=== design 1 ===
==> src/rtl/vector_pkg.sv <==
// Shared types for the vector element streamer.
// Lane types here use default widths; modules re-derive them from their own parameters.
package vector_pkg;

  localparam int DEF_I = 2;
  localparam int DEF_L = 4;

  typedef logic [DEF_L-1:0] elem_t;
  typedef logic [DEF_I-1:0][DEF_L-1:0] vec_t;

  typedef enum logic [1:0] {
    IDLE,
    STREAM,
    DONE
  } strm_state_t;

  function automatic int clamp_count(input int cnt, input int lanes);
    return (cnt > lanes) ? lanes : cnt;
  endfunction

endpackage

==> src/rtl/vector_element_streamer_if.sv <==
// Element-serial valid/ready channel.
// Carries lane data, lane index and a last-element flag.
interface vector_element_streamer_if #(
  parameter int I = 2,
  parameter int L = 4
);

  localparam int IW = $clog2(I);

  logic          Elem_Valid;
  logic          Elem_Ready;
  logic [L-1:0]  Elem_Data;
  logic [IW-1:0] Elem_Idx;
  logic          Elem_Last;

  modport master (
    output Elem_Valid,
    output Elem_Data,
    output Elem_Idx,
    output Elem_Last,
    input  Elem_Ready
  );

  modport slave (
    input  Elem_Valid,
    input  Elem_Data,
    input  Elem_Idx,
    input  Elem_Last,
    output Elem_Ready
  );

endinterface

==> src/rtl/vector_element_streamer_counter.sv <==
// Lane index counter for the streamer.
// Loads zero, increments on enable, flags the final lane of the latched count.
module elem_index_counter #(
  parameter  int I  = 2,
  localparam int IW = $clog2(I),
  localparam int CW = $clog2(I + 1)
) (
  input  logic          CLK,
  input  logic          RST,
  input  logic          load,
  input  logic          inc,
  input  logic [CW-1:0] cnt,
  output logic [IW-1:0] idx,
  output logic          term
);

  always_ff @(posedge CLK or posedge RST) begin
    if (RST) begin
      idx <= '0;
    end else if (load) begin
      idx <= '0;
    end else if (inc) begin
      idx <= idx + IW'(1);
    end
  end

  assign term = (CW'(idx) + CW'(1)) == cnt;

endmodule

==> src/rtl/vector_element_streamer.sv <==
// Captures one vector on Start and streams its first Count lanes,
// lane 0 first, one element per valid/ready transfer.
module vector_element_streamer
  import vector_pkg::*;
#(
  parameter  int I  = 2,
  parameter  int L  = 4,
  localparam int IW = $clog2(I),
  localparam int CW = $clog2(I + 1)
) (
  input  logic                 CLK,
  input  logic                 RST,
  input  logic                 Start,
  input  logic [CW-1:0]        Count,
  input  logic [I-1:0][L-1:0]  Data_In,
  output logic                 Busy,
  output logic                 Done,
  vector_element_streamer_if.master elem
);

  strm_state_t state_q;
  strm_state_t state_d;

  logic [I-1:0][L-1:0] shadow;
  logic [CW-1:0]       cnt_q;
  logic [CW-1:0]       cnt_in;
  logic [IW-1:0]       idx;
  logic                term;
  logic                load;
  logic                inc;
  logic                valid;
  logic                xfer;

  // Oversized requests are clipped to the lane count.
  assign cnt_in = (Count > CW'(I)) ? CW'(I) : Count;

  assign valid = (state_q == STREAM);
  assign xfer  = valid && elem.Elem_Ready;
  assign inc   = xfer && !term;

  always_ff @(posedge CLK or posedge RST) begin
    if (RST) begin
      state_q <= IDLE;
    end else begin
      state_q <= state_d;
    end
  end

  always_ff @(posedge CLK or posedge RST) begin
    if (RST) begin
      shadow <= '0;
      cnt_q  <= '0;
    end else if (load) begin
      shadow <= Data_In;
      cnt_q  <= cnt_in;
    end
  end

  always_comb begin
    state_d = state_q;
    load    = 1'b0;
    unique case (state_q)
      IDLE: begin
        if (Start) begin
          load    = 1'b1;
          state_d = (cnt_in == '0) ? DONE : STREAM;
        end
      end
      STREAM: begin
        if (xfer && term) begin
          state_d = DONE;
        end
      end
      DONE: begin
        state_d = IDLE;
      end
      default: begin
        state_d = IDLE;
      end
    endcase
  end

  elem_index_counter #(
    .I (I)
  ) u_cnt (
    .CLK  (CLK),
    .RST  (RST),
    .load (load),
    .inc  (inc),
    .cnt  (cnt_q),
    .idx  (idx),
    .term (term)
  );

  assign Busy            = (state_q != IDLE);
  assign Done            = (state_q == DONE);
  assign elem.Elem_Valid = valid;
  assign elem.Elem_Idx   = idx;
  assign elem.Elem_Last  = valid && term;
  assign elem.Elem_Data  = valid ? shadow[idx] : '0;

endmodule

==> src/flat_wrapper.sv <==
// flat-port wrapper written by rule: the top's interface ports become plain ports
module vector_element_streamer_flat import vector_pkg::*;
#(
  parameter  int I  = 2,
  parameter  int L  = 4,
  localparam int IW = $clog2(I),
  localparam int CW = $clog2(I + 1)
)
  (CLK, RST, Start, Count, Data_In, Busy, Done, elem_Elem_Valid, elem_Elem_Data, elem_Elem_Idx, elem_Elem_Last, elem_Elem_Ready);
  vector_element_streamer_if #(.I(I), .L(L)) elem_i ();
  input  logic CLK;
  input  logic RST;
  input  logic Start;
  input  logic [CW-1:0] Count;
  input  logic [I-1:0][L-1:0] Data_In;
  output logic Busy;
  output logic Done;
  output wire logic [$bits(elem_i.Elem_Valid)-1:0] elem_Elem_Valid;
  output wire logic [$bits(elem_i.Elem_Data)-1:0] elem_Elem_Data;
  output wire logic [$bits(elem_i.Elem_Idx)-1:0] elem_Elem_Idx;
  output wire logic [$bits(elem_i.Elem_Last)-1:0] elem_Elem_Last;
  input wire logic [$bits(elem_i.Elem_Ready)-1:0] elem_Elem_Ready;
  assign elem_Elem_Valid = elem_i.Elem_Valid;
  assign elem_Elem_Data = elem_i.Elem_Data;
  assign elem_Elem_Idx = elem_i.Elem_Idx;
  assign elem_Elem_Last = elem_i.Elem_Last;
  assign elem_i.Elem_Ready = elem_Elem_Ready;
  vector_element_streamer #(.I(I), .L(L)) u_core (.CLK(CLK), .RST(RST), .Start(Start), .Count(Count), .Data_In(Data_In), .Busy(Busy), .Done(Done), .elem(elem_i));
endmodule
==> config.mk <==
export PLATFORM = sky130hd
export DESIGN_NAME = vector_element_streamer_flat
export DESIGN_NICKNAME = d
export VERILOG_FILES = /design/src/rtl/vector_pkg.sv /design/src/rtl/vector_element_streamer_if.sv /design/src/rtl/vector_element_streamer_counter.sv /design/src/rtl/vector_element_streamer.sv /design/src/flat_wrapper.sv
export SDC_FILE = /design/constraint.sdc
export NUM_CORES = 1
export LEC_CHECK = 0
export CAP_MARGIN = 10
export CORE_UTILIZATION = 39
export DETAILED_ROUTE_END_ITERATION = 16
export DONT_BUFFER_PORTS = 1
export SETUP_SLACK_MARGIN = 0.4
export SLEW_MARGIN = 30
export SYNTH_ARGS = -nofsm -noshare
export SYNTH_HDL_FRONTEND = slang
export SYNTH_HIERARCHICAL = 1
export SYNTH_SLANG_ARGS = --single-unit
export TNS_END_PERCENT = 100
==> constraint.sdc <==
create_clock -name CLK -period 2 [get_ports CLK]
set_input_delay 0.4 -clock CLK [delete_from_list [all_inputs] [get_ports CLK]]
set_output_delay 0.4 -clock CLK [all_outputs]
set_load 0.005 [all_outputs]
=== design 2 ===
==> src/rtl/float_pkg.sv <==
// Shared constants and types for the binary32 multiplier exception stage.
package float_pkg;

    localparam logic [31:0] FP_QNAN    = 32'h7FC00000;
    localparam int          FP_BIAS    = 127;
    localparam int          FP_EXP_MAX = 255;

    localparam int FLG_INVALID   = 2;
    localparam int FLG_OVERFLOW  = 1;
    localparam int FLG_UNDERFLOW = 0;

    typedef enum logic [1:0] {
        FC_ZERO,
        FC_NORMAL,
        FC_INF,
        FC_NAN
    } fp_class_e;

endpackage

==> src/rtl/float_classify.sv <==
// Classifies a binary32 value; denormals are treated as zero.
module float_classify
    import float_pkg::*;
(
    input  logic [31:0] value,
    output fp_class_e   cls
);

    logic [7:0]  exp_field;
    logic [22:0] man_field;
    logic        unused_sign;

    assign exp_field   = value[30:23];
    assign man_field   = value[22:0];
    assign unused_sign = value[31];

    always_comb begin
        cls = FC_NORMAL;
        if (exp_field == 8'hFF) begin
            cls = (man_field != 23'd0) ? FC_NAN : FC_INF;
        end else if (exp_field == 8'h00) begin
            cls = FC_ZERO;
        end
    end

endmodule

==> src/rtl/float_mult_exception_stage.sv <==
// Two-stage exception/range fix-up behind the combinational float multiplier,
// with valid/ready handshake and sticky exception flags.
module float_mult_exception_stage
    import float_pkg::*;
(
    input  logic        clk,
    input  logic        rst_n,
    input  logic        in_valid,
    output logic        in_ready,
    input  logic [31:0] op_a,
    input  logic [31:0] op_b,
    input  logic [31:0] raw_result,
    output logic        out_valid,
    input  logic        out_ready,
    output logic [31:0] out_data,
    output logic [2:0]  out_flags,
    output logic [2:0]  sticky_flags,
    input  logic        flags_clear
);

    localparam logic signed [9:0] EXP_LIMIT = 10'(FP_EXP_MAX);
    localparam logic signed [9:0] EXP_BIAS  = 10'(FP_BIAS);

    logic        s1_valid;
    logic [31:0] s1_a;
    logic [31:0] s1_b;
    logic [31:0] s1_raw;
    logic        s2_valid;
    logic [31:0] s2_data;
    logic [2:0]  s2_flags;
    logic [2:0]  sticky;
    logic        adv;

    fp_class_e   cls_a;
    fp_class_e   cls_b;
    logic        sign;
    logic        any_nan;
    logic        any_inf;
    logic        any_zero;
    logic signed [9:0] exp_sum;
    logic signed [9:0] exp_full;
    logic [7:0]  inc;
    logic [31:0] next_data;
    logic [2:0]  next_flags;
    logic        unused_raw_sign;

    float_classify u_classify_a (.value(s1_a), .cls(cls_a));
    float_classify u_classify_b (.value(s1_b), .cls(cls_b));

    assign adv          = !s2_valid || out_ready;
    assign in_ready     = rst_n && (!s1_valid || adv);
    assign out_valid    = s2_valid;
    assign out_data     = s2_data;
    assign out_flags    = s2_flags;
    assign sticky_flags = sticky;

    assign sign            = s1_a[31] ^ s1_b[31];
    assign any_nan         = (cls_a == FC_NAN) || (cls_b == FC_NAN);
    assign any_inf         = (cls_a == FC_INF) || (cls_b == FC_INF);
    assign any_zero        = (cls_a == FC_ZERO) || (cls_b == FC_ZERO);
    assign unused_raw_sign = s1_raw[31];

    // The multiplier only reports the low 8 exponent bits; recover the carry
    // from normalisation (0..2) by comparing against the unbiased sum.
    assign exp_sum  = $signed({2'b00, s1_a[30:23]}) + $signed({2'b00, s1_b[30:23]}) - EXP_BIAS;
    assign inc      = s1_raw[30:23] - exp_sum[7:0];
    assign exp_full = exp_sum + $signed({2'b00, inc});

    always_comb begin
        next_data  = {sign, s1_raw[30:0]};
        next_flags = 3'b000;
        if (any_nan || (any_inf && any_zero)) begin
            next_data                = FP_QNAN;
            next_flags[FLG_INVALID]  = 1'b1;
        end else if (any_inf) begin
            next_data = {sign, 8'hFF, 23'd0};
        end else if (any_zero) begin
            next_data = {sign, 31'd0};
        end else if (exp_full >= EXP_LIMIT) begin
            next_data                = {sign, 8'hFF, 23'd0};
            next_flags[FLG_OVERFLOW] = 1'b1;
        end else if (exp_full <= 10'sd0) begin
            next_data                 = {sign, 31'd0};
            next_flags[FLG_UNDERFLOW] = 1'b1;
        end
    end

    always_ff @(posedge clk) begin
        if (!rst_n) begin
            s1_valid <= 1'b0;
            s1_a     <= '0;
            s1_b     <= '0;
            s1_raw   <= '0;
            s2_valid <= 1'b0;
            s2_data  <= '0;
            s2_flags <= '0;
            sticky   <= '0;
        end else begin
            if (in_ready) begin
                s1_valid <= in_valid;
                if (in_valid) begin
                    s1_a   <= op_a;
                    s1_b   <= op_b;
                    s1_raw <= raw_result;
                end
            end
            if (adv) begin
                s2_valid <= s1_valid;
                if (s1_valid) begin
                    s2_data  <= next_data;
                    s2_flags <= next_flags;
                end
            end
            // A clear coinciding with a handshake keeps only the new flags.
            if (s2_valid && out_ready) begin
                sticky <= flags_clear ? s2_flags : (sticky | s2_flags);
            end else if (flags_clear) begin
                sticky <= '0;
            end
        end
    end

endmodule
==> config.mk <==
export PLATFORM = sky130hd
export DESIGN_NAME = float_mult_exception_stage
export DESIGN_NICKNAME = d
export VERILOG_FILES = /design/src/rtl/float_pkg.sv /design/src/rtl/float_classify.sv /design/src/rtl/float_mult_exception_stage.sv
export SDC_FILE = /design/constraint.sdc
export NUM_CORES = 1
export LEC_CHECK = 0
export ABC_AREA = 1
export CAP_MARGIN = 20
export CORE_UTILIZATION = 51
export CTS_CLUSTER_DIAMETER = 80
export DETAILED_ROUTE_END_ITERATION = 8
export GPL_ROUTABILITY_DRIVEN = 1
export GPL_TIMING_DRIVEN = 0
export PLACE_DENSITY = 0.77
export SYNTH_ARGS = -nofsm -noshare
export SYNTH_HDL_FRONTEND = slang
export SYNTH_SLANG_ARGS = --single-unit
==> constraint.sdc <==
create_clock -name clk -period 5.7 [get_ports clk]
set_clock_uncertainty 0.15 [all_clocks]
set_input_delay 0.855 -clock clk [delete_from_list [all_inputs] [get_ports clk]]
set_output_delay 0.855 -clock clk [all_outputs]
set_load 0.02 [all_outputs]
Figure 1. Close-up of the layout (design 1).
Scale bar: 5 um. Window x 22 to 42, y 22 to 42 um. Cells in gray, sequential cells in the stronger gray; small squares are vias.
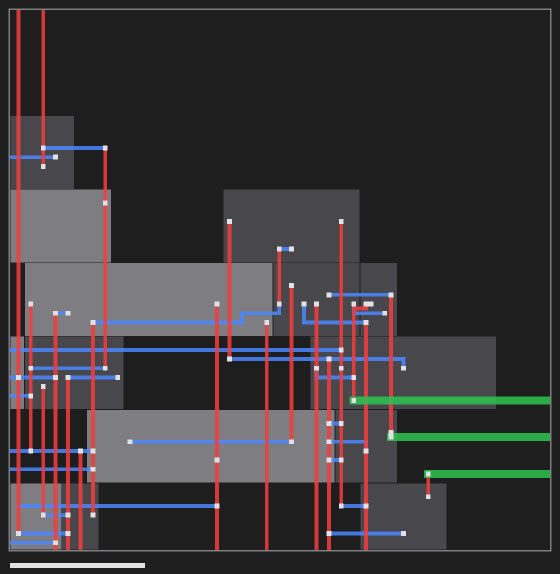
layer	color
met3	green
met1	blue
met2	red
most frequent	dfrtp_1 (2)
cells with their middle in the window	11
netlist names of flops here include	u_core/cnt_q (1), u_core/state_q (1)
sequential cells in the window	2

==> out/results.ini, design 1 <==
[run_status]
status = completed

[critical_path]
crit_path_end = elem_Elem_Last
critPathMaxFanout = 8
path_class = register to output pin
required_ps = 1600
crit_slowest_cell = dfrtp_2
cp.depth = 4
setup.worst_path.start = u_core/u_cnt/idx

[clocking]
clock-sinks = 13
clockBufferDepth = 2
cts-hold-fix-buffers = 1
root_buffer = clkbuf_4
post-cts-setup-buffers = 1

[routing]
wirelength_mm = 1.15
ant_nets = 0

[synth]
mux_area_share_pct = 23.5
yosysTopAreaCell = dfrtp_1
ys_types = 20
synth_area_sq_um = 649
synth_cells = 56
top_cell = dfrtp_1
ys_sh_xor_pct = 1.35

[grt]
grt_start_max_net_pins = 13
grt_usage_pct = 14.3
antenna_found_initial = 0

[timing]
max_freq_ghz = 0.640
period_used_pct = 78.2

[finish]
layout_top_cell = dfrtp_1
antennaDiodeCount = 0
layout-drive-gt1-share_pct = 40.0
final_cell_mix = dfrtp_1 (12), mux2_2 (10), inv_1 (5), nor2_1 (5), mux2i_1 (4)
fin_area_sq_um = 723

[power_and_ir_drop]
cellPowerDensity_mw_per_mm2 = 1580
power_w = 0.00114
p_leak_nw = 0.316

[floorplanning]
initCoreUtil_pct = 42.6
die_h_um = 42.8

[place]
place.gp.congestion = 0.713
io_buffer_count = 0

[job]
cap_violations = 0

==> design 1: worst register-to-register path, stage by stage (launching register included) <==
cell     delay (ps)
dfrtp_1         450
nor3b_4         540
mux2_2          410
==> design 1: layer usage <==
metal  track usage [%]  routed length [um]  share of wire (%)  vias up
met5                 0                   0                  0        -
met4              5.63                   9               0.78        0
met3              3.83                  95                8.3        2
met2              23.3                 580                 51       13
met1              17.9                 461                 40      201
li1                  -                   -                  -      196
==> design 1: cell type report <==
cell class	instances	area (sq um)	share of cell area [%]
Clock buffer	4	26.3	3.63
Inverter	5	18.8	2.60
Multi-Input combinational cell	35	307	42.4
Sequential cell	13	327	45.2
Tap cell	16	20.0	2.77
Timing Repair Buffer	3	25.0	3.46
==> design 1: power breakdown <==
group          switching [W]  leakage [nW]  internal (W)  total, W
sequential          0.000121         0.155      0.000394  0.000515
clock              0.0000767        0.0150     0.0000771  0.000154
combinational       0.000212         0.146      0.000261  0.000473
==> design 1: state kept, by name, indices dropped and copies added, names as in the netlist <==
name	cells
u_core/cnt_q	2
u_core/shadow	8
u_core/state_q	2
u_core/u_cnt/idx	1
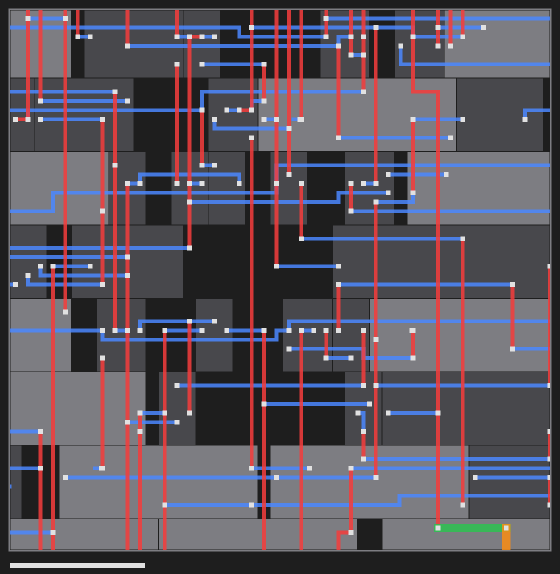
Figure 2: design 2, close-up of the layout.
Scale bar: 5 um. Window x 75 to 95, y 75 to 95 um. Cells in gray, sequential cells in the stronger gray; small squares are vias.
layer	color
met4	orange
met1	blue
met2	red
met3	green
sequential cells in the window	7
most frequent	dfxtp_1 (7), nand2_1 (6)
cells with their middle in the window	30
netlist names of flops here include	s1_raw (3)

==> out/results.ini, design 2 <==
[min_path]
min_path_type = register to register

[floorplanning]
io_pins = 141
die_h_um = 114
chipArea_sq_mm = 0.0129

[critical_path]
path_cells = ha_1 > ha_1 > fa_1 > inv_1 > ha_1 > nand2_1 > o21ai_0 > a21oi_1 > o21ai_0 > a21o_1 > a21oi_1 > xor2_1 > ha_1 > a21oi_1 > nand2_1 > a21oi_1 > nand2_1 > nand2_1 > nand2_1 > nand2_2 > nand3_4 > buf_6 > o21ai_2
endpoint_kind = register

[finish]
final_nets = 1130
final_util_pct = 71.2
area_growth_pct = 35.2
comb-cell-share_pct = 36.0
nFillCells = 998
nMultiInputCombCells = 566
bufAreaShareNonClock_pct = 18.3

[grt]
top_usage_layer = met2
met2_usage_pct = 41.5
grt_pass1_vias = 5562
grt_start_max_net_pins = 17

[clocking]
root_buffer = clkbuf_16
clock-sinks = 135
clock_latency_ps = 420

[place]
dp_cells = 1148
place.gp.congestion = 0.866
dp_slack_ps = 858
dp_hpwl_mm = 11.9

[routing]
top_layer_used = met4
vias = 6011
wl_met2_mm = 7.40
drt-initial-drc-count = 536
viasPerCell = 5.09
ant_nets = 0

[synth]
yosys_warnings = 0
seq_area_frac_synth_pct = 42.6
netlist_top_cells_count = nand2_1 (243), dfxtp_1 (135), inv_1 (98)
ys_types = 33
yosysTopAreaCell = dfxtp_1
ff_type = dfxtp_1
ys_ff = 135

[timing]
hold_viol = 0
worst_hold_slack_ps = 314

[job]
warning_count = 27

[power_and_ir_drop]
p_leak_nw = 3.64
cellPowerDensity_mw_per_mm2 = 358

[run_status]
status = completed

==> design 2: worst max-delay path, delay by kind of cell (launching register included) <==
kind / cells / cell delay, ps
AND-OR/OR-AND: 8 / 1360
XOR/XNOR: 1 / 150
adder cells (fa/ha/maj): 5 / 1700
buffers and inverters: 2 / 250
flip-flops: 1 / 410
AND/OR/NAND/NOR: 7 / 770
==> design 2: final timing paths <==
check             startpoint         endpoint  slack, ps  cells after the start
max                 s1_b[24]      out_data[9]        860                     23
min          sticky_flags[1]  sticky_flags[1]        310                      2
max reg2reg         s1_b[24]      out_data[9]        860                     23
min reg2reg  sticky_flags[1]  sticky_flags[1]        310                      2
==> design 2: logic make-up (layout without fill, tap and decap cells) <==
group	after synthesis	in the layout	share of synthesized area [%]
AND-OR/OR-AND	166	166	16.6
AND/OR/NAND/NOR	359	359	24.4
flip-flops	135	135	42.6
XOR/XNOR	11	11	1.52
buffers and inverters	140	311	8.79
adder cells (fa/ha/maj)	30	30	6.15
==> design 2: where the power goes <==
group	total, W	internal (W)	switching (W)
Combinational	0.000857	0.000348	0.000509
Sequential	0.00104	0.00101	0.0000309
Clock	0.00118	0.000747	0.000430

==> notes/layouts.md <==
Pictures saved along the way, in no particular order.

Signal metal coverage by tile.
picture 1
The die is cut into 23 by 23 equal tiles; white is low, dark blue is high, scaled to the fullest tile. Values are wire area over tile area, all layers added.
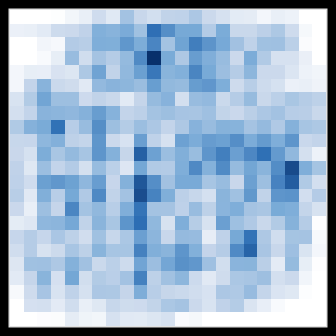
picture 2
The die is cut into 9 by 9 equal tiles; white is low, dark blue is high, scaled to the fullest tile. Values are wire area over tile area, all layers added.
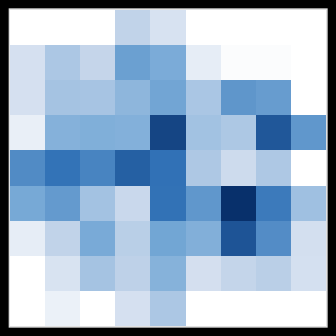
design 2: picture 1
design 1: picture 2

Key to picture 1:
nearly empty tiles	6.6%
tiles over half the peak	16%
mean over tiles	0.20


=== design 3 ===
Figure 3. Signal wires by layer (design 3).
Scale bar: 50 um. Only two layers are drawn.
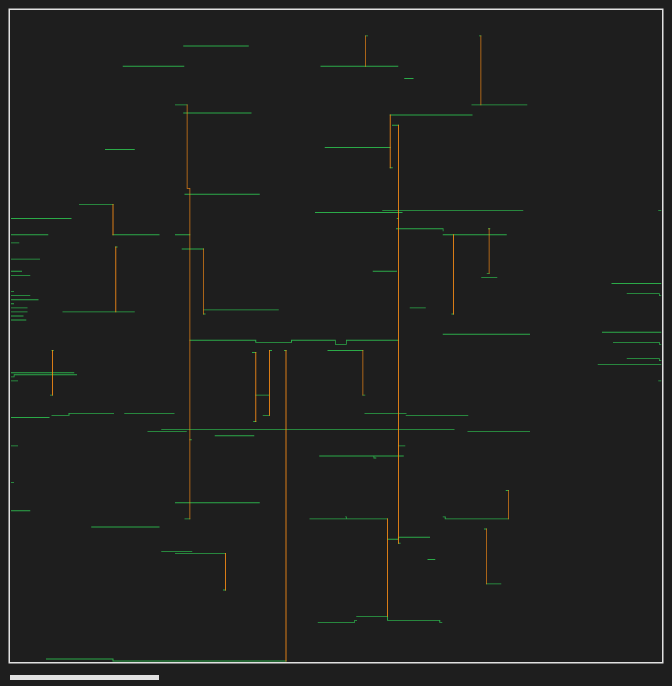

==> src/rtl/palette_update_scheduler.sv <==
// Palette RAM with a blanking-gated host update queue.
// Host colour writes are buffered in a small FIFO and drained into the
// palette one entry per cycle, only while the display is blanking.
// The shaper reads the palette through a registered lookup every cycle.
module palette_update_scheduler #(
    parameter int INDEX_WIDTH = 3,
    parameter int COLOR_WIDTH = 24,
    parameter int FIFO_DEPTH  = 4
) (
    input  logic                             aClock,
    input  logic                             aReset,
    input  logic                             aWriteValid,
    input  logic [INDEX_WIDTH-1:0]           aWriteIndex,
    input  logic [COLOR_WIDTH-1:0]           aWriteColor,
    output logic                             anWriteReady,
    input  logic                             aBlanking,
    input  logic [INDEX_WIDTH-1:0]           aLookupIndex,
    output logic [7:0]                       anOutRed,
    output logic [7:0]                       anOutGreen,
    output logic [7:0]                       anOutBlue,
    output logic [$clog2(FIFO_DEPTH+1)-1:0]  anPendingCount,
    output logic                             anBusy
);

    localparam int ENTRY_COUNT = 2 ** INDEX_WIDTH;
    localparam int CW          = $clog2(FIFO_DEPTH + 1);
    localparam int PW          = $clog2(FIFO_DEPTH);
    localparam logic [CW-1:0] FULL_COUNT = CW'(FIFO_DEPTH);

    typedef enum logic [1:0] {
        IDLE   = 2'd0,
        WAIT   = 2'd1,
        COMMIT = 2'd2
    } state_t;

    // Power-on palette contents: black, white, red, green, blue, then black.
    function automatic logic [COLOR_WIDTH-1:0] default_color(input int idx);
        case (idx)
            1:       return COLOR_WIDTH'(24'hffffff);
            2:       return COLOR_WIDTH'(24'hff0000);
            3:       return COLOR_WIDTH'(24'h00ff00);
            4:       return COLOR_WIDTH'(24'h0000ff);
            default: return '0;
        endcase
    endfunction

    logic [COLOR_WIDTH-1:0] palette_q [ENTRY_COUNT];
    logic [COLOR_WIDTH-1:0] lookup_q;
    logic [INDEX_WIDTH-1:0] fifo_idx_q   [FIFO_DEPTH];
    logic [COLOR_WIDTH-1:0] fifo_color_q [FIFO_DEPTH];
    logic [PW-1:0]          wr_ptr_q, rd_ptr_q;
    logic [CW-1:0]          count_q, count_d;
    state_t                 state_q, state_d;
    logic                   push, pop;

    // Ready depends only on the registered count, so a pop from a full FIFO
    // opens the input one cycle later.
    assign anWriteReady   = (count_q != FULL_COUNT);
    assign push           = aWriteValid && anWriteReady;
    assign pop            = aBlanking && (count_q != '0);
    assign anPendingCount = count_q;
    assign anBusy         = (state_q == COMMIT);
    assign anOutRed       = lookup_q[23:16];
    assign anOutGreen     = lookup_q[15:8];
    assign anOutBlue      = lookup_q[7:0];

    // Pending-write count: simultaneous push and pop leave it unchanged.
    always_comb begin
        // NOTE: assign a default before any branch so no path leaves the
        // signal unassigned, which would infer a latch.
        count_d = count_q;
        case ({push, pop})
            2'b10:   count_d = count_q + CW'(1);
            2'b01:   count_d = count_q - CW'(1);
            default: count_d = count_q;
        endcase
    end

    // Queue pointers and count; pointers wrap naturally at the power-of-two depth.
    always_ff @(posedge aClock or posedge aReset) begin
        if (aReset) begin
            wr_ptr_q <= '0;
            rd_ptr_q <= '0;
            count_q  <= '0;
        end else begin
            // NOTE: sequential state uses non-blocking assignments so every
            // register samples its inputs from before the edge.
            count_q <= count_d;
            if (push) wr_ptr_q <= wr_ptr_q + PW'(1);
            if (pop)  rd_ptr_q <= rd_ptr_q + PW'(1);
        end
    end

    // Queue storage; only slots between the pointers are ever read.
    // NOTE: the FIFO storage is deliberately not reset; the pointers and
    // count alone define which entries are valid.
    always_ff @(posedge aClock) begin
        if (push) begin
            fifo_idx_q[wr_ptr_q]   <= aWriteIndex;
            fifo_color_q[wr_ptr_q] <= aWriteColor;
        end
    end

    // Palette: restored to defaults on reset, head entry committed on each pop.
    always_ff @(posedge aClock or posedge aReset) begin
        if (aReset) begin
            for (int i = 0; i < ENTRY_COUNT; i++) begin
                palette_q[i] <= default_color(i);
            end
        end else if (pop) begin
            palette_q[fifo_idx_q[rd_ptr_q]] <= fifo_color_q[rd_ptr_q];
        end
    end

    // Registered lookup; a same-edge commit is seen one cycle later.
    always_ff @(posedge aClock or posedge aReset) begin
        if (aReset) begin
            lookup_q <= '0;
        end else begin
            lookup_q <= palette_q[aLookupIndex];
        end
    end

    // Scheduler state register.
    always_ff @(posedge aClock or posedge aReset) begin
        if (aReset) begin
            state_q <= IDLE;
        end else begin
            state_q <= state_d;
        end
    end

    // Next state: idle when the queue drains, otherwise track blanking.
    always_comb begin
        state_d = state_q;
        if (count_d == '0) begin
            state_d = IDLE;
        end else begin
            case (state_q)
                IDLE:        state_d = WAIT;
                WAIT, COMMIT: state_d = aBlanking ? COMMIT : WAIT;
                default:     state_d = IDLE;
            endcase
        end
    end

endmodule
==> config.mk <==
export PLATFORM = sky130hd
export DESIGN_NAME = palette_update_scheduler
export DESIGN_NICKNAME = d
export VERILOG_FILES = /design/src/rtl/palette_update_scheduler.sv
export SDC_FILE = /design/constraint.sdc
export NUM_CORES = 1
export LEC_CHECK = 0
export CAP_MARGIN = 20
export CORE_MARGIN = 2
export CORE_UTILIZATION = 30
export CTS_BUF_LIST = sky130_fd_sc_hd__clkbuf_4
export DETAILED_ROUTE_END_ITERATION = 10
export PLACE_DENSITY = 0.45
export SLEW_MARGIN = 40
export SYNTH_ARGS = -nofsm -noshare
export SYNTH_HDL_FRONTEND = slang
export SYNTH_SLANG_ARGS = --single-unit
==> constraint.sdc <==
create_clock -name aClock -period 12.5 [get_ports aClock]
set_input_delay 3.75 -clock aClock [delete_from_list [all_inputs] [get_ports aClock]]
set_output_delay 3.75 -clock aClock [all_outputs]
set_load 0.05 [all_outputs]
=== design 4 ===
**config.mk**
```make
export PLATFORM = sky130hd
export DESIGN_NAME = segment_scan_ctrl
export DESIGN_NICKNAME = d
export VERILOG_FILES = /design/src/rtl/segment_scan_ctrl.sv
export SDC_FILE = /design/constraint.sdc
export NUM_CORES = 1
export LEC_CHECK = 0
export ABC_AREA = 1
export CAP_MARGIN = 10
export CORE_MARGIN = 3
export CORE_UTILIZATION = 43
export CTS_CLUSTER_SIZE = 8
export DETAILED_ROUTE_END_ITERATION = 16
export PLACE_DENSITY = 0.68
export SYNTH_ARGS = -nofsm -noshare
export SYNTH_HDL_FRONTEND = slang
export SYNTH_SLANG_ARGS = --single-unit
```
**constraint.sdc**
```tcl
create_clock -name i_clk -period 4.72 [get_ports i_clk]
set_input_delay 1.416 -clock i_clk [delete_from_list [all_inputs] [get_ports i_clk]]
set_output_delay 1.416 -clock i_clk [all_outputs]
set_load 0.005 [all_outputs]
```
**src/rtl/segment_scan_ctrl.sv**
```systemverilog
// Multiplexed scan controller for a common-anode 7-segment display.
// Data is double-buffered so a new word only takes effect at a frame boundary.
module segment_scan_ctrl #(
    parameter int DIGITS = 8,
    parameter int TICK   = 100000
) (
    input  logic                  i_clk,
    input  logic                  i_rst,
    input  logic [4*DIGITS-1:0]   i_val,
    input  logic [DIGITS-1:0]     i_dp,
    input  logic [DIGITS-1:0]     i_en,
    input  logic                  i_lzb,
    input  logic [2:0]            i_bright,
    input  logic                  i_load,
    output logic [6:0]            o_seg,
    output logic                  o_dp,
    output logic [DIGITS-1:0]     o_an,
    output logic                  o_frame
);

    localparam int SUB  = TICK / 8;
    localparam int SUBW = (SUB > 1) ? $clog2(SUB) : 1;
    localparam int SW   = (DIGITS > 1) ? $clog2(DIGITS) : 1;

    // The slot prescaler is split into a sub-count and a 3-bit PWM phase so the
    // phase is available directly, without dividing the count by TICK/8.
    logic [SUBW-1:0]       sub_q, sub_d;
    logic [2:0]            phase_q, phase_d;
    logic [SW-1:0]         slot_q, slot_d;
    logic                  slotEnd, frameEnd;

    logic [4*DIGITS-1:0]   shadowVal_q, activeVal_q;
    logic [DIGITS-1:0]     shadowDp_q, activeDp_q;
    logic [DIGITS-1:0]     shadowEn_q, activeEn_q;
    logic                  shadowLzb_q, activeLzb_q;
    logic [2:0]            shadowBright_q, activeBright_q;

    logic [6:0]            seg_q, seg_d;
    logic                  dp_q, dp_d;
    logic [DIGITS-1:0]     an_q, an_d;
    logic                  frame_q, frame_d;

    logic [DIGITS-1:0]     blank;
    logic                  chain;
    logic [3:0]            nibble;
    logic                  lit;

    function automatic logic [6:0] decodeHex(input logic [3:0] n);
        case (n)
            4'h0: decodeHex = 7'b1000000;
            4'h1: decodeHex = 7'b1111001;
            4'h2: decodeHex = 7'b0100100;
            4'h3: decodeHex = 7'b0110000;
            4'h4: decodeHex = 7'b0011001;
            4'h5: decodeHex = 7'b0010010;
            4'h6: decodeHex = 7'b0000010;
            4'h7: decodeHex = 7'b1111000;
            4'h8: decodeHex = 7'b0000000;
            4'h9: decodeHex = 7'b0010000;
            4'hA: decodeHex = 7'b0001000;
            4'hB: decodeHex = 7'b0000011;
            4'hC: decodeHex = 7'b1000110;
            4'hD: decodeHex = 7'b0100001;
            4'hE: decodeHex = 7'b0000110;
            4'hF: decodeHex = 7'b0001110;
        endcase
    endfunction

    always_comb begin
        sub_d    = sub_q + 1'b1;
        phase_d  = phase_q;
        slot_d   = slot_q;
        slotEnd  = (phase_q == 3'd7) && (sub_q == SUBW'(SUB - 1));
        frameEnd = slotEnd && (slot_q == SW'(DIGITS - 1));
        if (sub_q == SUBW'(SUB - 1)) begin
            sub_d   = '0;
            phase_d = phase_q + 3'd1;
        end
        if (slotEnd) begin
            slot_d = frameEnd ? '0 : slot_q + 1'b1;
        end
    end

    // Disabled digits are transparent to the blanking chain; only a shown digit stops it.
    always_comb begin
        blank = '0;
        chain = 1'b1;
        for (int k = DIGITS - 1; k >= 1; k--) begin
            if (activeLzb_q && chain && (activeVal_q[4*k +: 4] == 4'h0) && !activeDp_q[k]) begin
                blank[k] = 1'b1;
            end else if (activeEn_q[k]) begin
                chain = 1'b0;
            end
        end
    end

    always_comb begin
        nibble  = activeVal_q[4*slot_q +: 4];
        lit     = activeEn_q[slot_q] && !blank[slot_q] && (phase_q <= activeBright_q);
        seg_d   = 7'h7F;
        dp_d    = 1'b1;
        an_d    = '1;
        frame_d = frameEnd;
        if (lit) begin
            an_d[slot_q] = 1'b0;
            seg_d        = decodeHex(nibble);
            dp_d         = ~activeDp_q[slot_q];
        end
    end

    always_ff @(posedge i_clk) begin
        if (i_rst) begin
            sub_q          <= '0;
            phase_q        <= '0;
            slot_q         <= '0;
            shadowVal_q    <= '0;
            shadowDp_q     <= '0;
            shadowEn_q     <= '0;
            shadowLzb_q    <= 1'b0;
            shadowBright_q <= '0;
            activeVal_q    <= '0;
            activeDp_q     <= '0;
            activeEn_q     <= '0;
            activeLzb_q    <= 1'b0;
            activeBright_q <= '0;
            seg_q          <= 7'h7F;
            dp_q           <= 1'b1;
            an_q           <= '1;
            frame_q        <= 1'b0;
        end else begin
            sub_q   <= sub_d;
            phase_q <= phase_d;
            slot_q  <= slot_d;
            if (i_load) begin
                shadowVal_q    <= i_val;
                shadowDp_q     <= i_dp;
                shadowEn_q     <= i_en;
                shadowLzb_q    <= i_lzb;
                shadowBright_q <= i_bright;
            end
            if (frameEnd) begin
                activeVal_q    <= shadowVal_q;
                activeDp_q     <= shadowDp_q;
                activeEn_q     <= shadowEn_q;
                activeLzb_q    <= shadowLzb_q;
                activeBright_q <= shadowBright_q;
            end
            seg_q   <= seg_d;
            dp_q    <= dp_d;
            an_q    <= an_d;
            frame_q <= frame_d;
        end
    end

    assign o_seg   = seg_q;
    assign o_dp    = dp_q;
    assign o_an    = an_q;
    assign o_frame = frame_q;

endmodule

```
=== design 5 ===
**config.mk**
```make
export PLATFORM = sky130hd
export DESIGN_NAME = serial_byte_loader
export DESIGN_NICKNAME = d
export VERILOG_FILES = /design/src/rtl/serial_byte_loader.sv
export SDC_FILE = /design/constraint.sdc
export NUM_CORES = 1
export LEC_CHECK = 0
export ABC_AREA = 0
export CAP_MARGIN = 30
export CORE_ASPECT_RATIO = 1.75
export CORE_MARGIN = 3
export CORE_UTILIZATION = 52
export DETAILED_ROUTE_END_ITERATION = 10
export MAX_ROUTING_LAYER = met4
export PLACE_DENSITY = 0.85
export REMOVE_ABC_BUFFERS = 1
export SLEW_MARGIN = 5
export SYNTH_ARGS = -nofsm -noshare
export SYNTH_HDL_FRONTEND = slang
export SYNTH_SLANG_ARGS = --single-unit
```
**constraint.sdc**
```tcl
create_clock -name clk -period 4.1 [get_ports clk]
set_clock_uncertainty 0.15 [all_clocks]
set_input_delay 1.025 -clock clk [delete_from_list [all_inputs] [get_ports clk]]
set_output_delay 1.025 -clock clk [all_outputs]
set_load 0.01 [all_outputs]
```
**src/rtl/serial_byte_loader.sv**
```systemverilog
// Serial-to-parallel word loader: assembles WIDTH accepted bits behind a
// valid/ready handshake and holds the finished word on out_reg until acked.
module serial_byte_loader #(
    parameter int WIDTH     = 8,
    parameter bit MSB_FIRST = 1'b1
) (
    input  logic                       clk,
    input  logic                       rst_n,
    input  logic                       ser_in,
    input  logic                       ser_valid,
    output logic                       ser_ready,
    input  logic                       flush,
    output logic [WIDTH-1:0]           out_reg,
    output logic                       out_valid,
    input  logic                       out_ack,
    output logic [$clog2(WIDTH+1)-1:0] bit_count,
    output logic [7:0]                 word_count
);
    localparam int            CW   = $clog2(WIDTH + 1);
    localparam logic [CW-1:0] FULL = CW'(WIDTH);

    typedef enum logic [1:0] {IDLE, SHIFT, HOLD} state_t;

    state_t           state_q, state_d;
    logic [WIDTH-1:0] shift_q, shift_d, shifted, out_reg_d;
    logic             out_valid_d, ser_ready_d, accept;
    logic [CW-1:0]    bit_count_d, count_inc;
    logic [7:0]       word_count_d;

    // ser_ready is low in HOLD, so a bit can never be consumed while a word is held.
    assign accept    = ser_valid && ser_ready && !flush;
    assign count_inc = bit_count + CW'(1);

    generate
        if (MSB_FIRST) begin : g_msb
            assign shifted = {shift_q[WIDTH-2:0], ser_in};
        end else begin : g_lsb
            assign shifted = {ser_in, shift_q[WIDTH-1:1]};
        end
    endgenerate

    // NOTE: every signal driven here gets a default first, so no path can infer a latch.
    always_comb begin
        state_d      = state_q;
        shift_d      = shift_q;
        out_reg_d    = out_reg;
        out_valid_d  = out_valid;
        bit_count_d  = bit_count;
        word_count_d = word_count;
        case (state_q)
            IDLE, SHIFT: begin
                if (flush) begin
                    shift_d     = '0;
                    bit_count_d = '0;
                    state_d     = IDLE;
                end else if (accept) begin
                    if (count_inc == FULL) begin
                        out_reg_d    = shifted;
                        out_valid_d  = 1'b1;
                        shift_d      = '0;
                        bit_count_d  = '0;
                        word_count_d = word_count + 8'd1;
                        state_d      = HOLD;
                    end else begin
                        shift_d     = shifted;
                        bit_count_d = count_inc;
                        state_d     = SHIFT;
                    end
                end
            end
            HOLD: begin
                if (out_ack) begin
                    out_valid_d = 1'b0;
                    state_d     = IDLE;
                end
            end
            default: state_d = IDLE;
        endcase
        ser_ready_d = (state_d != HOLD);
    end

    // NOTE: sequential state uses non-blocking assignments so every flop samples pre-edge values.
    always_ff @(posedge clk) begin
        if (!rst_n) begin
            state_q    <= IDLE;
            shift_q    <= '0;
            out_reg    <= '0;
            out_valid  <= 1'b0;
            ser_ready  <= 1'b0;
            bit_count  <= '0;
            word_count <= '0;
        end else begin
            state_q    <= state_d;
            shift_q    <= shift_d;
            out_reg    <= out_reg_d;
            out_valid  <= out_valid_d;
            ser_ready  <= ser_ready_d;
            bit_count  <= bit_count_d;
            word_count <= word_count_d;
        end
    end
endmodule

```
Figure 4. Signal metal coverage by tile (design 4).
The die is cut into 25 by 25 equal tiles; white is low, dark blue is high, scaled to the fullest tile. Values are wire area over tile area, all layers added.
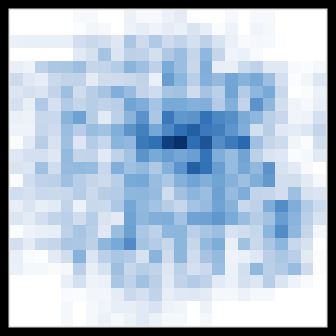
tiles over half the peak	9.9%
nearly empty tiles	15%
mean over tiles	0.15
emptiest ninth of the die	south-west
densest ninth of the die	center
fullest tile	0.60

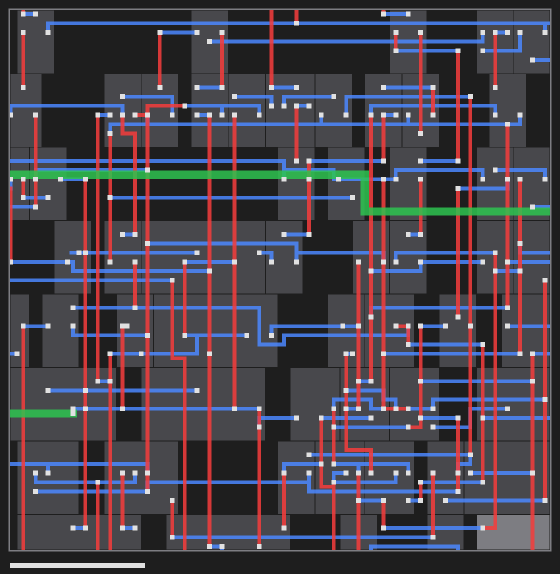
Figure 5: design 4, close-up of the layout.
Scale bar: 5 um. Window x 83 to 103, y 83 to 103 um. Cells in gray, sequential cells in the stronger gray; small squares are vias.
layer	color
met2	red
met1	blue
met3	green
most frequent	nand2_1 (22), nand3_1 (6), nor2_1 (6)
cells with their middle in the window	49
sequential cells in the window	0

==> out/results.ini, design 4 <==
[run_status]
status = completed

[timing]
finClkSkew_ps = 8.21
slew_headroom_pct = 49.1
period_used_pct = 59.7
max_freq_ghz = 0.355
slew_viol_final = 0

[power_and_ir_drop]
p_switching_w = 0.000571
pg_comb_w = 0.000117
maxPowerGroup = clock
p_leak_nw = 3.22
ir_drop_v = 0.000272
power_w = 0.00263
pg_clk_w = 0.00128

[grt]
grt_usage_pct = 18.8
grt_start_max_net_pins = 86

[place]
dpl_cell_area_sq_mm = 0.00679
place.gp.congestion = 0.861

[clocking]
cts.clk_slew.worst_paths_ps = 60
root_buffer = clkbuf_16
clockBufferDepth = 2
cts_resized = 0

[synth]
synth_cells = 856
synth_area_sq_mm = 0.00605
ys_types = 32
adder_share_pct = 2.90
ys_ff = 141
fp_nets = 925
simple_gate_area_share_pct = 34.8
yosys_warnings = 0
ys_area_sq_mm = 0.00605

[critical_path]
setup.worst_path.start = i_rst
r2r_end = o_seg[3]
crit_path_end = shadowDp_q[7]
critPathTopFamily = buffers and inverters
path_cells = clkdlybuf4s50_1 > inv_2 > buf_4 > o21ai_0 > nor2_1
required_ps = 5070

[floorplanning]
die_h_um = 125
io_pins = 72
initCoreUtil_pct = 44.8

[routing]
vias = 5427
drc_errors = 0

[min_path]
min_path_type = register to register

[finish]
final_cell_mix = nand2_1 (242), nor2_1 (165), dfxtp_1 (141)

design 4: routing by layer:
layer / wire, um / share of wire (%) / global-route usage, % / vias to the layer above
li1: - / - / - / 2836
met1: 6940 / 49 / 25.2 / 2443
met2: 6210 / 44 / 29.2 / 130
met3: 779 / 5.5 / 5.19 / 18
met4: 232 / 1.6 / 6.51 / 0
met5: 0 / 0 / 0 / -
design 4: cell type report:
class                      instances  area, sq um  share of cell area, %
multi-input combinational        623         2810                   38.1
inverter                          50          188                   2.55
tap                              176          220                   2.99
timing repair buffer              76          748                   10.2
clock inverter                     9         86.3                   1.17
sequential                       141         2820                   38.3
clock buffer                      23          488                   6.63
design 4: cells in the mapped netlist (all sizes together):
master	number	area, sq um
o21ai	82	410
buf	21	148
nor3b	4	30.0
or2	5	31.3
and2	1	6.26
a22oi	2	15.0
dfxtp	141	2820
ha	14	175
nand3	63	315
o32ai	1	8.76
a21oi	16	80.1
nand3b	3	22.5
nand4	11	68.8
nor4	2	27.5
o21a	2	15.0
inv	49	184
nor2	167	651
nand2	244	921
clkbuf	21	80.1
nor3	6	30.0
clkinv	1	3.75
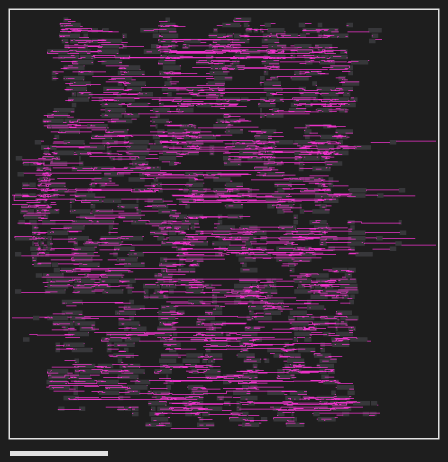
Figure 6: design 3, metal 1.
Scale bar: 50 um.
wire length on this layer	13,200 um
nets with wire on the layer	830
share of all routed wire	44%
Vias: 7,069
met1 Use GR: 17.0%

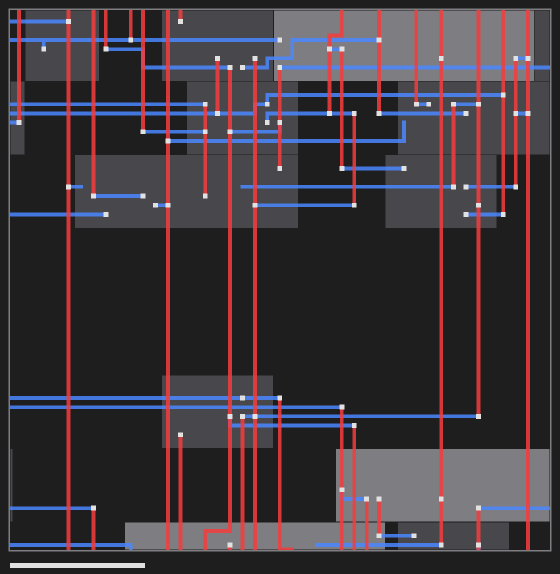
Figure 7: design 3, close-up of the layout.
Scale bar: 5 um. Window x 154 to 174, y 154 to 174 um. Cells in gray, sequential cells in the stronger gray; small squares are vias.
layer	color
met2	red
met1	blue
cells with their middle in the window	9
netlist names of flops here include	palette_q (2)
most frequent	mux2_2 (4), mux4_2 (2)
sequential cells in the window	2

## Picture notes: Figure 3
layer	color	wire length
met3	green	1,330 um
met4	orange	678 um
GRT Resource Usage Total: 13.4%
total wire length after detailed routing: 30.3 mm
mean routed wirelength per cell: 20.0 um

==> out/results.ini, design 3 <==
[run_status]
status = completed

[min_path]
hold_end = palette_q[91]

[power_and_ir_drop]
p_clk_share_pct = 22.4
internal-power_w = 0.00286
powerSeq_w = 0.00186

[finish]
layout-drive-gt1-share_pct = 55.2
clk_share_pct = 7.05
sh_seq_area_pct = 55.2
fin_area_sq_mm = 0.0162

[synth]
seq_area_frac_synth_pct = 64.8
ys_area_sq_mm = 0.0138
ys_sh_xor_pct = 0.317
ff_type = dfrtp_1
yosys.area_share.aoi_pct = 0.490
top_cell = mux2_2
synth_area_sq_mm = 0.0138

[timing]
tns_ps = 0
slew_viol_final = 0

[critical_path]
cp_num_buf_inv = 1
path_cells = nor2_1 > nand2_1 > clkdlybuf4s50_1
crit_slowest_cell = clkdlybuf4s50_1
required_ps = 8750

[grt]
overflow = 0
grt_start_max_net_pins = 154
met2_usage_pct = 22.0
antenna_found_initial = 1

[clocking]
cts_tree = built
htree_levels = 3

[floorplanning]
taps = 600
core_area_sq_mm = 0.0454
die_w_um = 218

[place]
dpl_cell_area_sq_mm = 0.0150

==> design 3: cell usage in the layout, fill, tap and decap left out, types with 2 or more instances in the layout <==
master,count
mux2_1,5
buf_2,2
nand4b_4,2
inv_2,3
clkbuf_4,142
ha_1,8
xnor2_1,4
mux2_2,212
mux4_2,74
and2_1,4
dfrtp_1,176
edfxtp_1,108
nand2_1,5
buf_4,12
buf_6,3
dfstp_2,48
o21ai_0,2
inv_1,9
clkdlybuf4s50_1,59
nor4b_4,3
clkinv_1,17
==> design 3: per-stage QoR <==
stage | worst slack (ps) | total power [W] | utilization, %
final | 6510 | 0.00425 | 35.7
after global placement | 6320 | 0.00325 | 33.1
after floorplan | 2670 | 0.00290 | -
after CTS | 6400 | 0.00433 | 35.7
after global routing | 6370 | 0.00453 | 35.7
after detailed placement | 6180 | 0.00335 | 33.2
==> design 3: cells by family (layout without fill, tap and decap cells) <==
kind of cell / after synthesis / in the layout
DFF: 333 / 333
muxes: 292 / 292
buffers and inverters: 49 / 249
and+or+nand+nor: 20 / 20
adders and majority gates: 9 / 9
AOI/OAI and AO/OA: 8 / 8
xor gates and xnor gates: 5 / 5
other: 0 / 1
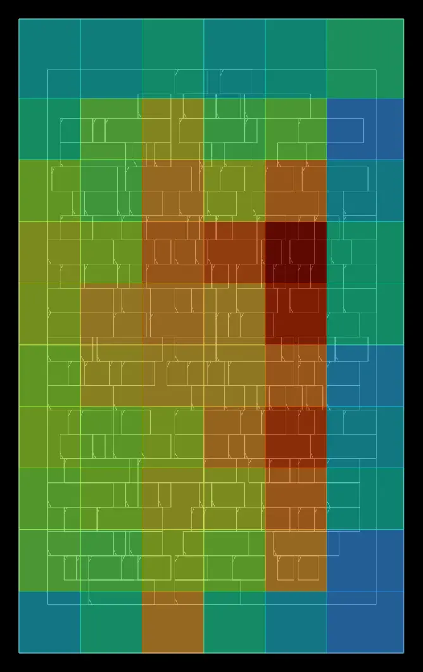
Figure 8: design 5, congestion heat map.
GRT Resource Usage Total: 20.8%
M3 GR Usage: 4.83%
Final Util: 71.6%
GRT Max-Usage Layer: met2
M2 GR Usage: 33.6%

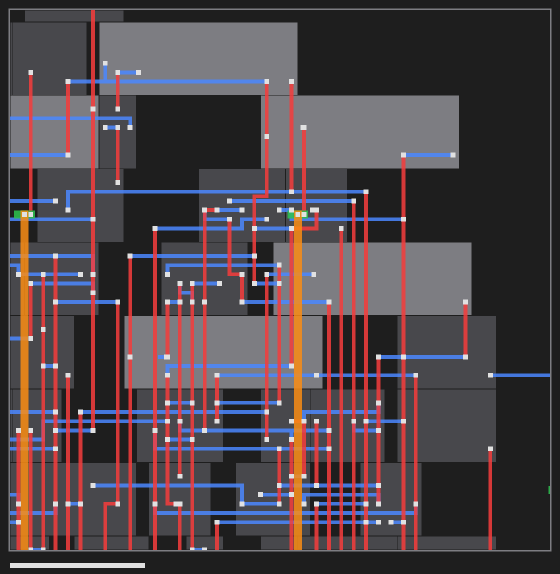
Figure 9: design 5, close-up of the layout.
Scale bar: 5 um. Window x 22 to 42, y 43 to 63 um. Cells in gray, sequential cells in the stronger gray; small squares are vias.
layer	color
met1	blue
met3	green
met2	red
met4	orange
cells with their middle in the window	22
most frequent	dfxtp_1 (4), nand2b_1 (2), clkdlybuf4s50_1 (2)
sequential cells in the window	4
netlist names of flops here include	word_count (4)

==> out/results.ini, design 5 <==
[clocking]
post-cts-setup-buffers = 0
clock-sinks = 31
cts_resized = 0
cts-hold-fix-buffers = 0
htree_levels = 2

[critical_path]
r2r-start = ser_ready
reg2reg_slack_ps = 1800
max_stage_delay_ps = 640
path_cells = clkdlybuf4s50_1 > and4bb_2 > o2111ai_2 > or4_1 > a21oi_1
worst_setup_path_start_kind = input port
worstRegToRegCells = 4

[timing]
slew_headroom_pct = 47.9
period_used_pct = 76.0

[synth]
ys_area_sq_mm = 0.00125
synth_cells = 131
async_flop_share_pct = 0

[min_path]
min_path_type = register to register
hold_end = state_q[0]

[routing]
wl_met3_um = 108
vias = 1080

[run_status]
status = completed

[floorplanning]
taps = 24

[grt]
overflow = 0
met1_usage_pct = 22.1
grt_pass1_vias = 1085

[finish]
layout_top_cell = dfxtp_1
bufAreaShareNonClock_pct = 17.6

[place]
io_buffer_count = 27
dp_cells = 177
place.gp.congestion = 0.854

[power_and_ir_drop]
pwr-share-comb_pct = 4.4
p_switching_w = 0.000104
ir_drop_v = 0.000273
maxPowerGroup = registers

[design 5: cells in the mapped netlist (2+ instances only)]
| library cell | number | area share (%) |
|---|---|---|
| nor2_1 | 20 | 6.0 |
| nor2b_1 | 2 | 1.0 |
| nand3_1 | 4 | 1.6 |
| nand4_1 | 2 | 1.0 |
| buf_2 | 2 | 0.80 |
| inv_1 | 3 | 0.90 |
| dfxtp_1 | 31 | 50 |
| mux2i_1 | 11 | 8.8 |
| a32oi_1 | 7 | 4.9 |
| a21oi_1 | 9 | 3.6 |
| o41ai_1 | 2 | 1.4 |
| nand2b_1 | 3 | 1.5 |
| clkbuf_1 | 4 | 1.2 |
| nand2_1 | 4 | 1.2 |
| o21ai_0 | 5 | 2.0 |
| or3_1 | 3 | 1.5 |
| ha_1 | 2 | 2.0 |
[design 5: kinds of logic after synthesis]
family / Yosys count / share of synthesized area, %
AND-OR/OR-AND: 32 / 18.3
XOR/XNOR: 1 / 0.699
adder cells (fa/ha/maj): 2 / 2.00
buffers and inverters: 10 / 3.19
flip-flops: 31 / 49.5
multiplexers: 11 / 8.78
AND/OR/NAND/NOR: 44 / 17.6

=== design 6 ===
Figure 10. Close-up of the layout (design 6).
Scale bar: 5 um. Window x 59 to 79, y 72 to 92 um. Cells in gray, sequential cells in the stronger gray; small squares are vias.
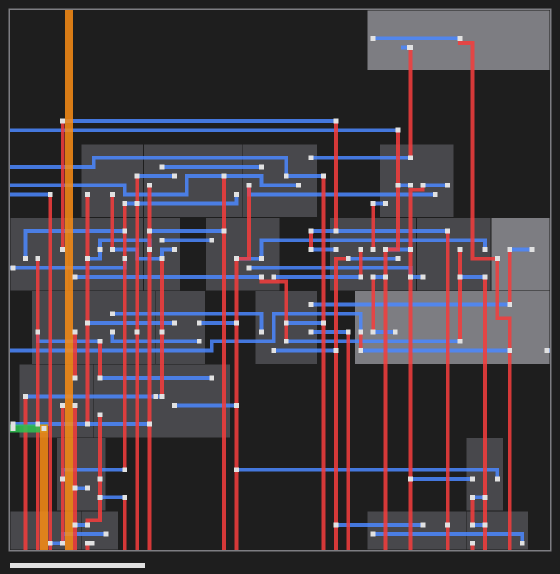

`src/rtl/q_seg_display_if.sv`:
```
// rtl/q_seg_display_if.sv - counter value in, multiplexed 7-segment drive out
interface q_seg_display_if;
  logic [4:0] Q_IN;
  logic [6:0] SEG;
  logic       DP;
  logic [3:0] AN;

  modport master (output Q_IN, input SEG, DP, AN);
  modport slave  (input Q_IN, output SEG, DP, AN);
endinterface

```
`src/rtl/q_seg_display.sv`:
```
// rtl/q_seg_display.sv - resync/filter counter value, show as two multiplexed
// decimal digits with leading-zero and inter-slot anode blanking
module q_seg_display #(
  parameter int REFRESH_DIV  = 50000,
  parameter int BLANK_CYCLES = 500
) (
  input  logic            CLK50MHz,
  input  logic            RST,
  q_seg_display_if.slave  disp
);
  localparam int CW = $clog2(REFRESH_DIV);
  localparam logic [CW-1:0] LAST      = CW'(REFRESH_DIV - 1);
  localparam logic [CW-1:0] BLANK_END = CW'(BLANK_CYCLES);

  logic [4:0]    s1_q, s2_q, s3_q, stable_q, frame_q;
  logic [CW-1:0] cnt_q, cnt_d;
  logic          sel_q, sel_d;
  logic          load;
  logic [1:0]    tens;
  logic [4:0]    ones;
  logic [6:0]    seg_q, seg_d;
  logic [3:0]    an_q, an_d;

  function automatic logic [6:0] seg_code(input logic [4:0] d);
    case (d)
      5'd0:    seg_code = 7'b1000000;
      5'd1:    seg_code = 7'b1111001;
      5'd2:    seg_code = 7'b0100100;
      5'd3:    seg_code = 7'b0110000;
      5'd4:    seg_code = 7'b0011001;
      5'd5:    seg_code = 7'b0010010;
      5'd6:    seg_code = 7'b0000010;
      5'd7:    seg_code = 7'b1111000;
      5'd8:    seg_code = 7'b0000000;
      5'd9:    seg_code = 7'b0010000;
      default: seg_code = 7'b1111111;
    endcase
  endfunction

  always_comb begin
    tens = 2'd0;
    ones = frame_q;
    if (frame_q >= 5'd30) begin
      tens = 2'd3;
      ones = frame_q - 5'd30;
    end else if (frame_q >= 5'd20) begin
      tens = 2'd2;
      ones = frame_q - 5'd20;
    end else if (frame_q >= 5'd10) begin
      tens = 2'd1;
      ones = frame_q - 5'd10;
    end
  end

  // Frame latch loads on the tens->ones wrap, so both digits share one value.
  always_comb begin
    cnt_d = (cnt_q == LAST) ? '0 : cnt_q + 1'b1;
    sel_d = (cnt_q == LAST) ? ~sel_q : sel_q;
    load  = (cnt_q == LAST) && sel_q;
    if (sel_q)
      seg_d = (tens == 2'd0) ? 7'b1111111 : seg_code({3'd0, tens});
    else
      seg_d = seg_code(ones);
    if (cnt_q < BLANK_END)
      an_d = 4'b1111;
    else
      an_d = sel_q ? 4'b1101 : 4'b1110;
  end

  always_ff @(posedge CLK50MHz) begin
    if (RST) begin
      s1_q     <= '0;
      s2_q     <= '0;
      s3_q     <= '0;
      stable_q <= '0;
      frame_q  <= '0;
      cnt_q    <= '0;
      sel_q    <= 1'b0;
      seg_q    <= 7'b1111111;
      an_q     <= 4'b1111;
    end else begin
      s1_q <= disp.Q_IN;
      s2_q <= s1_q;
      s3_q <= s2_q;
      // Two equal consecutive samples required; a one-clock glitch never matches.
      if (s2_q == s3_q)
        stable_q <= s2_q;
      if (load)
        frame_q <= stable_q;
      cnt_q <= cnt_d;
      sel_q <= sel_d;
      seg_q <= seg_d;
      an_q  <= an_d;
    end
  end

  assign disp.SEG = seg_q;
  assign disp.AN  = an_q;
  assign disp.DP  = 1'b1;
endmodule

```
`src/flat_wrapper.sv`:
```
// flat-port wrapper written by rule: the top's interface ports become plain ports
module q_seg_display_flat 
#(
  parameter int REFRESH_DIV  = 50000,
  parameter int BLANK_CYCLES = 500
)
  (CLK50MHz, RST, disp_Q_IN, disp_SEG, disp_DP, disp_AN);
  q_seg_display_if disp_i ();
  input  logic CLK50MHz;
  input  logic RST;
  input wire logic [$bits(disp_i.Q_IN)-1:0] disp_Q_IN;
  output wire logic [$bits(disp_i.SEG)-1:0] disp_SEG;
  output wire logic [$bits(disp_i.DP)-1:0] disp_DP;
  output wire logic [$bits(disp_i.AN)-1:0] disp_AN;
  assign disp_i.Q_IN = disp_Q_IN;
  assign disp_SEG = disp_i.SEG;
  assign disp_DP = disp_i.DP;
  assign disp_AN = disp_i.AN;
  q_seg_display #(.REFRESH_DIV(REFRESH_DIV), .BLANK_CYCLES(BLANK_CYCLES)) u_core (.CLK50MHz(CLK50MHz), .RST(RST), .disp(disp_i));
endmodule
```
`config.mk`:
```
export PLATFORM = sky130hd
export DESIGN_NAME = q_seg_display_flat
export DESIGN_NICKNAME = d
export VERILOG_FILES = /design/src/rtl/q_seg_display_if.sv /design/src/rtl/q_seg_display.sv /design/src/flat_wrapper.sv
export SDC_FILE = /design/constraint.sdc
export NUM_CORES = 1
export LEC_CHECK = 0
export CAP_MARGIN = 20
export CORE_ASPECT_RATIO = 1.2
export CORE_MARGIN = 1
export CORE_UTILIZATION = 25
export DETAILED_ROUTE_END_ITERATION = 12
export PLACE_DENSITY = 0.4
export SYNTH_ARGS = -nofsm -noshare
export SYNTH_HDL_FRONTEND = slang
export SYNTH_SLANG_ARGS = --single-unit
```
`constraint.sdc`:
```
create_clock -name CLK50MHz -period 4.95 [get_ports CLK50MHz]
set_clock_uncertainty 0.2 [all_clocks]
set_input_delay 0.99 -clock CLK50MHz [delete_from_list [all_inputs] [get_ports CLK50MHz]]
set_output_delay 0.99 -clock CLK50MHz [all_outputs]
set_load 0.05 [all_outputs]
```
=== design 7 ===
File: src/rtl/adder_pkg.sv
// Shared constants and types for the nibble-serial add/subtract engine.
package adder_pkg;

  localparam int unsigned NIB_W = 4;

  typedef enum logic [1:0] {
    IDLE = 2'd0,
    RUN  = 2'd1,
    DONE = 2'd2
  } state_e;

endpackage

File: src/rtl/nibble_serial_adder_ctrl_if.sv
// Request/result handshake bundle for the nibble-serial adder controller.
interface nibble_serial_adder_ctrl_if #(
  parameter int unsigned WIDTH = 16
) ();

  logic             in_valid;
  logic             in_ready;
  logic [WIDTH-1:0] in_a;
  logic [WIDTH-1:0] in_b;
  logic             in_sub;
  logic             out_valid;
  logic             out_ready;
  logic [WIDTH-1:0] out_sum;
  logic             out_carry;
  logic             out_ovf;
  logic             busy;

  // Requester / result consumer side.
  modport master (
    output in_valid, in_a, in_b, in_sub, out_ready,
    input  in_ready, out_valid, out_sum, out_carry, out_ovf, busy
  );

  // Controller side.
  modport slave (
    input  in_valid, in_a, in_b, in_sub, out_ready,
    output in_ready, out_valid, out_sum, out_carry, out_ovf, busy
  );

endinterface

File: src/rtl/adder_slice4.sv
// 4-bit ripple adder slice built from full_adder cells.
module adder_slice4
  import adder_pkg::*;
(
  input  logic [NIB_W-1:0] a,
  input  logic [NIB_W-1:0] b,
  input  logic             cin,
  output logic [NIB_W-1:0] sum,
  output logic             cout
);

  logic [NIB_W:0] c;

  assign c[0] = cin;

  for (genvar i = 0; i < NIB_W; i++) begin : g_bit
    full_adder u_fa (
      .a    (a[i]),
      .b    (b[i]),
      .cin  (c[i]),
      .s    (sum[i]),
      .cout (c[i+1])
    );
  end

  assign cout = c[NIB_W];

endmodule

File: src/rtl/full_adder.sv
// Single-bit full adder cell.
module full_adder (
  input  logic a,
  input  logic b,
  input  logic cin,
  output logic s,
  output logic cout
);

  assign s    = a ^ b ^ cin;
  assign cout = (a & b) | (cin & (a ^ b));

endmodule

File: src/rtl/nibble_serial_adder_ctrl.sv
// Wide add/subtract engine: one 4-bit slice is reused across operand nibbles,
// LSB first, with the carry held in a register between nibbles.
module nibble_serial_adder_ctrl
  import adder_pkg::*;
#(
  parameter int unsigned WIDTH = 16
) (
  input logic                       clk,
  input logic                       rst,
  nibble_serial_adder_ctrl_if.slave bus
);

  localparam int unsigned NIBS = WIDTH / NIB_W;
  localparam int unsigned IDX_W = (NIBS > 1) ? $clog2(NIBS) : 1;
  localparam logic [IDX_W-1:0] LAST_IDX = IDX_W'(NIBS - 1);

  state_e           state_q, state_d;
  logic [WIDTH-1:0] a_q, a_d;
  logic [WIDTH-1:0] b_q, b_d;
  logic [WIDTH-1:0] result_q, result_d;
  logic [IDX_W-1:0] idx_q, idx_d;
  logic             carry_q, carry_d;
  logic             ovf_q, ovf_d;

  logic [NIB_W-1:0] slice_a;
  logic [NIB_W-1:0] slice_b;
  logic [NIB_W-1:0] slice_sum;
  logic             slice_cout;

  assign slice_a = a_q[idx_q*NIB_W +: NIB_W];
  assign slice_b = b_q[idx_q*NIB_W +: NIB_W];

  adder_slice4 u_slice (
    .a    (slice_a),
    .b    (slice_b),
    .cin  (carry_q),
    .sum  (slice_sum),
    .cout (slice_cout)
  );

  // Next-state: accept in IDLE, step one nibble per RUN cycle, release in DONE.
  always_comb begin
    state_d  = state_q;
    a_d      = a_q;
    b_d      = b_q;
    result_d = result_q;
    idx_d    = idx_q;
    carry_d  = carry_q;
    ovf_d    = ovf_q;
    unique case (state_q)
      IDLE: begin
        if (bus.in_valid) begin
          a_d     = bus.in_a;
          // Subtract as A + ~B + 1, the +1 entering through the initial carry.
          b_d     = bus.in_sub ? ~bus.in_b : bus.in_b;
          carry_d = bus.in_sub;
          idx_d   = '0;
          state_d = RUN;
        end
      end
      RUN: begin
        result_d[idx_q*NIB_W +: NIB_W] = slice_sum;
        carry_d = slice_cout;
        if (idx_q == LAST_IDX) begin
          ovf_d   = (slice_a[NIB_W-1] == slice_b[NIB_W-1]) &&
                    (slice_sum[NIB_W-1] != slice_a[NIB_W-1]);
          state_d = DONE;
        end else begin
          idx_d = idx_q + 1'b1;
        end
      end
      DONE: begin
        if (bus.out_ready) begin
          state_d = IDLE;
        end
      end
      default: state_d = IDLE;
    endcase
  end

  // State registers with synchronous reset.
  always_ff @(posedge clk) begin
    if (rst) begin
      state_q  <= IDLE;
      a_q      <= '0;
      b_q      <= '0;
      result_q <= '0;
      idx_q    <= '0;
      carry_q  <= 1'b0;
      ovf_q    <= 1'b0;
    end else begin
      state_q  <= state_d;
      a_q      <= a_d;
      b_q      <= b_d;
      result_q <= result_d;
      idx_q    <= idx_d;
      carry_q  <= carry_d;
      ovf_q    <= ovf_d;
    end
  end

  // Handshake and result outputs; in_ready is held low while reset is applied.
  always_comb begin
    bus.in_ready  = (state_q == IDLE) && !rst;
    bus.out_valid = (state_q == DONE);
    bus.busy      = (state_q != IDLE);
    bus.out_sum   = result_q;
    bus.out_carry = carry_q;
    bus.out_ovf   = ovf_q;
  end

endmodule

File: src/flat_wrapper.sv
// flat-port wrapper written by rule: the top's interface ports become plain ports
module nibble_serial_adder_ctrl_flat import adder_pkg::*;
#(
  parameter int unsigned WIDTH = 16
)
  (clk, rst, bus_in_valid, bus_in_a, bus_in_b, bus_in_sub, bus_out_ready, bus_in_ready, bus_out_valid, bus_out_sum, bus_out_carry, bus_out_ovf, bus_busy);
  nibble_serial_adder_ctrl_if #(.WIDTH(WIDTH)) bus_i ();
  input logic clk;
  input logic rst;
  input wire logic [$bits(bus_i.in_valid)-1:0] bus_in_valid;
  input wire logic [$bits(bus_i.in_a)-1:0] bus_in_a;
  input wire logic [$bits(bus_i.in_b)-1:0] bus_in_b;
  input wire logic [$bits(bus_i.in_sub)-1:0] bus_in_sub;
  input wire logic [$bits(bus_i.out_ready)-1:0] bus_out_ready;
  output wire logic [$bits(bus_i.in_ready)-1:0] bus_in_ready;
  output wire logic [$bits(bus_i.out_valid)-1:0] bus_out_valid;
  output wire logic [$bits(bus_i.out_sum)-1:0] bus_out_sum;
  output wire logic [$bits(bus_i.out_carry)-1:0] bus_out_carry;
  output wire logic [$bits(bus_i.out_ovf)-1:0] bus_out_ovf;
  output wire logic [$bits(bus_i.busy)-1:0] bus_busy;
  assign bus_i.in_valid = bus_in_valid;
  assign bus_i.in_a = bus_in_a;
  assign bus_i.in_b = bus_in_b;
  assign bus_i.in_sub = bus_in_sub;
  assign bus_i.out_ready = bus_out_ready;
  assign bus_in_ready = bus_i.in_ready;
  assign bus_out_valid = bus_i.out_valid;
  assign bus_out_sum = bus_i.out_sum;
  assign bus_out_carry = bus_i.out_carry;
  assign bus_out_ovf = bus_i.out_ovf;
  assign bus_busy = bus_i.busy;
  nibble_serial_adder_ctrl #(.WIDTH(WIDTH)) u_core (.clk(clk), .rst(rst), .bus(bus_i));
endmodule
File: config.mk
export PLATFORM = sky130hd
export DESIGN_NAME = nibble_serial_adder_ctrl_flat
export DESIGN_NICKNAME = d
export VERILOG_FILES = /design/src/rtl/adder_pkg.sv /design/src/rtl/nibble_serial_adder_ctrl_if.sv /design/src/rtl/adder_slice4.sv /design/src/rtl/full_adder.sv /design/src/rtl/nibble_serial_adder_ctrl.sv /design/src/flat_wrapper.sv
export SDC_FILE = /design/constraint.sdc
export NUM_CORES = 1
export LEC_CHECK = 0
export ABC_CLOCK_PERIOD_IN_PS = 4200
export CAP_MARGIN = 20
export CORE_MARGIN = 4
export CORE_UTILIZATION = 45
export CTS_CLUSTER_DIAMETER = 40
export DETAILED_ROUTE_END_ITERATION = 10
export PLACE_DENSITY = 0.84
export SLEW_MARGIN = 20
export SYNTH_ARGS = -nofsm -noshare
export SYNTH_HDL_FRONTEND = slang
export SYNTH_HIERARCHICAL = 1
export SYNTH_SLANG_ARGS = --single-unit
File: constraint.sdc
create_clock -name clk -period 4.2 [get_ports clk]
set_input_delay 0.84 -clock clk [delete_from_list [all_inputs] [get_ports clk]]
set_output_delay 0.84 -clock clk [all_outputs]
set_load 0.02 [all_outputs]
Figure 11. Congestion heat map (design 6).
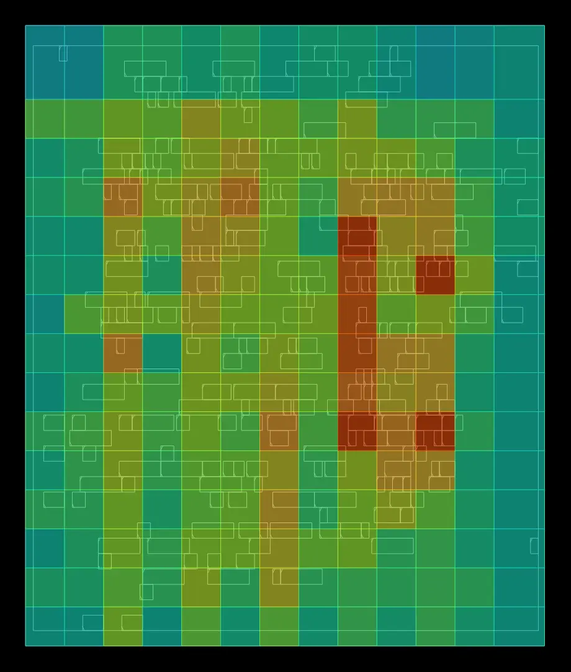
GRT Resource Usage Total: 10.4%
Final Util: 29.7%
GRT Max-Usage Layer: met2
met1 Use GR: 12.4%

About Figure 10:
layer	color
met3	green
met1	blue
met2	red
met4	orange
cells with their middle in the window	23
sequential cells in the window	2
netlist names of flops here include	u_core.disp.SEG (2)

==> out/results.ini, design 6 <==
[finish]
comb-cell-share_pct = 46.8
nMultiInputCombCells = 191
flop_area_sq_mm = 0.00102
clk_share_pct = 3.52
fin_cells = 394
final_nets = 290
num-clock-buffers = 5
comb_area_sq_mm = 0.00128
layout_top_cell = dfxtp_1
layout-drive-gt1-share_pct = 7.66

[critical_path]
endpoint_kind = register
arrival_ps = 2850
crit_slowest_cell = dfxtp_1

[timing]
rsz0062_at_grt = false
max_freq_ghz = 0.349
post-route-min-period_ps = 2860
hold_viol = 0
tightest_slew_ps = 600

[routing]
drt-initial-drc-count = 47
vias = 1723

[power_and_ir_drop]
powerSeq_w = 0.000426
pg_clk_w = 0.000260
pwr-share-seq_pct = 57.7
cellPowerDensity_mw_per_mm2 = 269

[synth]
synth_cells = 262
ys_sh_xor_pct = 7.25
ys_cells = 262
ys_ff = 51
adder_share_pct = 5.18

[grt]
antenna_found_initial = 0

[min_path]
min_path_type = register to register

[run_status]
status = completed

[clocking]
htree_levels = 2
cts_made_buffers = 5

[floorplanning]
taps = 120

==> design 6: stage by stage <==
step	instance area (sq um)	total power (W)
floorplan	2420	0.000474
global placement	2640	0.000488
detailed placement	2640	0.000488
CTS	2740	0.000756
global route	2740	0.000779
finish	2740	0.000738
==> design 6: final timing paths <==
kind	from	end
worst max-delay path	u_core.frame_q[1]	u_core.disp.SEG[4]
worst min-delay path	u_core.s1_q[0]	u_core.s2_q[0]
worst max register to register	u_core.frame_q[1]	u_core.disp.SEG[4]
worst min register to register	u_core.s1_q[0]	u_core.s2_q[0]
==> design 6: cells in the mapped netlist (2+ instances only) <==
cell and number:
nor3b_1 2, o21ai_0 4, a21o_1 2, nand2_1 13, a31oi_1 5, dfxtp_1 51, nand2b_1 2, or3_1 3
mux2i_1 13, inv_1 7, nand4_1 4, nor2_1 40, a211oi_1 2, a21oi_1 5, xor2_1 14, nor2b_1 17
buf_4 3, xnor2_1 6, buf_2 2, buf_6 3, o211ai_1 2, ha_1 10, and2_1 6, nor3_1 2
nand3_1 10, clkbuf_1 6
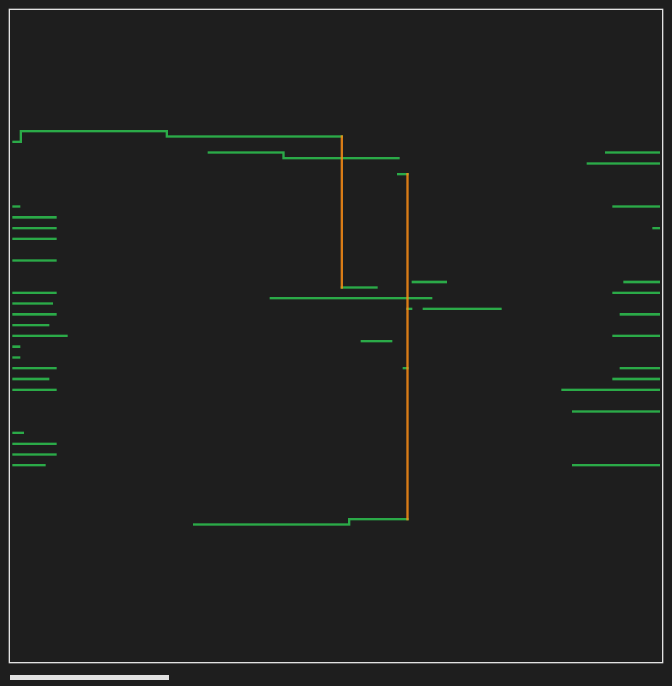
Figure 12: design 7, signal wires by layer.
Scale bar: 20 um. Only two layers are drawn.
layer	color	wire length
met3	green	306 um
met4	orange	62.6 um

==> out/results.ini, design 7 <==
[run_status]
status = completed

[clocking]
htree_levels = 2
root_buffer = clkbuf_8

[routing]
drc_errors = 0
viasPerCell = 5.15
wl_met3_um = 306
dr.pass1.iters = 4

[critical_path]
setup.worst_path.start = u_core/idx_q[0]
worstRegToRegCells = 7
r2r-start = u_core/idx_q[0]
critPathMaxFanout = 6

[grt]
top_usage_layer = met2
antenna_found_initial = 0

[finish]
layout_top_cell = clkdlybuf4s50_1
flop_area_sq_mm = 0.00108
antennaDiodeCount = 0
fin_area_sq_mm = 0.00320

[timing]
period_used_pct = 86.1
post-route-min-period_ps = 3620
rsz0062_at_grt = false

[floorplanning]
core_area_sq_mm = 0.00524

[synth]
yosys-top-cells-area = dfxtp_1 (44%), mux4_2 (7.3%), nand2_1 (7.0%), a21oi_1 (6.5%), xnor2_1 (5.6%)
simple_gate_area_share_pct = 20.6
synth_area_sq_mm = 0.00248
top_cell = dfxtp_1

[min_path]
hold_path_depth = 2
worstHoldStart = u_core/bus.out_sum[9]

[place]
io_buffer_count = 57

[power_and_ir_drop]
power_w = 0.00112

## design 7: flip-flops by register name, summed over array words and instances, names as in the netlist
name / flops
u_core/a_q: 16
u_core/b_q: 16
u_core/bus.out_carry: 1
u_core/bus.out_ovf: 1
u_core/bus.out_sum: 16
u_core/idx_q: 2
u_core/state_q: 2
## design 7: power by group
| group | leakage [nW] | internal (W) | switching [W] |
|---|---|---|---|
| Sequential | 0.442 | 0.000541 | 0.0000205 |
| Clock | 0.0514 | 0.000178 | 0.000168 |
| Combinational | 0.619 | 0.000106 | 0.000106 |
| Total | 1.11 | 0.000826 | 0.000294 |
## design 7: through the flow
step           hold WS (ps)  worst slack (ps)
3_3_place_gp            440               703
2_1_floorplan           433               525
3_5_place_dp            444               623
4_1_cts                 457               592
6_report                455               583
5_1_grt                 478               486
## design 7: critical path: stages, from the launching register on
cell	delay (ps)
dfxtp_1	460
mux4_2	570
fa_1	450
fa_1	400
fa_1	400
fa_1	620
or3b_1	390
a311oi_2	240
## design 7: final cells by class
cell class                 count  area share [%]
clock inverter                 2            1.17
tap                           70            2.74
sequential                    54            33.8
multi-input combinational    193            41.2
inverter                       2           0.235
clock buffer                   6            2.27
timing repair buffer          61            18.6

## Gallery

Metal 1.
Scale bar: 20 um.
Plate I
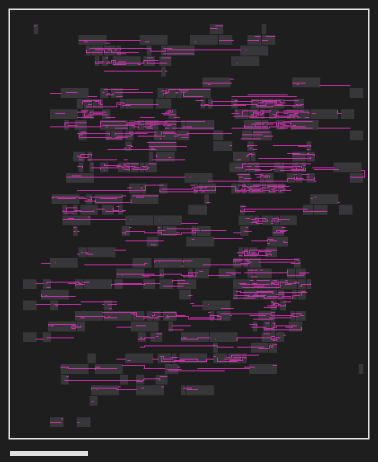
Plate II
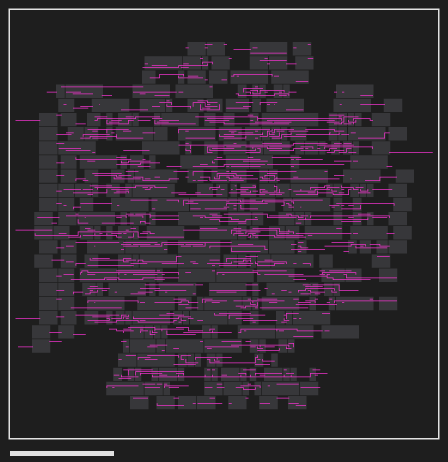
Plate I is design 6.
Plate II is design 7.


=== design 8 ===
File: config.mk
export PLATFORM = sky130hd
export DESIGN_NAME = mips_cpu_muldiv_flat
export DESIGN_NICKNAME = d
export VERILOG_FILES = /design/src/rtl/mips_cpu_muldiv_if.sv /design/src/rtl/mips_cpu_muldiv.sv /design/src/flat_wrapper.sv
export SDC_FILE = /design/constraint.sdc
export NUM_CORES = 1
export LEC_CHECK = 0
export CORE_MARGIN = 4
export CORE_UTILIZATION = 50
export CTS_BUF_LIST = sky130_fd_sc_hd__clkbuf_8 sky130_fd_sc_hd__clkbuf_16
export DETAILED_ROUTE_END_ITERATION = 8
export GPL_TIMING_DRIVEN = 0
export HOLD_SLACK_MARGIN = 0.12
export PLACE_DENSITY = 0.75
export SYNTH_ARGS = -nofsm -noshare
export SYNTH_HDL_FRONTEND = slang
export SYNTH_SLANG_ARGS = --single-unit
File: constraint.sdc
create_clock -name clk -period 4.37 [get_ports clk]
set_input_delay 0.874 -clock clk [delete_from_list [all_inputs] [get_ports clk]]
set_output_delay 0.874 -clock clk [all_outputs]
set_load 0.1 [all_outputs]
File: src/rtl/mips_cpu_muldiv_if.sv
// mips_cpu_muldiv_if
//   Request/result bundle between pipeline control and the HI/LO
//   multiply/divide unit.
//   start  : request strobe, sampled only while busy=0
//   op     : 0 MULT, 1 MULTU, 2 DIV, 3 DIVU, 4 MTHI, 5 MTLO, 6-7 reserved
//   a, b   : operands from regfile read ports rs / rt
//   cancel : abort in-flight op, also rejects a same-cycle start
//   busy   : op in flight, HI/LO not yet updated
//   done   : one-cycle pulse after a mul/div op writes HI/LO
//   hi, lo : architectural HI/LO registers
interface mips_cpu_muldiv_if #(
    parameter int WIDTH = 32
);
    logic             start;
    logic [2:0]       op;
    logic [WIDTH-1:0] a;
    logic [WIDTH-1:0] b;
    logic             cancel;
    logic             busy;
    logic             done;
    logic [WIDTH-1:0] hi;
    logic [WIDTH-1:0] lo;

    modport master (output start, op, a, b, cancel,
                    input  busy, done, hi, lo);
    modport slave  (input  start, op, a, b, cancel,
                    output busy, done, hi, lo);
endinterface

File: src/rtl/mips_cpu_muldiv.sv
// mips_cpu_muldiv
//   Multi-cycle HI/LO multiply/divide unit. MULT/MULTU use radix-2
//   shift-add (or a single product step when FAST_MUL=1), DIV/DIVU use
//   restoring division of operand magnitudes with a final sign fix-up.
//   MTHI/MTLO write HI/LO directly on the accept edge.
//   clk : rising-edge clock
//   rst : asynchronous active-low reset
//   bus : slave side of mips_cpu_muldiv_if (start/op/a/b/cancel in,
//         busy/done/hi/lo out)
module mips_cpu_muldiv #(
    parameter int WIDTH    = 32,
    parameter bit FAST_MUL = 1'b0
) (
    input logic               clk,
    input logic               rst,
    mips_cpu_muldiv_if.slave  bus
);
    localparam int CW = $clog2(WIDTH);

    typedef enum logic [1:0] {S_IDLE, S_RUN, S_FINAL} state_t;

    state_t             r_state;
    state_t             w_state_nxt;
    logic [CW-1:0]      r_cnt;
    logic [2*WIDTH-1:0] r_acc;      // mul: {partial, multiplier}; div: {rem, quotient}
    logic [WIDTH-1:0]   r_opnd;     // multiplicand or divisor magnitude
    logic [WIDTH-1:0]   r_a_raw;    // unmodified dividend, returned in HI on divide by zero
    logic               r_is_div;
    logic               r_neg_q;    // product / quotient sign
    logic               r_neg_r;    // remainder sign
    logic               r_div0;
    logic [WIDTH-1:0]   r_hi;
    logic [WIDTH-1:0]   r_lo;
    logic               r_done;

    logic               w_accept;
    logic               w_md_op;
    logic               w_signed;
    logic               w_div;
    logic [WIDTH-1:0]   w_a_mag;
    logic [WIDTH-1:0]   w_b_mag;
    logic [WIDTH:0]     w_mul_sum;
    logic [2*WIDTH-1:0] w_mul_next;
    logic [WIDTH:0]     w_rem_sh;
    logic [WIDTH:0]     w_diff;
    logic [2*WIDTH-1:0] w_div_next;
    logic [2*WIDTH-1:0] w_prod;
    logic [WIDTH-1:0]   w_fin_hi;
    logic [WIDTH-1:0]   w_fin_lo;

    assign w_accept = (r_state == S_IDLE) && bus.start && !bus.cancel;
    assign w_md_op  = !bus.op[2];
    assign w_signed = !bus.op[0];
    assign w_div    = bus.op[1];
    assign w_a_mag  = (w_signed && bus.a[WIDTH-1]) ? -bus.a : bus.a;
    assign w_b_mag  = (w_signed && bus.b[WIDTH-1]) ? -bus.b : bus.b;

    // Shift-add: add multiplicand into the upper half when the current
    // multiplier LSB is set, then shift the whole accumulator right.
    assign w_mul_sum  = {1'b0, r_acc[2*WIDTH-1:WIDTH]} + (r_acc[0] ? {1'b0, r_opnd} : '0);
    assign w_mul_next = {w_mul_sum, r_acc[WIDTH-1:1]};

    // Restoring divide: the top bit of the WIDTH+1 difference is the borrow.
    assign w_rem_sh   = r_acc[2*WIDTH-1:WIDTH-1];
    assign w_diff     = w_rem_sh - {1'b0, r_opnd};
    assign w_div_next = {(w_diff[WIDTH] ? w_rem_sh[WIDTH-1:0] : w_diff[WIDTH-1:0]),
                         r_acc[WIDTH-2:0], !w_diff[WIDTH]};

    always_comb begin
        w_fin_hi = '0;
        w_fin_lo = '0;
        w_prod   = r_neg_q ? -r_acc : r_acc;
        if (r_is_div) begin
            if (r_div0) begin
                w_fin_hi = r_a_raw;
                w_fin_lo = '1;
            end else begin
                w_fin_hi = r_neg_r ? -r_acc[2*WIDTH-1:WIDTH] : r_acc[2*WIDTH-1:WIDTH];
                w_fin_lo = r_neg_q ? -r_acc[WIDTH-1:0] : r_acc[WIDTH-1:0];
            end
        end else begin
            {w_fin_hi, w_fin_lo} = w_prod;
        end
    end

    always_comb begin
        w_state_nxt = r_state;
        case (r_state)
            S_IDLE: begin
                if (w_accept && w_md_op)
                    w_state_nxt = (FAST_MUL && !w_div) ? S_FINAL : S_RUN;
            end
            S_RUN: begin
                if (bus.cancel)
                    w_state_nxt = S_IDLE;
                else if (r_cnt == '0)
                    w_state_nxt = S_FINAL;
            end
            S_FINAL: w_state_nxt = S_IDLE;
            default: w_state_nxt = S_IDLE;
        endcase
    end

    always_ff @(posedge clk or negedge rst) begin
        if (!rst) begin
            r_state  <= S_IDLE;
            r_cnt    <= '0;
            r_acc    <= '0;
            r_opnd   <= '0;
            r_a_raw  <= '0;
            r_is_div <= 1'b0;
            r_neg_q  <= 1'b0;
            r_neg_r  <= 1'b0;
            r_div0   <= 1'b0;
            r_hi     <= '0;
            r_lo     <= '0;
            r_done   <= 1'b0;
        end else begin
            r_state <= w_state_nxt;
            r_done  <= (r_state == S_FINAL) && !bus.cancel;
            case (r_state)
                S_IDLE: begin
                    if (w_accept) begin
                        if (w_md_op) begin
                            r_cnt    <= CW'(WIDTH-1);
                            r_is_div <= w_div;
                            r_neg_q  <= w_signed && (bus.a[WIDTH-1] ^ bus.b[WIDTH-1]);
                            r_neg_r  <= w_signed && bus.a[WIDTH-1];
                            r_div0   <= (bus.b == '0);
                            r_a_raw  <= bus.a;
                            r_opnd   <= w_div ? w_b_mag : w_a_mag;
                            if (w_div)
                                r_acc <= {{WIDTH{1'b0}}, w_a_mag};
                            else if (FAST_MUL)
                                r_acc <= (2*WIDTH)'(w_a_mag) * (2*WIDTH)'(w_b_mag);
                            else
                                r_acc <= {{WIDTH{1'b0}}, w_b_mag};
                        end else if (bus.op == 3'd4) begin
                            r_hi <= bus.a;
                        end else if (bus.op == 3'd5) begin
                            r_lo <= bus.a;
                        end
                    end
                end
                S_RUN: begin
                    if (!bus.cancel) begin
                        r_acc <= r_is_div ? w_div_next : w_mul_next;
                        if (r_cnt != '0)
                            r_cnt <= r_cnt - CW'(1);
                    end
                end
                S_FINAL: begin
                    if (!bus.cancel) begin
                        r_hi <= w_fin_hi;
                        r_lo <= w_fin_lo;
                    end
                end
                default: ;
            endcase
        end
    end

    assign bus.busy = (r_state != S_IDLE);
    assign bus.done = r_done;
    assign bus.hi   = r_hi;
    assign bus.lo   = r_lo;
endmodule

File: src/flat_wrapper.sv
// flat-port wrapper written by rule: the top's interface ports become plain ports
module mips_cpu_muldiv_flat 
#(
    parameter int WIDTH    = 32,
    parameter bit FAST_MUL = 1'b0
)
  (clk, rst, bus_start, bus_op, bus_a, bus_b, bus_cancel, bus_busy, bus_done, bus_hi, bus_lo);
  mips_cpu_muldiv_if #(.WIDTH(WIDTH)) bus_i ();
  input logic clk;
  input logic rst;
  input wire logic [$bits(bus_i.start)-1:0] bus_start;
  input wire logic [$bits(bus_i.op)-1:0] bus_op;
  input wire logic [$bits(bus_i.a)-1:0] bus_a;
  input wire logic [$bits(bus_i.b)-1:0] bus_b;
  input wire logic [$bits(bus_i.cancel)-1:0] bus_cancel;
  output wire logic [$bits(bus_i.busy)-1:0] bus_busy;
  output wire logic [$bits(bus_i.done)-1:0] bus_done;
  output wire logic [$bits(bus_i.hi)-1:0] bus_hi;
  output wire logic [$bits(bus_i.lo)-1:0] bus_lo;
  assign bus_i.start = bus_start;
  assign bus_i.op = bus_op;
  assign bus_i.a = bus_a;
  assign bus_i.b = bus_b;
  assign bus_i.cancel = bus_cancel;
  assign bus_busy = bus_i.busy;
  assign bus_done = bus_i.done;
  assign bus_hi = bus_i.hi;
  assign bus_lo = bus_i.lo;
  mips_cpu_muldiv #(.WIDTH(WIDTH), .FAST_MUL(FAST_MUL)) u_core (.clk(clk), .rst(rst), .bus(bus_i));
endmodule
=== design 9 ===
### config.mk
export PLATFORM = sky130hd
export DESIGN_NAME = rf_wb_scheduler
export DESIGN_NICKNAME = d
export VERILOG_FILES = /design/src/rtl/rf_wb_scheduler.sv
export SDC_FILE = /design/constraint.sdc
export NUM_CORES = 1
export LEC_CHECK = 0
export ABC_CLOCK_PERIOD_IN_PS = 3750
export CAP_MARGIN = 20
export CORE_ASPECT_RATIO = 0.7
export CORE_MARGIN = 2
export CORE_UTILIZATION = 44
export CTS_CLUSTER_SIZE = 28
export DETAILED_ROUTE_END_ITERATION = 10
export PLACE_DENSITY = 0.82
export SYNTH_ARGS = -nofsm -noshare
export SYNTH_HDL_FRONTEND = slang
export SYNTH_SLANG_ARGS = --single-unit
### constraint.sdc
create_clock -name clk -period 3.75 [get_ports clk]
set_input_delay 0.75 -clock clk [delete_from_list [all_inputs] [get_ports clk]]
set_output_delay 0.75 -clock clk [all_outputs]
set_load 0.01 [all_outputs]
### src/rtl/rf_wb_scheduler.sv
// Write-back scheduler for the 32x32 register file: round-robin arbitration of
// NREQ result producers onto one registered write port, plus a busy scoreboard.
module rf_wb_scheduler #(
  parameter int NREQ = 3,
  parameter int XLEN = 32
) (
  input  logic                 clk,
  input  logic                 rst_n,
  input  logic [NREQ-1:0]      wb_valid,
  output logic [NREQ-1:0]      wb_ready,
  input  logic [5*NREQ-1:0]    wb_rd,
  input  logic [XLEN*NREQ-1:0] wb_data,
  output logic                 rf_we,
  output logic [4:0]           rf_waddr,
  output logic [XLEN-1:0]      rf_wdata,
  input  logic                 issue_valid,
  input  logic [4:0]           issue_rs1,
  input  logic [4:0]           issue_rs2,
  input  logic [4:0]           issue_rd,
  output logic                 issue_stall,
  input  logic                 flush,
  output logic [31:0]          busy
);

  localparam int PW = (NREQ > 1) ? $clog2(NREQ) : 1;

  // Handshake: requester i transfers in a cycle where wb_valid[i] && wb_ready[i];
  // it must hold wb_valid/wb_rd/wb_data stable until then. wb_ready is one-hot or zero.

  logic [PW-1:0]   ptr_q, ptr_d;
  logic            rf_we_q, rf_we_d;
  logic [4:0]      rf_waddr_q, rf_waddr_d;
  logic [XLEN-1:0] rf_wdata_q, rf_wdata_d;
  logic [31:0]     busy_q, busy_d;

  logic [NREQ-1:0] grant;
  logic [PW-1:0]   gnt_idx;
  logic            xfer;
  logic [4:0]      sel_rd;
  logic [XLEN-1:0] sel_data;
  logic            hit_rs1, hit_rs2, hit_rd;
  logic            issue_set;
  int              idx;

  // Search starts at ptr and wraps; the first valid requester wins.
  always_comb begin
    grant   = '0;
    gnt_idx = '0;
    xfer    = 1'b0;
    idx     = 0;
    for (int k = 0; k < NREQ; k++) begin
      idx = (int'(ptr_q) + k) % NREQ;
      if (!xfer && wb_valid[idx]) begin
        xfer       = 1'b1;
        grant[idx] = 1'b1;
        gnt_idx    = PW'(idx);
      end
    end
  end

  assign wb_ready = grant;
  assign sel_rd   = wb_rd[5*gnt_idx +: 5];
  assign sel_data = wb_data[XLEN*gnt_idx +: XLEN];

  always_comb begin
    ptr_d = ptr_q;
    if (xfer) begin
      ptr_d = (gnt_idx == PW'(NREQ-1)) ? '0 : gnt_idx + 1'b1;
    end
  end

  // x0 results complete the handshake but never reach the register file.
  always_comb begin
    rf_we_d    = 1'b0;
    rf_waddr_d = rf_waddr_q;
    rf_wdata_d = rf_wdata_q;
    if (xfer) begin
      rf_we_d    = (sel_rd != 5'd0);
      rf_waddr_d = sel_rd;
      rf_wdata_d = sel_data;
    end
  end

  assign hit_rs1     = (issue_rs1 != 5'd0) && busy_q[issue_rs1];
  assign hit_rs2     = (issue_rs2 != 5'd0) && busy_q[issue_rs2];
  assign hit_rd      = (issue_rd  != 5'd0) && busy_q[issue_rd];
  assign issue_stall = issue_valid && (hit_rs1 || hit_rs2 || hit_rd);
  assign issue_set   = issue_valid && !issue_stall && (issue_rd != 5'd0);

  // Priority low to high: clear on write, set on issue, flush.
  always_comb begin
    busy_d = busy_q;
    if (rf_we_q) begin
      busy_d[rf_waddr_q] = 1'b0;
    end
    if (issue_set) begin
      busy_d[issue_rd] = 1'b1;
    end
    if (flush) begin
      busy_d = '0;
    end
    busy_d[0] = 1'b0;
  end

  always_ff @(posedge clk or negedge rst_n) begin
    if (!rst_n) begin
      ptr_q      <= '0;
      rf_we_q    <= 1'b0;
      rf_waddr_q <= 5'd0;
      rf_wdata_q <= '0;
      busy_q     <= '0;
    end else begin
      ptr_q      <= ptr_d;
      rf_we_q    <= rf_we_d;
      rf_waddr_q <= rf_waddr_d;
      rf_wdata_q <= rf_wdata_d;
      busy_q     <= busy_d;
    end
  end

  assign rf_we    = rf_we_q;
  assign rf_waddr = rf_waddr_q;
  assign rf_wdata = rf_wdata_q;
  assign busy     = busy_q;

endmodule

=== design 10 ===
## src/rtl/rsa_decoder.sv

```systemverilog
`default_nettype none
// ============================================================================
//  Module   : rsa_decoder
//  Purpose  : RSA decryption engine for the 8-bit RSA link. Recovers the
//             plaintext as cipher_data^D mod N using right-to-left
//             square-and-multiply. Each multiply and each modular reduction
//             takes one registered step.
//  Ports    : clk              - system clock, rising edge
//             reset            - synchronous, active-high, overrides all inputs
//             cipher_data      - 16-bit ciphertext, sampled on the accept edge
//             input_data_ready - start request, honoured only in IDLE
//             busy             - high while a decode is in flight
//             done             - result valid (level), held until next accept
//             range_error      - cipher_data >= N at accept, valid with done
//             output_data      - recovered plaintext (result[7:0])
//  Config   : RSA_DEC_CONST_TIME_EN - when defined, the multiply/reduce of the
//             accumulator runs for every exponent bit. Latency is then fixed
//             at 4*EXP_W. Results are identical in both builds.
//  Revision : 1.0 - initial release
// ============================================================================
module rsa_decoder #(
  parameter int unsigned N     = 3233,  // modulus, < 2^16
  parameter int unsigned D     = 2753,  // private exponent, fits in EXP_W bits
  parameter int unsigned EXP_W = 12     // exponent bits processed, LSB first
) (
  input  logic        clk,
  input  logic        reset,
  input  logic [15:0] cipher_data,
  input  logic        input_data_ready,
  output logic        busy,
  output logic        done,
  output logic        range_error,
  output logic [7:0]  output_data
);

  localparam int unsigned       CNT_W  = $clog2(EXP_W) + 1;
  localparam logic [15:0]       N16    = N[15:0];
  localparam logic [31:0]       N32    = {16'd0, N16};
  localparam logic [EXP_W-1:0]  D_BITS = D[EXP_W-1:0];
  localparam logic [CNT_W-1:0]  CNT_INIT = CNT_W'(EXP_W);
  localparam logic [CNT_W-1:0]  CNT_ONE  = CNT_W'(1);

  typedef enum logic [2:0] {
    ST_IDLE  = 3'd0,
    ST_MUL_R = 3'd1,
    ST_MOD_R = 3'd2,
    ST_MUL_B = 3'd3,
    ST_MOD_B = 3'd4
  } state_e;

  state_e             state_q;
  logic [15:0]        result_q;
  logic [15:0]        base_q;
  logic [31:0]        prod_q;
  logic [EXP_W-1:0]   exp_q;
  logic [CNT_W-1:0]   cnt_q;

  // Datapath next values shared by the FSM states
  logic [15:0]        mul_a_d;
  logic [31:0]        prod_d;
  logic [15:0]        mod_d;
  logic [EXP_W-1:0]   exp_d;
  logic               last_bit_d;
  logic               range_bad_d;

  // The multiplier's left operand is the accumulator in MUL_R and the base
  // in MUL_B; the right operand is always the base.
  assign mul_a_d     = (state_q == ST_MUL_R) ? result_q : base_q;
  assign prod_d      = 32'(mul_a_d) * 32'(base_q);
  // prod_q % N is always < N < 2^16, so the truncation loses nothing.
  assign mod_d       = 16'(prod_q % N32);
  assign exp_d       = exp_q >> 1;
  assign last_bit_d  = (cnt_q == CNT_ONE);
  assign range_bad_d = (cipher_data >= N16);

  always_ff @(posedge clk) begin
    if (reset) begin
      state_q     <= ST_IDLE;
      result_q    <= '0;
      base_q      <= '0;
      prod_q      <= '0;
      exp_q       <= '0;
      cnt_q       <= '0;
      busy        <= 1'b0;
      done        <= 1'b0;
      range_error <= 1'b0;
      output_data <= '0;
    end else begin
      case (state_q)
        ST_IDLE: begin
          if (input_data_ready) begin
            if (range_bad_d) begin
              // Rejected in a single cycle; no computation is started.
              done        <= 1'b1;
              range_error <= 1'b1;
              output_data <= '0;
            end else begin
              result_q    <= 16'd1;
              base_q      <= cipher_data;
              exp_q       <= D_BITS;
              cnt_q       <= CNT_INIT;
              busy        <= 1'b1;
              done        <= 1'b0;
              range_error <= 1'b0;
`ifdef RSA_DEC_CONST_TIME_EN
              state_q     <= ST_MUL_R;
`else
              state_q     <= D_BITS[0] ? ST_MUL_R : ST_MUL_B;
`endif
            end
          end
        end

        ST_MUL_R: begin
          prod_q  <= prod_d;
          state_q <= ST_MOD_R;
        end

        ST_MOD_R: begin
          // In the variable-time build this state is only reached when the
          // bit is set, so the guard matters only for constant-time mode.
          if (exp_q[0]) begin
            result_q <= mod_d;
          end
          state_q <= ST_MUL_B;
        end

        ST_MUL_B: begin
          prod_q  <= prod_d;
          state_q <= ST_MOD_B;
        end

        ST_MOD_B: begin
          // The square on the final bit is computed and discarded so that
          // every bit follows the same control path.
          base_q <= mod_d;
          exp_q  <= exp_d;
          cnt_q  <= cnt_q - CNT_ONE;
          if (last_bit_d) begin
            output_data <= result_q[7:0];
            done        <= 1'b1;
            busy        <= 1'b0;
            state_q     <= ST_IDLE;
          end else begin
`ifdef RSA_DEC_CONST_TIME_EN
            state_q <= ST_MUL_R;
`else
            state_q <= exp_d[0] ? ST_MUL_R : ST_MUL_B;
`endif
          end
        end

        default: begin
          state_q <= ST_IDLE;
          busy    <= 1'b0;
        end
      endcase
    end
  end

endmodule
`default_nettype wire

```

## config.mk

```make
export PLATFORM = sky130hd
export DESIGN_NAME = rsa_decoder
export DESIGN_NICKNAME = d
export VERILOG_FILES = /design/src/rtl/rsa_decoder.sv
export SDC_FILE = /design/constraint.sdc
export NUM_CORES = 1
export LEC_CHECK = 0
export CAP_MARGIN = 10
export CORE_MARGIN = 8
export CORE_UTILIZATION = 30
export CTS_CLUSTER_SIZE = 28
export DETAILED_ROUTE_END_ITERATION = 10
export GPL_ROUTABILITY_DRIVEN = 0
export MAX_ROUTING_LAYER = met4
export PLACE_DENSITY = 0.51
export SETUP_SLACK_MARGIN = 0.4
export SLEW_MARGIN = 20
export SYNTH_ARGS = -nofsm -noshare
export SYNTH_HDL_FRONTEND = slang
export SYNTH_SLANG_ARGS = --single-unit
export TNS_END_PERCENT = 100
```

## constraint.sdc

```tcl
create_clock -name clk -period 34.3 [get_ports clk]
set_clock_uncertainty 0.1 [all_clocks]
set_input_delay 10.29 -clock clk [delete_from_list [all_inputs] [get_ports clk]]
set_output_delay 10.29 -clock clk [all_outputs]
set_load 0.01 [all_outputs]
```

Figure 13. Close-up of the layout (design 8).
Scale bar: 5 um. Window x 136 to 156, y 136 to 156 um. Cells in gray, sequential cells in the stronger gray; small squares are vias.
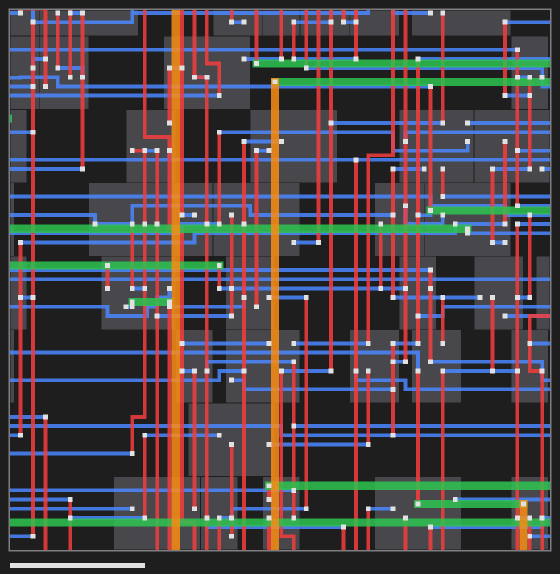
layer	color
met1	blue
met4	orange
met3	green
met2	red
cells with their middle in the window	27
sequential cells in the window	0
most frequent	o21ai_0 (6), xnor2_1 (5), nor2_1 (4)

==> out/results.ini, design 8 <==
[run_status]
status = completed

[timing]
max_freq_ghz = 0.231
finClkSkew_ps = 26.2

[floorplanning]
die_h_um = 195
taps = 455
chipArea_sq_mm = 0.0379

[routing]
drc_errors = 0

[clocking]
clock-sinks = 204
cts_made_buffers = 24
cts_resized = 4

[synth]
yosysTopAreaCell = dfrtp_1

[finish]
bufAreaShareNonClock_pct = 10.2
clk_share_pct = 4.11
fin_area_sq_mm = 0.0202

[critical_path]
critPathMaxFanout = 10
crit_slowest_cell = dfrtp_1
worstRegToRegCells = 13
worst_setup_path_start_kind = register
cp_num_buf_inv = 3
max_stage_delay_ps = 580

[grt]
overflow = 0
met2_usage_pct = 56.3

==> design 8: kinds of logic (layout without fill, tap and decap cells) <==
group | Yosys count | count (layout)
mux | 96 | 96
xor+xnor | 202 | 202
simple gates | 766 | 766
buf+inv | 238 | 413
compound gates | 681 | 681
flops | 204 | 204
fa+ha+maj | 72 | 72
==> design 8: synthesized netlist by cell type (12+ instances only) <==
cell type  count
clkbuf_1     133
and3_1        18
o31ai_1       26
nor3_1        32
xor2_1        79
nor4_1        14
o41ai_1       13
ha_1          70
xnor2_1      123
o211ai_1      31
nor2_1       189
dfrtp_1      204
inv_1         70
or4_1         12
o22ai_1       37
a211oi_1      12
a21o_1        29
nand4_1       15
nand2b_1      22
nand3_1       47
mux2i_1       87
buf_2         16
a31oi_1       28
nand2_1      335
or3_1         22
a22oi_1       12
o21a_1        18
a21oi_1      162
nor2b_1       12
o21ai_0      238
==> design 8: metal layers <==
layer | up-vias | wire length [um] | part of all wire (%)
met1 | 9031 | 29700 | 41
met2 | 1181 | 31300 | 43
met5 | - | 0 | 0
met4 | 0 | 3550 | 4.9
met3 | 260 | 8050 | 11
li1 | 8322 | - | -
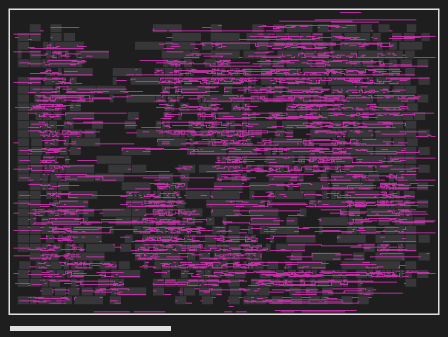
Figure 14: design 9, metal 1.
Scale bar: 50 um.
wire length on this layer	7,200 um
share of all routed wire	38%
main direction	horizontal
nets with wire on the layer	803

==> out/results.ini, design 9 <==
[run_status]
status = completed

[clocking]
cts-hold-fix-buffers = 0

[synth]
ys_area_sq_mm = 0.00510
mux_area_share_pct = 14.2
async_flop_share_pct = 100
yosys_warnings = 0
synth_area_sq_mm = 0.00510
yosysTopAreaCell = dfrtp_1

[timing]
worst_hold_slack_ps = 480

[critical_path]
arrival_ps = 2920
r2r-start = ptr_q[1]
worstRegToRegCells = 9

[finish]
nMultiInputCombCells = 453
fin_area_sq_mm = 0.00773
num-clock-buffers = 13

[place]
dpl_cell_area_sq_mm = 0.00741

[job]
warning_count = 29

[grt]
grt_start_max_net_pins = 72
antenna_found_initial = 1

==> design 9: registers in the layout, summed over array words and instances (netlist names) <==
| signal | count |
|---|---|
| rf_wdata | 32 |
| busy | 31 |
| rf_waddr | 5 |
| ptr_q | 2 |
| rf_we | 1 |
==> design 9: Yosys cell counts, drive strengths merged (2+ instances only) <==
| cell | instances |
|---|---|
| o21ai | 124 |
| nand2 | 91 |
| dfrtp | 71 |
| and3 | 38 |
| a211oi | 35 |
| clkbuf | 32 |
| mux4 | 24 |
| nand3b | 23 |
| nor2b | 20 |
| buf | 19 |
| mux2i | 16 |
| nor2 | 11 |
| nor3b | 9 |
| a21oi | 8 |
| inv | 6 |
| nand3 | 6 |
| o21a | 5 |
| ha | 4 |
| nor3 | 4 |
| nand4 | 3 |
| o31ai | 3 |
| nor4bb | 2 |
| o211ai | 2 |
==> design 9: metrics by stage <==
stage | worst slack (ps) | utilization [%] | std cells | setup TNS [ps]
2_1_floorplan | 532 | - | 581 | 0
4_1_cts | 88.8 | 69.5 | 941 | 0
3_3_place_gp | -272 | 66.5 | 924 | -272
3_5_place_dp | -326 | 66.5 | 924 | -326
5_1_grt | 25.5 | 69.5 | 942 | 0
6_report | 82.0 | 69.5 | 942 | 0
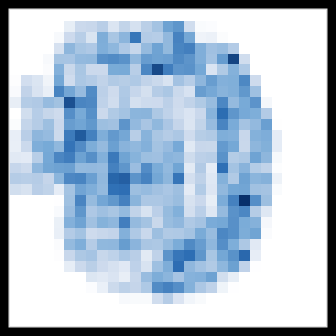
Figure 15: design 10, signal metal coverage by tile.
The die is cut into 29 by 29 equal tiles; white is low, dark blue is high, scaled to the fullest tile. Values are wire area over tile area, all layers added.
nearly empty tiles	39%
tiles over half the peak	15%
fullest tile	0.52
total wire length after detailed routing: 67.9 mm
GRT Resource Usage Total: 15.9%
mean routed wirelength per cell: 17.1 um

==> out/results.ini, design 10 <==
[clocking]
post-cts-setup-buffers = 0
clock-sinks = 95
clockBufferDepth = 2
cts.clk_slew.worst_paths_ps = 90
clock_latency_ps = 390

[grt]
grt_first_pass_wirelength_mm = 112
overflow = 0
top_usage_layer = met2
antenna_found_initial = 0

[timing]
post-route-min-period_ps = 25740
slew_viol_final = 0
worst_slack_ps = 8560

[job]
cap_violations = 0

[synth]
top_logic_kind = AND-OR/OR-AND gates
avgSynthCellArea_sq_um = 7.48
synth_cells = 3064
ys_sh_xor_pct = 7.00
seq_area_frac_synth_pct = 8.30
fp_nets = 3387
ys_types = 128
ff_type = dfxtp_1

[critical_path]
critPathMaxFanout = 17
crit_slowest_cell = o21ai_1
r2r_end = base_q[0]
reg2reg_slack_ps = 8560

[routing]
drc_errors = 0
drt-initial-drc-count = 1504
top_layer_used = met4

[min_path]
min_path_type = register to register
hold_path_depth = 2
worstHoldStart = result_q[11]

[place]
dp_slack_ps = 8780

[floorplanning]
core_area_sq_mm = 0.0758
initCoreUtil_pct = 30.2

[run_status]
status = completed

[finish]
flop_area_sq_mm = 0.00190
nMultiInputCombCells = 2550
bufAreaShareNonClock_pct = 1.91
num-clock-buffers = 9

[design 10: stage by stage]
stage / std cells / util [%]
floorplan: 3064 / -
global placement: 3956 / 31.7
detailed placement: 3956 / 31.7
CTS: 3972 / 32.1
global route: 3972 / 32.1
finish: 3972 / 32.1
[design 10: registers in the layout (all words and copies together) (netlist names)]
signal and count:
range_error 1, base_q 16, done 1, state_q 3, exp_q 12, result_q 16, cnt_q 5, busy 1
prod_q 32, output_data 8
[design 10: placed cells by master (no fill, tap or decap), drive strengths merged, types with 64 or more instances in the layout]
cell type	count
a21oi	193
and2	105
dfxtp	95
fa	194
ha	110
inv	284
nand2	457
nand3	64
nor2	216
nor3	83
o21ai	165
xnor2	138
[design 10: worst min-delay path: cells and delay by family (launching register included)]
family | cells | cell delay (ps)
flip-flops | 1 | 330
AND/OR/NAND/NOR | 1 | 60
AND-OR/OR-AND | 1 | 50

## Gallery

Congestion heat map.
panel A
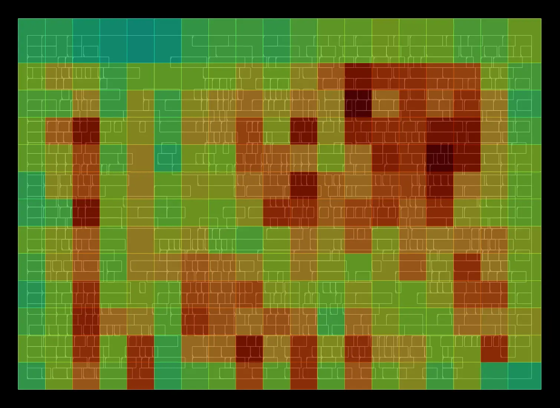
panel B
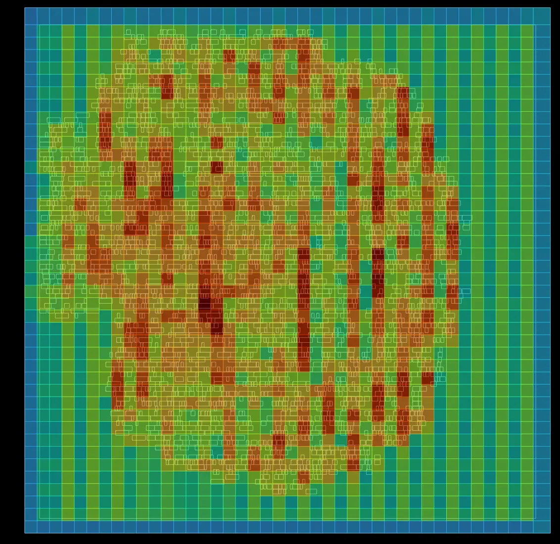
panel C
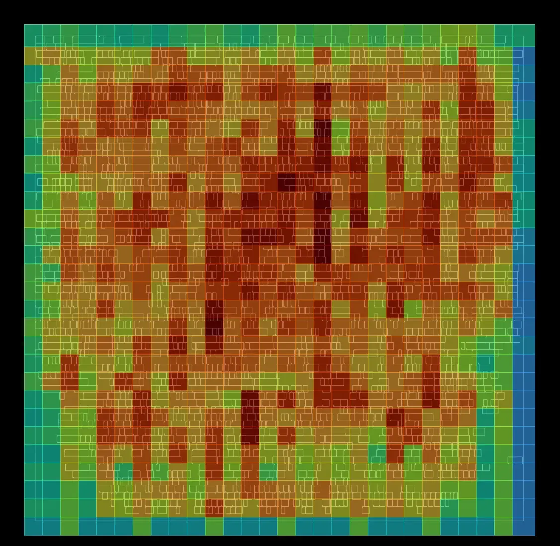
Of these, lowest track usage: panel B
Of these, lowest utilization: panel B
| from | picture |
|---|---|
| design 9 | panel A |
| design 8 | panel C |
| design 10 | panel B |


=== design 11 ===
Figure 16. Signal wires by layer (design 11).
Scale bar: 10 um. Only two layers are drawn.
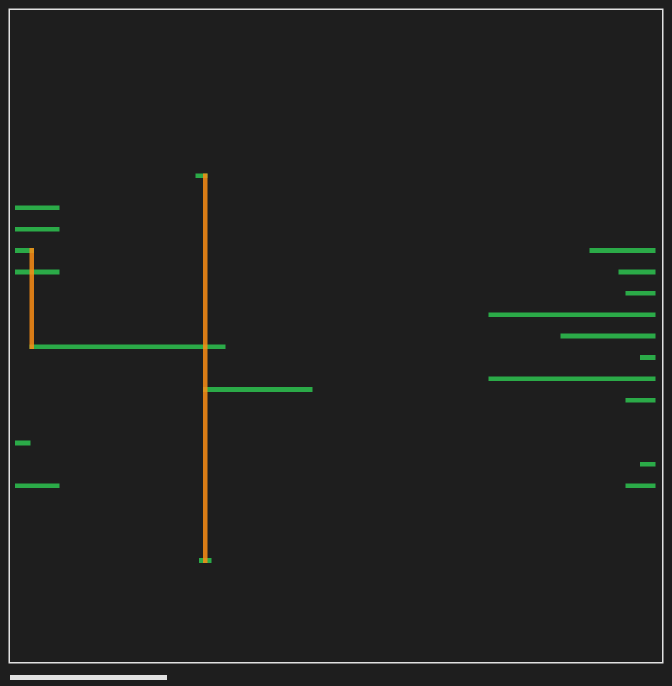

[src/rtl/irq_pending_arbiter.sv]
// Sticky interrupt-pending capture with enable mask, fixed-priority selection
// (highest-numbered line wins) and a valid/ready index offer to the encoder stage.
module irq_pending_arbiter #(
  parameter int N    = 4,
  parameter int IDXW = 2,
  parameter int EDGE = 1
) (
  input  logic            clk,
  input  logic            rst_n,
  input  logic [N-1:0]    req_in,
  input  logic [N-1:0]    mask,
  input  logic            flush,
  output logic            out_valid,
  input  logic            out_ready,
  output logic [IDXW-1:0] out_idx,
  output logic [N-1:0]    pending
);

  // Handshake: an offer is open while out_valid=1; out_idx is stable for its
  // whole life and it completes on the first rising edge with out_ready=1.
  // out_ready is ignored while out_valid=0.
  typedef enum logic {IDLE, OFFER} state_t;

  state_t          state_q, state_d;
  logic [N-1:0]    pending_q, pending_d;
  logic [N-1:0]    req_q, req_d;
  logic [IDXW-1:0] out_idx_q, out_idx_d;

  logic [N-1:0]    evt;
  logic [N-1:0]    clr;
  logic [N-1:0]    elig;
  logic [IDXW-1:0] sel_idx;
  logic            handshake;

  always_comb begin
    evt       = (EDGE != 0) ? (req_in & ~req_q) : req_in;
    handshake = (state_q == OFFER) && out_ready;
    clr       = '0;
    for (int i = 0; i < N; i++) begin
      clr[i] = handshake && (out_idx_q == IDXW'(i));
    end

    // Ascending scan: the last hit is the highest-numbered eligible line.
    elig    = pending_q & mask;
    sel_idx = '0;
    for (int i = 0; i < N; i++) begin
      if (elig[i]) begin
        sel_idx = IDXW'(i);
      end
    end

    // A new event on the served line in the handshake cycle survives the clear.
    state_d   = state_q;
    out_idx_d = out_idx_q;
    pending_d = (pending_q & ~clr) | evt;
    req_d     = req_in;

    case (state_q)
      IDLE: begin
        if (elig != '0) begin
          state_d   = OFFER;
          out_idx_d = sel_idx;
        end
      end
      OFFER: begin
        if (out_ready) begin
          state_d = IDLE;
        end
      end
      default: state_d = IDLE;
    endcase

    if (flush) begin
      pending_d = '0;
      state_d   = IDLE;
    end
  end

  always_ff @(posedge clk or negedge rst_n) begin
    if (!rst_n) begin
      state_q   <= IDLE;
      pending_q <= '0;
      req_q     <= '0;
      out_idx_q <= '0;
    end else begin
      state_q   <= state_d;
      pending_q <= pending_d;
      req_q     <= req_d;
      out_idx_q <= out_idx_d;
    end
  end

  assign out_valid = (state_q == OFFER);
  assign out_idx   = out_idx_q;
  assign pending   = pending_q;

endmodule

[config.mk]
export PLATFORM = sky130hd
export DESIGN_NAME = irq_pending_arbiter
export DESIGN_NICKNAME = d
export VERILOG_FILES = /design/src/rtl/irq_pending_arbiter.sv
export SDC_FILE = /design/constraint.sdc
export NUM_CORES = 1
export LEC_CHECK = 0
export CELL_PAD_IN_SITES_DETAIL_PLACEMENT = 1
export CELL_PAD_IN_SITES_GLOBAL_PLACEMENT = 1
export CORE_UTILIZATION = 28
export DETAILED_ROUTE_END_ITERATION = 10
export MAX_ROUTING_LAYER = met4
export PLACE_DENSITY = 0.7
export SYNTH_ARGS = -nofsm -noshare
export SYNTH_HDL_FRONTEND = slang
export SYNTH_SLANG_ARGS = --single-unit
export TNS_END_PERCENT = 10
[constraint.sdc]
create_clock -name clk -period 1.3 [get_ports clk]
set_clock_uncertainty 0.15 [all_clocks]
set_input_delay 0.13 -clock clk [delete_from_list [all_inputs] [get_ports clk]]
set_output_delay 0.13 -clock clk [all_outputs]
set_load 0.1 [all_outputs]
=== design 12 ===
<file path="src/rtl/fetch_pkg.sv">
// Shared types and constants for the instruction fetch stage.
package fetch_pkg;

  localparam logic [31:0] RESET_PC_DEF = 32'h0000_0000;
  localparam logic [31:0] NOP_INSTR    = 32'h0000_0013;
  localparam logic [31:0] PC_INC       = 32'd4;

  // One buffered fetch result as presented to decode
  typedef struct packed {
    logic [31:0] pc;
    logic [31:0] instr;
    logic        misalign;
  } fetch_entry_t;

endpackage

</file>
<file path="src/rtl/fetch_skid_fifo.sv">
// Two-entry skid FIFO between instruction memory and decode.
// Entry 0 is always the head; a pop shifts entry 1 down.
module fetch_skid_fifo
  import fetch_pkg::*;
(
  input  logic         clk,
  input  logic         reset,
  input  logic         push,
  input  logic         pop,
  input  logic         flush,
  input  fetch_entry_t din,
  output logic [1:0]   count,
  output fetch_entry_t head
);

  fetch_entry_t ent0, ent1;

  // Storage and occupancy; flush empties but may take a same-cycle push
  always_ff @(posedge clk) begin
    if (reset) begin
      count <= 2'd0;
      ent0  <= '0;
      ent1  <= '0;
    end else if (flush) begin
      count <= push ? 2'd1 : 2'd0;
      if (push) ent0 <= din;
    end else begin
      case ({push, pop})
        2'b10: begin
          if (count == 2'd0) ent0 <= din;
          else               ent1 <= din;
          count <= count + 2'd1;
        end
        2'b01: begin
          ent0  <= ent1;
          count <= count - 2'd1;
        end
        2'b11: begin
          if (count == 2'd1) begin
            ent0 <= din;
          end else begin
            ent0 <= ent1;
            ent1 <= din;
          end
        end
        default: ;
      endcase
    end
  end

  assign head = ent0;

endmodule

</file>
<file path="src/rtl/instruction_fetch.sv">
// PC generation and fetch stage feeding decode through a 2-entry skid FIFO.
// Optional macro FETCH_MISALIGN_CHECK_EN: misaligned redirects produce a
// flagged NOP entry (out_misalign) and halt fetch until the next redirect.
module instruction_fetch
  import fetch_pkg::*;
#(
  parameter int          IM_ADDR_WIDTH = 10,
  parameter logic [31:0] RESET_PC      = RESET_PC_DEF
) (
  input  logic                     clk,
  input  logic                     reset,
  input  logic                     redirect_valid,
  input  logic [31:0]              redirect_pc,
  output logic                     im_ce,
  output logic [IM_ADDR_WIDTH-1:0] im_addr,
  input  logic [31:0]              im_q,
  output logic                     out_valid,
  input  logic                     out_ready,
  output logic [31:0]              out_pc,
  output logic [31:0]              out_instr
`ifdef FETCH_MISALIGN_CHECK_EN
  ,
  output logic                     out_misalign
`endif
);

  logic [31:0]  pc, req_pc, redir_tgt;
  logic         req_valid, redir_mis, halted, redirect, push, pop;
  logic [1:0]   count;
  logic [2:0]   occ;
  fetch_entry_t head, push_data;

`ifdef FETCH_MISALIGN_CHECK_EN
  assign redir_tgt = redirect_pc;
  assign redir_mis = |redirect_pc[1:0];

  // Misaligned redirect parks fetch until a later redirect or reset
  always_ff @(posedge clk) begin
    if (reset)               halted <= 1'b0;
    else if (redirect_valid) halted <= redir_mis;
  end

  assign out_misalign = reset ? 1'b0 : head.misalign;
`else
  logic [1:0] unused_redir_lsb;
  logic       unused_misalign;
  assign redir_tgt        = {redirect_pc[31:2], 2'b00};
  assign redir_mis        = 1'b0;
  assign halted           = 1'b0;
  assign unused_redir_lsb = redirect_pc[1:0];
  assign unused_misalign  = head.misalign;
`endif

  // Reset beats redirect; a redirect cycle never hands anything to decode
  assign redirect  = ~reset & redirect_valid;
  assign out_valid = ~reset & ~redirect_valid & (count != 2'd0);
  assign pop       = out_valid & out_ready;

  // Entries that will be held after this edge if nothing new is issued
  assign occ   = {1'b0, count} + {2'b00, req_valid} - {2'b00, pop};
  assign im_ce = ~reset & (redirect_valid ? ~redir_mis : (~halted & (occ < 3'd2)));

  assign im_addr = reset          ? '0 :
                   redirect_valid ? redir_tgt[IM_ADDR_WIDTH+1:2] :
                                    pc[IM_ADDR_WIDTH+1:2];

  // The response for last cycle's request lands now unless a redirect kills it
  assign push      = redirect ? redir_mis : req_valid;
  assign push_data = redirect ? '{pc: redir_tgt, instr: NOP_INSTR, misalign: 1'b1}
                              : '{pc: req_pc,    instr: im_q,      misalign: 1'b0};

  // PC and outstanding-request tracking
  always_ff @(posedge clk) begin
    if (reset) begin
      pc        <= RESET_PC;
      req_pc    <= '0;
      req_valid <= 1'b0;
    end else if (redirect_valid) begin
      req_pc    <= redir_tgt;
      req_valid <= ~redir_mis;
      pc        <= redir_tgt + PC_INC;
    end else if (im_ce) begin
      req_pc    <= pc;
      req_valid <= 1'b1;
      pc        <= pc + PC_INC;
    end else begin
      req_valid <= 1'b0;
    end
  end

  fetch_skid_fifo u_fifo (
    .clk   (clk),
    .reset (reset),
    .push  (push),
    .pop   (pop),
    .flush (redirect),
    .din   (push_data),
    .count (count),
    .head  (head)
  );

  assign out_pc    = reset ? 32'd0 : head.pc;
  assign out_instr = reset ? 32'd0 : head.instr;

endmodule
</file>
<file path="config.mk">
export PLATFORM = sky130hd
export DESIGN_NAME = instruction_fetch
export DESIGN_NICKNAME = d
export VERILOG_FILES = /design/src/rtl/fetch_pkg.sv /design/src/rtl/fetch_skid_fifo.sv /design/src/rtl/instruction_fetch.sv
export SDC_FILE = /design/constraint.sdc
export NUM_CORES = 1
export LEC_CHECK = 0
export CAP_MARGIN = 20
export CORE_UTILIZATION = 35
export CTS_BUF_LIST = sky130_fd_sc_hd__clkbuf_4 sky130_fd_sc_hd__clkbuf_8 sky130_fd_sc_hd__clkbuf_16
export CTS_CLUSTER_DIAMETER = 80
export DETAILED_ROUTE_END_ITERATION = 8
export GPL_TIMING_DRIVEN = 0
export SETUP_SLACK_MARGIN = 0.15
export SKIP_CTS_REPAIR_TIMING = 1
export SLEW_MARGIN = 25
export SYNTH_ARGS = -nofsm -noshare
export SYNTH_HDL_FRONTEND = slang
export SYNTH_SLANG_ARGS = --single-unit
</file>
<file path="constraint.sdc">
create_clock -name clk -period 4.65 [get_ports clk]
set_input_delay 0.93 -clock clk [delete_from_list [all_inputs] [get_ports clk]]
set_output_delay 0.93 -clock clk [all_outputs]
set_load 0.01 [all_outputs]
</file>
=== design 13 ===
**src/rtl/fetch_unit.sv**
```systemverilog
// ============================================================================
//  Module      : fetch_unit
//  Description : Instruction fetch sequencer. Requests one word at a time from
//                instruction memory, issues it to the decoder and advances the
//                PC (sequential or taken branch), stopping on the halt opcode.
//  Revision    : 1.0 - initial release
// ============================================================================
`default_nettype none

module fetch_unit #(
    parameter logic [31:0] RESET_PC = 32'h0000_0000
) (
    input  logic        clk,
    input  logic        reset,
    output logic        imemReq,
    output logic [31:0] imemAddr,
    input  logic        imemAck,
    input  logic [31:0] imemData,
    output logic [31:0] instruction,
    output logic        instrValid,
    input  logic        stall,
    input  logic        branch,
    input  logic        zero,
    input  logic [31:0] branchOffset,
    output logic [31:0] pc,
    output logic        halted
);

    localparam logic [6:0] c_halt_opcode = 7'd127;

    typedef enum logic [1:0] {
        S_IDLE  = 2'd0,
        S_REQ   = 2'd1,
        S_ISSUE = 2'd2,
        S_HALT  = 2'd3
    } state_t;

    state_t      r_state;
    state_t      w_next_state;
    logic [31:0] r_pc;
    logic [31:0] r_instr;
    logic [31:0] w_pc_sum;
    logic [31:0] w_next_pc;
    logic        w_capture;
    logic        w_consume;
    logic        w_is_halt;

    assign w_capture = (r_state == S_REQ) && imemAck;
    assign w_consume = (r_state == S_ISSUE) && !stall;
    assign w_is_halt = (r_instr[6:0] == c_halt_opcode);

    // Offset is applied modulo 2^32, then the low bits are cleared to keep
    // the PC word-aligned even for odd branch offsets.
    assign w_pc_sum  = r_pc + ((branch && zero) ? branchOffset : 32'd4);
    assign w_next_pc = {w_pc_sum[31:2], 2'b00};

    always_ff @(posedge clk or posedge reset) begin
        if (reset) begin
            r_state <= S_IDLE;
        end else begin
            r_state <= w_next_state;
        end
    end

    always_comb begin
        w_next_state = r_state;
        case (r_state)
            S_IDLE:  w_next_state = S_REQ;
            S_REQ:   if (imemAck) w_next_state = S_ISSUE;
            S_ISSUE: if (!stall) w_next_state = w_is_halt ? S_HALT : S_REQ;
            S_HALT:  w_next_state = S_HALT;
            default: w_next_state = S_IDLE;
        endcase
    end

    always_ff @(posedge clk or posedge reset) begin
        if (reset) begin
            r_pc    <= RESET_PC;
            r_instr <= 32'h0;
        end else begin
            if (w_capture) begin
                r_instr <= imemData;
            end
            if (w_consume && !w_is_halt) begin
                r_pc <= w_next_pc;
            end
        end
    end

    assign imemReq     = (r_state == S_REQ);
    assign imemAddr    = r_pc;
    assign pc          = r_pc;
    assign instruction = r_instr;
    assign instrValid  = (r_state == S_ISSUE);
    assign halted      = (r_state == S_HALT);

endmodule

`default_nettype wire

```
**config.mk**
```make
export PLATFORM = sky130hd
export DESIGN_NAME = fetch_unit
export DESIGN_NICKNAME = d
export VERILOG_FILES = /design/src/rtl/fetch_unit.sv
export SDC_FILE = /design/constraint.sdc
export NUM_CORES = 1
export LEC_CHECK = 0
export ABC_AREA = 1
export CELL_PAD_IN_SITES_DETAIL_PLACEMENT = 1
export CELL_PAD_IN_SITES_GLOBAL_PLACEMENT = 1
export CORE_ASPECT_RATIO = 0.7
export CORE_UTILIZATION = 36
export CTS_BUF_LIST = sky130_fd_sc_hd__clkbuf_4
export DETAILED_ROUTE_END_ITERATION = 8
export GPL_TIMING_DRIVEN = 0
export HOLD_SLACK_MARGIN = 0.05
export PLACE_DENSITY_LB_ADDON = 0.1
export SLEW_MARGIN = 15
export SYNTH_ARGS = -nofsm -noshare
export SYNTH_HDL_FRONTEND = slang
export SYNTH_SLANG_ARGS = --single-unit
```
**constraint.sdc**
```tcl
create_clock -name clk -period 4.9 [get_ports clk]
set_input_delay 0.98 -clock clk [delete_from_list [all_inputs] [get_ports clk]]
set_output_delay 0.98 -clock clk [all_outputs]
set_load 0.01 [all_outputs]
```
=== design 14 ===
[src/rtl/int_sqrt_pkg.sv]
// int_sqrt shared types.
// FSM state encoding for the sequential root unit.
package int_sqrt_pkg;

  typedef enum logic [1:0] {
    IDLE = 2'd0,
    CALC = 2'd1,
    DONE = 2'd2
  } state_e;

endpackage

[src/rtl/int_sqrt_step.sv]
// int_sqrt_step: one restoring root iteration.
// Trial-subtracts {Q,01} from {R,next two radicand bits}.
module int_sqrt_step #(
  parameter int K = 8
) (
  input  logic [K+1:0] r_i,
  input  logic [K-1:0] q_i,
  input  logic [1:0]   d_i,
  output logic [K+1:0] r_o,
  output logic [K-1:0] q_o
);

  logic [K+3:0] a;
  logic [K+3:0] b;
  logic [K+1:0] t;
  logic         ge;

  assign a  = {r_i, d_i};
  assign b  = {2'b00, q_i, 2'b01};
  assign ge = (a >= b);
  // a fits in K+2 bits whenever ge or restore is taken
  assign t  = a[K+1:0] - b[K+1:0];

  // Keep the trial difference when it is non-negative
  always_comb begin
    r_o = ge ? t : a[K+1:0];
  end

  if (K > 1) begin : g_wide
    assign q_o = {q_i[K-2:0], ge};
  end else begin : g_one
    assign q_o = ge;
  end

endmodule

[src/rtl/int_sqrt.sv]
// int_sqrt: multi-cycle unsigned floor(sqrt(in)).
// One result bit per cycle, level done held until start drops.
module int_sqrt
  import int_sqrt_pkg::*;
#(
  parameter int N = 16
) (
  input  logic         clk,
  input  logic         rst,
  input  logic         start,
  input  logic [N-1:0] in,
  output logic         done,
  output logic [N-1:0] out
);

  localparam int K  = (N + 1) / 2;
  localparam int CW = $clog2(K + 1);

  state_e          state_q, state_d;
  logic [K+1:0]    r_q, r_d, r_nx;
  logic [K-1:0]    q_q, q_d, q_nx;
  logic [2*K-1:0]  d_q, d_d;
  logic [CW-1:0]   cnt_q, cnt_d;
  logic [N-1:0]    out_q, out_d;
  logic            done_q, done_d;

  int_sqrt_step #(
    .K (K)
  ) u_step (
    .r_i (r_q),
    .q_i (q_q),
    .d_i (d_q[2*K-1:2*K-2]),
    .r_o (r_nx),
    .q_o (q_nx)
  );

  // Next-state and datapath control
  always_comb begin
    state_d = state_q;
    r_d     = r_q;
    q_d     = q_q;
    d_d     = d_q;
    cnt_d   = cnt_q;
    out_d   = out_q;
    done_d  = done_q;
    unique case (state_q)
      IDLE: begin
        done_d = 1'b0;
        if (start) begin
          d_d        = '0;
          d_d[N-1:0] = in;
          r_d        = '0;
          q_d        = '0;
          cnt_d      = CW'(K);
          state_d    = CALC;
        end
      end
      CALC: begin
        r_d   = r_nx;
        q_d   = q_nx;
        d_d   = d_q << 2;
        cnt_d = cnt_q - 1'b1;
        if (cnt_q == CW'(1)) begin
          out_d        = '0;
          out_d[K-1:0] = q_nx;
          done_d       = 1'b1;
          state_d      = DONE;
        end
      end
      DONE: begin
        if (!start) begin
          done_d  = 1'b0;
          state_d = IDLE;
        end
      end
      default: begin
        state_d = IDLE;
        done_d  = 1'b0;
      end
    endcase
  end

  // State and datapath registers, cleared asynchronously
  always_ff @(posedge clk or negedge rst) begin
    if (!rst) begin
      state_q <= IDLE;
      r_q     <= '0;
      q_q     <= '0;
      d_q     <= '0;
      cnt_q   <= '0;
      out_q   <= '0;
      done_q  <= 1'b0;
    end else begin
      state_q <= state_d;
      r_q     <= r_d;
      q_q     <= q_d;
      d_q     <= d_d;
      cnt_q   <= cnt_d;
      out_q   <= out_d;
      done_q  <= done_d;
    end
  end

  assign done = done_q;
  assign out  = out_q;

endmodule

[config.mk]
export PLATFORM = sky130hd
export DESIGN_NAME = int_sqrt
export DESIGN_NICKNAME = d
export VERILOG_FILES = /design/src/rtl/int_sqrt_pkg.sv /design/src/rtl/int_sqrt_step.sv /design/src/rtl/int_sqrt.sv
export SDC_FILE = /design/constraint.sdc
export NUM_CORES = 1
export LEC_CHECK = 0
export CORE_MARGIN = 3
export CORE_UTILIZATION = 50
export CTS_CLUSTER_SIZE = 10
export DETAILED_ROUTE_END_ITERATION = 12
export MAX_ROUTING_LAYER = met4
export PLACE_DENSITY = 0.76
export REMOVE_ABC_BUFFERS = 1
export SLEW_MARGIN = 20
export SYNTH_ARGS = -nofsm -noshare
export SYNTH_HDL_FRONTEND = slang
export SYNTH_SLANG_ARGS = --single-unit
[constraint.sdc]
create_clock -name clk -period 4.02 [get_ports clk]
set_input_delay 0.804 -clock clk [delete_from_list [all_inputs] [get_ports clk]]
set_output_delay 0.804 -clock clk [all_outputs]
set_load 0.02 [all_outputs]

==> notes/layouts.md <==
Pictures saved along the way, in no particular order.

Metal 1.
image #1
Scale bar: 10 um.
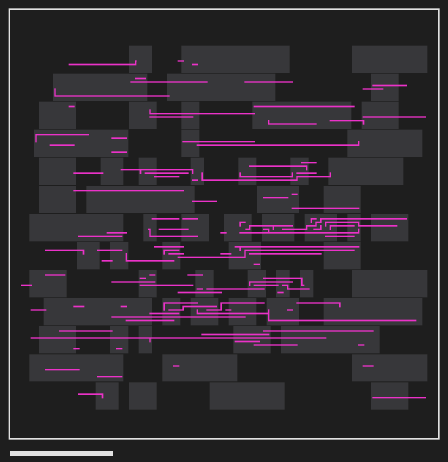
image #2
Scale bar: 20 um.
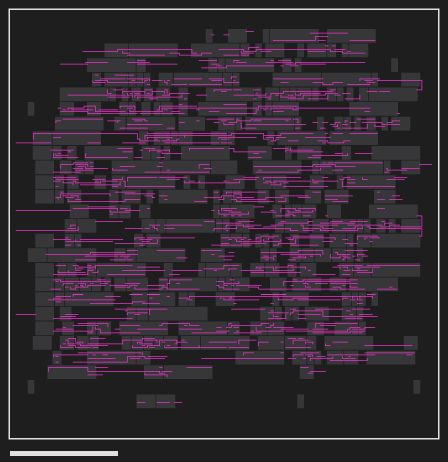
image #3
Scale bar: 50 um.
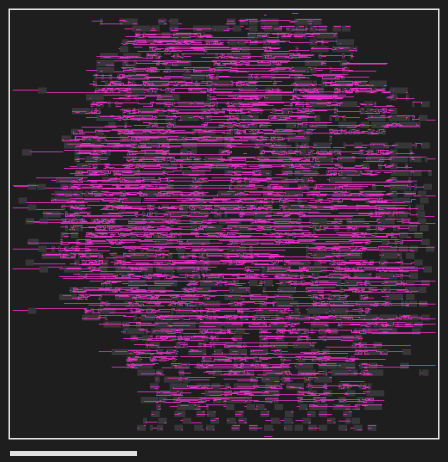
image #4
Scale bar: 50 um.
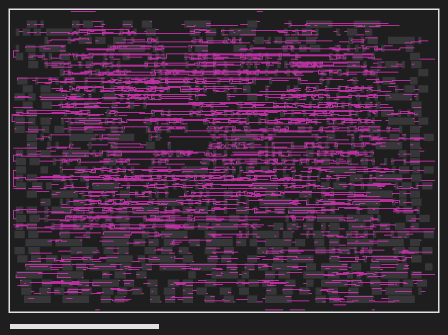
| picture | from |
|---|---|
| image #1 | design 11 |
| image #2 | design 14 |
| image #4 | design 13 |
| image #3 | design 12 |
The one with the largest die is image #3.
The one with the smallest die is image #1.

Figure 17. Close-up of the layout (design 12).
Scale bar: 5 um. Window x 117 to 137, y 117 to 137 um. Cells in gray, sequential cells in the stronger gray; small squares are vias.
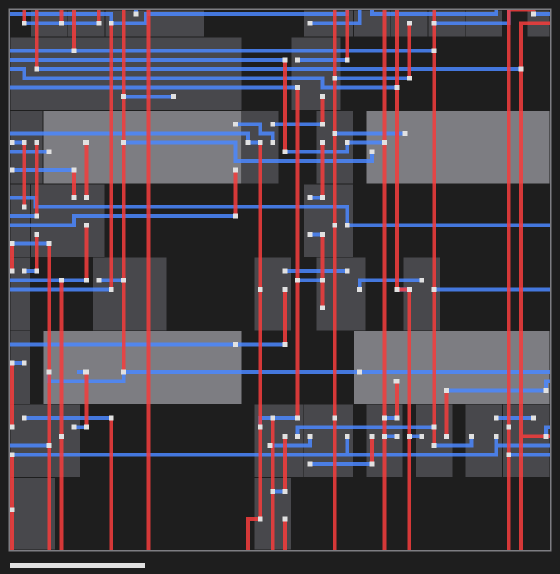
layer	color
met1	blue
met2	red
sequential cells in the window	4
netlist names of flops here include	pc (2), req_pc (2)
most frequent	nand2_1 (6), a21oi_1 (6), dfxtp_1 (4)
cells with their middle in the window	23

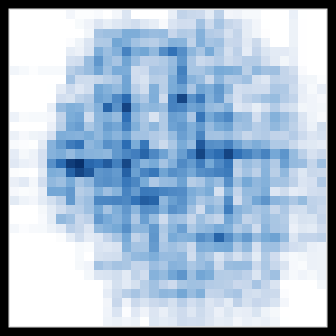
Figure 18: design 12, signal metal coverage by tile.
The die is cut into 34 by 34 equal tiles; white is low, dark blue is high, scaled to the fullest tile. Values are wire area over tile area, all layers added.
mean over tiles	0.19
fullest tile	0.70
nearly empty tiles	20%
emptiest ninth of the die	south-west
densest ninth of the die	center

==> out/results.ini, design 12 <==
[grt]
met1_usage_pct = 34.0
met3_usage_pct = 3.06
antenna_found_initial = 1
grt_start_max_net_pins = 21
met2_usage_pct = 39.7

[synth]
simple_gate_area_share_pct = 22.6
avgSynthCellArea_sq_um = 7.95
ys_area_sq_mm = 0.00978
async_flop_share_pct = 0
ys_sh_xor_pct = 3.67
edf_count = 0
top_logic_kind = simple AND/OR/NAND/NOR gates
yosys_warnings = 0
synth_cells = 1231

[routing]
viasPerCell = 5.44
wl_met2_mm = 16.3
vias = 9625
ant_nets = 0
top_layer_used = met4
drc_errors = 0

[critical_path]
arrival_ps = 3590
required_ps = 3720
cp_common_cell = inv_2
reg2reg_slack_ps = 670

[floorplanning]
initCoreUtil_pct = 36.0

[power_and_ir_drop]
ir_drop_v = 0.000227

[clocking]
cts_made_buffers = 17
htree_levels = 4

[place]
dpl_cell_area_sq_mm = 0.0116
place.gp.congestion = 0.934

[finish]
final_util_pct = 45.1
antennaDiodeCount = 0
layout-drive-gt1-share_pct = 7.94

[run_status]
status = completed

[timing]
slew_headroom_pct = 28.8

design 12: sequential cells by signal, indices dropped and copies added, names as in the netlist:
signal        flops
u_fifo.ent1      62
pc               30
u_fifo.count      2
u_fifo.head      62
req_valid         1
req_pc           30
design 12: area by class of cell:
cell class,count,area [sq um],area share (%)
Timing Repair Buffer,135,1360,11.1
Tap cell,372,465,3.80
Clock inverter,15,178,1.45
Clock buffer,17,425,3.47
Buffer,112,515,4.21
Sequential cell,187,3740,30.5
Multi-Input combinational cell,874,5350,43.7
Inverter,58,218,1.78
design 12: final timing paths:
check                   from               to  cells after the start
max                    reset            im_ce                     14
min          u_fifo.ent1[25]  u_fifo.ent1[25]                      2
max reg2reg  u_fifo.count[1]            pc[3]                     14
min reg2reg  u_fifo.ent1[25]  u_fifo.ent1[25]                      2
design 12: power breakdown:
part	leakage [nW]	total [W]	internal (W)	switching (W)
registers	1.53	0.00183	0.00174	0.0000852
clock network	0.288	0.00149	0.000727	0.000758
logic	2.78	0.000978	0.000388	0.000590
design 12: per-stage QoR:
stage	std cells	TNS (ps)
4_1_cts	1767	-7760
2_1_floorplan	1232	0
6_report	1770	0
3_5_place_dp	1735	-7870
3_3_place_gp	1735	-11050
5_1_grt	1770	-7.24
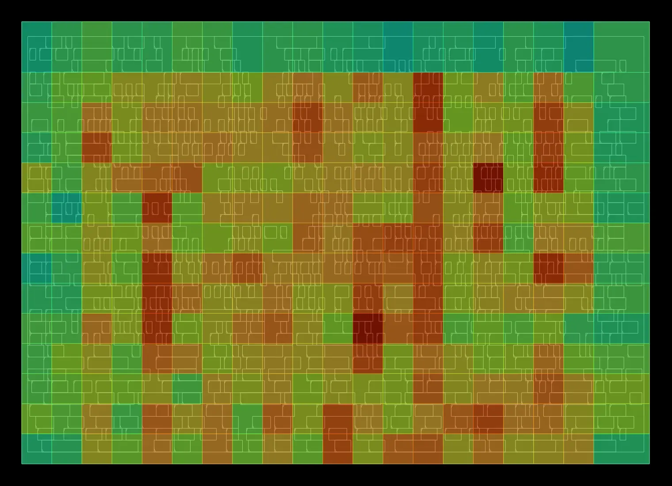
Figure 19: design 13, congestion heat map.
GRT Resource Usage Total: 25.6%
met1 Use GR: 35.1%
GRT Max-Usage Layer: met2

==> out/results.ini, design 13 <==
[run_status]
status = completed

[synth]
edf_count = 0
netlist_top_cells_count = nand2_1 (253), inv_1 (129), nor2_1 (70)
synth_area_sq_mm = 0.00507
yosys.area_share.aoi_pct = 4.29
top_logic_kind = simple AND/OR/NAND/NOR gates
top_cell = nand2_1
ys_area_sq_mm = 0.00507
avgSynthCellArea_sq_um = 6.82
ys_sh_xor_pct = 2.07
yosys-top-cells-area = dfrtp_1 (32%), nand2_1 (19%), inv_1 (9.5%), ha_1 (7.2%), mux2_2 (7.1%)

[floorplanning]
chipArea_sq_mm = 0.0146
core_area_sq_mm = 0.0134
io_pins = 169

[min_path]
hold_path_depth = 1
worstHoldStart = instruction[17]

[grt]
met3_usage_pct = 4.21
grt_start_max_net_pins = 41

[clocking]
post-cts-setup-buffers = 0
clock_latency_ps = 440

[timing]
finClkSkew_ps = 23.9
period_used_pct = 75.6
post-route-min-period_ps = 3700
hold_viol = 0

[critical_path]
cp_num_buf_inv = 5
arrival_ps = 4040

[job]
cap_violations = 0

[power_and_ir_drop]
ir_drop_v = 0.0000961
pwr-share-seq_pct = 47.5

[routing]
wl_met3_mm = 1.28
top_layer_used = met4

[place]
dp_cells = 1095
place.gp.congestion = 0.919

[finish]
fin_area_sq_mm = 0.00710

-- design 13: cell usage in the layout, fill, tap and decap left out, drive strengths merged --
| cell | count |
|---|---|
| bufinv | 1 |
| a21o | 1 |
| o21ai | 14 |
| nand3b | 3 |
| clkbuf | 11 |
| a21oi | 22 |
| nand2 | 255 |
| buf | 45 |
| nor2 | 72 |
| ha | 29 |
| xnor2 | 8 |
| clkdlybuf4s50 | 162 |
| dfrtp | 64 |
| mux2 | 32 |
| clkinv | 1 |
| xor2 | 4 |
| nand3 | 47 |
| o21bai | 4 |
| nand4 | 5 |
| clkinvlp | 3 |
| conb | 4 |
| inv | 133 |
| fa | 1 |
| or2 | 2 |
| nor3 | 2 |
-- design 13: final cells by class --
type	count	area (sq um)
inverter	132	498
timing repair buffer	163	1640
clock inverter	6	70.1
tap	185	231
sequential	64	1600
buffer	46	335
clock buffer	9	67.6
multi-input combinational	505	2650
fill	1751	6350
-- design 13: flip-flops by register name, summed over array words and instances (netlist names) --
signal,count
instruction,32
imemAddr,30
r_state,2
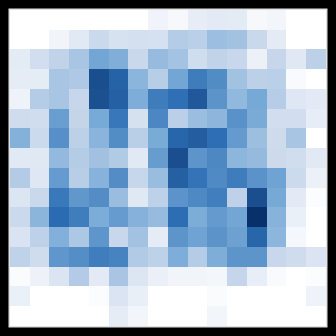
Figure 20: design 14, signal metal coverage by tile.
The die is cut into 16 by 16 equal tiles; white is low, dark blue is high, scaled to the fullest tile. Values are wire area over tile area, all layers added.
mean over tiles	0.14
densest ninth of the die	center
nearly empty tiles	17%
fullest tile	0.44
tiles over half the peak	24%

==> out/results.ini, design 14 <==
[critical_path]
critPathTopFamily = buffers and inverters
worstRegToRegCells = 8
path_cells = clkdlybuf4s50_1 > o21bai_2 > buf_4 > nand2_1 > o311ai_0
endpoint_kind = register
r2r_end = r_q[1]

[finish]
final_nets = 349
final_util_pct = 59.8
antennaDiodeCount = 0

[synth]
top_logic_kind = AND-OR/OR-AND gates
yosys.area_share.aoi_pct = 23.8
avgSynthCellArea_sq_um = 9.06
yosys.area.top_type_share_pct = 45.3
ys_types = 42

[power_and_ir_drop]
p_switching_w = 0.00116

[run_status]
status = completed

[clocking]
root_buffer = clkbuf_8
cts_made_buffers = 5
cts_tree = built

[timing]
finClkSkew_ps = 6.09
post-route-min-period_ps = 2460
slew_viol_final = 0
setup_viol = 0
max_freq_ghz = 0.406
slew_headroom_pct = 47.2
tns_ps = 0

[routing]
ant_nets = 0
wl_met2_mm = 2.67
drc_errors = 0
wl_met3_um = 235

[floorplanning]
initCoreUtil_pct = 52.4

[place]
dp_hpwl_mm = 3.82

[grt]
top_usage_layer = met2

[min_path]
min_path_type = input port to async pin

[design 14: cells by family after synthesis]
| kind of cell | count (synthesis) |
|---|---|
| other | 1 |
| DFF | 49 |
| adders and majority gates | 12 |
| and+or+nand+nor | 84 |
| muxes | 3 |
| xor gates and xnor gates | 6 |
| buffers and inverters | 40 |
| AOI/OAI and AO/OA | 104 |
[design 14: layout make-up]
cell class | count | area, sq um
multi-input cells | 217 | 1320
well taps | 70 | 87.6
clock inverters | 2 | 38.8
fillers | 456 | 2080
clock buffers | 6 | 72.6
flip-flops and latches | 49 | 1230
inverters | 15 | 56.3
repair buffers | 30 | 290
[design 14: placed cells by master, fill, tap and decap left out, types with 2 or more instances in the layout]
master,n
conb_1,8
o31ai_1,5
a22oi_1,12
nor3_1,3
o211ai_1,8
a21oi_1,23
nor2b_1,17
a21o_1,2
xnor2_1,4
clkdlybuf4s50_1,26
clkbuf_8,5
o21ai_0,38
buf_4,4
dfrtp_1,49
a221o_1,2
nor3b_1,2
nor2_1,6
nand2b_1,2
mux2i_1,2
a211oi_1,2
xor2_1,2
nand2_1,46
a31o_2,4
ha_1,12
inv_1,15
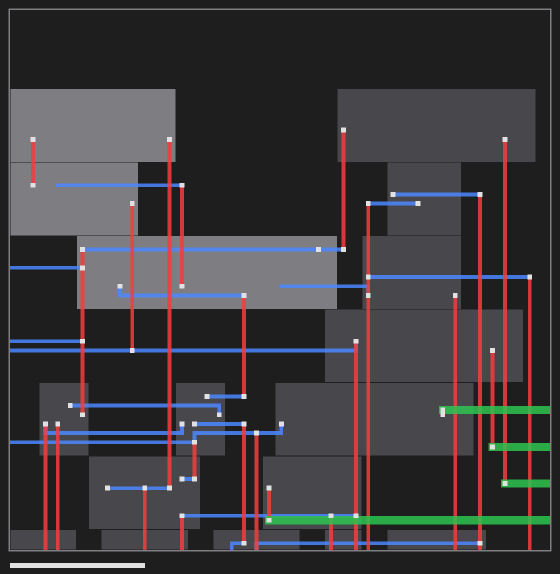
Figure 21: design 11, close-up of the layout.
Scale bar: 5 um. Window x 21 to 41, y 21 to 41 um. Cells in gray, sequential cells in the stronger gray; small squares are vias.
layer	color
met3	green
met1	blue
met2	red
sequential cells in the window	2
netlist names of flops here include	out_idx (1), pending (1)
most frequent	buf_12 (3), o21ai_0 (2), clkdlybuf4s50_1 (2)
cells with their middle in the window	11

Notes on Figure 16 above:
layer	color	wire length
met3	green	69.7 um
met4	orange	30.6 um
GRT Resource Usage Total: 15.6%
mean routed wirelength per cell: 13.8 um
total wire length after detailed routing: 1.08 mm
Vias: 404

==> out/results.ini, design 11 <==
[run_status]
status = finished with violations
violations = setup timing

[place]
dpl_cell_area_sq_um = 754
dp_cells = 76
place.gp.congestion = 0.733
dp_hpwl_um = 908

[timing]
period_used_pct = 101
setup_viol = 1
rsz0062_at_grt = true
tightest_slew_ps = 233
max_freq_ghz = 0.761
worst_slack_ps = -14.5

[floorplanning]
die_w_um = 41.5
io_pins = 19
num_rows = 13

[critical_path]
reg2reg_slack_ps = 70
worstRegToRegCells = 3
crit_path_end = pending[3]
cp.depth = 2
cp_num_buf_inv = 2
max_stage_delay_ps = 480

[routing]
viasPerCell = 5.18
wl_met2_um = 500

[synth]
adder_share_pct = 0
yosys_warnings = 0
synth_cells = 39
simple_gate_area_share_pct = 14.6

[grt]
overflow = 0
grt_first_pass_wirelength_mm = 1.93
grt_pass1_vias = 431
met3_usage_pct = 4.78

[clocking]
clock-sinks = 11

[finish]
nFillCells = 154

[power_and_ir_drop]
cellPowerDensity_mw_per_mm2 = 1520

design 11: cells in the mapped netlist, drive strengths merged:
cell	instances	share of area [%]
dfrtp	11	63
o21ai	5	5.7
a21oi	3	3.4
a22o	3	6.0
nand2b	3	4.3
nor3	3	3.4
inv	2	1.7
nand2	2	1.7
a211oi	1	1.7
a22oi	1	1.7
a32oi	1	2.0
nand3	1	1.1
nand3b	1	1.7
nor2	1	0.86
nor2b	1	1.4
design 11: cell type report:
cell class | instances | share of cell area, %
Inverter | 2 | 0.976
Timing Repair Buffer | 20 | 35.0
Multi-Input combinational cell | 26 | 20.0
Sequential cell | 11 | 38.2
Tap cell | 15 | 2.44
Clock buffer | 4 | 3.41
design 11: worst register-to-register path: cells and delay by family (launching register included):
| family | cells | cell delay [ps] |
|---|---|---|
| flip-flops | 1 | 510 |
| AND/OR/NAND/NOR | 1 | 160 |
| AND-OR/OR-AND | 2 | 290 |
design 11: state kept, by name, summed over array words and instances (netlist names):
signal / count
pending: 4
out_idx: 2
req_q: 4
out_valid: 1
design 11: report_power, final:
part           switching, W  internal (W)  total, W
Sequential        0.0000585      0.000390  0.000449
Combinational      0.000299      0.000190  0.000489
Clock              0.000113      0.000119  0.000232
Total              0.000471      0.000699   0.00117

=== design 15 ===
Figure 22. Signal metal coverage by tile (design 15).
The die is cut into 37 by 37 equal tiles; white is low, dark blue is high, scaled to the fullest tile. Values are wire area over tile area, all layers added.
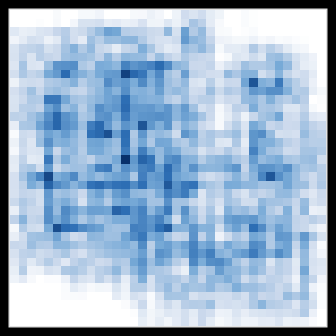

## src/rtl/mmio_console_pkg.sv

```systemverilog
// Shared constants for the MMIO console: register offsets, STATUS layout,
// drain FSM state type and the console window decode helper.
package mmio_console_pkg;

    // Register offsets relative to BASE (12-bit window)
    localparam logic [11:0] OFF_HALT   = 12'h000;
    localparam logic [11:0] OFF_CON    = 12'h100;
    localparam logic [11:0] OFF_WDT_LO = 12'h200;
    localparam logic [11:0] OFF_WDT_HI = 12'h204;
    localparam logic [11:0] OFF_STATUS = 12'h208;
    localparam logic [11:0] OFF_CYC_LO = 12'h20C;
    localparam logic [11:0] OFF_CYC_HI = 12'h210;

    // STATUS register field positions
    localparam int ST_HALT      = 0;
    localparam int ST_TIMEOUT   = 1;
    localparam int ST_COUNT_LSB = 2;
    localparam int ST_COUNT_W   = 6;
    localparam int ST_DROP_LSB  = 8;
    localparam int ST_DROP_W    = 8;

    // Drain FSM: IDLE waits for data, PRESENT holds a byte on the tx port
    typedef enum logic {
        DRAIN_IDLE    = 1'b0,
        DRAIN_PRESENT = 1'b1
    } drain_state_e;

    // True for a word-aligned CONSOLE[c] offset with c < nch
    function automatic logic is_console(input logic [11:0] off, input int nch);
        return (off[11:6] == OFF_CON[11:6]) && (off[1:0] == 2'b00) &&
               ({28'b0, off[5:2]} < nch);
    endfunction

endpackage

```

## src/rtl/mmio_console_sync_fifo.sv

```systemverilog
// Single-clock FIFO with full/empty/count and same-cycle push/pop.
// A push into a full FIFO is accepted when a pop frees a slot that cycle.
module sync_fifo #(
    parameter int W     = 12,
    parameter int DEPTH = 16
) (
    input  logic                     clk_i,
    input  logic                     rst_i,
    input  logic                     push_i,
    input  logic [W-1:0]             wdata_i,
    input  logic                     pop_i,
    output logic [W-1:0]             rdata_o,
    output logic                     full_o,
    output logic                     empty_o,
    output logic [$clog2(DEPTH):0]   count_o
);
    localparam int AW = $clog2(DEPTH);
    localparam logic [AW:0] FULL_CNT = (AW+1)'(DEPTH);

    logic [W-1:0]  mem_q [DEPTH];
    logic [AW-1:0] wr_ptr_q, wr_ptr_d, rd_ptr_q, rd_ptr_d;
    logic [AW:0]   count_q, count_d;
    logic          do_push, do_pop;

    assign full_o  = (count_q == FULL_CNT);
    assign empty_o = (count_q == '0);
    assign count_o = count_q;
    assign rdata_o = mem_q[rd_ptr_q];

    // Accepted push/pop and pointer/count next state
    always_comb begin
        do_pop   = pop_i && !empty_o;
        do_push  = push_i && (!full_o || do_pop);
        wr_ptr_d = wr_ptr_q;
        rd_ptr_d = rd_ptr_q;
        if (do_push) wr_ptr_d = wr_ptr_q + AW'(1);
        if (do_pop)  rd_ptr_d = rd_ptr_q + AW'(1);
        count_d  = count_q + (AW+1)'(do_push) - (AW+1)'(do_pop);
    end

    // Pointer and occupancy registers
    always_ff @(posedge clk_i) begin
        if (rst_i) begin
            wr_ptr_q <= '0;
            rd_ptr_q <= '0;
            count_q  <= '0;
        end else begin
            wr_ptr_q <= wr_ptr_d;
            rd_ptr_q <= rd_ptr_d;
            count_q  <= count_d;
        end
    end

    // Storage array; contents are don't-care while the slot is empty
    always_ff @(posedge clk_i) begin
        if (do_push) mem_q[wr_ptr_q] <= wdata_i;
    end

endmodule

```

## src/rtl/mmio_console.sv

```systemverilog
// MMIO console / halt / watchdog peripheral. Decodes the bus, queues tagged
// console bytes in a FIFO and drains them to the UART over WE/DATA/READY.
// The byte on the wire stays in the FIFO until tx_ready accepts it, so
// fifo_count always includes the byte currently being presented.
module mmio_console
    import mmio_console_pkg::*;
#(
    parameter logic [31:0] BASE       = 32'hf0000000,
    parameter int          NCH        = 4,
    parameter int          FIFO_DEPTH = 16,
    parameter int          CYC_W      = 64
) (
    input  logic        clk,
    input  logic        rst,
    input  logic        mmio_oe,
    input  logic [3:0]  mmio_we,
    input  logic [31:0] mem_addr,
    input  logic [31:0] mem_wdata,
    output logic [31:0] mmio_rdata,
    output logic        tx_we,
    output logic [7:0]  tx_data,
    output logic [3:0]  tx_ch,
    input  logic        tx_ready,
    output logic        halt,
    output logic [31:0] halt_code,
    output logic        timeout
);
    localparam int CNT_W = $clog2(FIFO_DEPTH) + 1;

    logic [11:0]      off;
    logic             in_range, wr_en, rd_en, con_hit;
    logic             fifo_push, fifo_pop, fifo_full, fifo_empty, drop_ev;
    logic [11:0]      fifo_rdata;
    logic [CNT_W-1:0] fifo_count;
    logic [31:0]      status;
    logic [63:0]      cyc64, lim64;

    logic             halt_q, halt_d, timeout_q, timeout_d;
    logic [31:0]      halt_code_q, halt_code_d, rdata_q, rdata_d;
    logic [CYC_W-1:0] cycle_q, cycle_d, limit_q, limit_d;
    logic [7:0]       drop_q, drop_d, tx_data_q, tx_data_d;
    logic [3:0]       tx_ch_q, tx_ch_d;
    drain_state_e     state_q, state_d;

    assign off       = mem_addr[11:0];
    assign in_range  = mmio_oe && (mem_addr[31:12] == BASE[31:12]);
    assign wr_en     = in_range && mmio_we[0];
    assign rd_en     = in_range && !mmio_we[0];
    assign con_hit   = is_console(off, NCH);
    assign fifo_push = wr_en && con_hit && !halt_q;
    assign drop_ev   = fifo_push && fifo_full && !fifo_pop;
    assign cyc64     = 64'(cycle_q);

    sync_fifo #(.W(12), .DEPTH(FIFO_DEPTH)) u_fifo (
        .clk_i   (clk),
        .rst_i   (rst),
        .push_i  (fifo_push),
        .wdata_i ({off[5:2], mem_wdata[7:0]}),
        .pop_i   (fifo_pop),
        .rdata_o (fifo_rdata),
        .full_o  (fifo_full),
        .empty_o (fifo_empty),
        .count_o (fifo_count)
    );

    // STATUS word assembly
    always_comb begin
        status = '0;
        status[ST_HALT]                       = halt_q;
        status[ST_TIMEOUT]                    = timeout_q;
        status[ST_COUNT_LSB +: ST_COUNT_W]    = ST_COUNT_W'(fifo_count);
        status[ST_DROP_LSB +: ST_DROP_W]      = drop_q;
    end

    // Register writes, watchdog, drop counter and registered read mux
    always_comb begin
        halt_d      = halt_q;
        halt_code_d = halt_code_q;
        drop_d      = drop_q;
        cycle_d     = cycle_q + CYC_W'(1);
        timeout_d   = timeout_q || ((limit_q != '0) && (cycle_q > limit_q));
        lim64       = 64'(limit_q);
        rdata_d     = '0;

        if (wr_en && off == OFF_HALT && !halt_q) begin
            halt_d      = 1'b1;
            halt_code_d = mem_wdata;
        end
        for (int b = 0; b < 4; b++) begin
            if (wr_en && mmio_we[b] && off == OFF_WDT_LO) lim64[8*b +: 8]      = mem_wdata[8*b +: 8];
            if (wr_en && mmio_we[b] && off == OFF_WDT_HI) lim64[32+8*b +: 8]   = mem_wdata[8*b +: 8];
        end
        limit_d = lim64[CYC_W-1:0];
        if (drop_ev && drop_q != 8'hff) drop_d = drop_q + 8'd1;

        if (rd_en) begin
            if (con_hit) rdata_d = {31'b0, !fifo_full};
            else begin
                case (off)
                    OFF_WDT_LO: rdata_d = lim64[31:0];
                    OFF_WDT_HI: rdata_d = lim64[63:32];
                    OFF_STATUS: rdata_d = status;
                    OFF_CYC_LO: rdata_d = cyc64[31:0];
                    OFF_CYC_HI: rdata_d = cyc64[63:32];
                    default:    rdata_d = '0;
                endcase
            end
        end
    end

    // Drain FSM: latch the head, present it, pop it once accepted
    always_comb begin
        state_d   = state_q;
        tx_data_d = tx_data_q;
        tx_ch_d   = tx_ch_q;
        fifo_pop  = 1'b0;
        case (state_q)
            DRAIN_IDLE: begin
                if (!fifo_empty) begin
                    tx_data_d = fifo_rdata[7:0];
                    tx_ch_d   = fifo_rdata[11:8];
                    state_d   = DRAIN_PRESENT;
                end
            end
            DRAIN_PRESENT: begin
                if (tx_ready) begin
                    fifo_pop = 1'b1;
                    state_d  = DRAIN_IDLE;
                end
            end
            default: state_d = DRAIN_IDLE;
        endcase
    end

    // State registers
    always_ff @(posedge clk) begin
        if (rst) begin
            halt_q      <= 1'b0;
            halt_code_q <= '0;
            timeout_q   <= 1'b0;
            cycle_q     <= '0;
            limit_q     <= '0;
            drop_q      <= '0;
            rdata_q     <= '0;
            tx_data_q   <= '0;
            tx_ch_q     <= '0;
            state_q     <= DRAIN_IDLE;
        end else begin
            halt_q      <= halt_d;
            halt_code_q <= halt_code_d;
            timeout_q   <= timeout_d;
            cycle_q     <= cycle_d;
            limit_q     <= limit_d;
            drop_q      <= drop_d;
            rdata_q     <= rdata_d;
            tx_data_q   <= tx_data_d;
            tx_ch_q     <= tx_ch_d;
            state_q     <= state_d;
        end
    end

    assign mmio_rdata = rdata_q;
    assign tx_we      = (state_q == DRAIN_PRESENT);
    assign tx_data    = tx_data_q;
    assign tx_ch      = tx_ch_q;
    assign halt       = halt_q;
    assign halt_code  = halt_code_q;
    assign timeout    = timeout_q;

endmodule

```

## config.mk

```make
export PLATFORM = sky130hd
export DESIGN_NAME = mmio_console
export DESIGN_NICKNAME = d
export VERILOG_FILES = /design/src/rtl/mmio_console_pkg.sv /design/src/rtl/mmio_console_sync_fifo.sv /design/src/rtl/mmio_console.sv
export SDC_FILE = /design/constraint.sdc
export NUM_CORES = 1
export LEC_CHECK = 0
export CAP_MARGIN = 20
export CORE_MARGIN = 2
export CORE_UTILIZATION = 59
export CTS_CLUSTER_SIZE = 20
export DETAILED_ROUTE_END_ITERATION = 8
export GPL_TIMING_DRIVEN = 1
export PLACE_DENSITY = 0.81
export REMOVE_ABC_BUFFERS = 1
export SLEW_MARGIN = 10
export SYNTH_ARGS = -nofsm -noshare
export SYNTH_HDL_FRONTEND = slang
export SYNTH_SLANG_ARGS = --single-unit
```

## constraint.sdc

```tcl
create_clock -name clk -period 4.7 [get_ports clk]
set_input_delay 1.41 -clock clk [delete_from_list [all_inputs] [get_ports clk]]
set_output_delay 1.41 -clock clk [all_outputs]
set_load 0.02 [all_outputs]
```

=== design 16 ===
File: src/rtl/uart_tx_if.sv
// ---------------------------------------------------------------------------
// uart_tx_if
//   Byte handshake between a producer and the UART transmitter.
//
//   Signals
//     tx_data   producer -> transmitter   byte to send, sampled on handshake
//     tx_valid  producer -> transmitter   tx_data holds a byte to send
//     tx_ready  transmitter -> producer   a byte can be accepted this cycle
//
//   A transfer happens on a rising edge where tx_valid and tx_ready are both
//   high. The producer may drop tx_valid at any time without side effects.
//
//   Modports
//     master  the producer (drives tx_data/tx_valid)
//     slave   the transmitter (drives tx_ready)
// ---------------------------------------------------------------------------
interface uart_tx_if #(
  parameter int DATA_BITS = 8
);

  logic [DATA_BITS-1:0] tx_data;
  logic                 tx_valid;
  logic                 tx_ready;

  modport master (
    output tx_data,
    output tx_valid,
    input  tx_ready
  );

  modport slave (
    input  tx_data,
    input  tx_valid,
    output tx_ready
  );

endinterface : uart_tx_if

File: src/rtl/uart_tx.sv
// ---------------------------------------------------------------------------
// uart_tx
//   Serial UART transmitter. Accepts one byte over the valid/ready handshake
//   in bus and sends it on tx as a frame:
//     start bit (0), DATA_BITS data bits LSB first, optional parity bit,
//     STOP_BITS stop bits (1).
//   Every bit lasts exactly CLKS_PER_BIT clock cycles.
//
//   Parameters
//     CLKS_PER_BIT  clock cycles per serial bit (>= 2)
//     DATA_BITS     data bits per frame (5..9)
//     PARITY_EN     1 inserts a parity bit after the data bits
//     PARITY_ODD    0 even parity, 1 odd parity (only with PARITY_EN=1)
//     STOP_BITS     1 or 2 stop bits
//
//   Ports
//     clk        system clock, rising edge
//     rst_n      synchronous active-low reset
//     bus        byte handshake (tx_data, tx_valid in; tx_ready out)
//     tx         serial line, idles high
//     busy       a frame is in progress
//     done       one-cycle pulse in the cycle after the last stop bit
//
//   Timing
//     Handshake on edge E0 -> tx=0 (start bit) from the next cycle on.
//     A frame of N bits occupies N*CLKS_PER_BIT cycles; done and tx_ready
//     are high together in cycle N*CLKS_PER_BIT+1, so with tx_valid held
//     high the next frame starts N*CLKS_PER_BIT+1 cycles after the first.
//
//   All outputs come straight from flops, so tx cannot glitch.
// ---------------------------------------------------------------------------
module uart_tx #(
  parameter int CLKS_PER_BIT = 868,
  parameter int DATA_BITS    = 8,
  parameter int PARITY_EN    = 0,
  parameter int PARITY_ODD   = 0,
  parameter int STOP_BITS    = 1
) (
  input  logic     clk,
  input  logic     rst_n,
  uart_tx_if.slave bus,
  output logic     tx,
  output logic     busy,
  output logic     done
);

  // -------------------------------------------------------------------------
  // Parameter legality
  // -------------------------------------------------------------------------
  if (CLKS_PER_BIT < 2) begin : g_bad_clks_per_bit
    $error("uart_tx: CLKS_PER_BIT must be 2 or greater");
  end
  if ((DATA_BITS < 5) || (DATA_BITS > 9)) begin : g_bad_data_bits
    $error("uart_tx: DATA_BITS must be in 5..9");
  end
  if ((PARITY_EN != 0) && (PARITY_EN != 1)) begin : g_bad_parity_en
    $error("uart_tx: PARITY_EN must be 0 or 1");
  end
  if ((PARITY_ODD != 0) && (PARITY_ODD != 1)) begin : g_bad_parity_odd
    $error("uart_tx: PARITY_ODD must be 0 or 1");
  end
  if ((STOP_BITS != 1) && (STOP_BITS != 2)) begin : g_bad_stop_bits
    $error("uart_tx: STOP_BITS must be 1 or 2");
  end

  // -------------------------------------------------------------------------
  // Local constants
  // -------------------------------------------------------------------------
  // Cycle counter runs 0..CLKS_PER_BIT-1 inside each bit.
  localparam int CNT_W = (CLKS_PER_BIT > 1) ? $clog2(CLKS_PER_BIT) : 1;
  // Bit index is shared by the data phase and the stop phase; the data
  // phase needs the wider range.
  localparam int BIT_W = (DATA_BITS > 2) ? $clog2(DATA_BITS) : 2;

  localparam logic [CNT_W-1:0] CNT_LAST  = CNT_W'(CLKS_PER_BIT - 1);
  localparam logic [BIT_W-1:0] DATA_LAST = BIT_W'(DATA_BITS - 1);
  localparam logic [BIT_W-1:0] STOP_LAST = BIT_W'(STOP_BITS - 1);

  localparam logic HAS_PARITY = (PARITY_EN != 0);
  localparam logic ODD_PARITY = (PARITY_ODD != 0);

  // -------------------------------------------------------------------------
  // State
  // -------------------------------------------------------------------------
  typedef enum logic [2:0] {
    IDLE   = 3'd0,
    START  = 3'd1,
    DATA   = 3'd2,
    PARITY = 3'd3,
    STOP   = 3'd4
  } state_t;

  state_t               state_reg,    state_next;
  logic [CNT_W-1:0]     cnt_reg,      cnt_next;
  logic [BIT_W-1:0]     bit_idx_reg,  bit_idx_next;
  logic [DATA_BITS-1:0] shift_reg,    shift_next;
  logic                 parity_reg,   parity_next;
  logic                 tx_reg,       tx_next;
  logic                 tx_ready_reg, tx_ready_next;
  logic                 busy_reg,     busy_next;
  logic                 done_reg,     done_next;

  logic                 handshake;
  logic                 bit_end;

  // A byte is taken only while the registered tx_ready is high, which is
  // exactly the IDLE cycles after the first post-reset edge.
  assign handshake = bus.tx_valid && tx_ready_reg;

  // Last cycle of the current serial bit.
  assign bit_end = (cnt_reg == CNT_LAST);

  // -------------------------------------------------------------------------
  // State register
  // -------------------------------------------------------------------------
  always_ff @(posedge clk) begin
    if (!rst_n) begin
      state_reg    <= IDLE;
      cnt_reg      <= '0;
      bit_idx_reg  <= '0;
      shift_reg    <= '0;
      parity_reg   <= 1'b0;
      tx_reg       <= 1'b1;
      tx_ready_reg <= 1'b0;
      busy_reg     <= 1'b0;
      done_reg     <= 1'b0;
    end else begin
      state_reg    <= state_next;
      cnt_reg      <= cnt_next;
      bit_idx_reg  <= bit_idx_next;
      shift_reg    <= shift_next;
      parity_reg   <= parity_next;
      tx_reg       <= tx_next;
      tx_ready_reg <= tx_ready_next;
      busy_reg     <= busy_next;
      done_reg     <= done_next;
    end
  end

  // -------------------------------------------------------------------------
  // Next-state and registered-output logic
  //
  // tx_next is the value the line must show during the cycle after this
  // edge, so every transition loads the level of the bit it enters.
  // -------------------------------------------------------------------------
  always_comb begin
    state_next    = state_reg;
    cnt_next      = cnt_reg;
    bit_idx_next  = bit_idx_reg;
    shift_next    = shift_reg;
    parity_next   = parity_reg;
    tx_next       = tx_reg;
    tx_ready_next = 1'b0;
    busy_next     = busy_reg;
    done_next     = 1'b0;

    case (state_reg)
      IDLE: begin
        tx_next       = 1'b1;
        tx_ready_next = 1'b1;
        busy_next     = 1'b0;
        if (handshake) begin
          // Latch the byte and its parity now; later changes on tx_data
          // cannot reach the frame.
          shift_next    = bus.tx_data;
          parity_next   = (^bus.tx_data) ^ ODD_PARITY;
          cnt_next      = '0;
          bit_idx_next  = '0;
          state_next    = START;
          tx_next       = 1'b0;
          tx_ready_next = 1'b0;
          busy_next     = 1'b1;
        end
      end

      START: begin
        if (bit_end) begin
          cnt_next   = '0;
          state_next = DATA;
          tx_next    = shift_reg[0];
        end else begin
          cnt_next = cnt_reg + CNT_W'(1);
        end
      end

      DATA: begin
        if (bit_end) begin
          cnt_next = '0;
          if (bit_idx_reg == DATA_LAST) begin
            bit_idx_next = '0;
            if (HAS_PARITY) begin
              state_next = PARITY;
              tx_next    = parity_reg;
            end else begin
              state_next = STOP;
              tx_next    = 1'b1;
            end
          end else begin
            // tx currently shows shift_reg[0]; the next bit is one up.
            bit_idx_next = bit_idx_reg + BIT_W'(1);
            shift_next   = shift_reg >> 1;
            tx_next      = shift_reg[1];
          end
        end else begin
          cnt_next = cnt_reg + CNT_W'(1);
        end
      end

      PARITY: begin
        if (bit_end) begin
          cnt_next   = '0;
          state_next = STOP;
          tx_next    = 1'b1;
        end else begin
          cnt_next = cnt_reg + CNT_W'(1);
        end
      end

      STOP: begin
        tx_next = 1'b1;
        if (bit_end) begin
          cnt_next = '0;
          if (bit_idx_reg == STOP_LAST) begin
            // Frame complete: done and tx_ready rise together so a held
            // tx_valid starts the next frame at the edge ending this cycle.
            bit_idx_next  = '0;
            state_next    = IDLE;
            done_next     = 1'b1;
            tx_ready_next = 1'b1;
            busy_next     = 1'b0;
          end else begin
            bit_idx_next = bit_idx_reg + BIT_W'(1);
          end
        end else begin
          cnt_next = cnt_reg + CNT_W'(1);
        end
      end

      default: begin
        state_next = IDLE;
        cnt_next   = '0;
        tx_next    = 1'b1;
        busy_next  = 1'b0;
      end
    endcase
  end

  // -------------------------------------------------------------------------
  // Outputs
  // -------------------------------------------------------------------------
  assign tx           = tx_reg;
  assign busy         = busy_reg;
  assign done         = done_reg;
  assign bus.tx_ready = tx_ready_reg;

endmodule : uart_tx
File: src/flat_wrapper.sv
// flat-port wrapper written by rule: the top's interface ports become plain ports
module uart_tx_flat 
#(
  parameter int CLKS_PER_BIT = 868,
  parameter int DATA_BITS    = 8,
  parameter int PARITY_EN    = 0,
  parameter int PARITY_ODD   = 0,
  parameter int STOP_BITS    = 1
)
  (clk, rst_n, tx, busy, done, bus_tx_data, bus_tx_valid, bus_tx_ready);
  uart_tx_if #(.DATA_BITS(DATA_BITS)) bus_i ();
  input  logic clk;
  input  logic rst_n;
  output logic tx;
  output logic busy;
  output logic done;
  input wire logic [$bits(bus_i.tx_data)-1:0] bus_tx_data;
  input wire logic [$bits(bus_i.tx_valid)-1:0] bus_tx_valid;
  output wire logic [$bits(bus_i.tx_ready)-1:0] bus_tx_ready;
  assign bus_i.tx_data = bus_tx_data;
  assign bus_i.tx_valid = bus_tx_valid;
  assign bus_tx_ready = bus_i.tx_ready;
  uart_tx #(.CLKS_PER_BIT(CLKS_PER_BIT), .DATA_BITS(DATA_BITS), .PARITY_EN(PARITY_EN), .PARITY_ODD(PARITY_ODD), .STOP_BITS(STOP_BITS)) u_core (.clk(clk), .rst_n(rst_n), .bus(bus_i), .tx(tx), .busy(busy), .done(done));
endmodule
File: config.mk
export PLATFORM = sky130hd
export DESIGN_NAME = uart_tx_flat
export DESIGN_NICKNAME = d
export VERILOG_FILES = /design/src/rtl/uart_tx_if.sv /design/src/rtl/uart_tx.sv /design/src/flat_wrapper.sv
export SDC_FILE = /design/constraint.sdc
export NUM_CORES = 1
export LEC_CHECK = 0
export CORE_MARGIN = 2
export CORE_UTILIZATION = 35
export DETAILED_ROUTE_END_ITERATION = 6
export PLACE_DENSITY = 0.52
export SYNTH_ARGS = -nofsm -noshare
export SYNTH_HDL_FRONTEND = slang
export SYNTH_SLANG_ARGS = --single-unit
export TNS_END_PERCENT = 50
File: constraint.sdc
create_clock -name clk -period 5.8 [get_ports clk]
set_input_delay 1.16 -clock clk [delete_from_list [all_inputs] [get_ports clk]]
set_output_delay 1.16 -clock clk [all_outputs]
set_load 0.005 [all_outputs]
=== design 17 ===
--- src/rtl/cc_coef_scheduler.sv ---
// Coefficient scheduler for the color corrector: buffers a shadow coefficient set and,
// on request, stalls the stream at the next frame start, drains it, and loads all 12 coefficients.
module cc_coef_scheduler #(
  parameter  int PX_WIDTH    = 10,
  parameter  int FRACT_WIDTH = 10,
  localparam int COEF_WIDTH  = PX_WIDTH + FRACT_WIDTH,
  localparam int TDATA_WIDTH = ((3 * PX_WIDTH + 7) / 8) * 8
) (
  input  logic                   clk_i,
  input  logic                   rst_i,
  input  logic                   csr_wr_i,
  input  logic [3:0]             csr_sel_i,
  input  logic [COEF_WIDTH:0]    csr_coef_i,
  input  logic                   commit_i,
  output logic                   busy_o,
  output logic                   commit_done_o,
  input  logic                   s_tvalid_i,
  output logic                   s_tready_o,
  input  logic [TDATA_WIDTH-1:0] s_tdata_i,
  input  logic                   s_tuser_i,
  input  logic                   s_tlast_i,
  output logic                   m_tvalid_o,
  input  logic                   m_tready_i,
  output logic [TDATA_WIDTH-1:0] m_tdata_o,
  output logic                   m_tuser_o,
  output logic                   m_tlast_o,
  input  logic                   cc_out_hs_i,
  output logic [COEF_WIDTH:0]    cc_coef_o,
  output logic [3:0]             cc_coef_sel_o,
  output logic                   cc_coef_lock_o,
  output logic [2:0]             dbg_state_o
);

  typedef enum logic [2:0] {
    ST_IDLE  = 3'd0,
    ST_ARMED = 3'd1,
    ST_DRAIN = 3'd2,
    ST_LOAD  = 3'd3,
    ST_DONE  = 3'd4
  } state_e;

  localparam int                NUM_COEF = 12;
  localparam logic [COEF_WIDTH:0] COEF_ONE = (COEF_WIDTH + 1)'(1) << FRACT_WIDTH;

  state_e              state_q, state_d;
  logic                pending_q, pending_d;
  logic [3:0]          inflight_q, inflight_d;
  logic                lock_q, lock_d;
  logic [3:0]          sel_q, sel_d;
  logic [COEF_WIDTH:0] coef_q, coef_d;
  logic [COEF_WIDTH:0] shadow_q [NUM_COEF];
  logic [COEF_WIDTH:0] shadow_d [NUM_COEF];
  logic                open;
  logic                shadow_we;
  logic [3:0]          load_sel;
  logic                sof_seen;

  // Stream valid/ready: a beat transfers on a cycle where tvalid & tready are both high;
  // the gate only masks both directions, data/user/last pass straight through.
  assign sof_seen = s_tvalid_i & s_tuser_i;

  always_comb begin
    open = 1'b1;
    case (state_q)
      ST_ARMED: open = ~sof_seen;
      ST_DRAIN: open = 1'b0;
      ST_LOAD:  open = 1'b0;
      default:  open = 1'b1;
    endcase
  end

  assign m_tvalid_o = s_tvalid_i & open;
  assign s_tready_o = m_tready_i & open;
  assign m_tdata_o  = s_tdata_i;
  assign m_tuser_o  = s_tuser_i;
  assign m_tlast_o  = s_tlast_i;

  always_comb begin
    inflight_d = inflight_q;
    if ((m_tvalid_o & m_tready_i) && !cc_out_hs_i) begin
      inflight_d = inflight_q + 4'd1;
    end else if (!(m_tvalid_o & m_tready_i) && cc_out_hs_i) begin
      inflight_d = inflight_q - 4'd1;
    end
  end

  assign shadow_we = csr_wr_i && (csr_sel_i < 4'(NUM_COEF)) &&
                     (state_q == ST_IDLE || state_q == ST_ARMED);

  always_comb begin
    for (int i = 0; i < NUM_COEF; i++) begin
      shadow_d[i] = shadow_q[i];
      if (shadow_we && csr_sel_i == 4'(i)) begin
        shadow_d[i] = csr_coef_i;
      end
    end
  end

  always_comb begin
    state_d   = state_q;
    pending_d = pending_q;
    lock_d    = 1'b0;
    sel_d     = sel_q;
    coef_d    = coef_q;
    load_sel  = 4'd0;
    case (state_q)
      ST_IDLE: begin
        if (commit_i) state_d = ST_ARMED;
      end
      ST_ARMED: begin
        if (sof_seen) state_d = ST_DRAIN;
      end
      ST_DRAIN: begin
        if (commit_i) pending_d = 1'b1;
        // Leave as soon as the last outstanding pixel retires this cycle.
        if (inflight_d == 4'd0) begin
          state_d  = ST_LOAD;
          lock_d   = 1'b1;
          load_sel = 4'd0;
        end
      end
      ST_LOAD: begin
        if (commit_i) pending_d = 1'b1;
        if (sel_q == 4'(NUM_COEF - 1)) begin
          state_d = ST_DONE;
        end else begin
          lock_d   = 1'b1;
          load_sel = sel_q + 4'd1;
        end
      end
      ST_DONE: begin
        state_d   = (pending_q || commit_i) ? ST_ARMED : ST_IDLE;
        pending_d = 1'b0;
      end
      default: state_d = ST_IDLE;
    endcase
    if (lock_d) begin
      sel_d = load_sel;
      for (int i = 0; i < NUM_COEF; i++) begin
        if (load_sel == 4'(i)) coef_d = shadow_q[i];
      end
    end
  end

  always_ff @(posedge clk_i or posedge rst_i) begin
    if (rst_i) begin
      state_q    <= ST_IDLE;
      pending_q  <= 1'b0;
      inflight_q <= 4'd0;
      lock_q     <= 1'b0;
      sel_q      <= 4'd0;
      coef_q     <= '0;
      for (int i = 0; i < NUM_COEF; i++) begin
        shadow_q[i] <= (i == 0 || i == 5 || i == 10) ? COEF_ONE : '0;
      end
    end else begin
      state_q    <= state_d;
      pending_q  <= pending_d;
      inflight_q <= inflight_d;
      lock_q     <= lock_d;
      sel_q      <= sel_d;
      coef_q     <= coef_d;
      for (int i = 0; i < NUM_COEF; i++) begin
        shadow_q[i] <= shadow_d[i];
      end
    end
  end

  assign busy_o         = (state_q != ST_IDLE);
  assign commit_done_o  = (state_q == ST_DONE);
  assign cc_coef_lock_o = lock_q;
  assign cc_coef_sel_o  = sel_q;
  assign cc_coef_o      = coef_q;
  assign dbg_state_o    = state_q;

endmodule
--- config.mk ---
export PLATFORM = sky130hd
export DESIGN_NAME = cc_coef_scheduler
export DESIGN_NICKNAME = d
export VERILOG_FILES = /design/src/rtl/cc_coef_scheduler.sv
export SDC_FILE = /design/constraint.sdc
export NUM_CORES = 1
export LEC_CHECK = 0
export ABC_CLOCK_PERIOD_IN_PS = 8000
export CORE_MARGIN = 5
export CORE_UTILIZATION = 52
export CTS_CLUSTER_SIZE = 12
export DETAILED_ROUTE_END_ITERATION = 8
export PLACE_DENSITY_LB_ADDON = 0.12
export SLEW_MARGIN = 40
export SYNTH_ARGS = -nofsm -noshare
export SYNTH_HDL_FRONTEND = slang
export SYNTH_SLANG_ARGS = --single-unit
--- constraint.sdc ---
create_clock -name clk_i -period 8 [get_ports clk_i]
set_input_delay 0.8 -clock clk_i [delete_from_list [all_inputs] [get_ports clk_i]]
set_output_delay 0.8 -clock clk_i [all_outputs]
set_load 0.005 [all_outputs]
=== design 18 ===
## config.mk

```make
export PLATFORM = sky130hd
export DESIGN_NAME = clz_share_ctrl
export DESIGN_NICKNAME = d
export VERILOG_FILES = /design/src/rtl/clz_share_ctrl.sv
export SDC_FILE = /design/constraint.sdc
export NUM_CORES = 1
export LEC_CHECK = 0
export CELL_PAD_IN_SITES_DETAIL_PLACEMENT = 0
export CELL_PAD_IN_SITES_GLOBAL_PLACEMENT = 1
export CORE_ASPECT_RATIO = 0.5
export CORE_MARGIN = 1
export CORE_UTILIZATION = 32
export CTS_CLUSTER_SIZE = 16
export DETAILED_ROUTE_END_ITERATION = 8
export GPL_TIMING_DRIVEN = 1
export PLACE_DENSITY = 0.94
export SETUP_SLACK_MARGIN = 0.02
export SYNTH_ARGS = -nofsm -noshare
export SYNTH_HDL_FRONTEND = slang
export SYNTH_SLANG_ARGS = --single-unit
```

## constraint.sdc

```tcl
create_clock -name clk -period 3.08 [get_ports clk]
set_clock_uncertainty 0.1 [all_clocks]
set_input_delay 0.308 -clock clk [delete_from_list [all_inputs] [get_ports clk]]
set_output_delay 0.308 -clock clk [all_outputs]
set_load 0.02 [all_outputs]
```

## src/rtl/clz_share_ctrl.sv

```systemverilog
// clz_share_ctrl: shares one combinational leading-zero counter between two
// requesters. Grants round-robin, issues the latched operand to the counter
// for one cycle, registers the count and returns it with a one-cycle valid.
// CLO is done by inverting the operand before it reaches the counter.
//
// Optional feature macro: CLZ_SHARE_CTRL_PIPE_EN
//   defined   - RESP also arbitrates, so back-to-back ops take 2 cycles each.
//   undefined - RESP always returns to IDLE, 3 cycles per op.
module clz_share_ctrl #(
  parameter int unsigned DATA_W = 32,
  parameter int unsigned RES_W  = 32
) (
  input  logic              clk,
  input  logic              rst_n,
  // requester 0
  input  logic              in_req0,
  input  logic              in_op0,
  input  logic [DATA_W-1:0] in_data0,
  output logic              out_ack0,
  output logic              out_valid0,
  output logic [RES_W-1:0]  out_res0,
  // requester 1
  input  logic              in_req1,
  input  logic              in_op1,
  input  logic [DATA_W-1:0] in_data1,
  output logic              out_ack1,
  output logic              out_valid1,
  output logic [RES_W-1:0]  out_res1,
  // shared counter
  output logic [DATA_W-1:0] out_cnt_data,
  output logic              out_cnt_ena,
  input  logic [RES_W-1:0]  in_cnt_res,
  // status
  output logic              out_busy
);

  typedef enum logic [1:0] {
    StIdle  = 2'd0,
    StIssue = 2'd1,
    StResp  = 2'd2
  } state_e;

  state_e            state_q, state_d;
  logic              rr_last_q, rr_last_d;  // index of the last granted requester
  logic              gnt_q, gnt_d;          // index of the requester being served
  logic [DATA_W-1:0] opnd_q, opnd_d;        // operand with CLO inversion already applied
  logic [RES_W-1:0]  res0_q, res0_d;
  logic [RES_W-1:0]  res1_q, res1_d;

  logic              any_req;
  logic              arb_gnt;
  logic [DATA_W-1:0] sel_opnd;

  // Round-robin arbitration and operand selection for a grant this cycle
  always_comb begin
    any_req  = in_req0 | in_req1;
    // On a tie the requester that was not granted last wins; otherwise the lone requester wins
    arb_gnt  = (in_req0 && in_req1) ? ~rr_last_q : in_req1;
    sel_opnd = arb_gnt ? (in_data1 ^ {DATA_W{in_op1}})
                       : (in_data0 ^ {DATA_W{in_op0}});
  end

  // Next-state logic: sequencing, grant capture and result capture
  always_comb begin
    state_d   = state_q;
    rr_last_d = rr_last_q;
    gnt_d     = gnt_q;
    opnd_d    = opnd_q;
    res0_d    = res0_q;
    res1_d    = res1_q;

    unique case (state_q)
      StIdle: begin
        if (any_req) begin
          state_d   = StIssue;
          gnt_d     = arb_gnt;
          rr_last_d = arb_gnt;
          opnd_d    = sel_opnd;
        end
      end

      StIssue: begin
        // The counter result is only meaningful while we drive it
        if (gnt_q) begin
          res1_d = in_cnt_res;
        end else begin
          res0_d = in_cnt_res;
        end
        state_d = StResp;
      end

      StResp: begin
        state_d = StIdle;
`ifdef CLZ_SHARE_CTRL_PIPE_EN
        if (any_req) begin
          state_d   = StIssue;
          gnt_d     = arb_gnt;
          rr_last_d = arb_gnt;
          opnd_d    = sel_opnd;
        end
`endif
      end

      default: begin
        state_d = StIdle;
      end
    endcase
  end

  // State registers with synchronous active-low reset
  always_ff @(posedge clk) begin
    if (!rst_n) begin
      state_q   <= StIdle;
      rr_last_q <= 1'b1;
      gnt_q     <= 1'b0;
      opnd_q    <= '0;
      res0_q    <= '0;
      res1_q    <= '0;
    end else begin
      state_q   <= state_d;
      rr_last_q <= rr_last_d;
      gnt_q     <= gnt_d;
      opnd_q    <= opnd_d;
      res0_q    <= res0_d;
      res1_q    <= res1_d;
    end
  end

  // Output decode: ack and counter drive in ISSUE, valid in RESP
  always_comb begin
    out_ack0     = 1'b0;
    out_ack1     = 1'b0;
    out_valid0   = 1'b0;
    out_valid1   = 1'b0;
    out_cnt_ena  = 1'b0;
    out_cnt_data = '0;

    unique case (state_q)
      StIssue: begin
        out_cnt_ena  = 1'b1;
        out_cnt_data = opnd_q;
        out_ack0     = ~gnt_q;
        out_ack1     = gnt_q;
      end
      StResp: begin
        out_valid0 = ~gnt_q;
        out_valid1 = gnt_q;
      end
      default: begin
      end
    endcase
  end

  assign out_res0 = res0_q;
  assign out_res1 = res1_q;
  assign out_busy = (state_q != StIdle);

  // Invariants: only one requester is ever acked or answered at a time
  a_ack_excl: assert property (@(posedge clk) !(out_ack0 && out_ack1));
  a_valid_excl: assert property (@(posedge clk) !(out_valid0 && out_valid1));
  a_ena_only_busy: assert property (@(posedge clk) out_cnt_ena |-> out_busy);

endmodule
```

Figure 23. Close-up of the layout (design 16).
Scale bar: 5 um. Window x 41 to 61, y 41 to 61 um. Cells in gray, sequential cells in the stronger gray; small squares are vias.
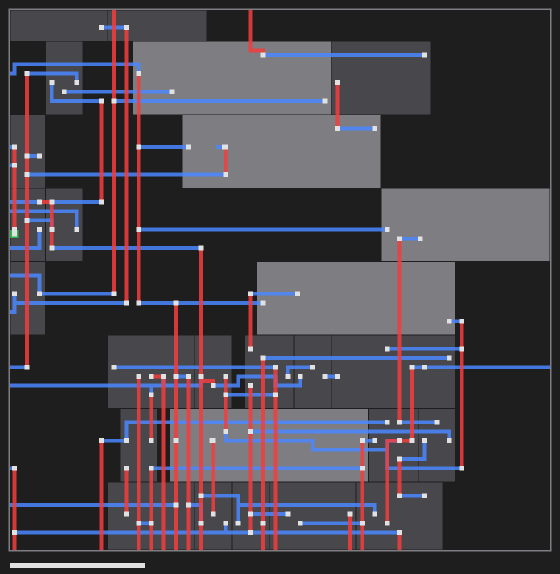
layer	color
met3	green
met2	red
met1	blue
cells with their middle in the window	23
most frequent	nor2_1 (6), dfxtp_1 (5), nand2_1 (3)
netlist names of flops here include	u_core.cnt_reg (3)
sequential cells in the window	5

==> out/results.ini, design 16 <==
[clocking]
cts_tree = built
cts_made_buffers = 3
post-cts-setup-buffers = 0
htree_levels = 1

[grt]
grt_start_max_net_pins = 22

[critical_path]
critPathMaxFanout = 10
worst_setup_path_start_kind = input port

[finish]
bufAreaShareNonClock_pct = 8.48
flop_area_sq_um = 561
final_nets = 192
buffers = 14
comb_area_sq_um = 800

[routing]
wl_met1_mm = 1.41
wl_met3_um = 77

[place]
place.gp.congestion = 0.789

[run_status]
status = completed

[synth]
seq_area_frac_synth_pct = 39.5
yosys_warnings = 0
yosysTopAreaCell = dfxtp_1
synth_area_sq_mm = 0.00142
ys_cells = 166

[timing]
finClkSkew_ps = 8.66
worst_slack_ps = 3150
slew_viol_final = 0
worst_hold_slack_ps = 477

[job]
warning_count = 27

[floorplanning]
io_pins = 15
num_rows = 23
chipArea_sq_mm = 0.00458

## design 16: power breakdown
| group | internal [W] | total (W) | switching [W] |
|---|---|---|---|
| combinational | 0.0000344 | 0.0000731 | 0.0000388 |
| clock | 0.0000924 | 0.000154 | 0.0000619 |
| sequential | 0.000204 | 0.000218 | 0.0000138 |
| total | 0.000331 | 0.000445 | 0.000114 |
## design 16: worst max-delay path, cell delays in order
cell	delay [ps]
clkdlybuf4s50_1	460
a2111oi_2	590
a31o_2	230
nand2_1	230
a21oi_1	190
## design 16: synthesized netlist by cell type (all sizes together) (2+ instances only)
library cell / count
xnor2: 5
o22ai: 2
a311oi: 7
o41ai: 2
nor2: 27
ha: 4
a31o: 2
clkbuf: 3
xor2: 4
nand2: 25
nand3: 6
or3: 2
nand4: 2
nor2b: 2
a21oi: 5
buf: 5
dfxtp: 28
o21ai: 9
nand2b: 2
nor3: 2
inv: 5
mux2i: 2
## design 16: cell families (layout without fill, tap and decap cells)
kind of cell	after synthesis	in the layout	share of synthesized area [%]
fa+ha+maj	4	4	3.53
compound gates	34	34	19.5
xor+xnor	9	9	5.56
flops	28	28	39.5
buf+inv	13	23	4.14
mux	2	2	1.41
simple gates	76	76	26.4
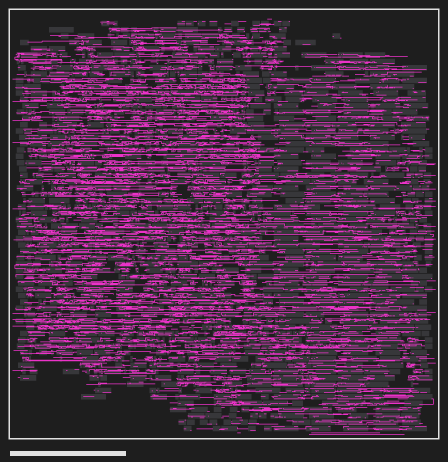
Figure 24: design 15, metal 1.
Scale bar: 50 um.
main direction	horizontal
longest straight run	52.0 um
wire length on this layer	20.1 mm

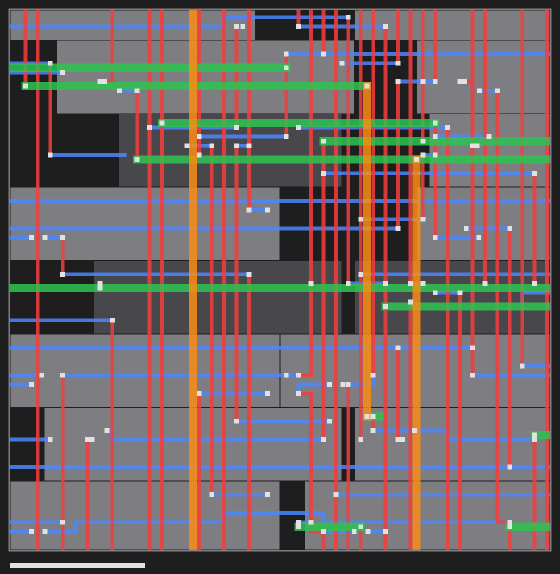
Figure 25: design 15, close-up of the layout.
Scale bar: 5 um. Window x 128 to 148, y 128 to 148 um. Cells in gray, sequential cells in the stronger gray; small squares are vias.
layer	color
met2	red
met3	green
met1	blue
met4	orange
sequential cells in the window	8
most frequent	edfxtp_1 (8), mux4_2 (2), clkbuf_16 (1)
cells with their middle in the window	11
netlist names of flops here include	u_fifo.mem_q (8)

## Picture notes: Figure 22
tiles over half the peak	20%
fullest tile	0.80
mean over tiles	0.26
nearly empty tiles	9.2%
densest ninth of the die	center

==> out/results.ini, design 15 <==
[finish]
num-clock-buffers = 57
fin_area_sq_mm = 0.0225
flop_area_sq_mm = 0.0103
dominant_cells = registers
buffers = 200
final_nets = 2046
comb-cell-share_pct = 35.9
clk_share_pct = 5.95
sh_seq_area_pct = 45.9

[power_and_ir_drop]
p_clk_share_pct = 40.4
maxPowerGroup = registers
p_switching_w = 0.00194
ir_drop_v = 0.000256
power_w = 0.00810

[grt]
grt_first_pass_wirelength_mm = 81.0
grt_pass1_vias = 14600
grt_start_max_net_pins = 112

[job]
cap_violations = 0

[routing]
viasPerCell = 6.39
avgRoutedWirePerCell_um = 22.7

[synth]
synth_cells = 1739
seq_area_frac_synth_pct = 54.1
yosys.area.top_type_share_pct = 30.2
ys_cells = 1739
async_flop_share_pct = 0
edf_count = 192
ys_types = 60

[clocking]
clockBufferDepth = 3
cts_resized = 0
root_buffer = clkbuf_16
cts_tree = built
clock_latency_ps = 540

[timing]
worst_slack_ps = 580
setup_viol = 0

[min_path]
hold_end = halt_code[21]

[critical_path]
crit_slowest_cell = a21oi_1
cp_common_cell = a21oi_1
required_ps = 5160

[floorplanning]
die_h_um = 184
chipArea_sq_mm = 0.0338

[place]
dp_cells = 2253

[run_status]
status = completed

design 15: worst max-delay path by stage:
| stage | from | endpoint | slack (ps) |
|---|---|---|---|
| 2_1_floorplan | mem_addr[24] | u_fifo.count_o[4] | 210 |
| 3_3_place_gp | mem_addr[24] | u_fifo.count_o[4] | 300 |
| 3_5_place_dp | mem_addr[24] | u_fifo.count_o[4] | 160 |
| 4_1_cts | mem_addr[24] | u_fifo.count_o[4] | 730 |
| 5_1_grt | mem_addr[24] | u_fifo.count_o[4] | 530 |
| 6_report | mem_addr[5] | mmio_rdata[22] | 580 |
design 15: logic make-up (layout without fill, tap and decap cells):
group / count (synthesis) / after routing / synth area share [%]
buffers and inverters: 179 / 369 / 3.67
adder cells (fa/ha/maj): 78 / 78 / 5.15
AND/OR/NAND/NOR: 588 / 588 / 15.6
XOR/XNOR: 57 / 57 / 2.61
flip-flops: 420 / 420 / 54.1
multiplexers: 92 / 92 / 8.75
AND-OR/OR-AND: 325 / 325 / 10.1
design 15: metal layers:
metal	up-vias	global-route usage, %	share of wire, %
met5	-	0	0
met4	0	13.0	4.0
met3	142	4.97	8.0
met2	816	54.7	50
met1	7204	38.6	38
li1	6743	-	-
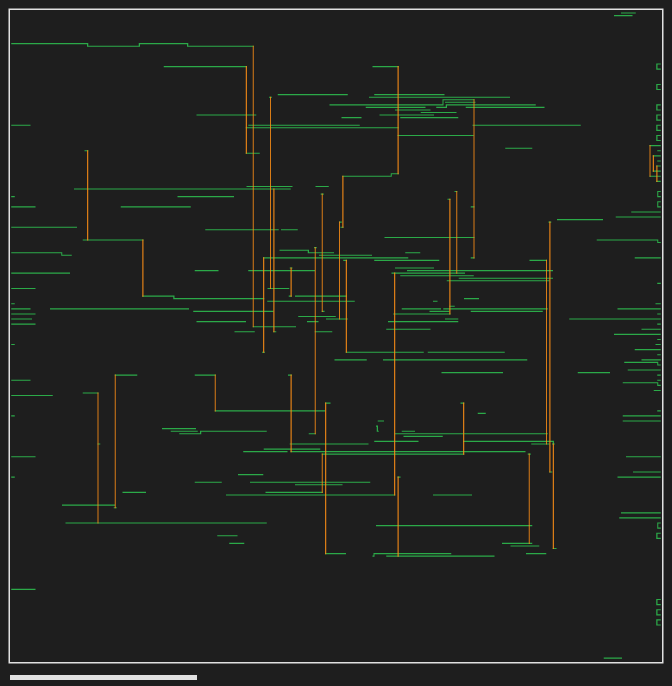
Figure 26: design 17, signal wires by layer.
Scale bar: 50 um. Only two layers are drawn.
layer	color	wire length
met4	orange	954 um
met3	green	2,410 um
Vias: 9,611
total wire length after detailed routing: 38.5 mm

==> out/results.ini, design 17 <==
[critical_path]
arrival_ps = 4020
cp.depth = 7
max_stage_delay_ps = 740
crit_slowest_cell = nand3_1
critPathTopFamily = simple AND/OR/NAND/NOR gates

[power_and_ir_drop]
ir_drop_v = 0.000210
p_leak_nw = 6.85
cellPowerDensity_mw_per_mm2 = 365

[synth]
ys_cells = 1158
ys_types = 88
top_logic_kind = multiplexers

[place]
place.gp.congestion = 0.823

[clocking]
cts.clk_slew.worst_paths_ps = 60
root_buffer = clkbuf_16
cts_resized = 0
htree_levels = 1

[run_status]
status = completed

[finish]
final_nets = 1236
fin_area_sq_mm = 0.0157

[grt]
grt_usage_pct = 25.3
grt_start_max_net_pins = 76

[timing]
post-route-min-period_ps = 3580
tns_ps = 0

[job]
cap_violations = 0

[floorplanning]
core_area_sq_mm = 0.0267

design 17: metrics by stage:
step | total power [W] | instances | hold slack [ps]
final | 0.00572 | 1524 | 498
after floorplan | 0.00378 | 1158 | 472
after CTS | 0.00573 | 1523 | 502
after global routing | 0.00605 | 1524 | 512
after global placement | 0.00435 | 1473 | 481
after detailed placement | 0.00442 | 1474 | 485
design 17: report_power, final:
group	internal [W]	switching, W
clock network	0.000747	0.000564
registers	0.00207	0.000396
logic	0.00100	0.000943
design 17: worst paths after layout:
check | start | to | slack, ps
max | cc_coef_sel_o[1] | cc_coef_o[8] | 4420
min | shadow_q[11] | shadow_q[11] | 500
max in group asynchronous | rst_i | cc_coef_sel_o[0] | 6240
min in group asynchronous | rst_i | shadow_q[84] | 570
max reg2reg | cc_coef_sel_o[1] | cc_coef_o[8] | 4420
min reg2reg | shadow_q[11] | shadow_q[11] | 500
design 17: metal layers:
layer  wire (um)  GRT usage (%)  up-vias
met5           0              0        -
met4         954           6.93        0
met3        2410           4.03       77
met2       17700           39.9      311
met1       17500           36.9     4981
li1            -              -     4242
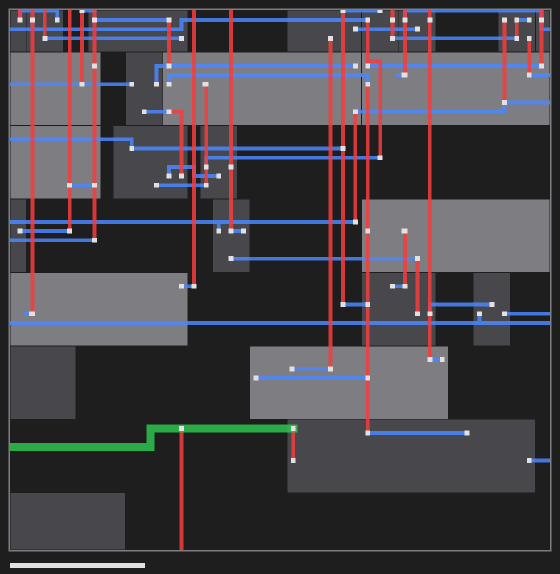
Figure 27: design 18, close-up of the layout.
Scale bar: 5 um. Window x 119 to 139, y 55 to 75 um. Cells in gray, sequential cells in the stronger gray; small squares are vias.
layer	color
met3	green
met1	blue
met2	red
netlist names of flops here include	out_res1 (4), out_res0 (1)
sequential cells in the window	5
most frequent	nand2_1 (8), dfxtp_1 (5), a21boi_0 (2)
cells with their middle in the window	18

==> out/results.ini, design 18 <==
[routing]
wl_met2_mm = 6.45
dr.pass1.iters = 4
top_layer_used = met4

[clocking]
htree_levels = 3
clock_latency_ps = 330

[synth]
async_flop_share_pct = 0
fp_nets = 653
yosysTopAreaCell = dfxtp_1
ys_sh_xor_pct = 12.1
synth_area_sq_mm = 0.00465
ff_type = dfxtp_1

[critical_path]
r2r_end = opnd_q[2]
reg2reg_slack_ps = 1300
r2r-start = state_q[1]
path_class = register to output pin

[power_and_ir_drop]
ir_drop_v = 0.000299

[grt]
grt_pass1_vias = 4174

[run_status]
status = completed

[finish]
layout-drive-gt1-share_pct = 4.37
area_growth_pct = 52.0
flop_area_sq_mm = 0.00200
final_cell_mix = clkdlybuf4s50_1 (200), nand2_1 (192), dfxtp_1 (100)

[min_path]
hold_path_depth = 2

[floorplanning]
die_w_um = 172

[job]
warning_count = 26

[design 18: worst max-delay path: cells and delay by family, from the launching register on]
family	cells	cell delay [ps]
buffers and inverters	2	880
DFF	1	440
and+or+nand+nor	1	440
[design 18: registers in the layout (all words and copies together), names as in the netlist]
signal and count:
rr_last_q 1, state_q 2, gnt_q 1, out_res0 32
out_res1 32, opnd_q 32
[design 18: metal layers]
metal / vias up / GRT usage [%]
met1: 1979 / 21.7
met2: 104 / 31.3
met4: 0 / 3.14
met5: - / 0
li1: 2142 / -
met3: 6 / 4.18
[design 18: layout make-up]
| type | count | area share (%) |
|---|---|---|
| repair buffers | 213 | 29.6 |
| clock buffers | 12 | 3.63 |
| flip-flops and latches | 100 | 28.3 |
| clock inverters | 3 | 0.655 |
| well taps | 192 | 3.40 |
| inverters | 3 | 0.230 |
| multi-input cells | 402 | 34.2 |
[design 18: where the power goes]
group / switching, W / internal (W)
registers: 0.0000472 / 0.00138
logic: 0.000336 / 0.000371
clock network: 0.000468 / 0.000672
[design 18: through the flow]
step	cells	hold slack (ps)	cell area [sq um]
finish	925	139	7070
global placement	910	341	6770
floorplan	551	334	4650
detailed placement	910	346	6770
global route	925	147	7070
CTS	925	119	7070


==> gallery <==
Signal wires by layer.
shot_01.png
Scale bar: 50 um. Only two layers are drawn.
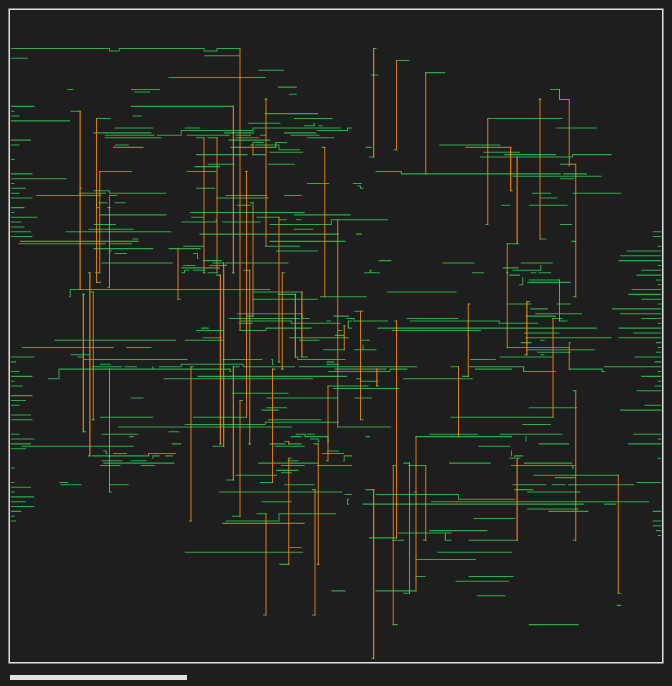
shot_02.png
Scale bar: 10 um. Only two layers are drawn.
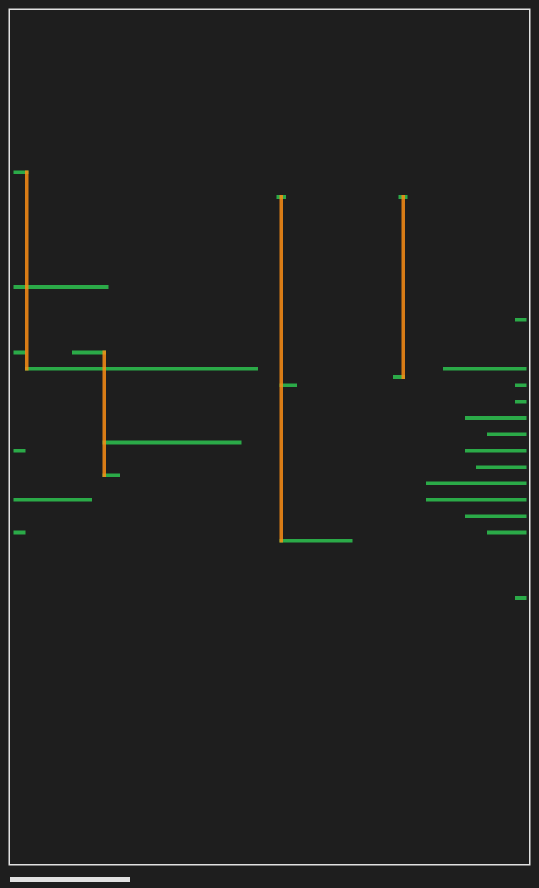
shot_03.png
Scale bar: 50 um. Only two layers are drawn.
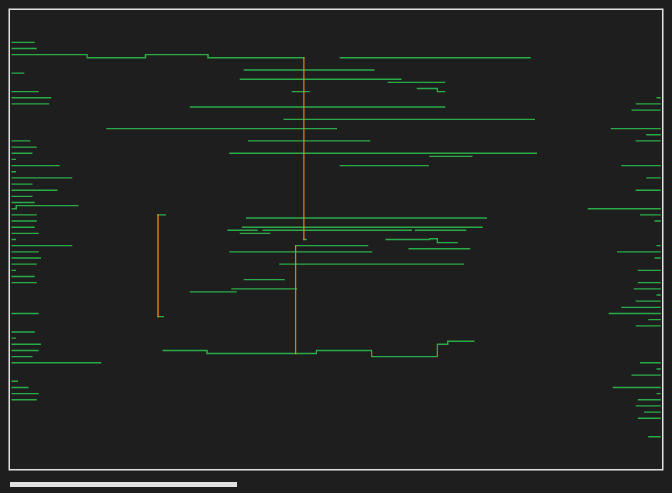
shot_04.png
Scale bar: 20 um. Only two layers are drawn.
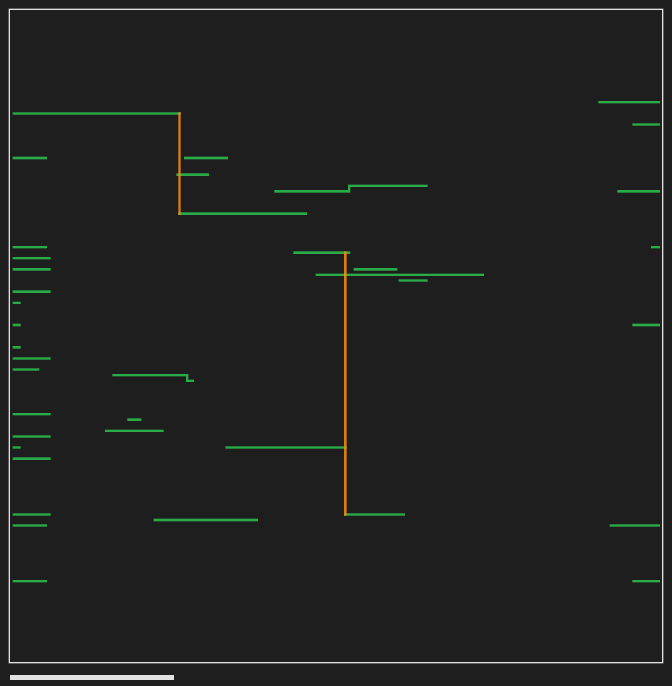
shot_05.png
Scale bar: 20 um. Only two layers are drawn.
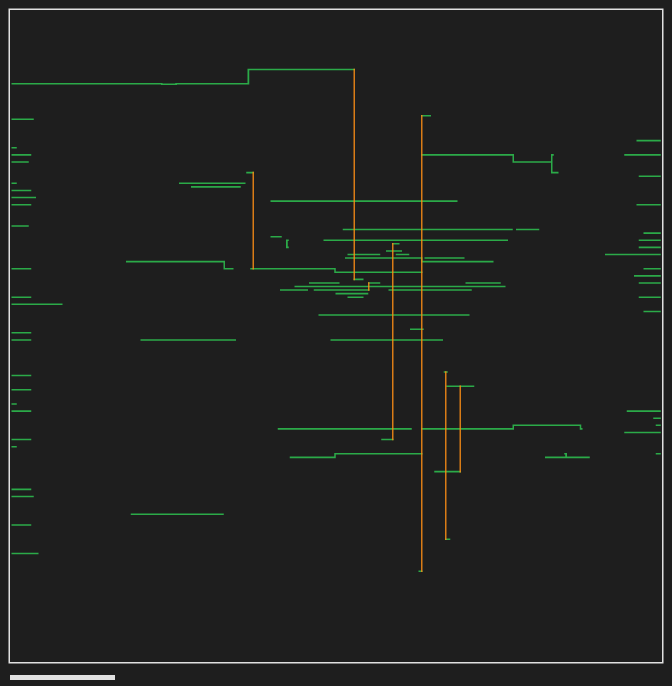
shot_06.png
Scale bar: 10 um. Only two layers are drawn.
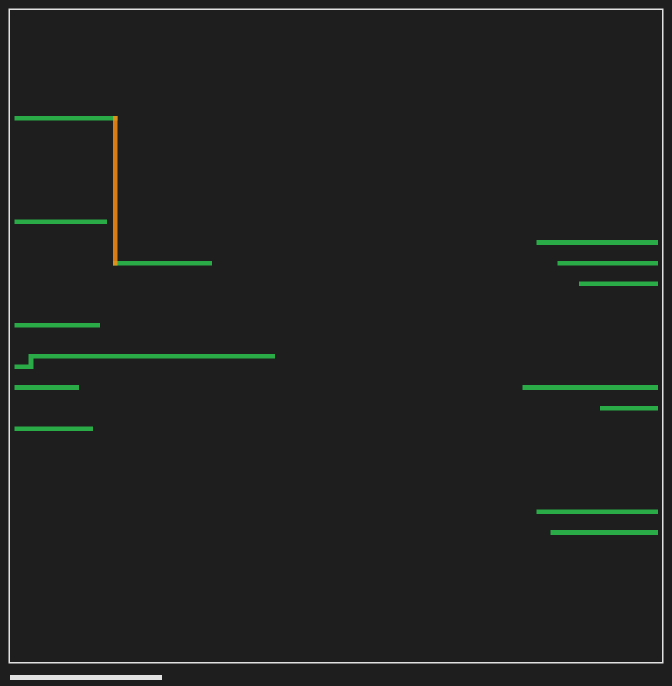
Of these, most wire: shot_01.png
Of these, largest die: shot_01.png
design 4: shot_05.png
design 13: shot_03.png
design 1: shot_06.png
design 15: shot_01.png
design 14: shot_04.png
design 5: shot_02.png


==> gallery <==
Signal metal coverage by tile.
(a)
The die is cut into 34 by 17 equal tiles; white is low, dark blue is high, scaled to the fullest tile. Values are wire area over tile area, all layers added.
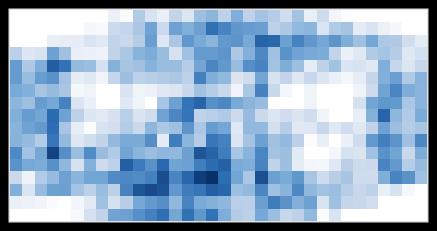
(b)
The die is cut into 35 by 35 equal tiles; white is low, dark blue is high, scaled to the fullest tile. Values are wire area over tile area, all layers added.
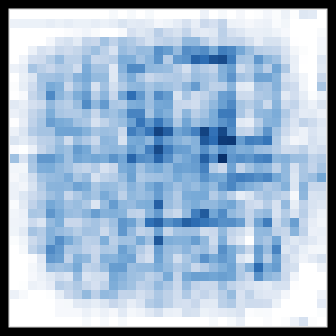
(c)
The die is cut into 27 by 19 equal tiles; white is low, dark blue is high, scaled to the fullest tile. Values are wire area over tile area, all layers added.
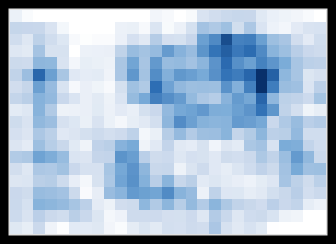
(d)
The die is cut into 14 by 14 equal tiles; white is low, dark blue is high, scaled to the fullest tile. Values are wire area over tile area, all layers added.
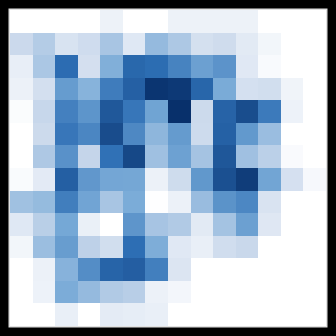
(e)
The die is cut into 9 by 14 equal tiles; white is low, dark blue is high, scaled to the fullest tile. Values are wire area over tile area, all layers added.
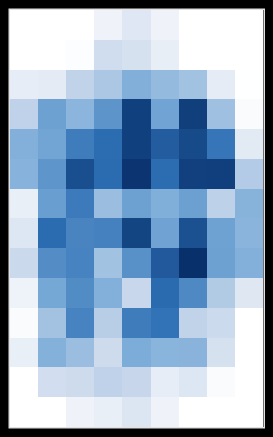
(f)
The die is cut into 16 by 16 equal tiles; white is low, dark blue is high, scaled to the fullest tile. Values are wire area over tile area, all layers added.
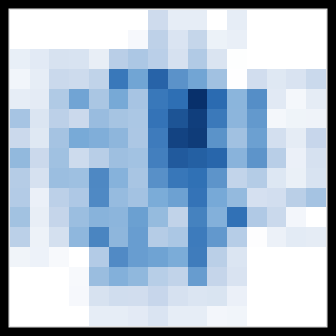
design 7 -> (f)
design 16 -> (d)
design 18 -> (a)
design 5 -> (e)
design 9 -> (c)
design 17 -> (b)

Key to (b):
fullest tile	0.67
mean over tiles	0.20
nearly empty tiles	11%
densest ninth of the die	center
tiles over half the peak	17%

Power and IR drop assume default switching activity.
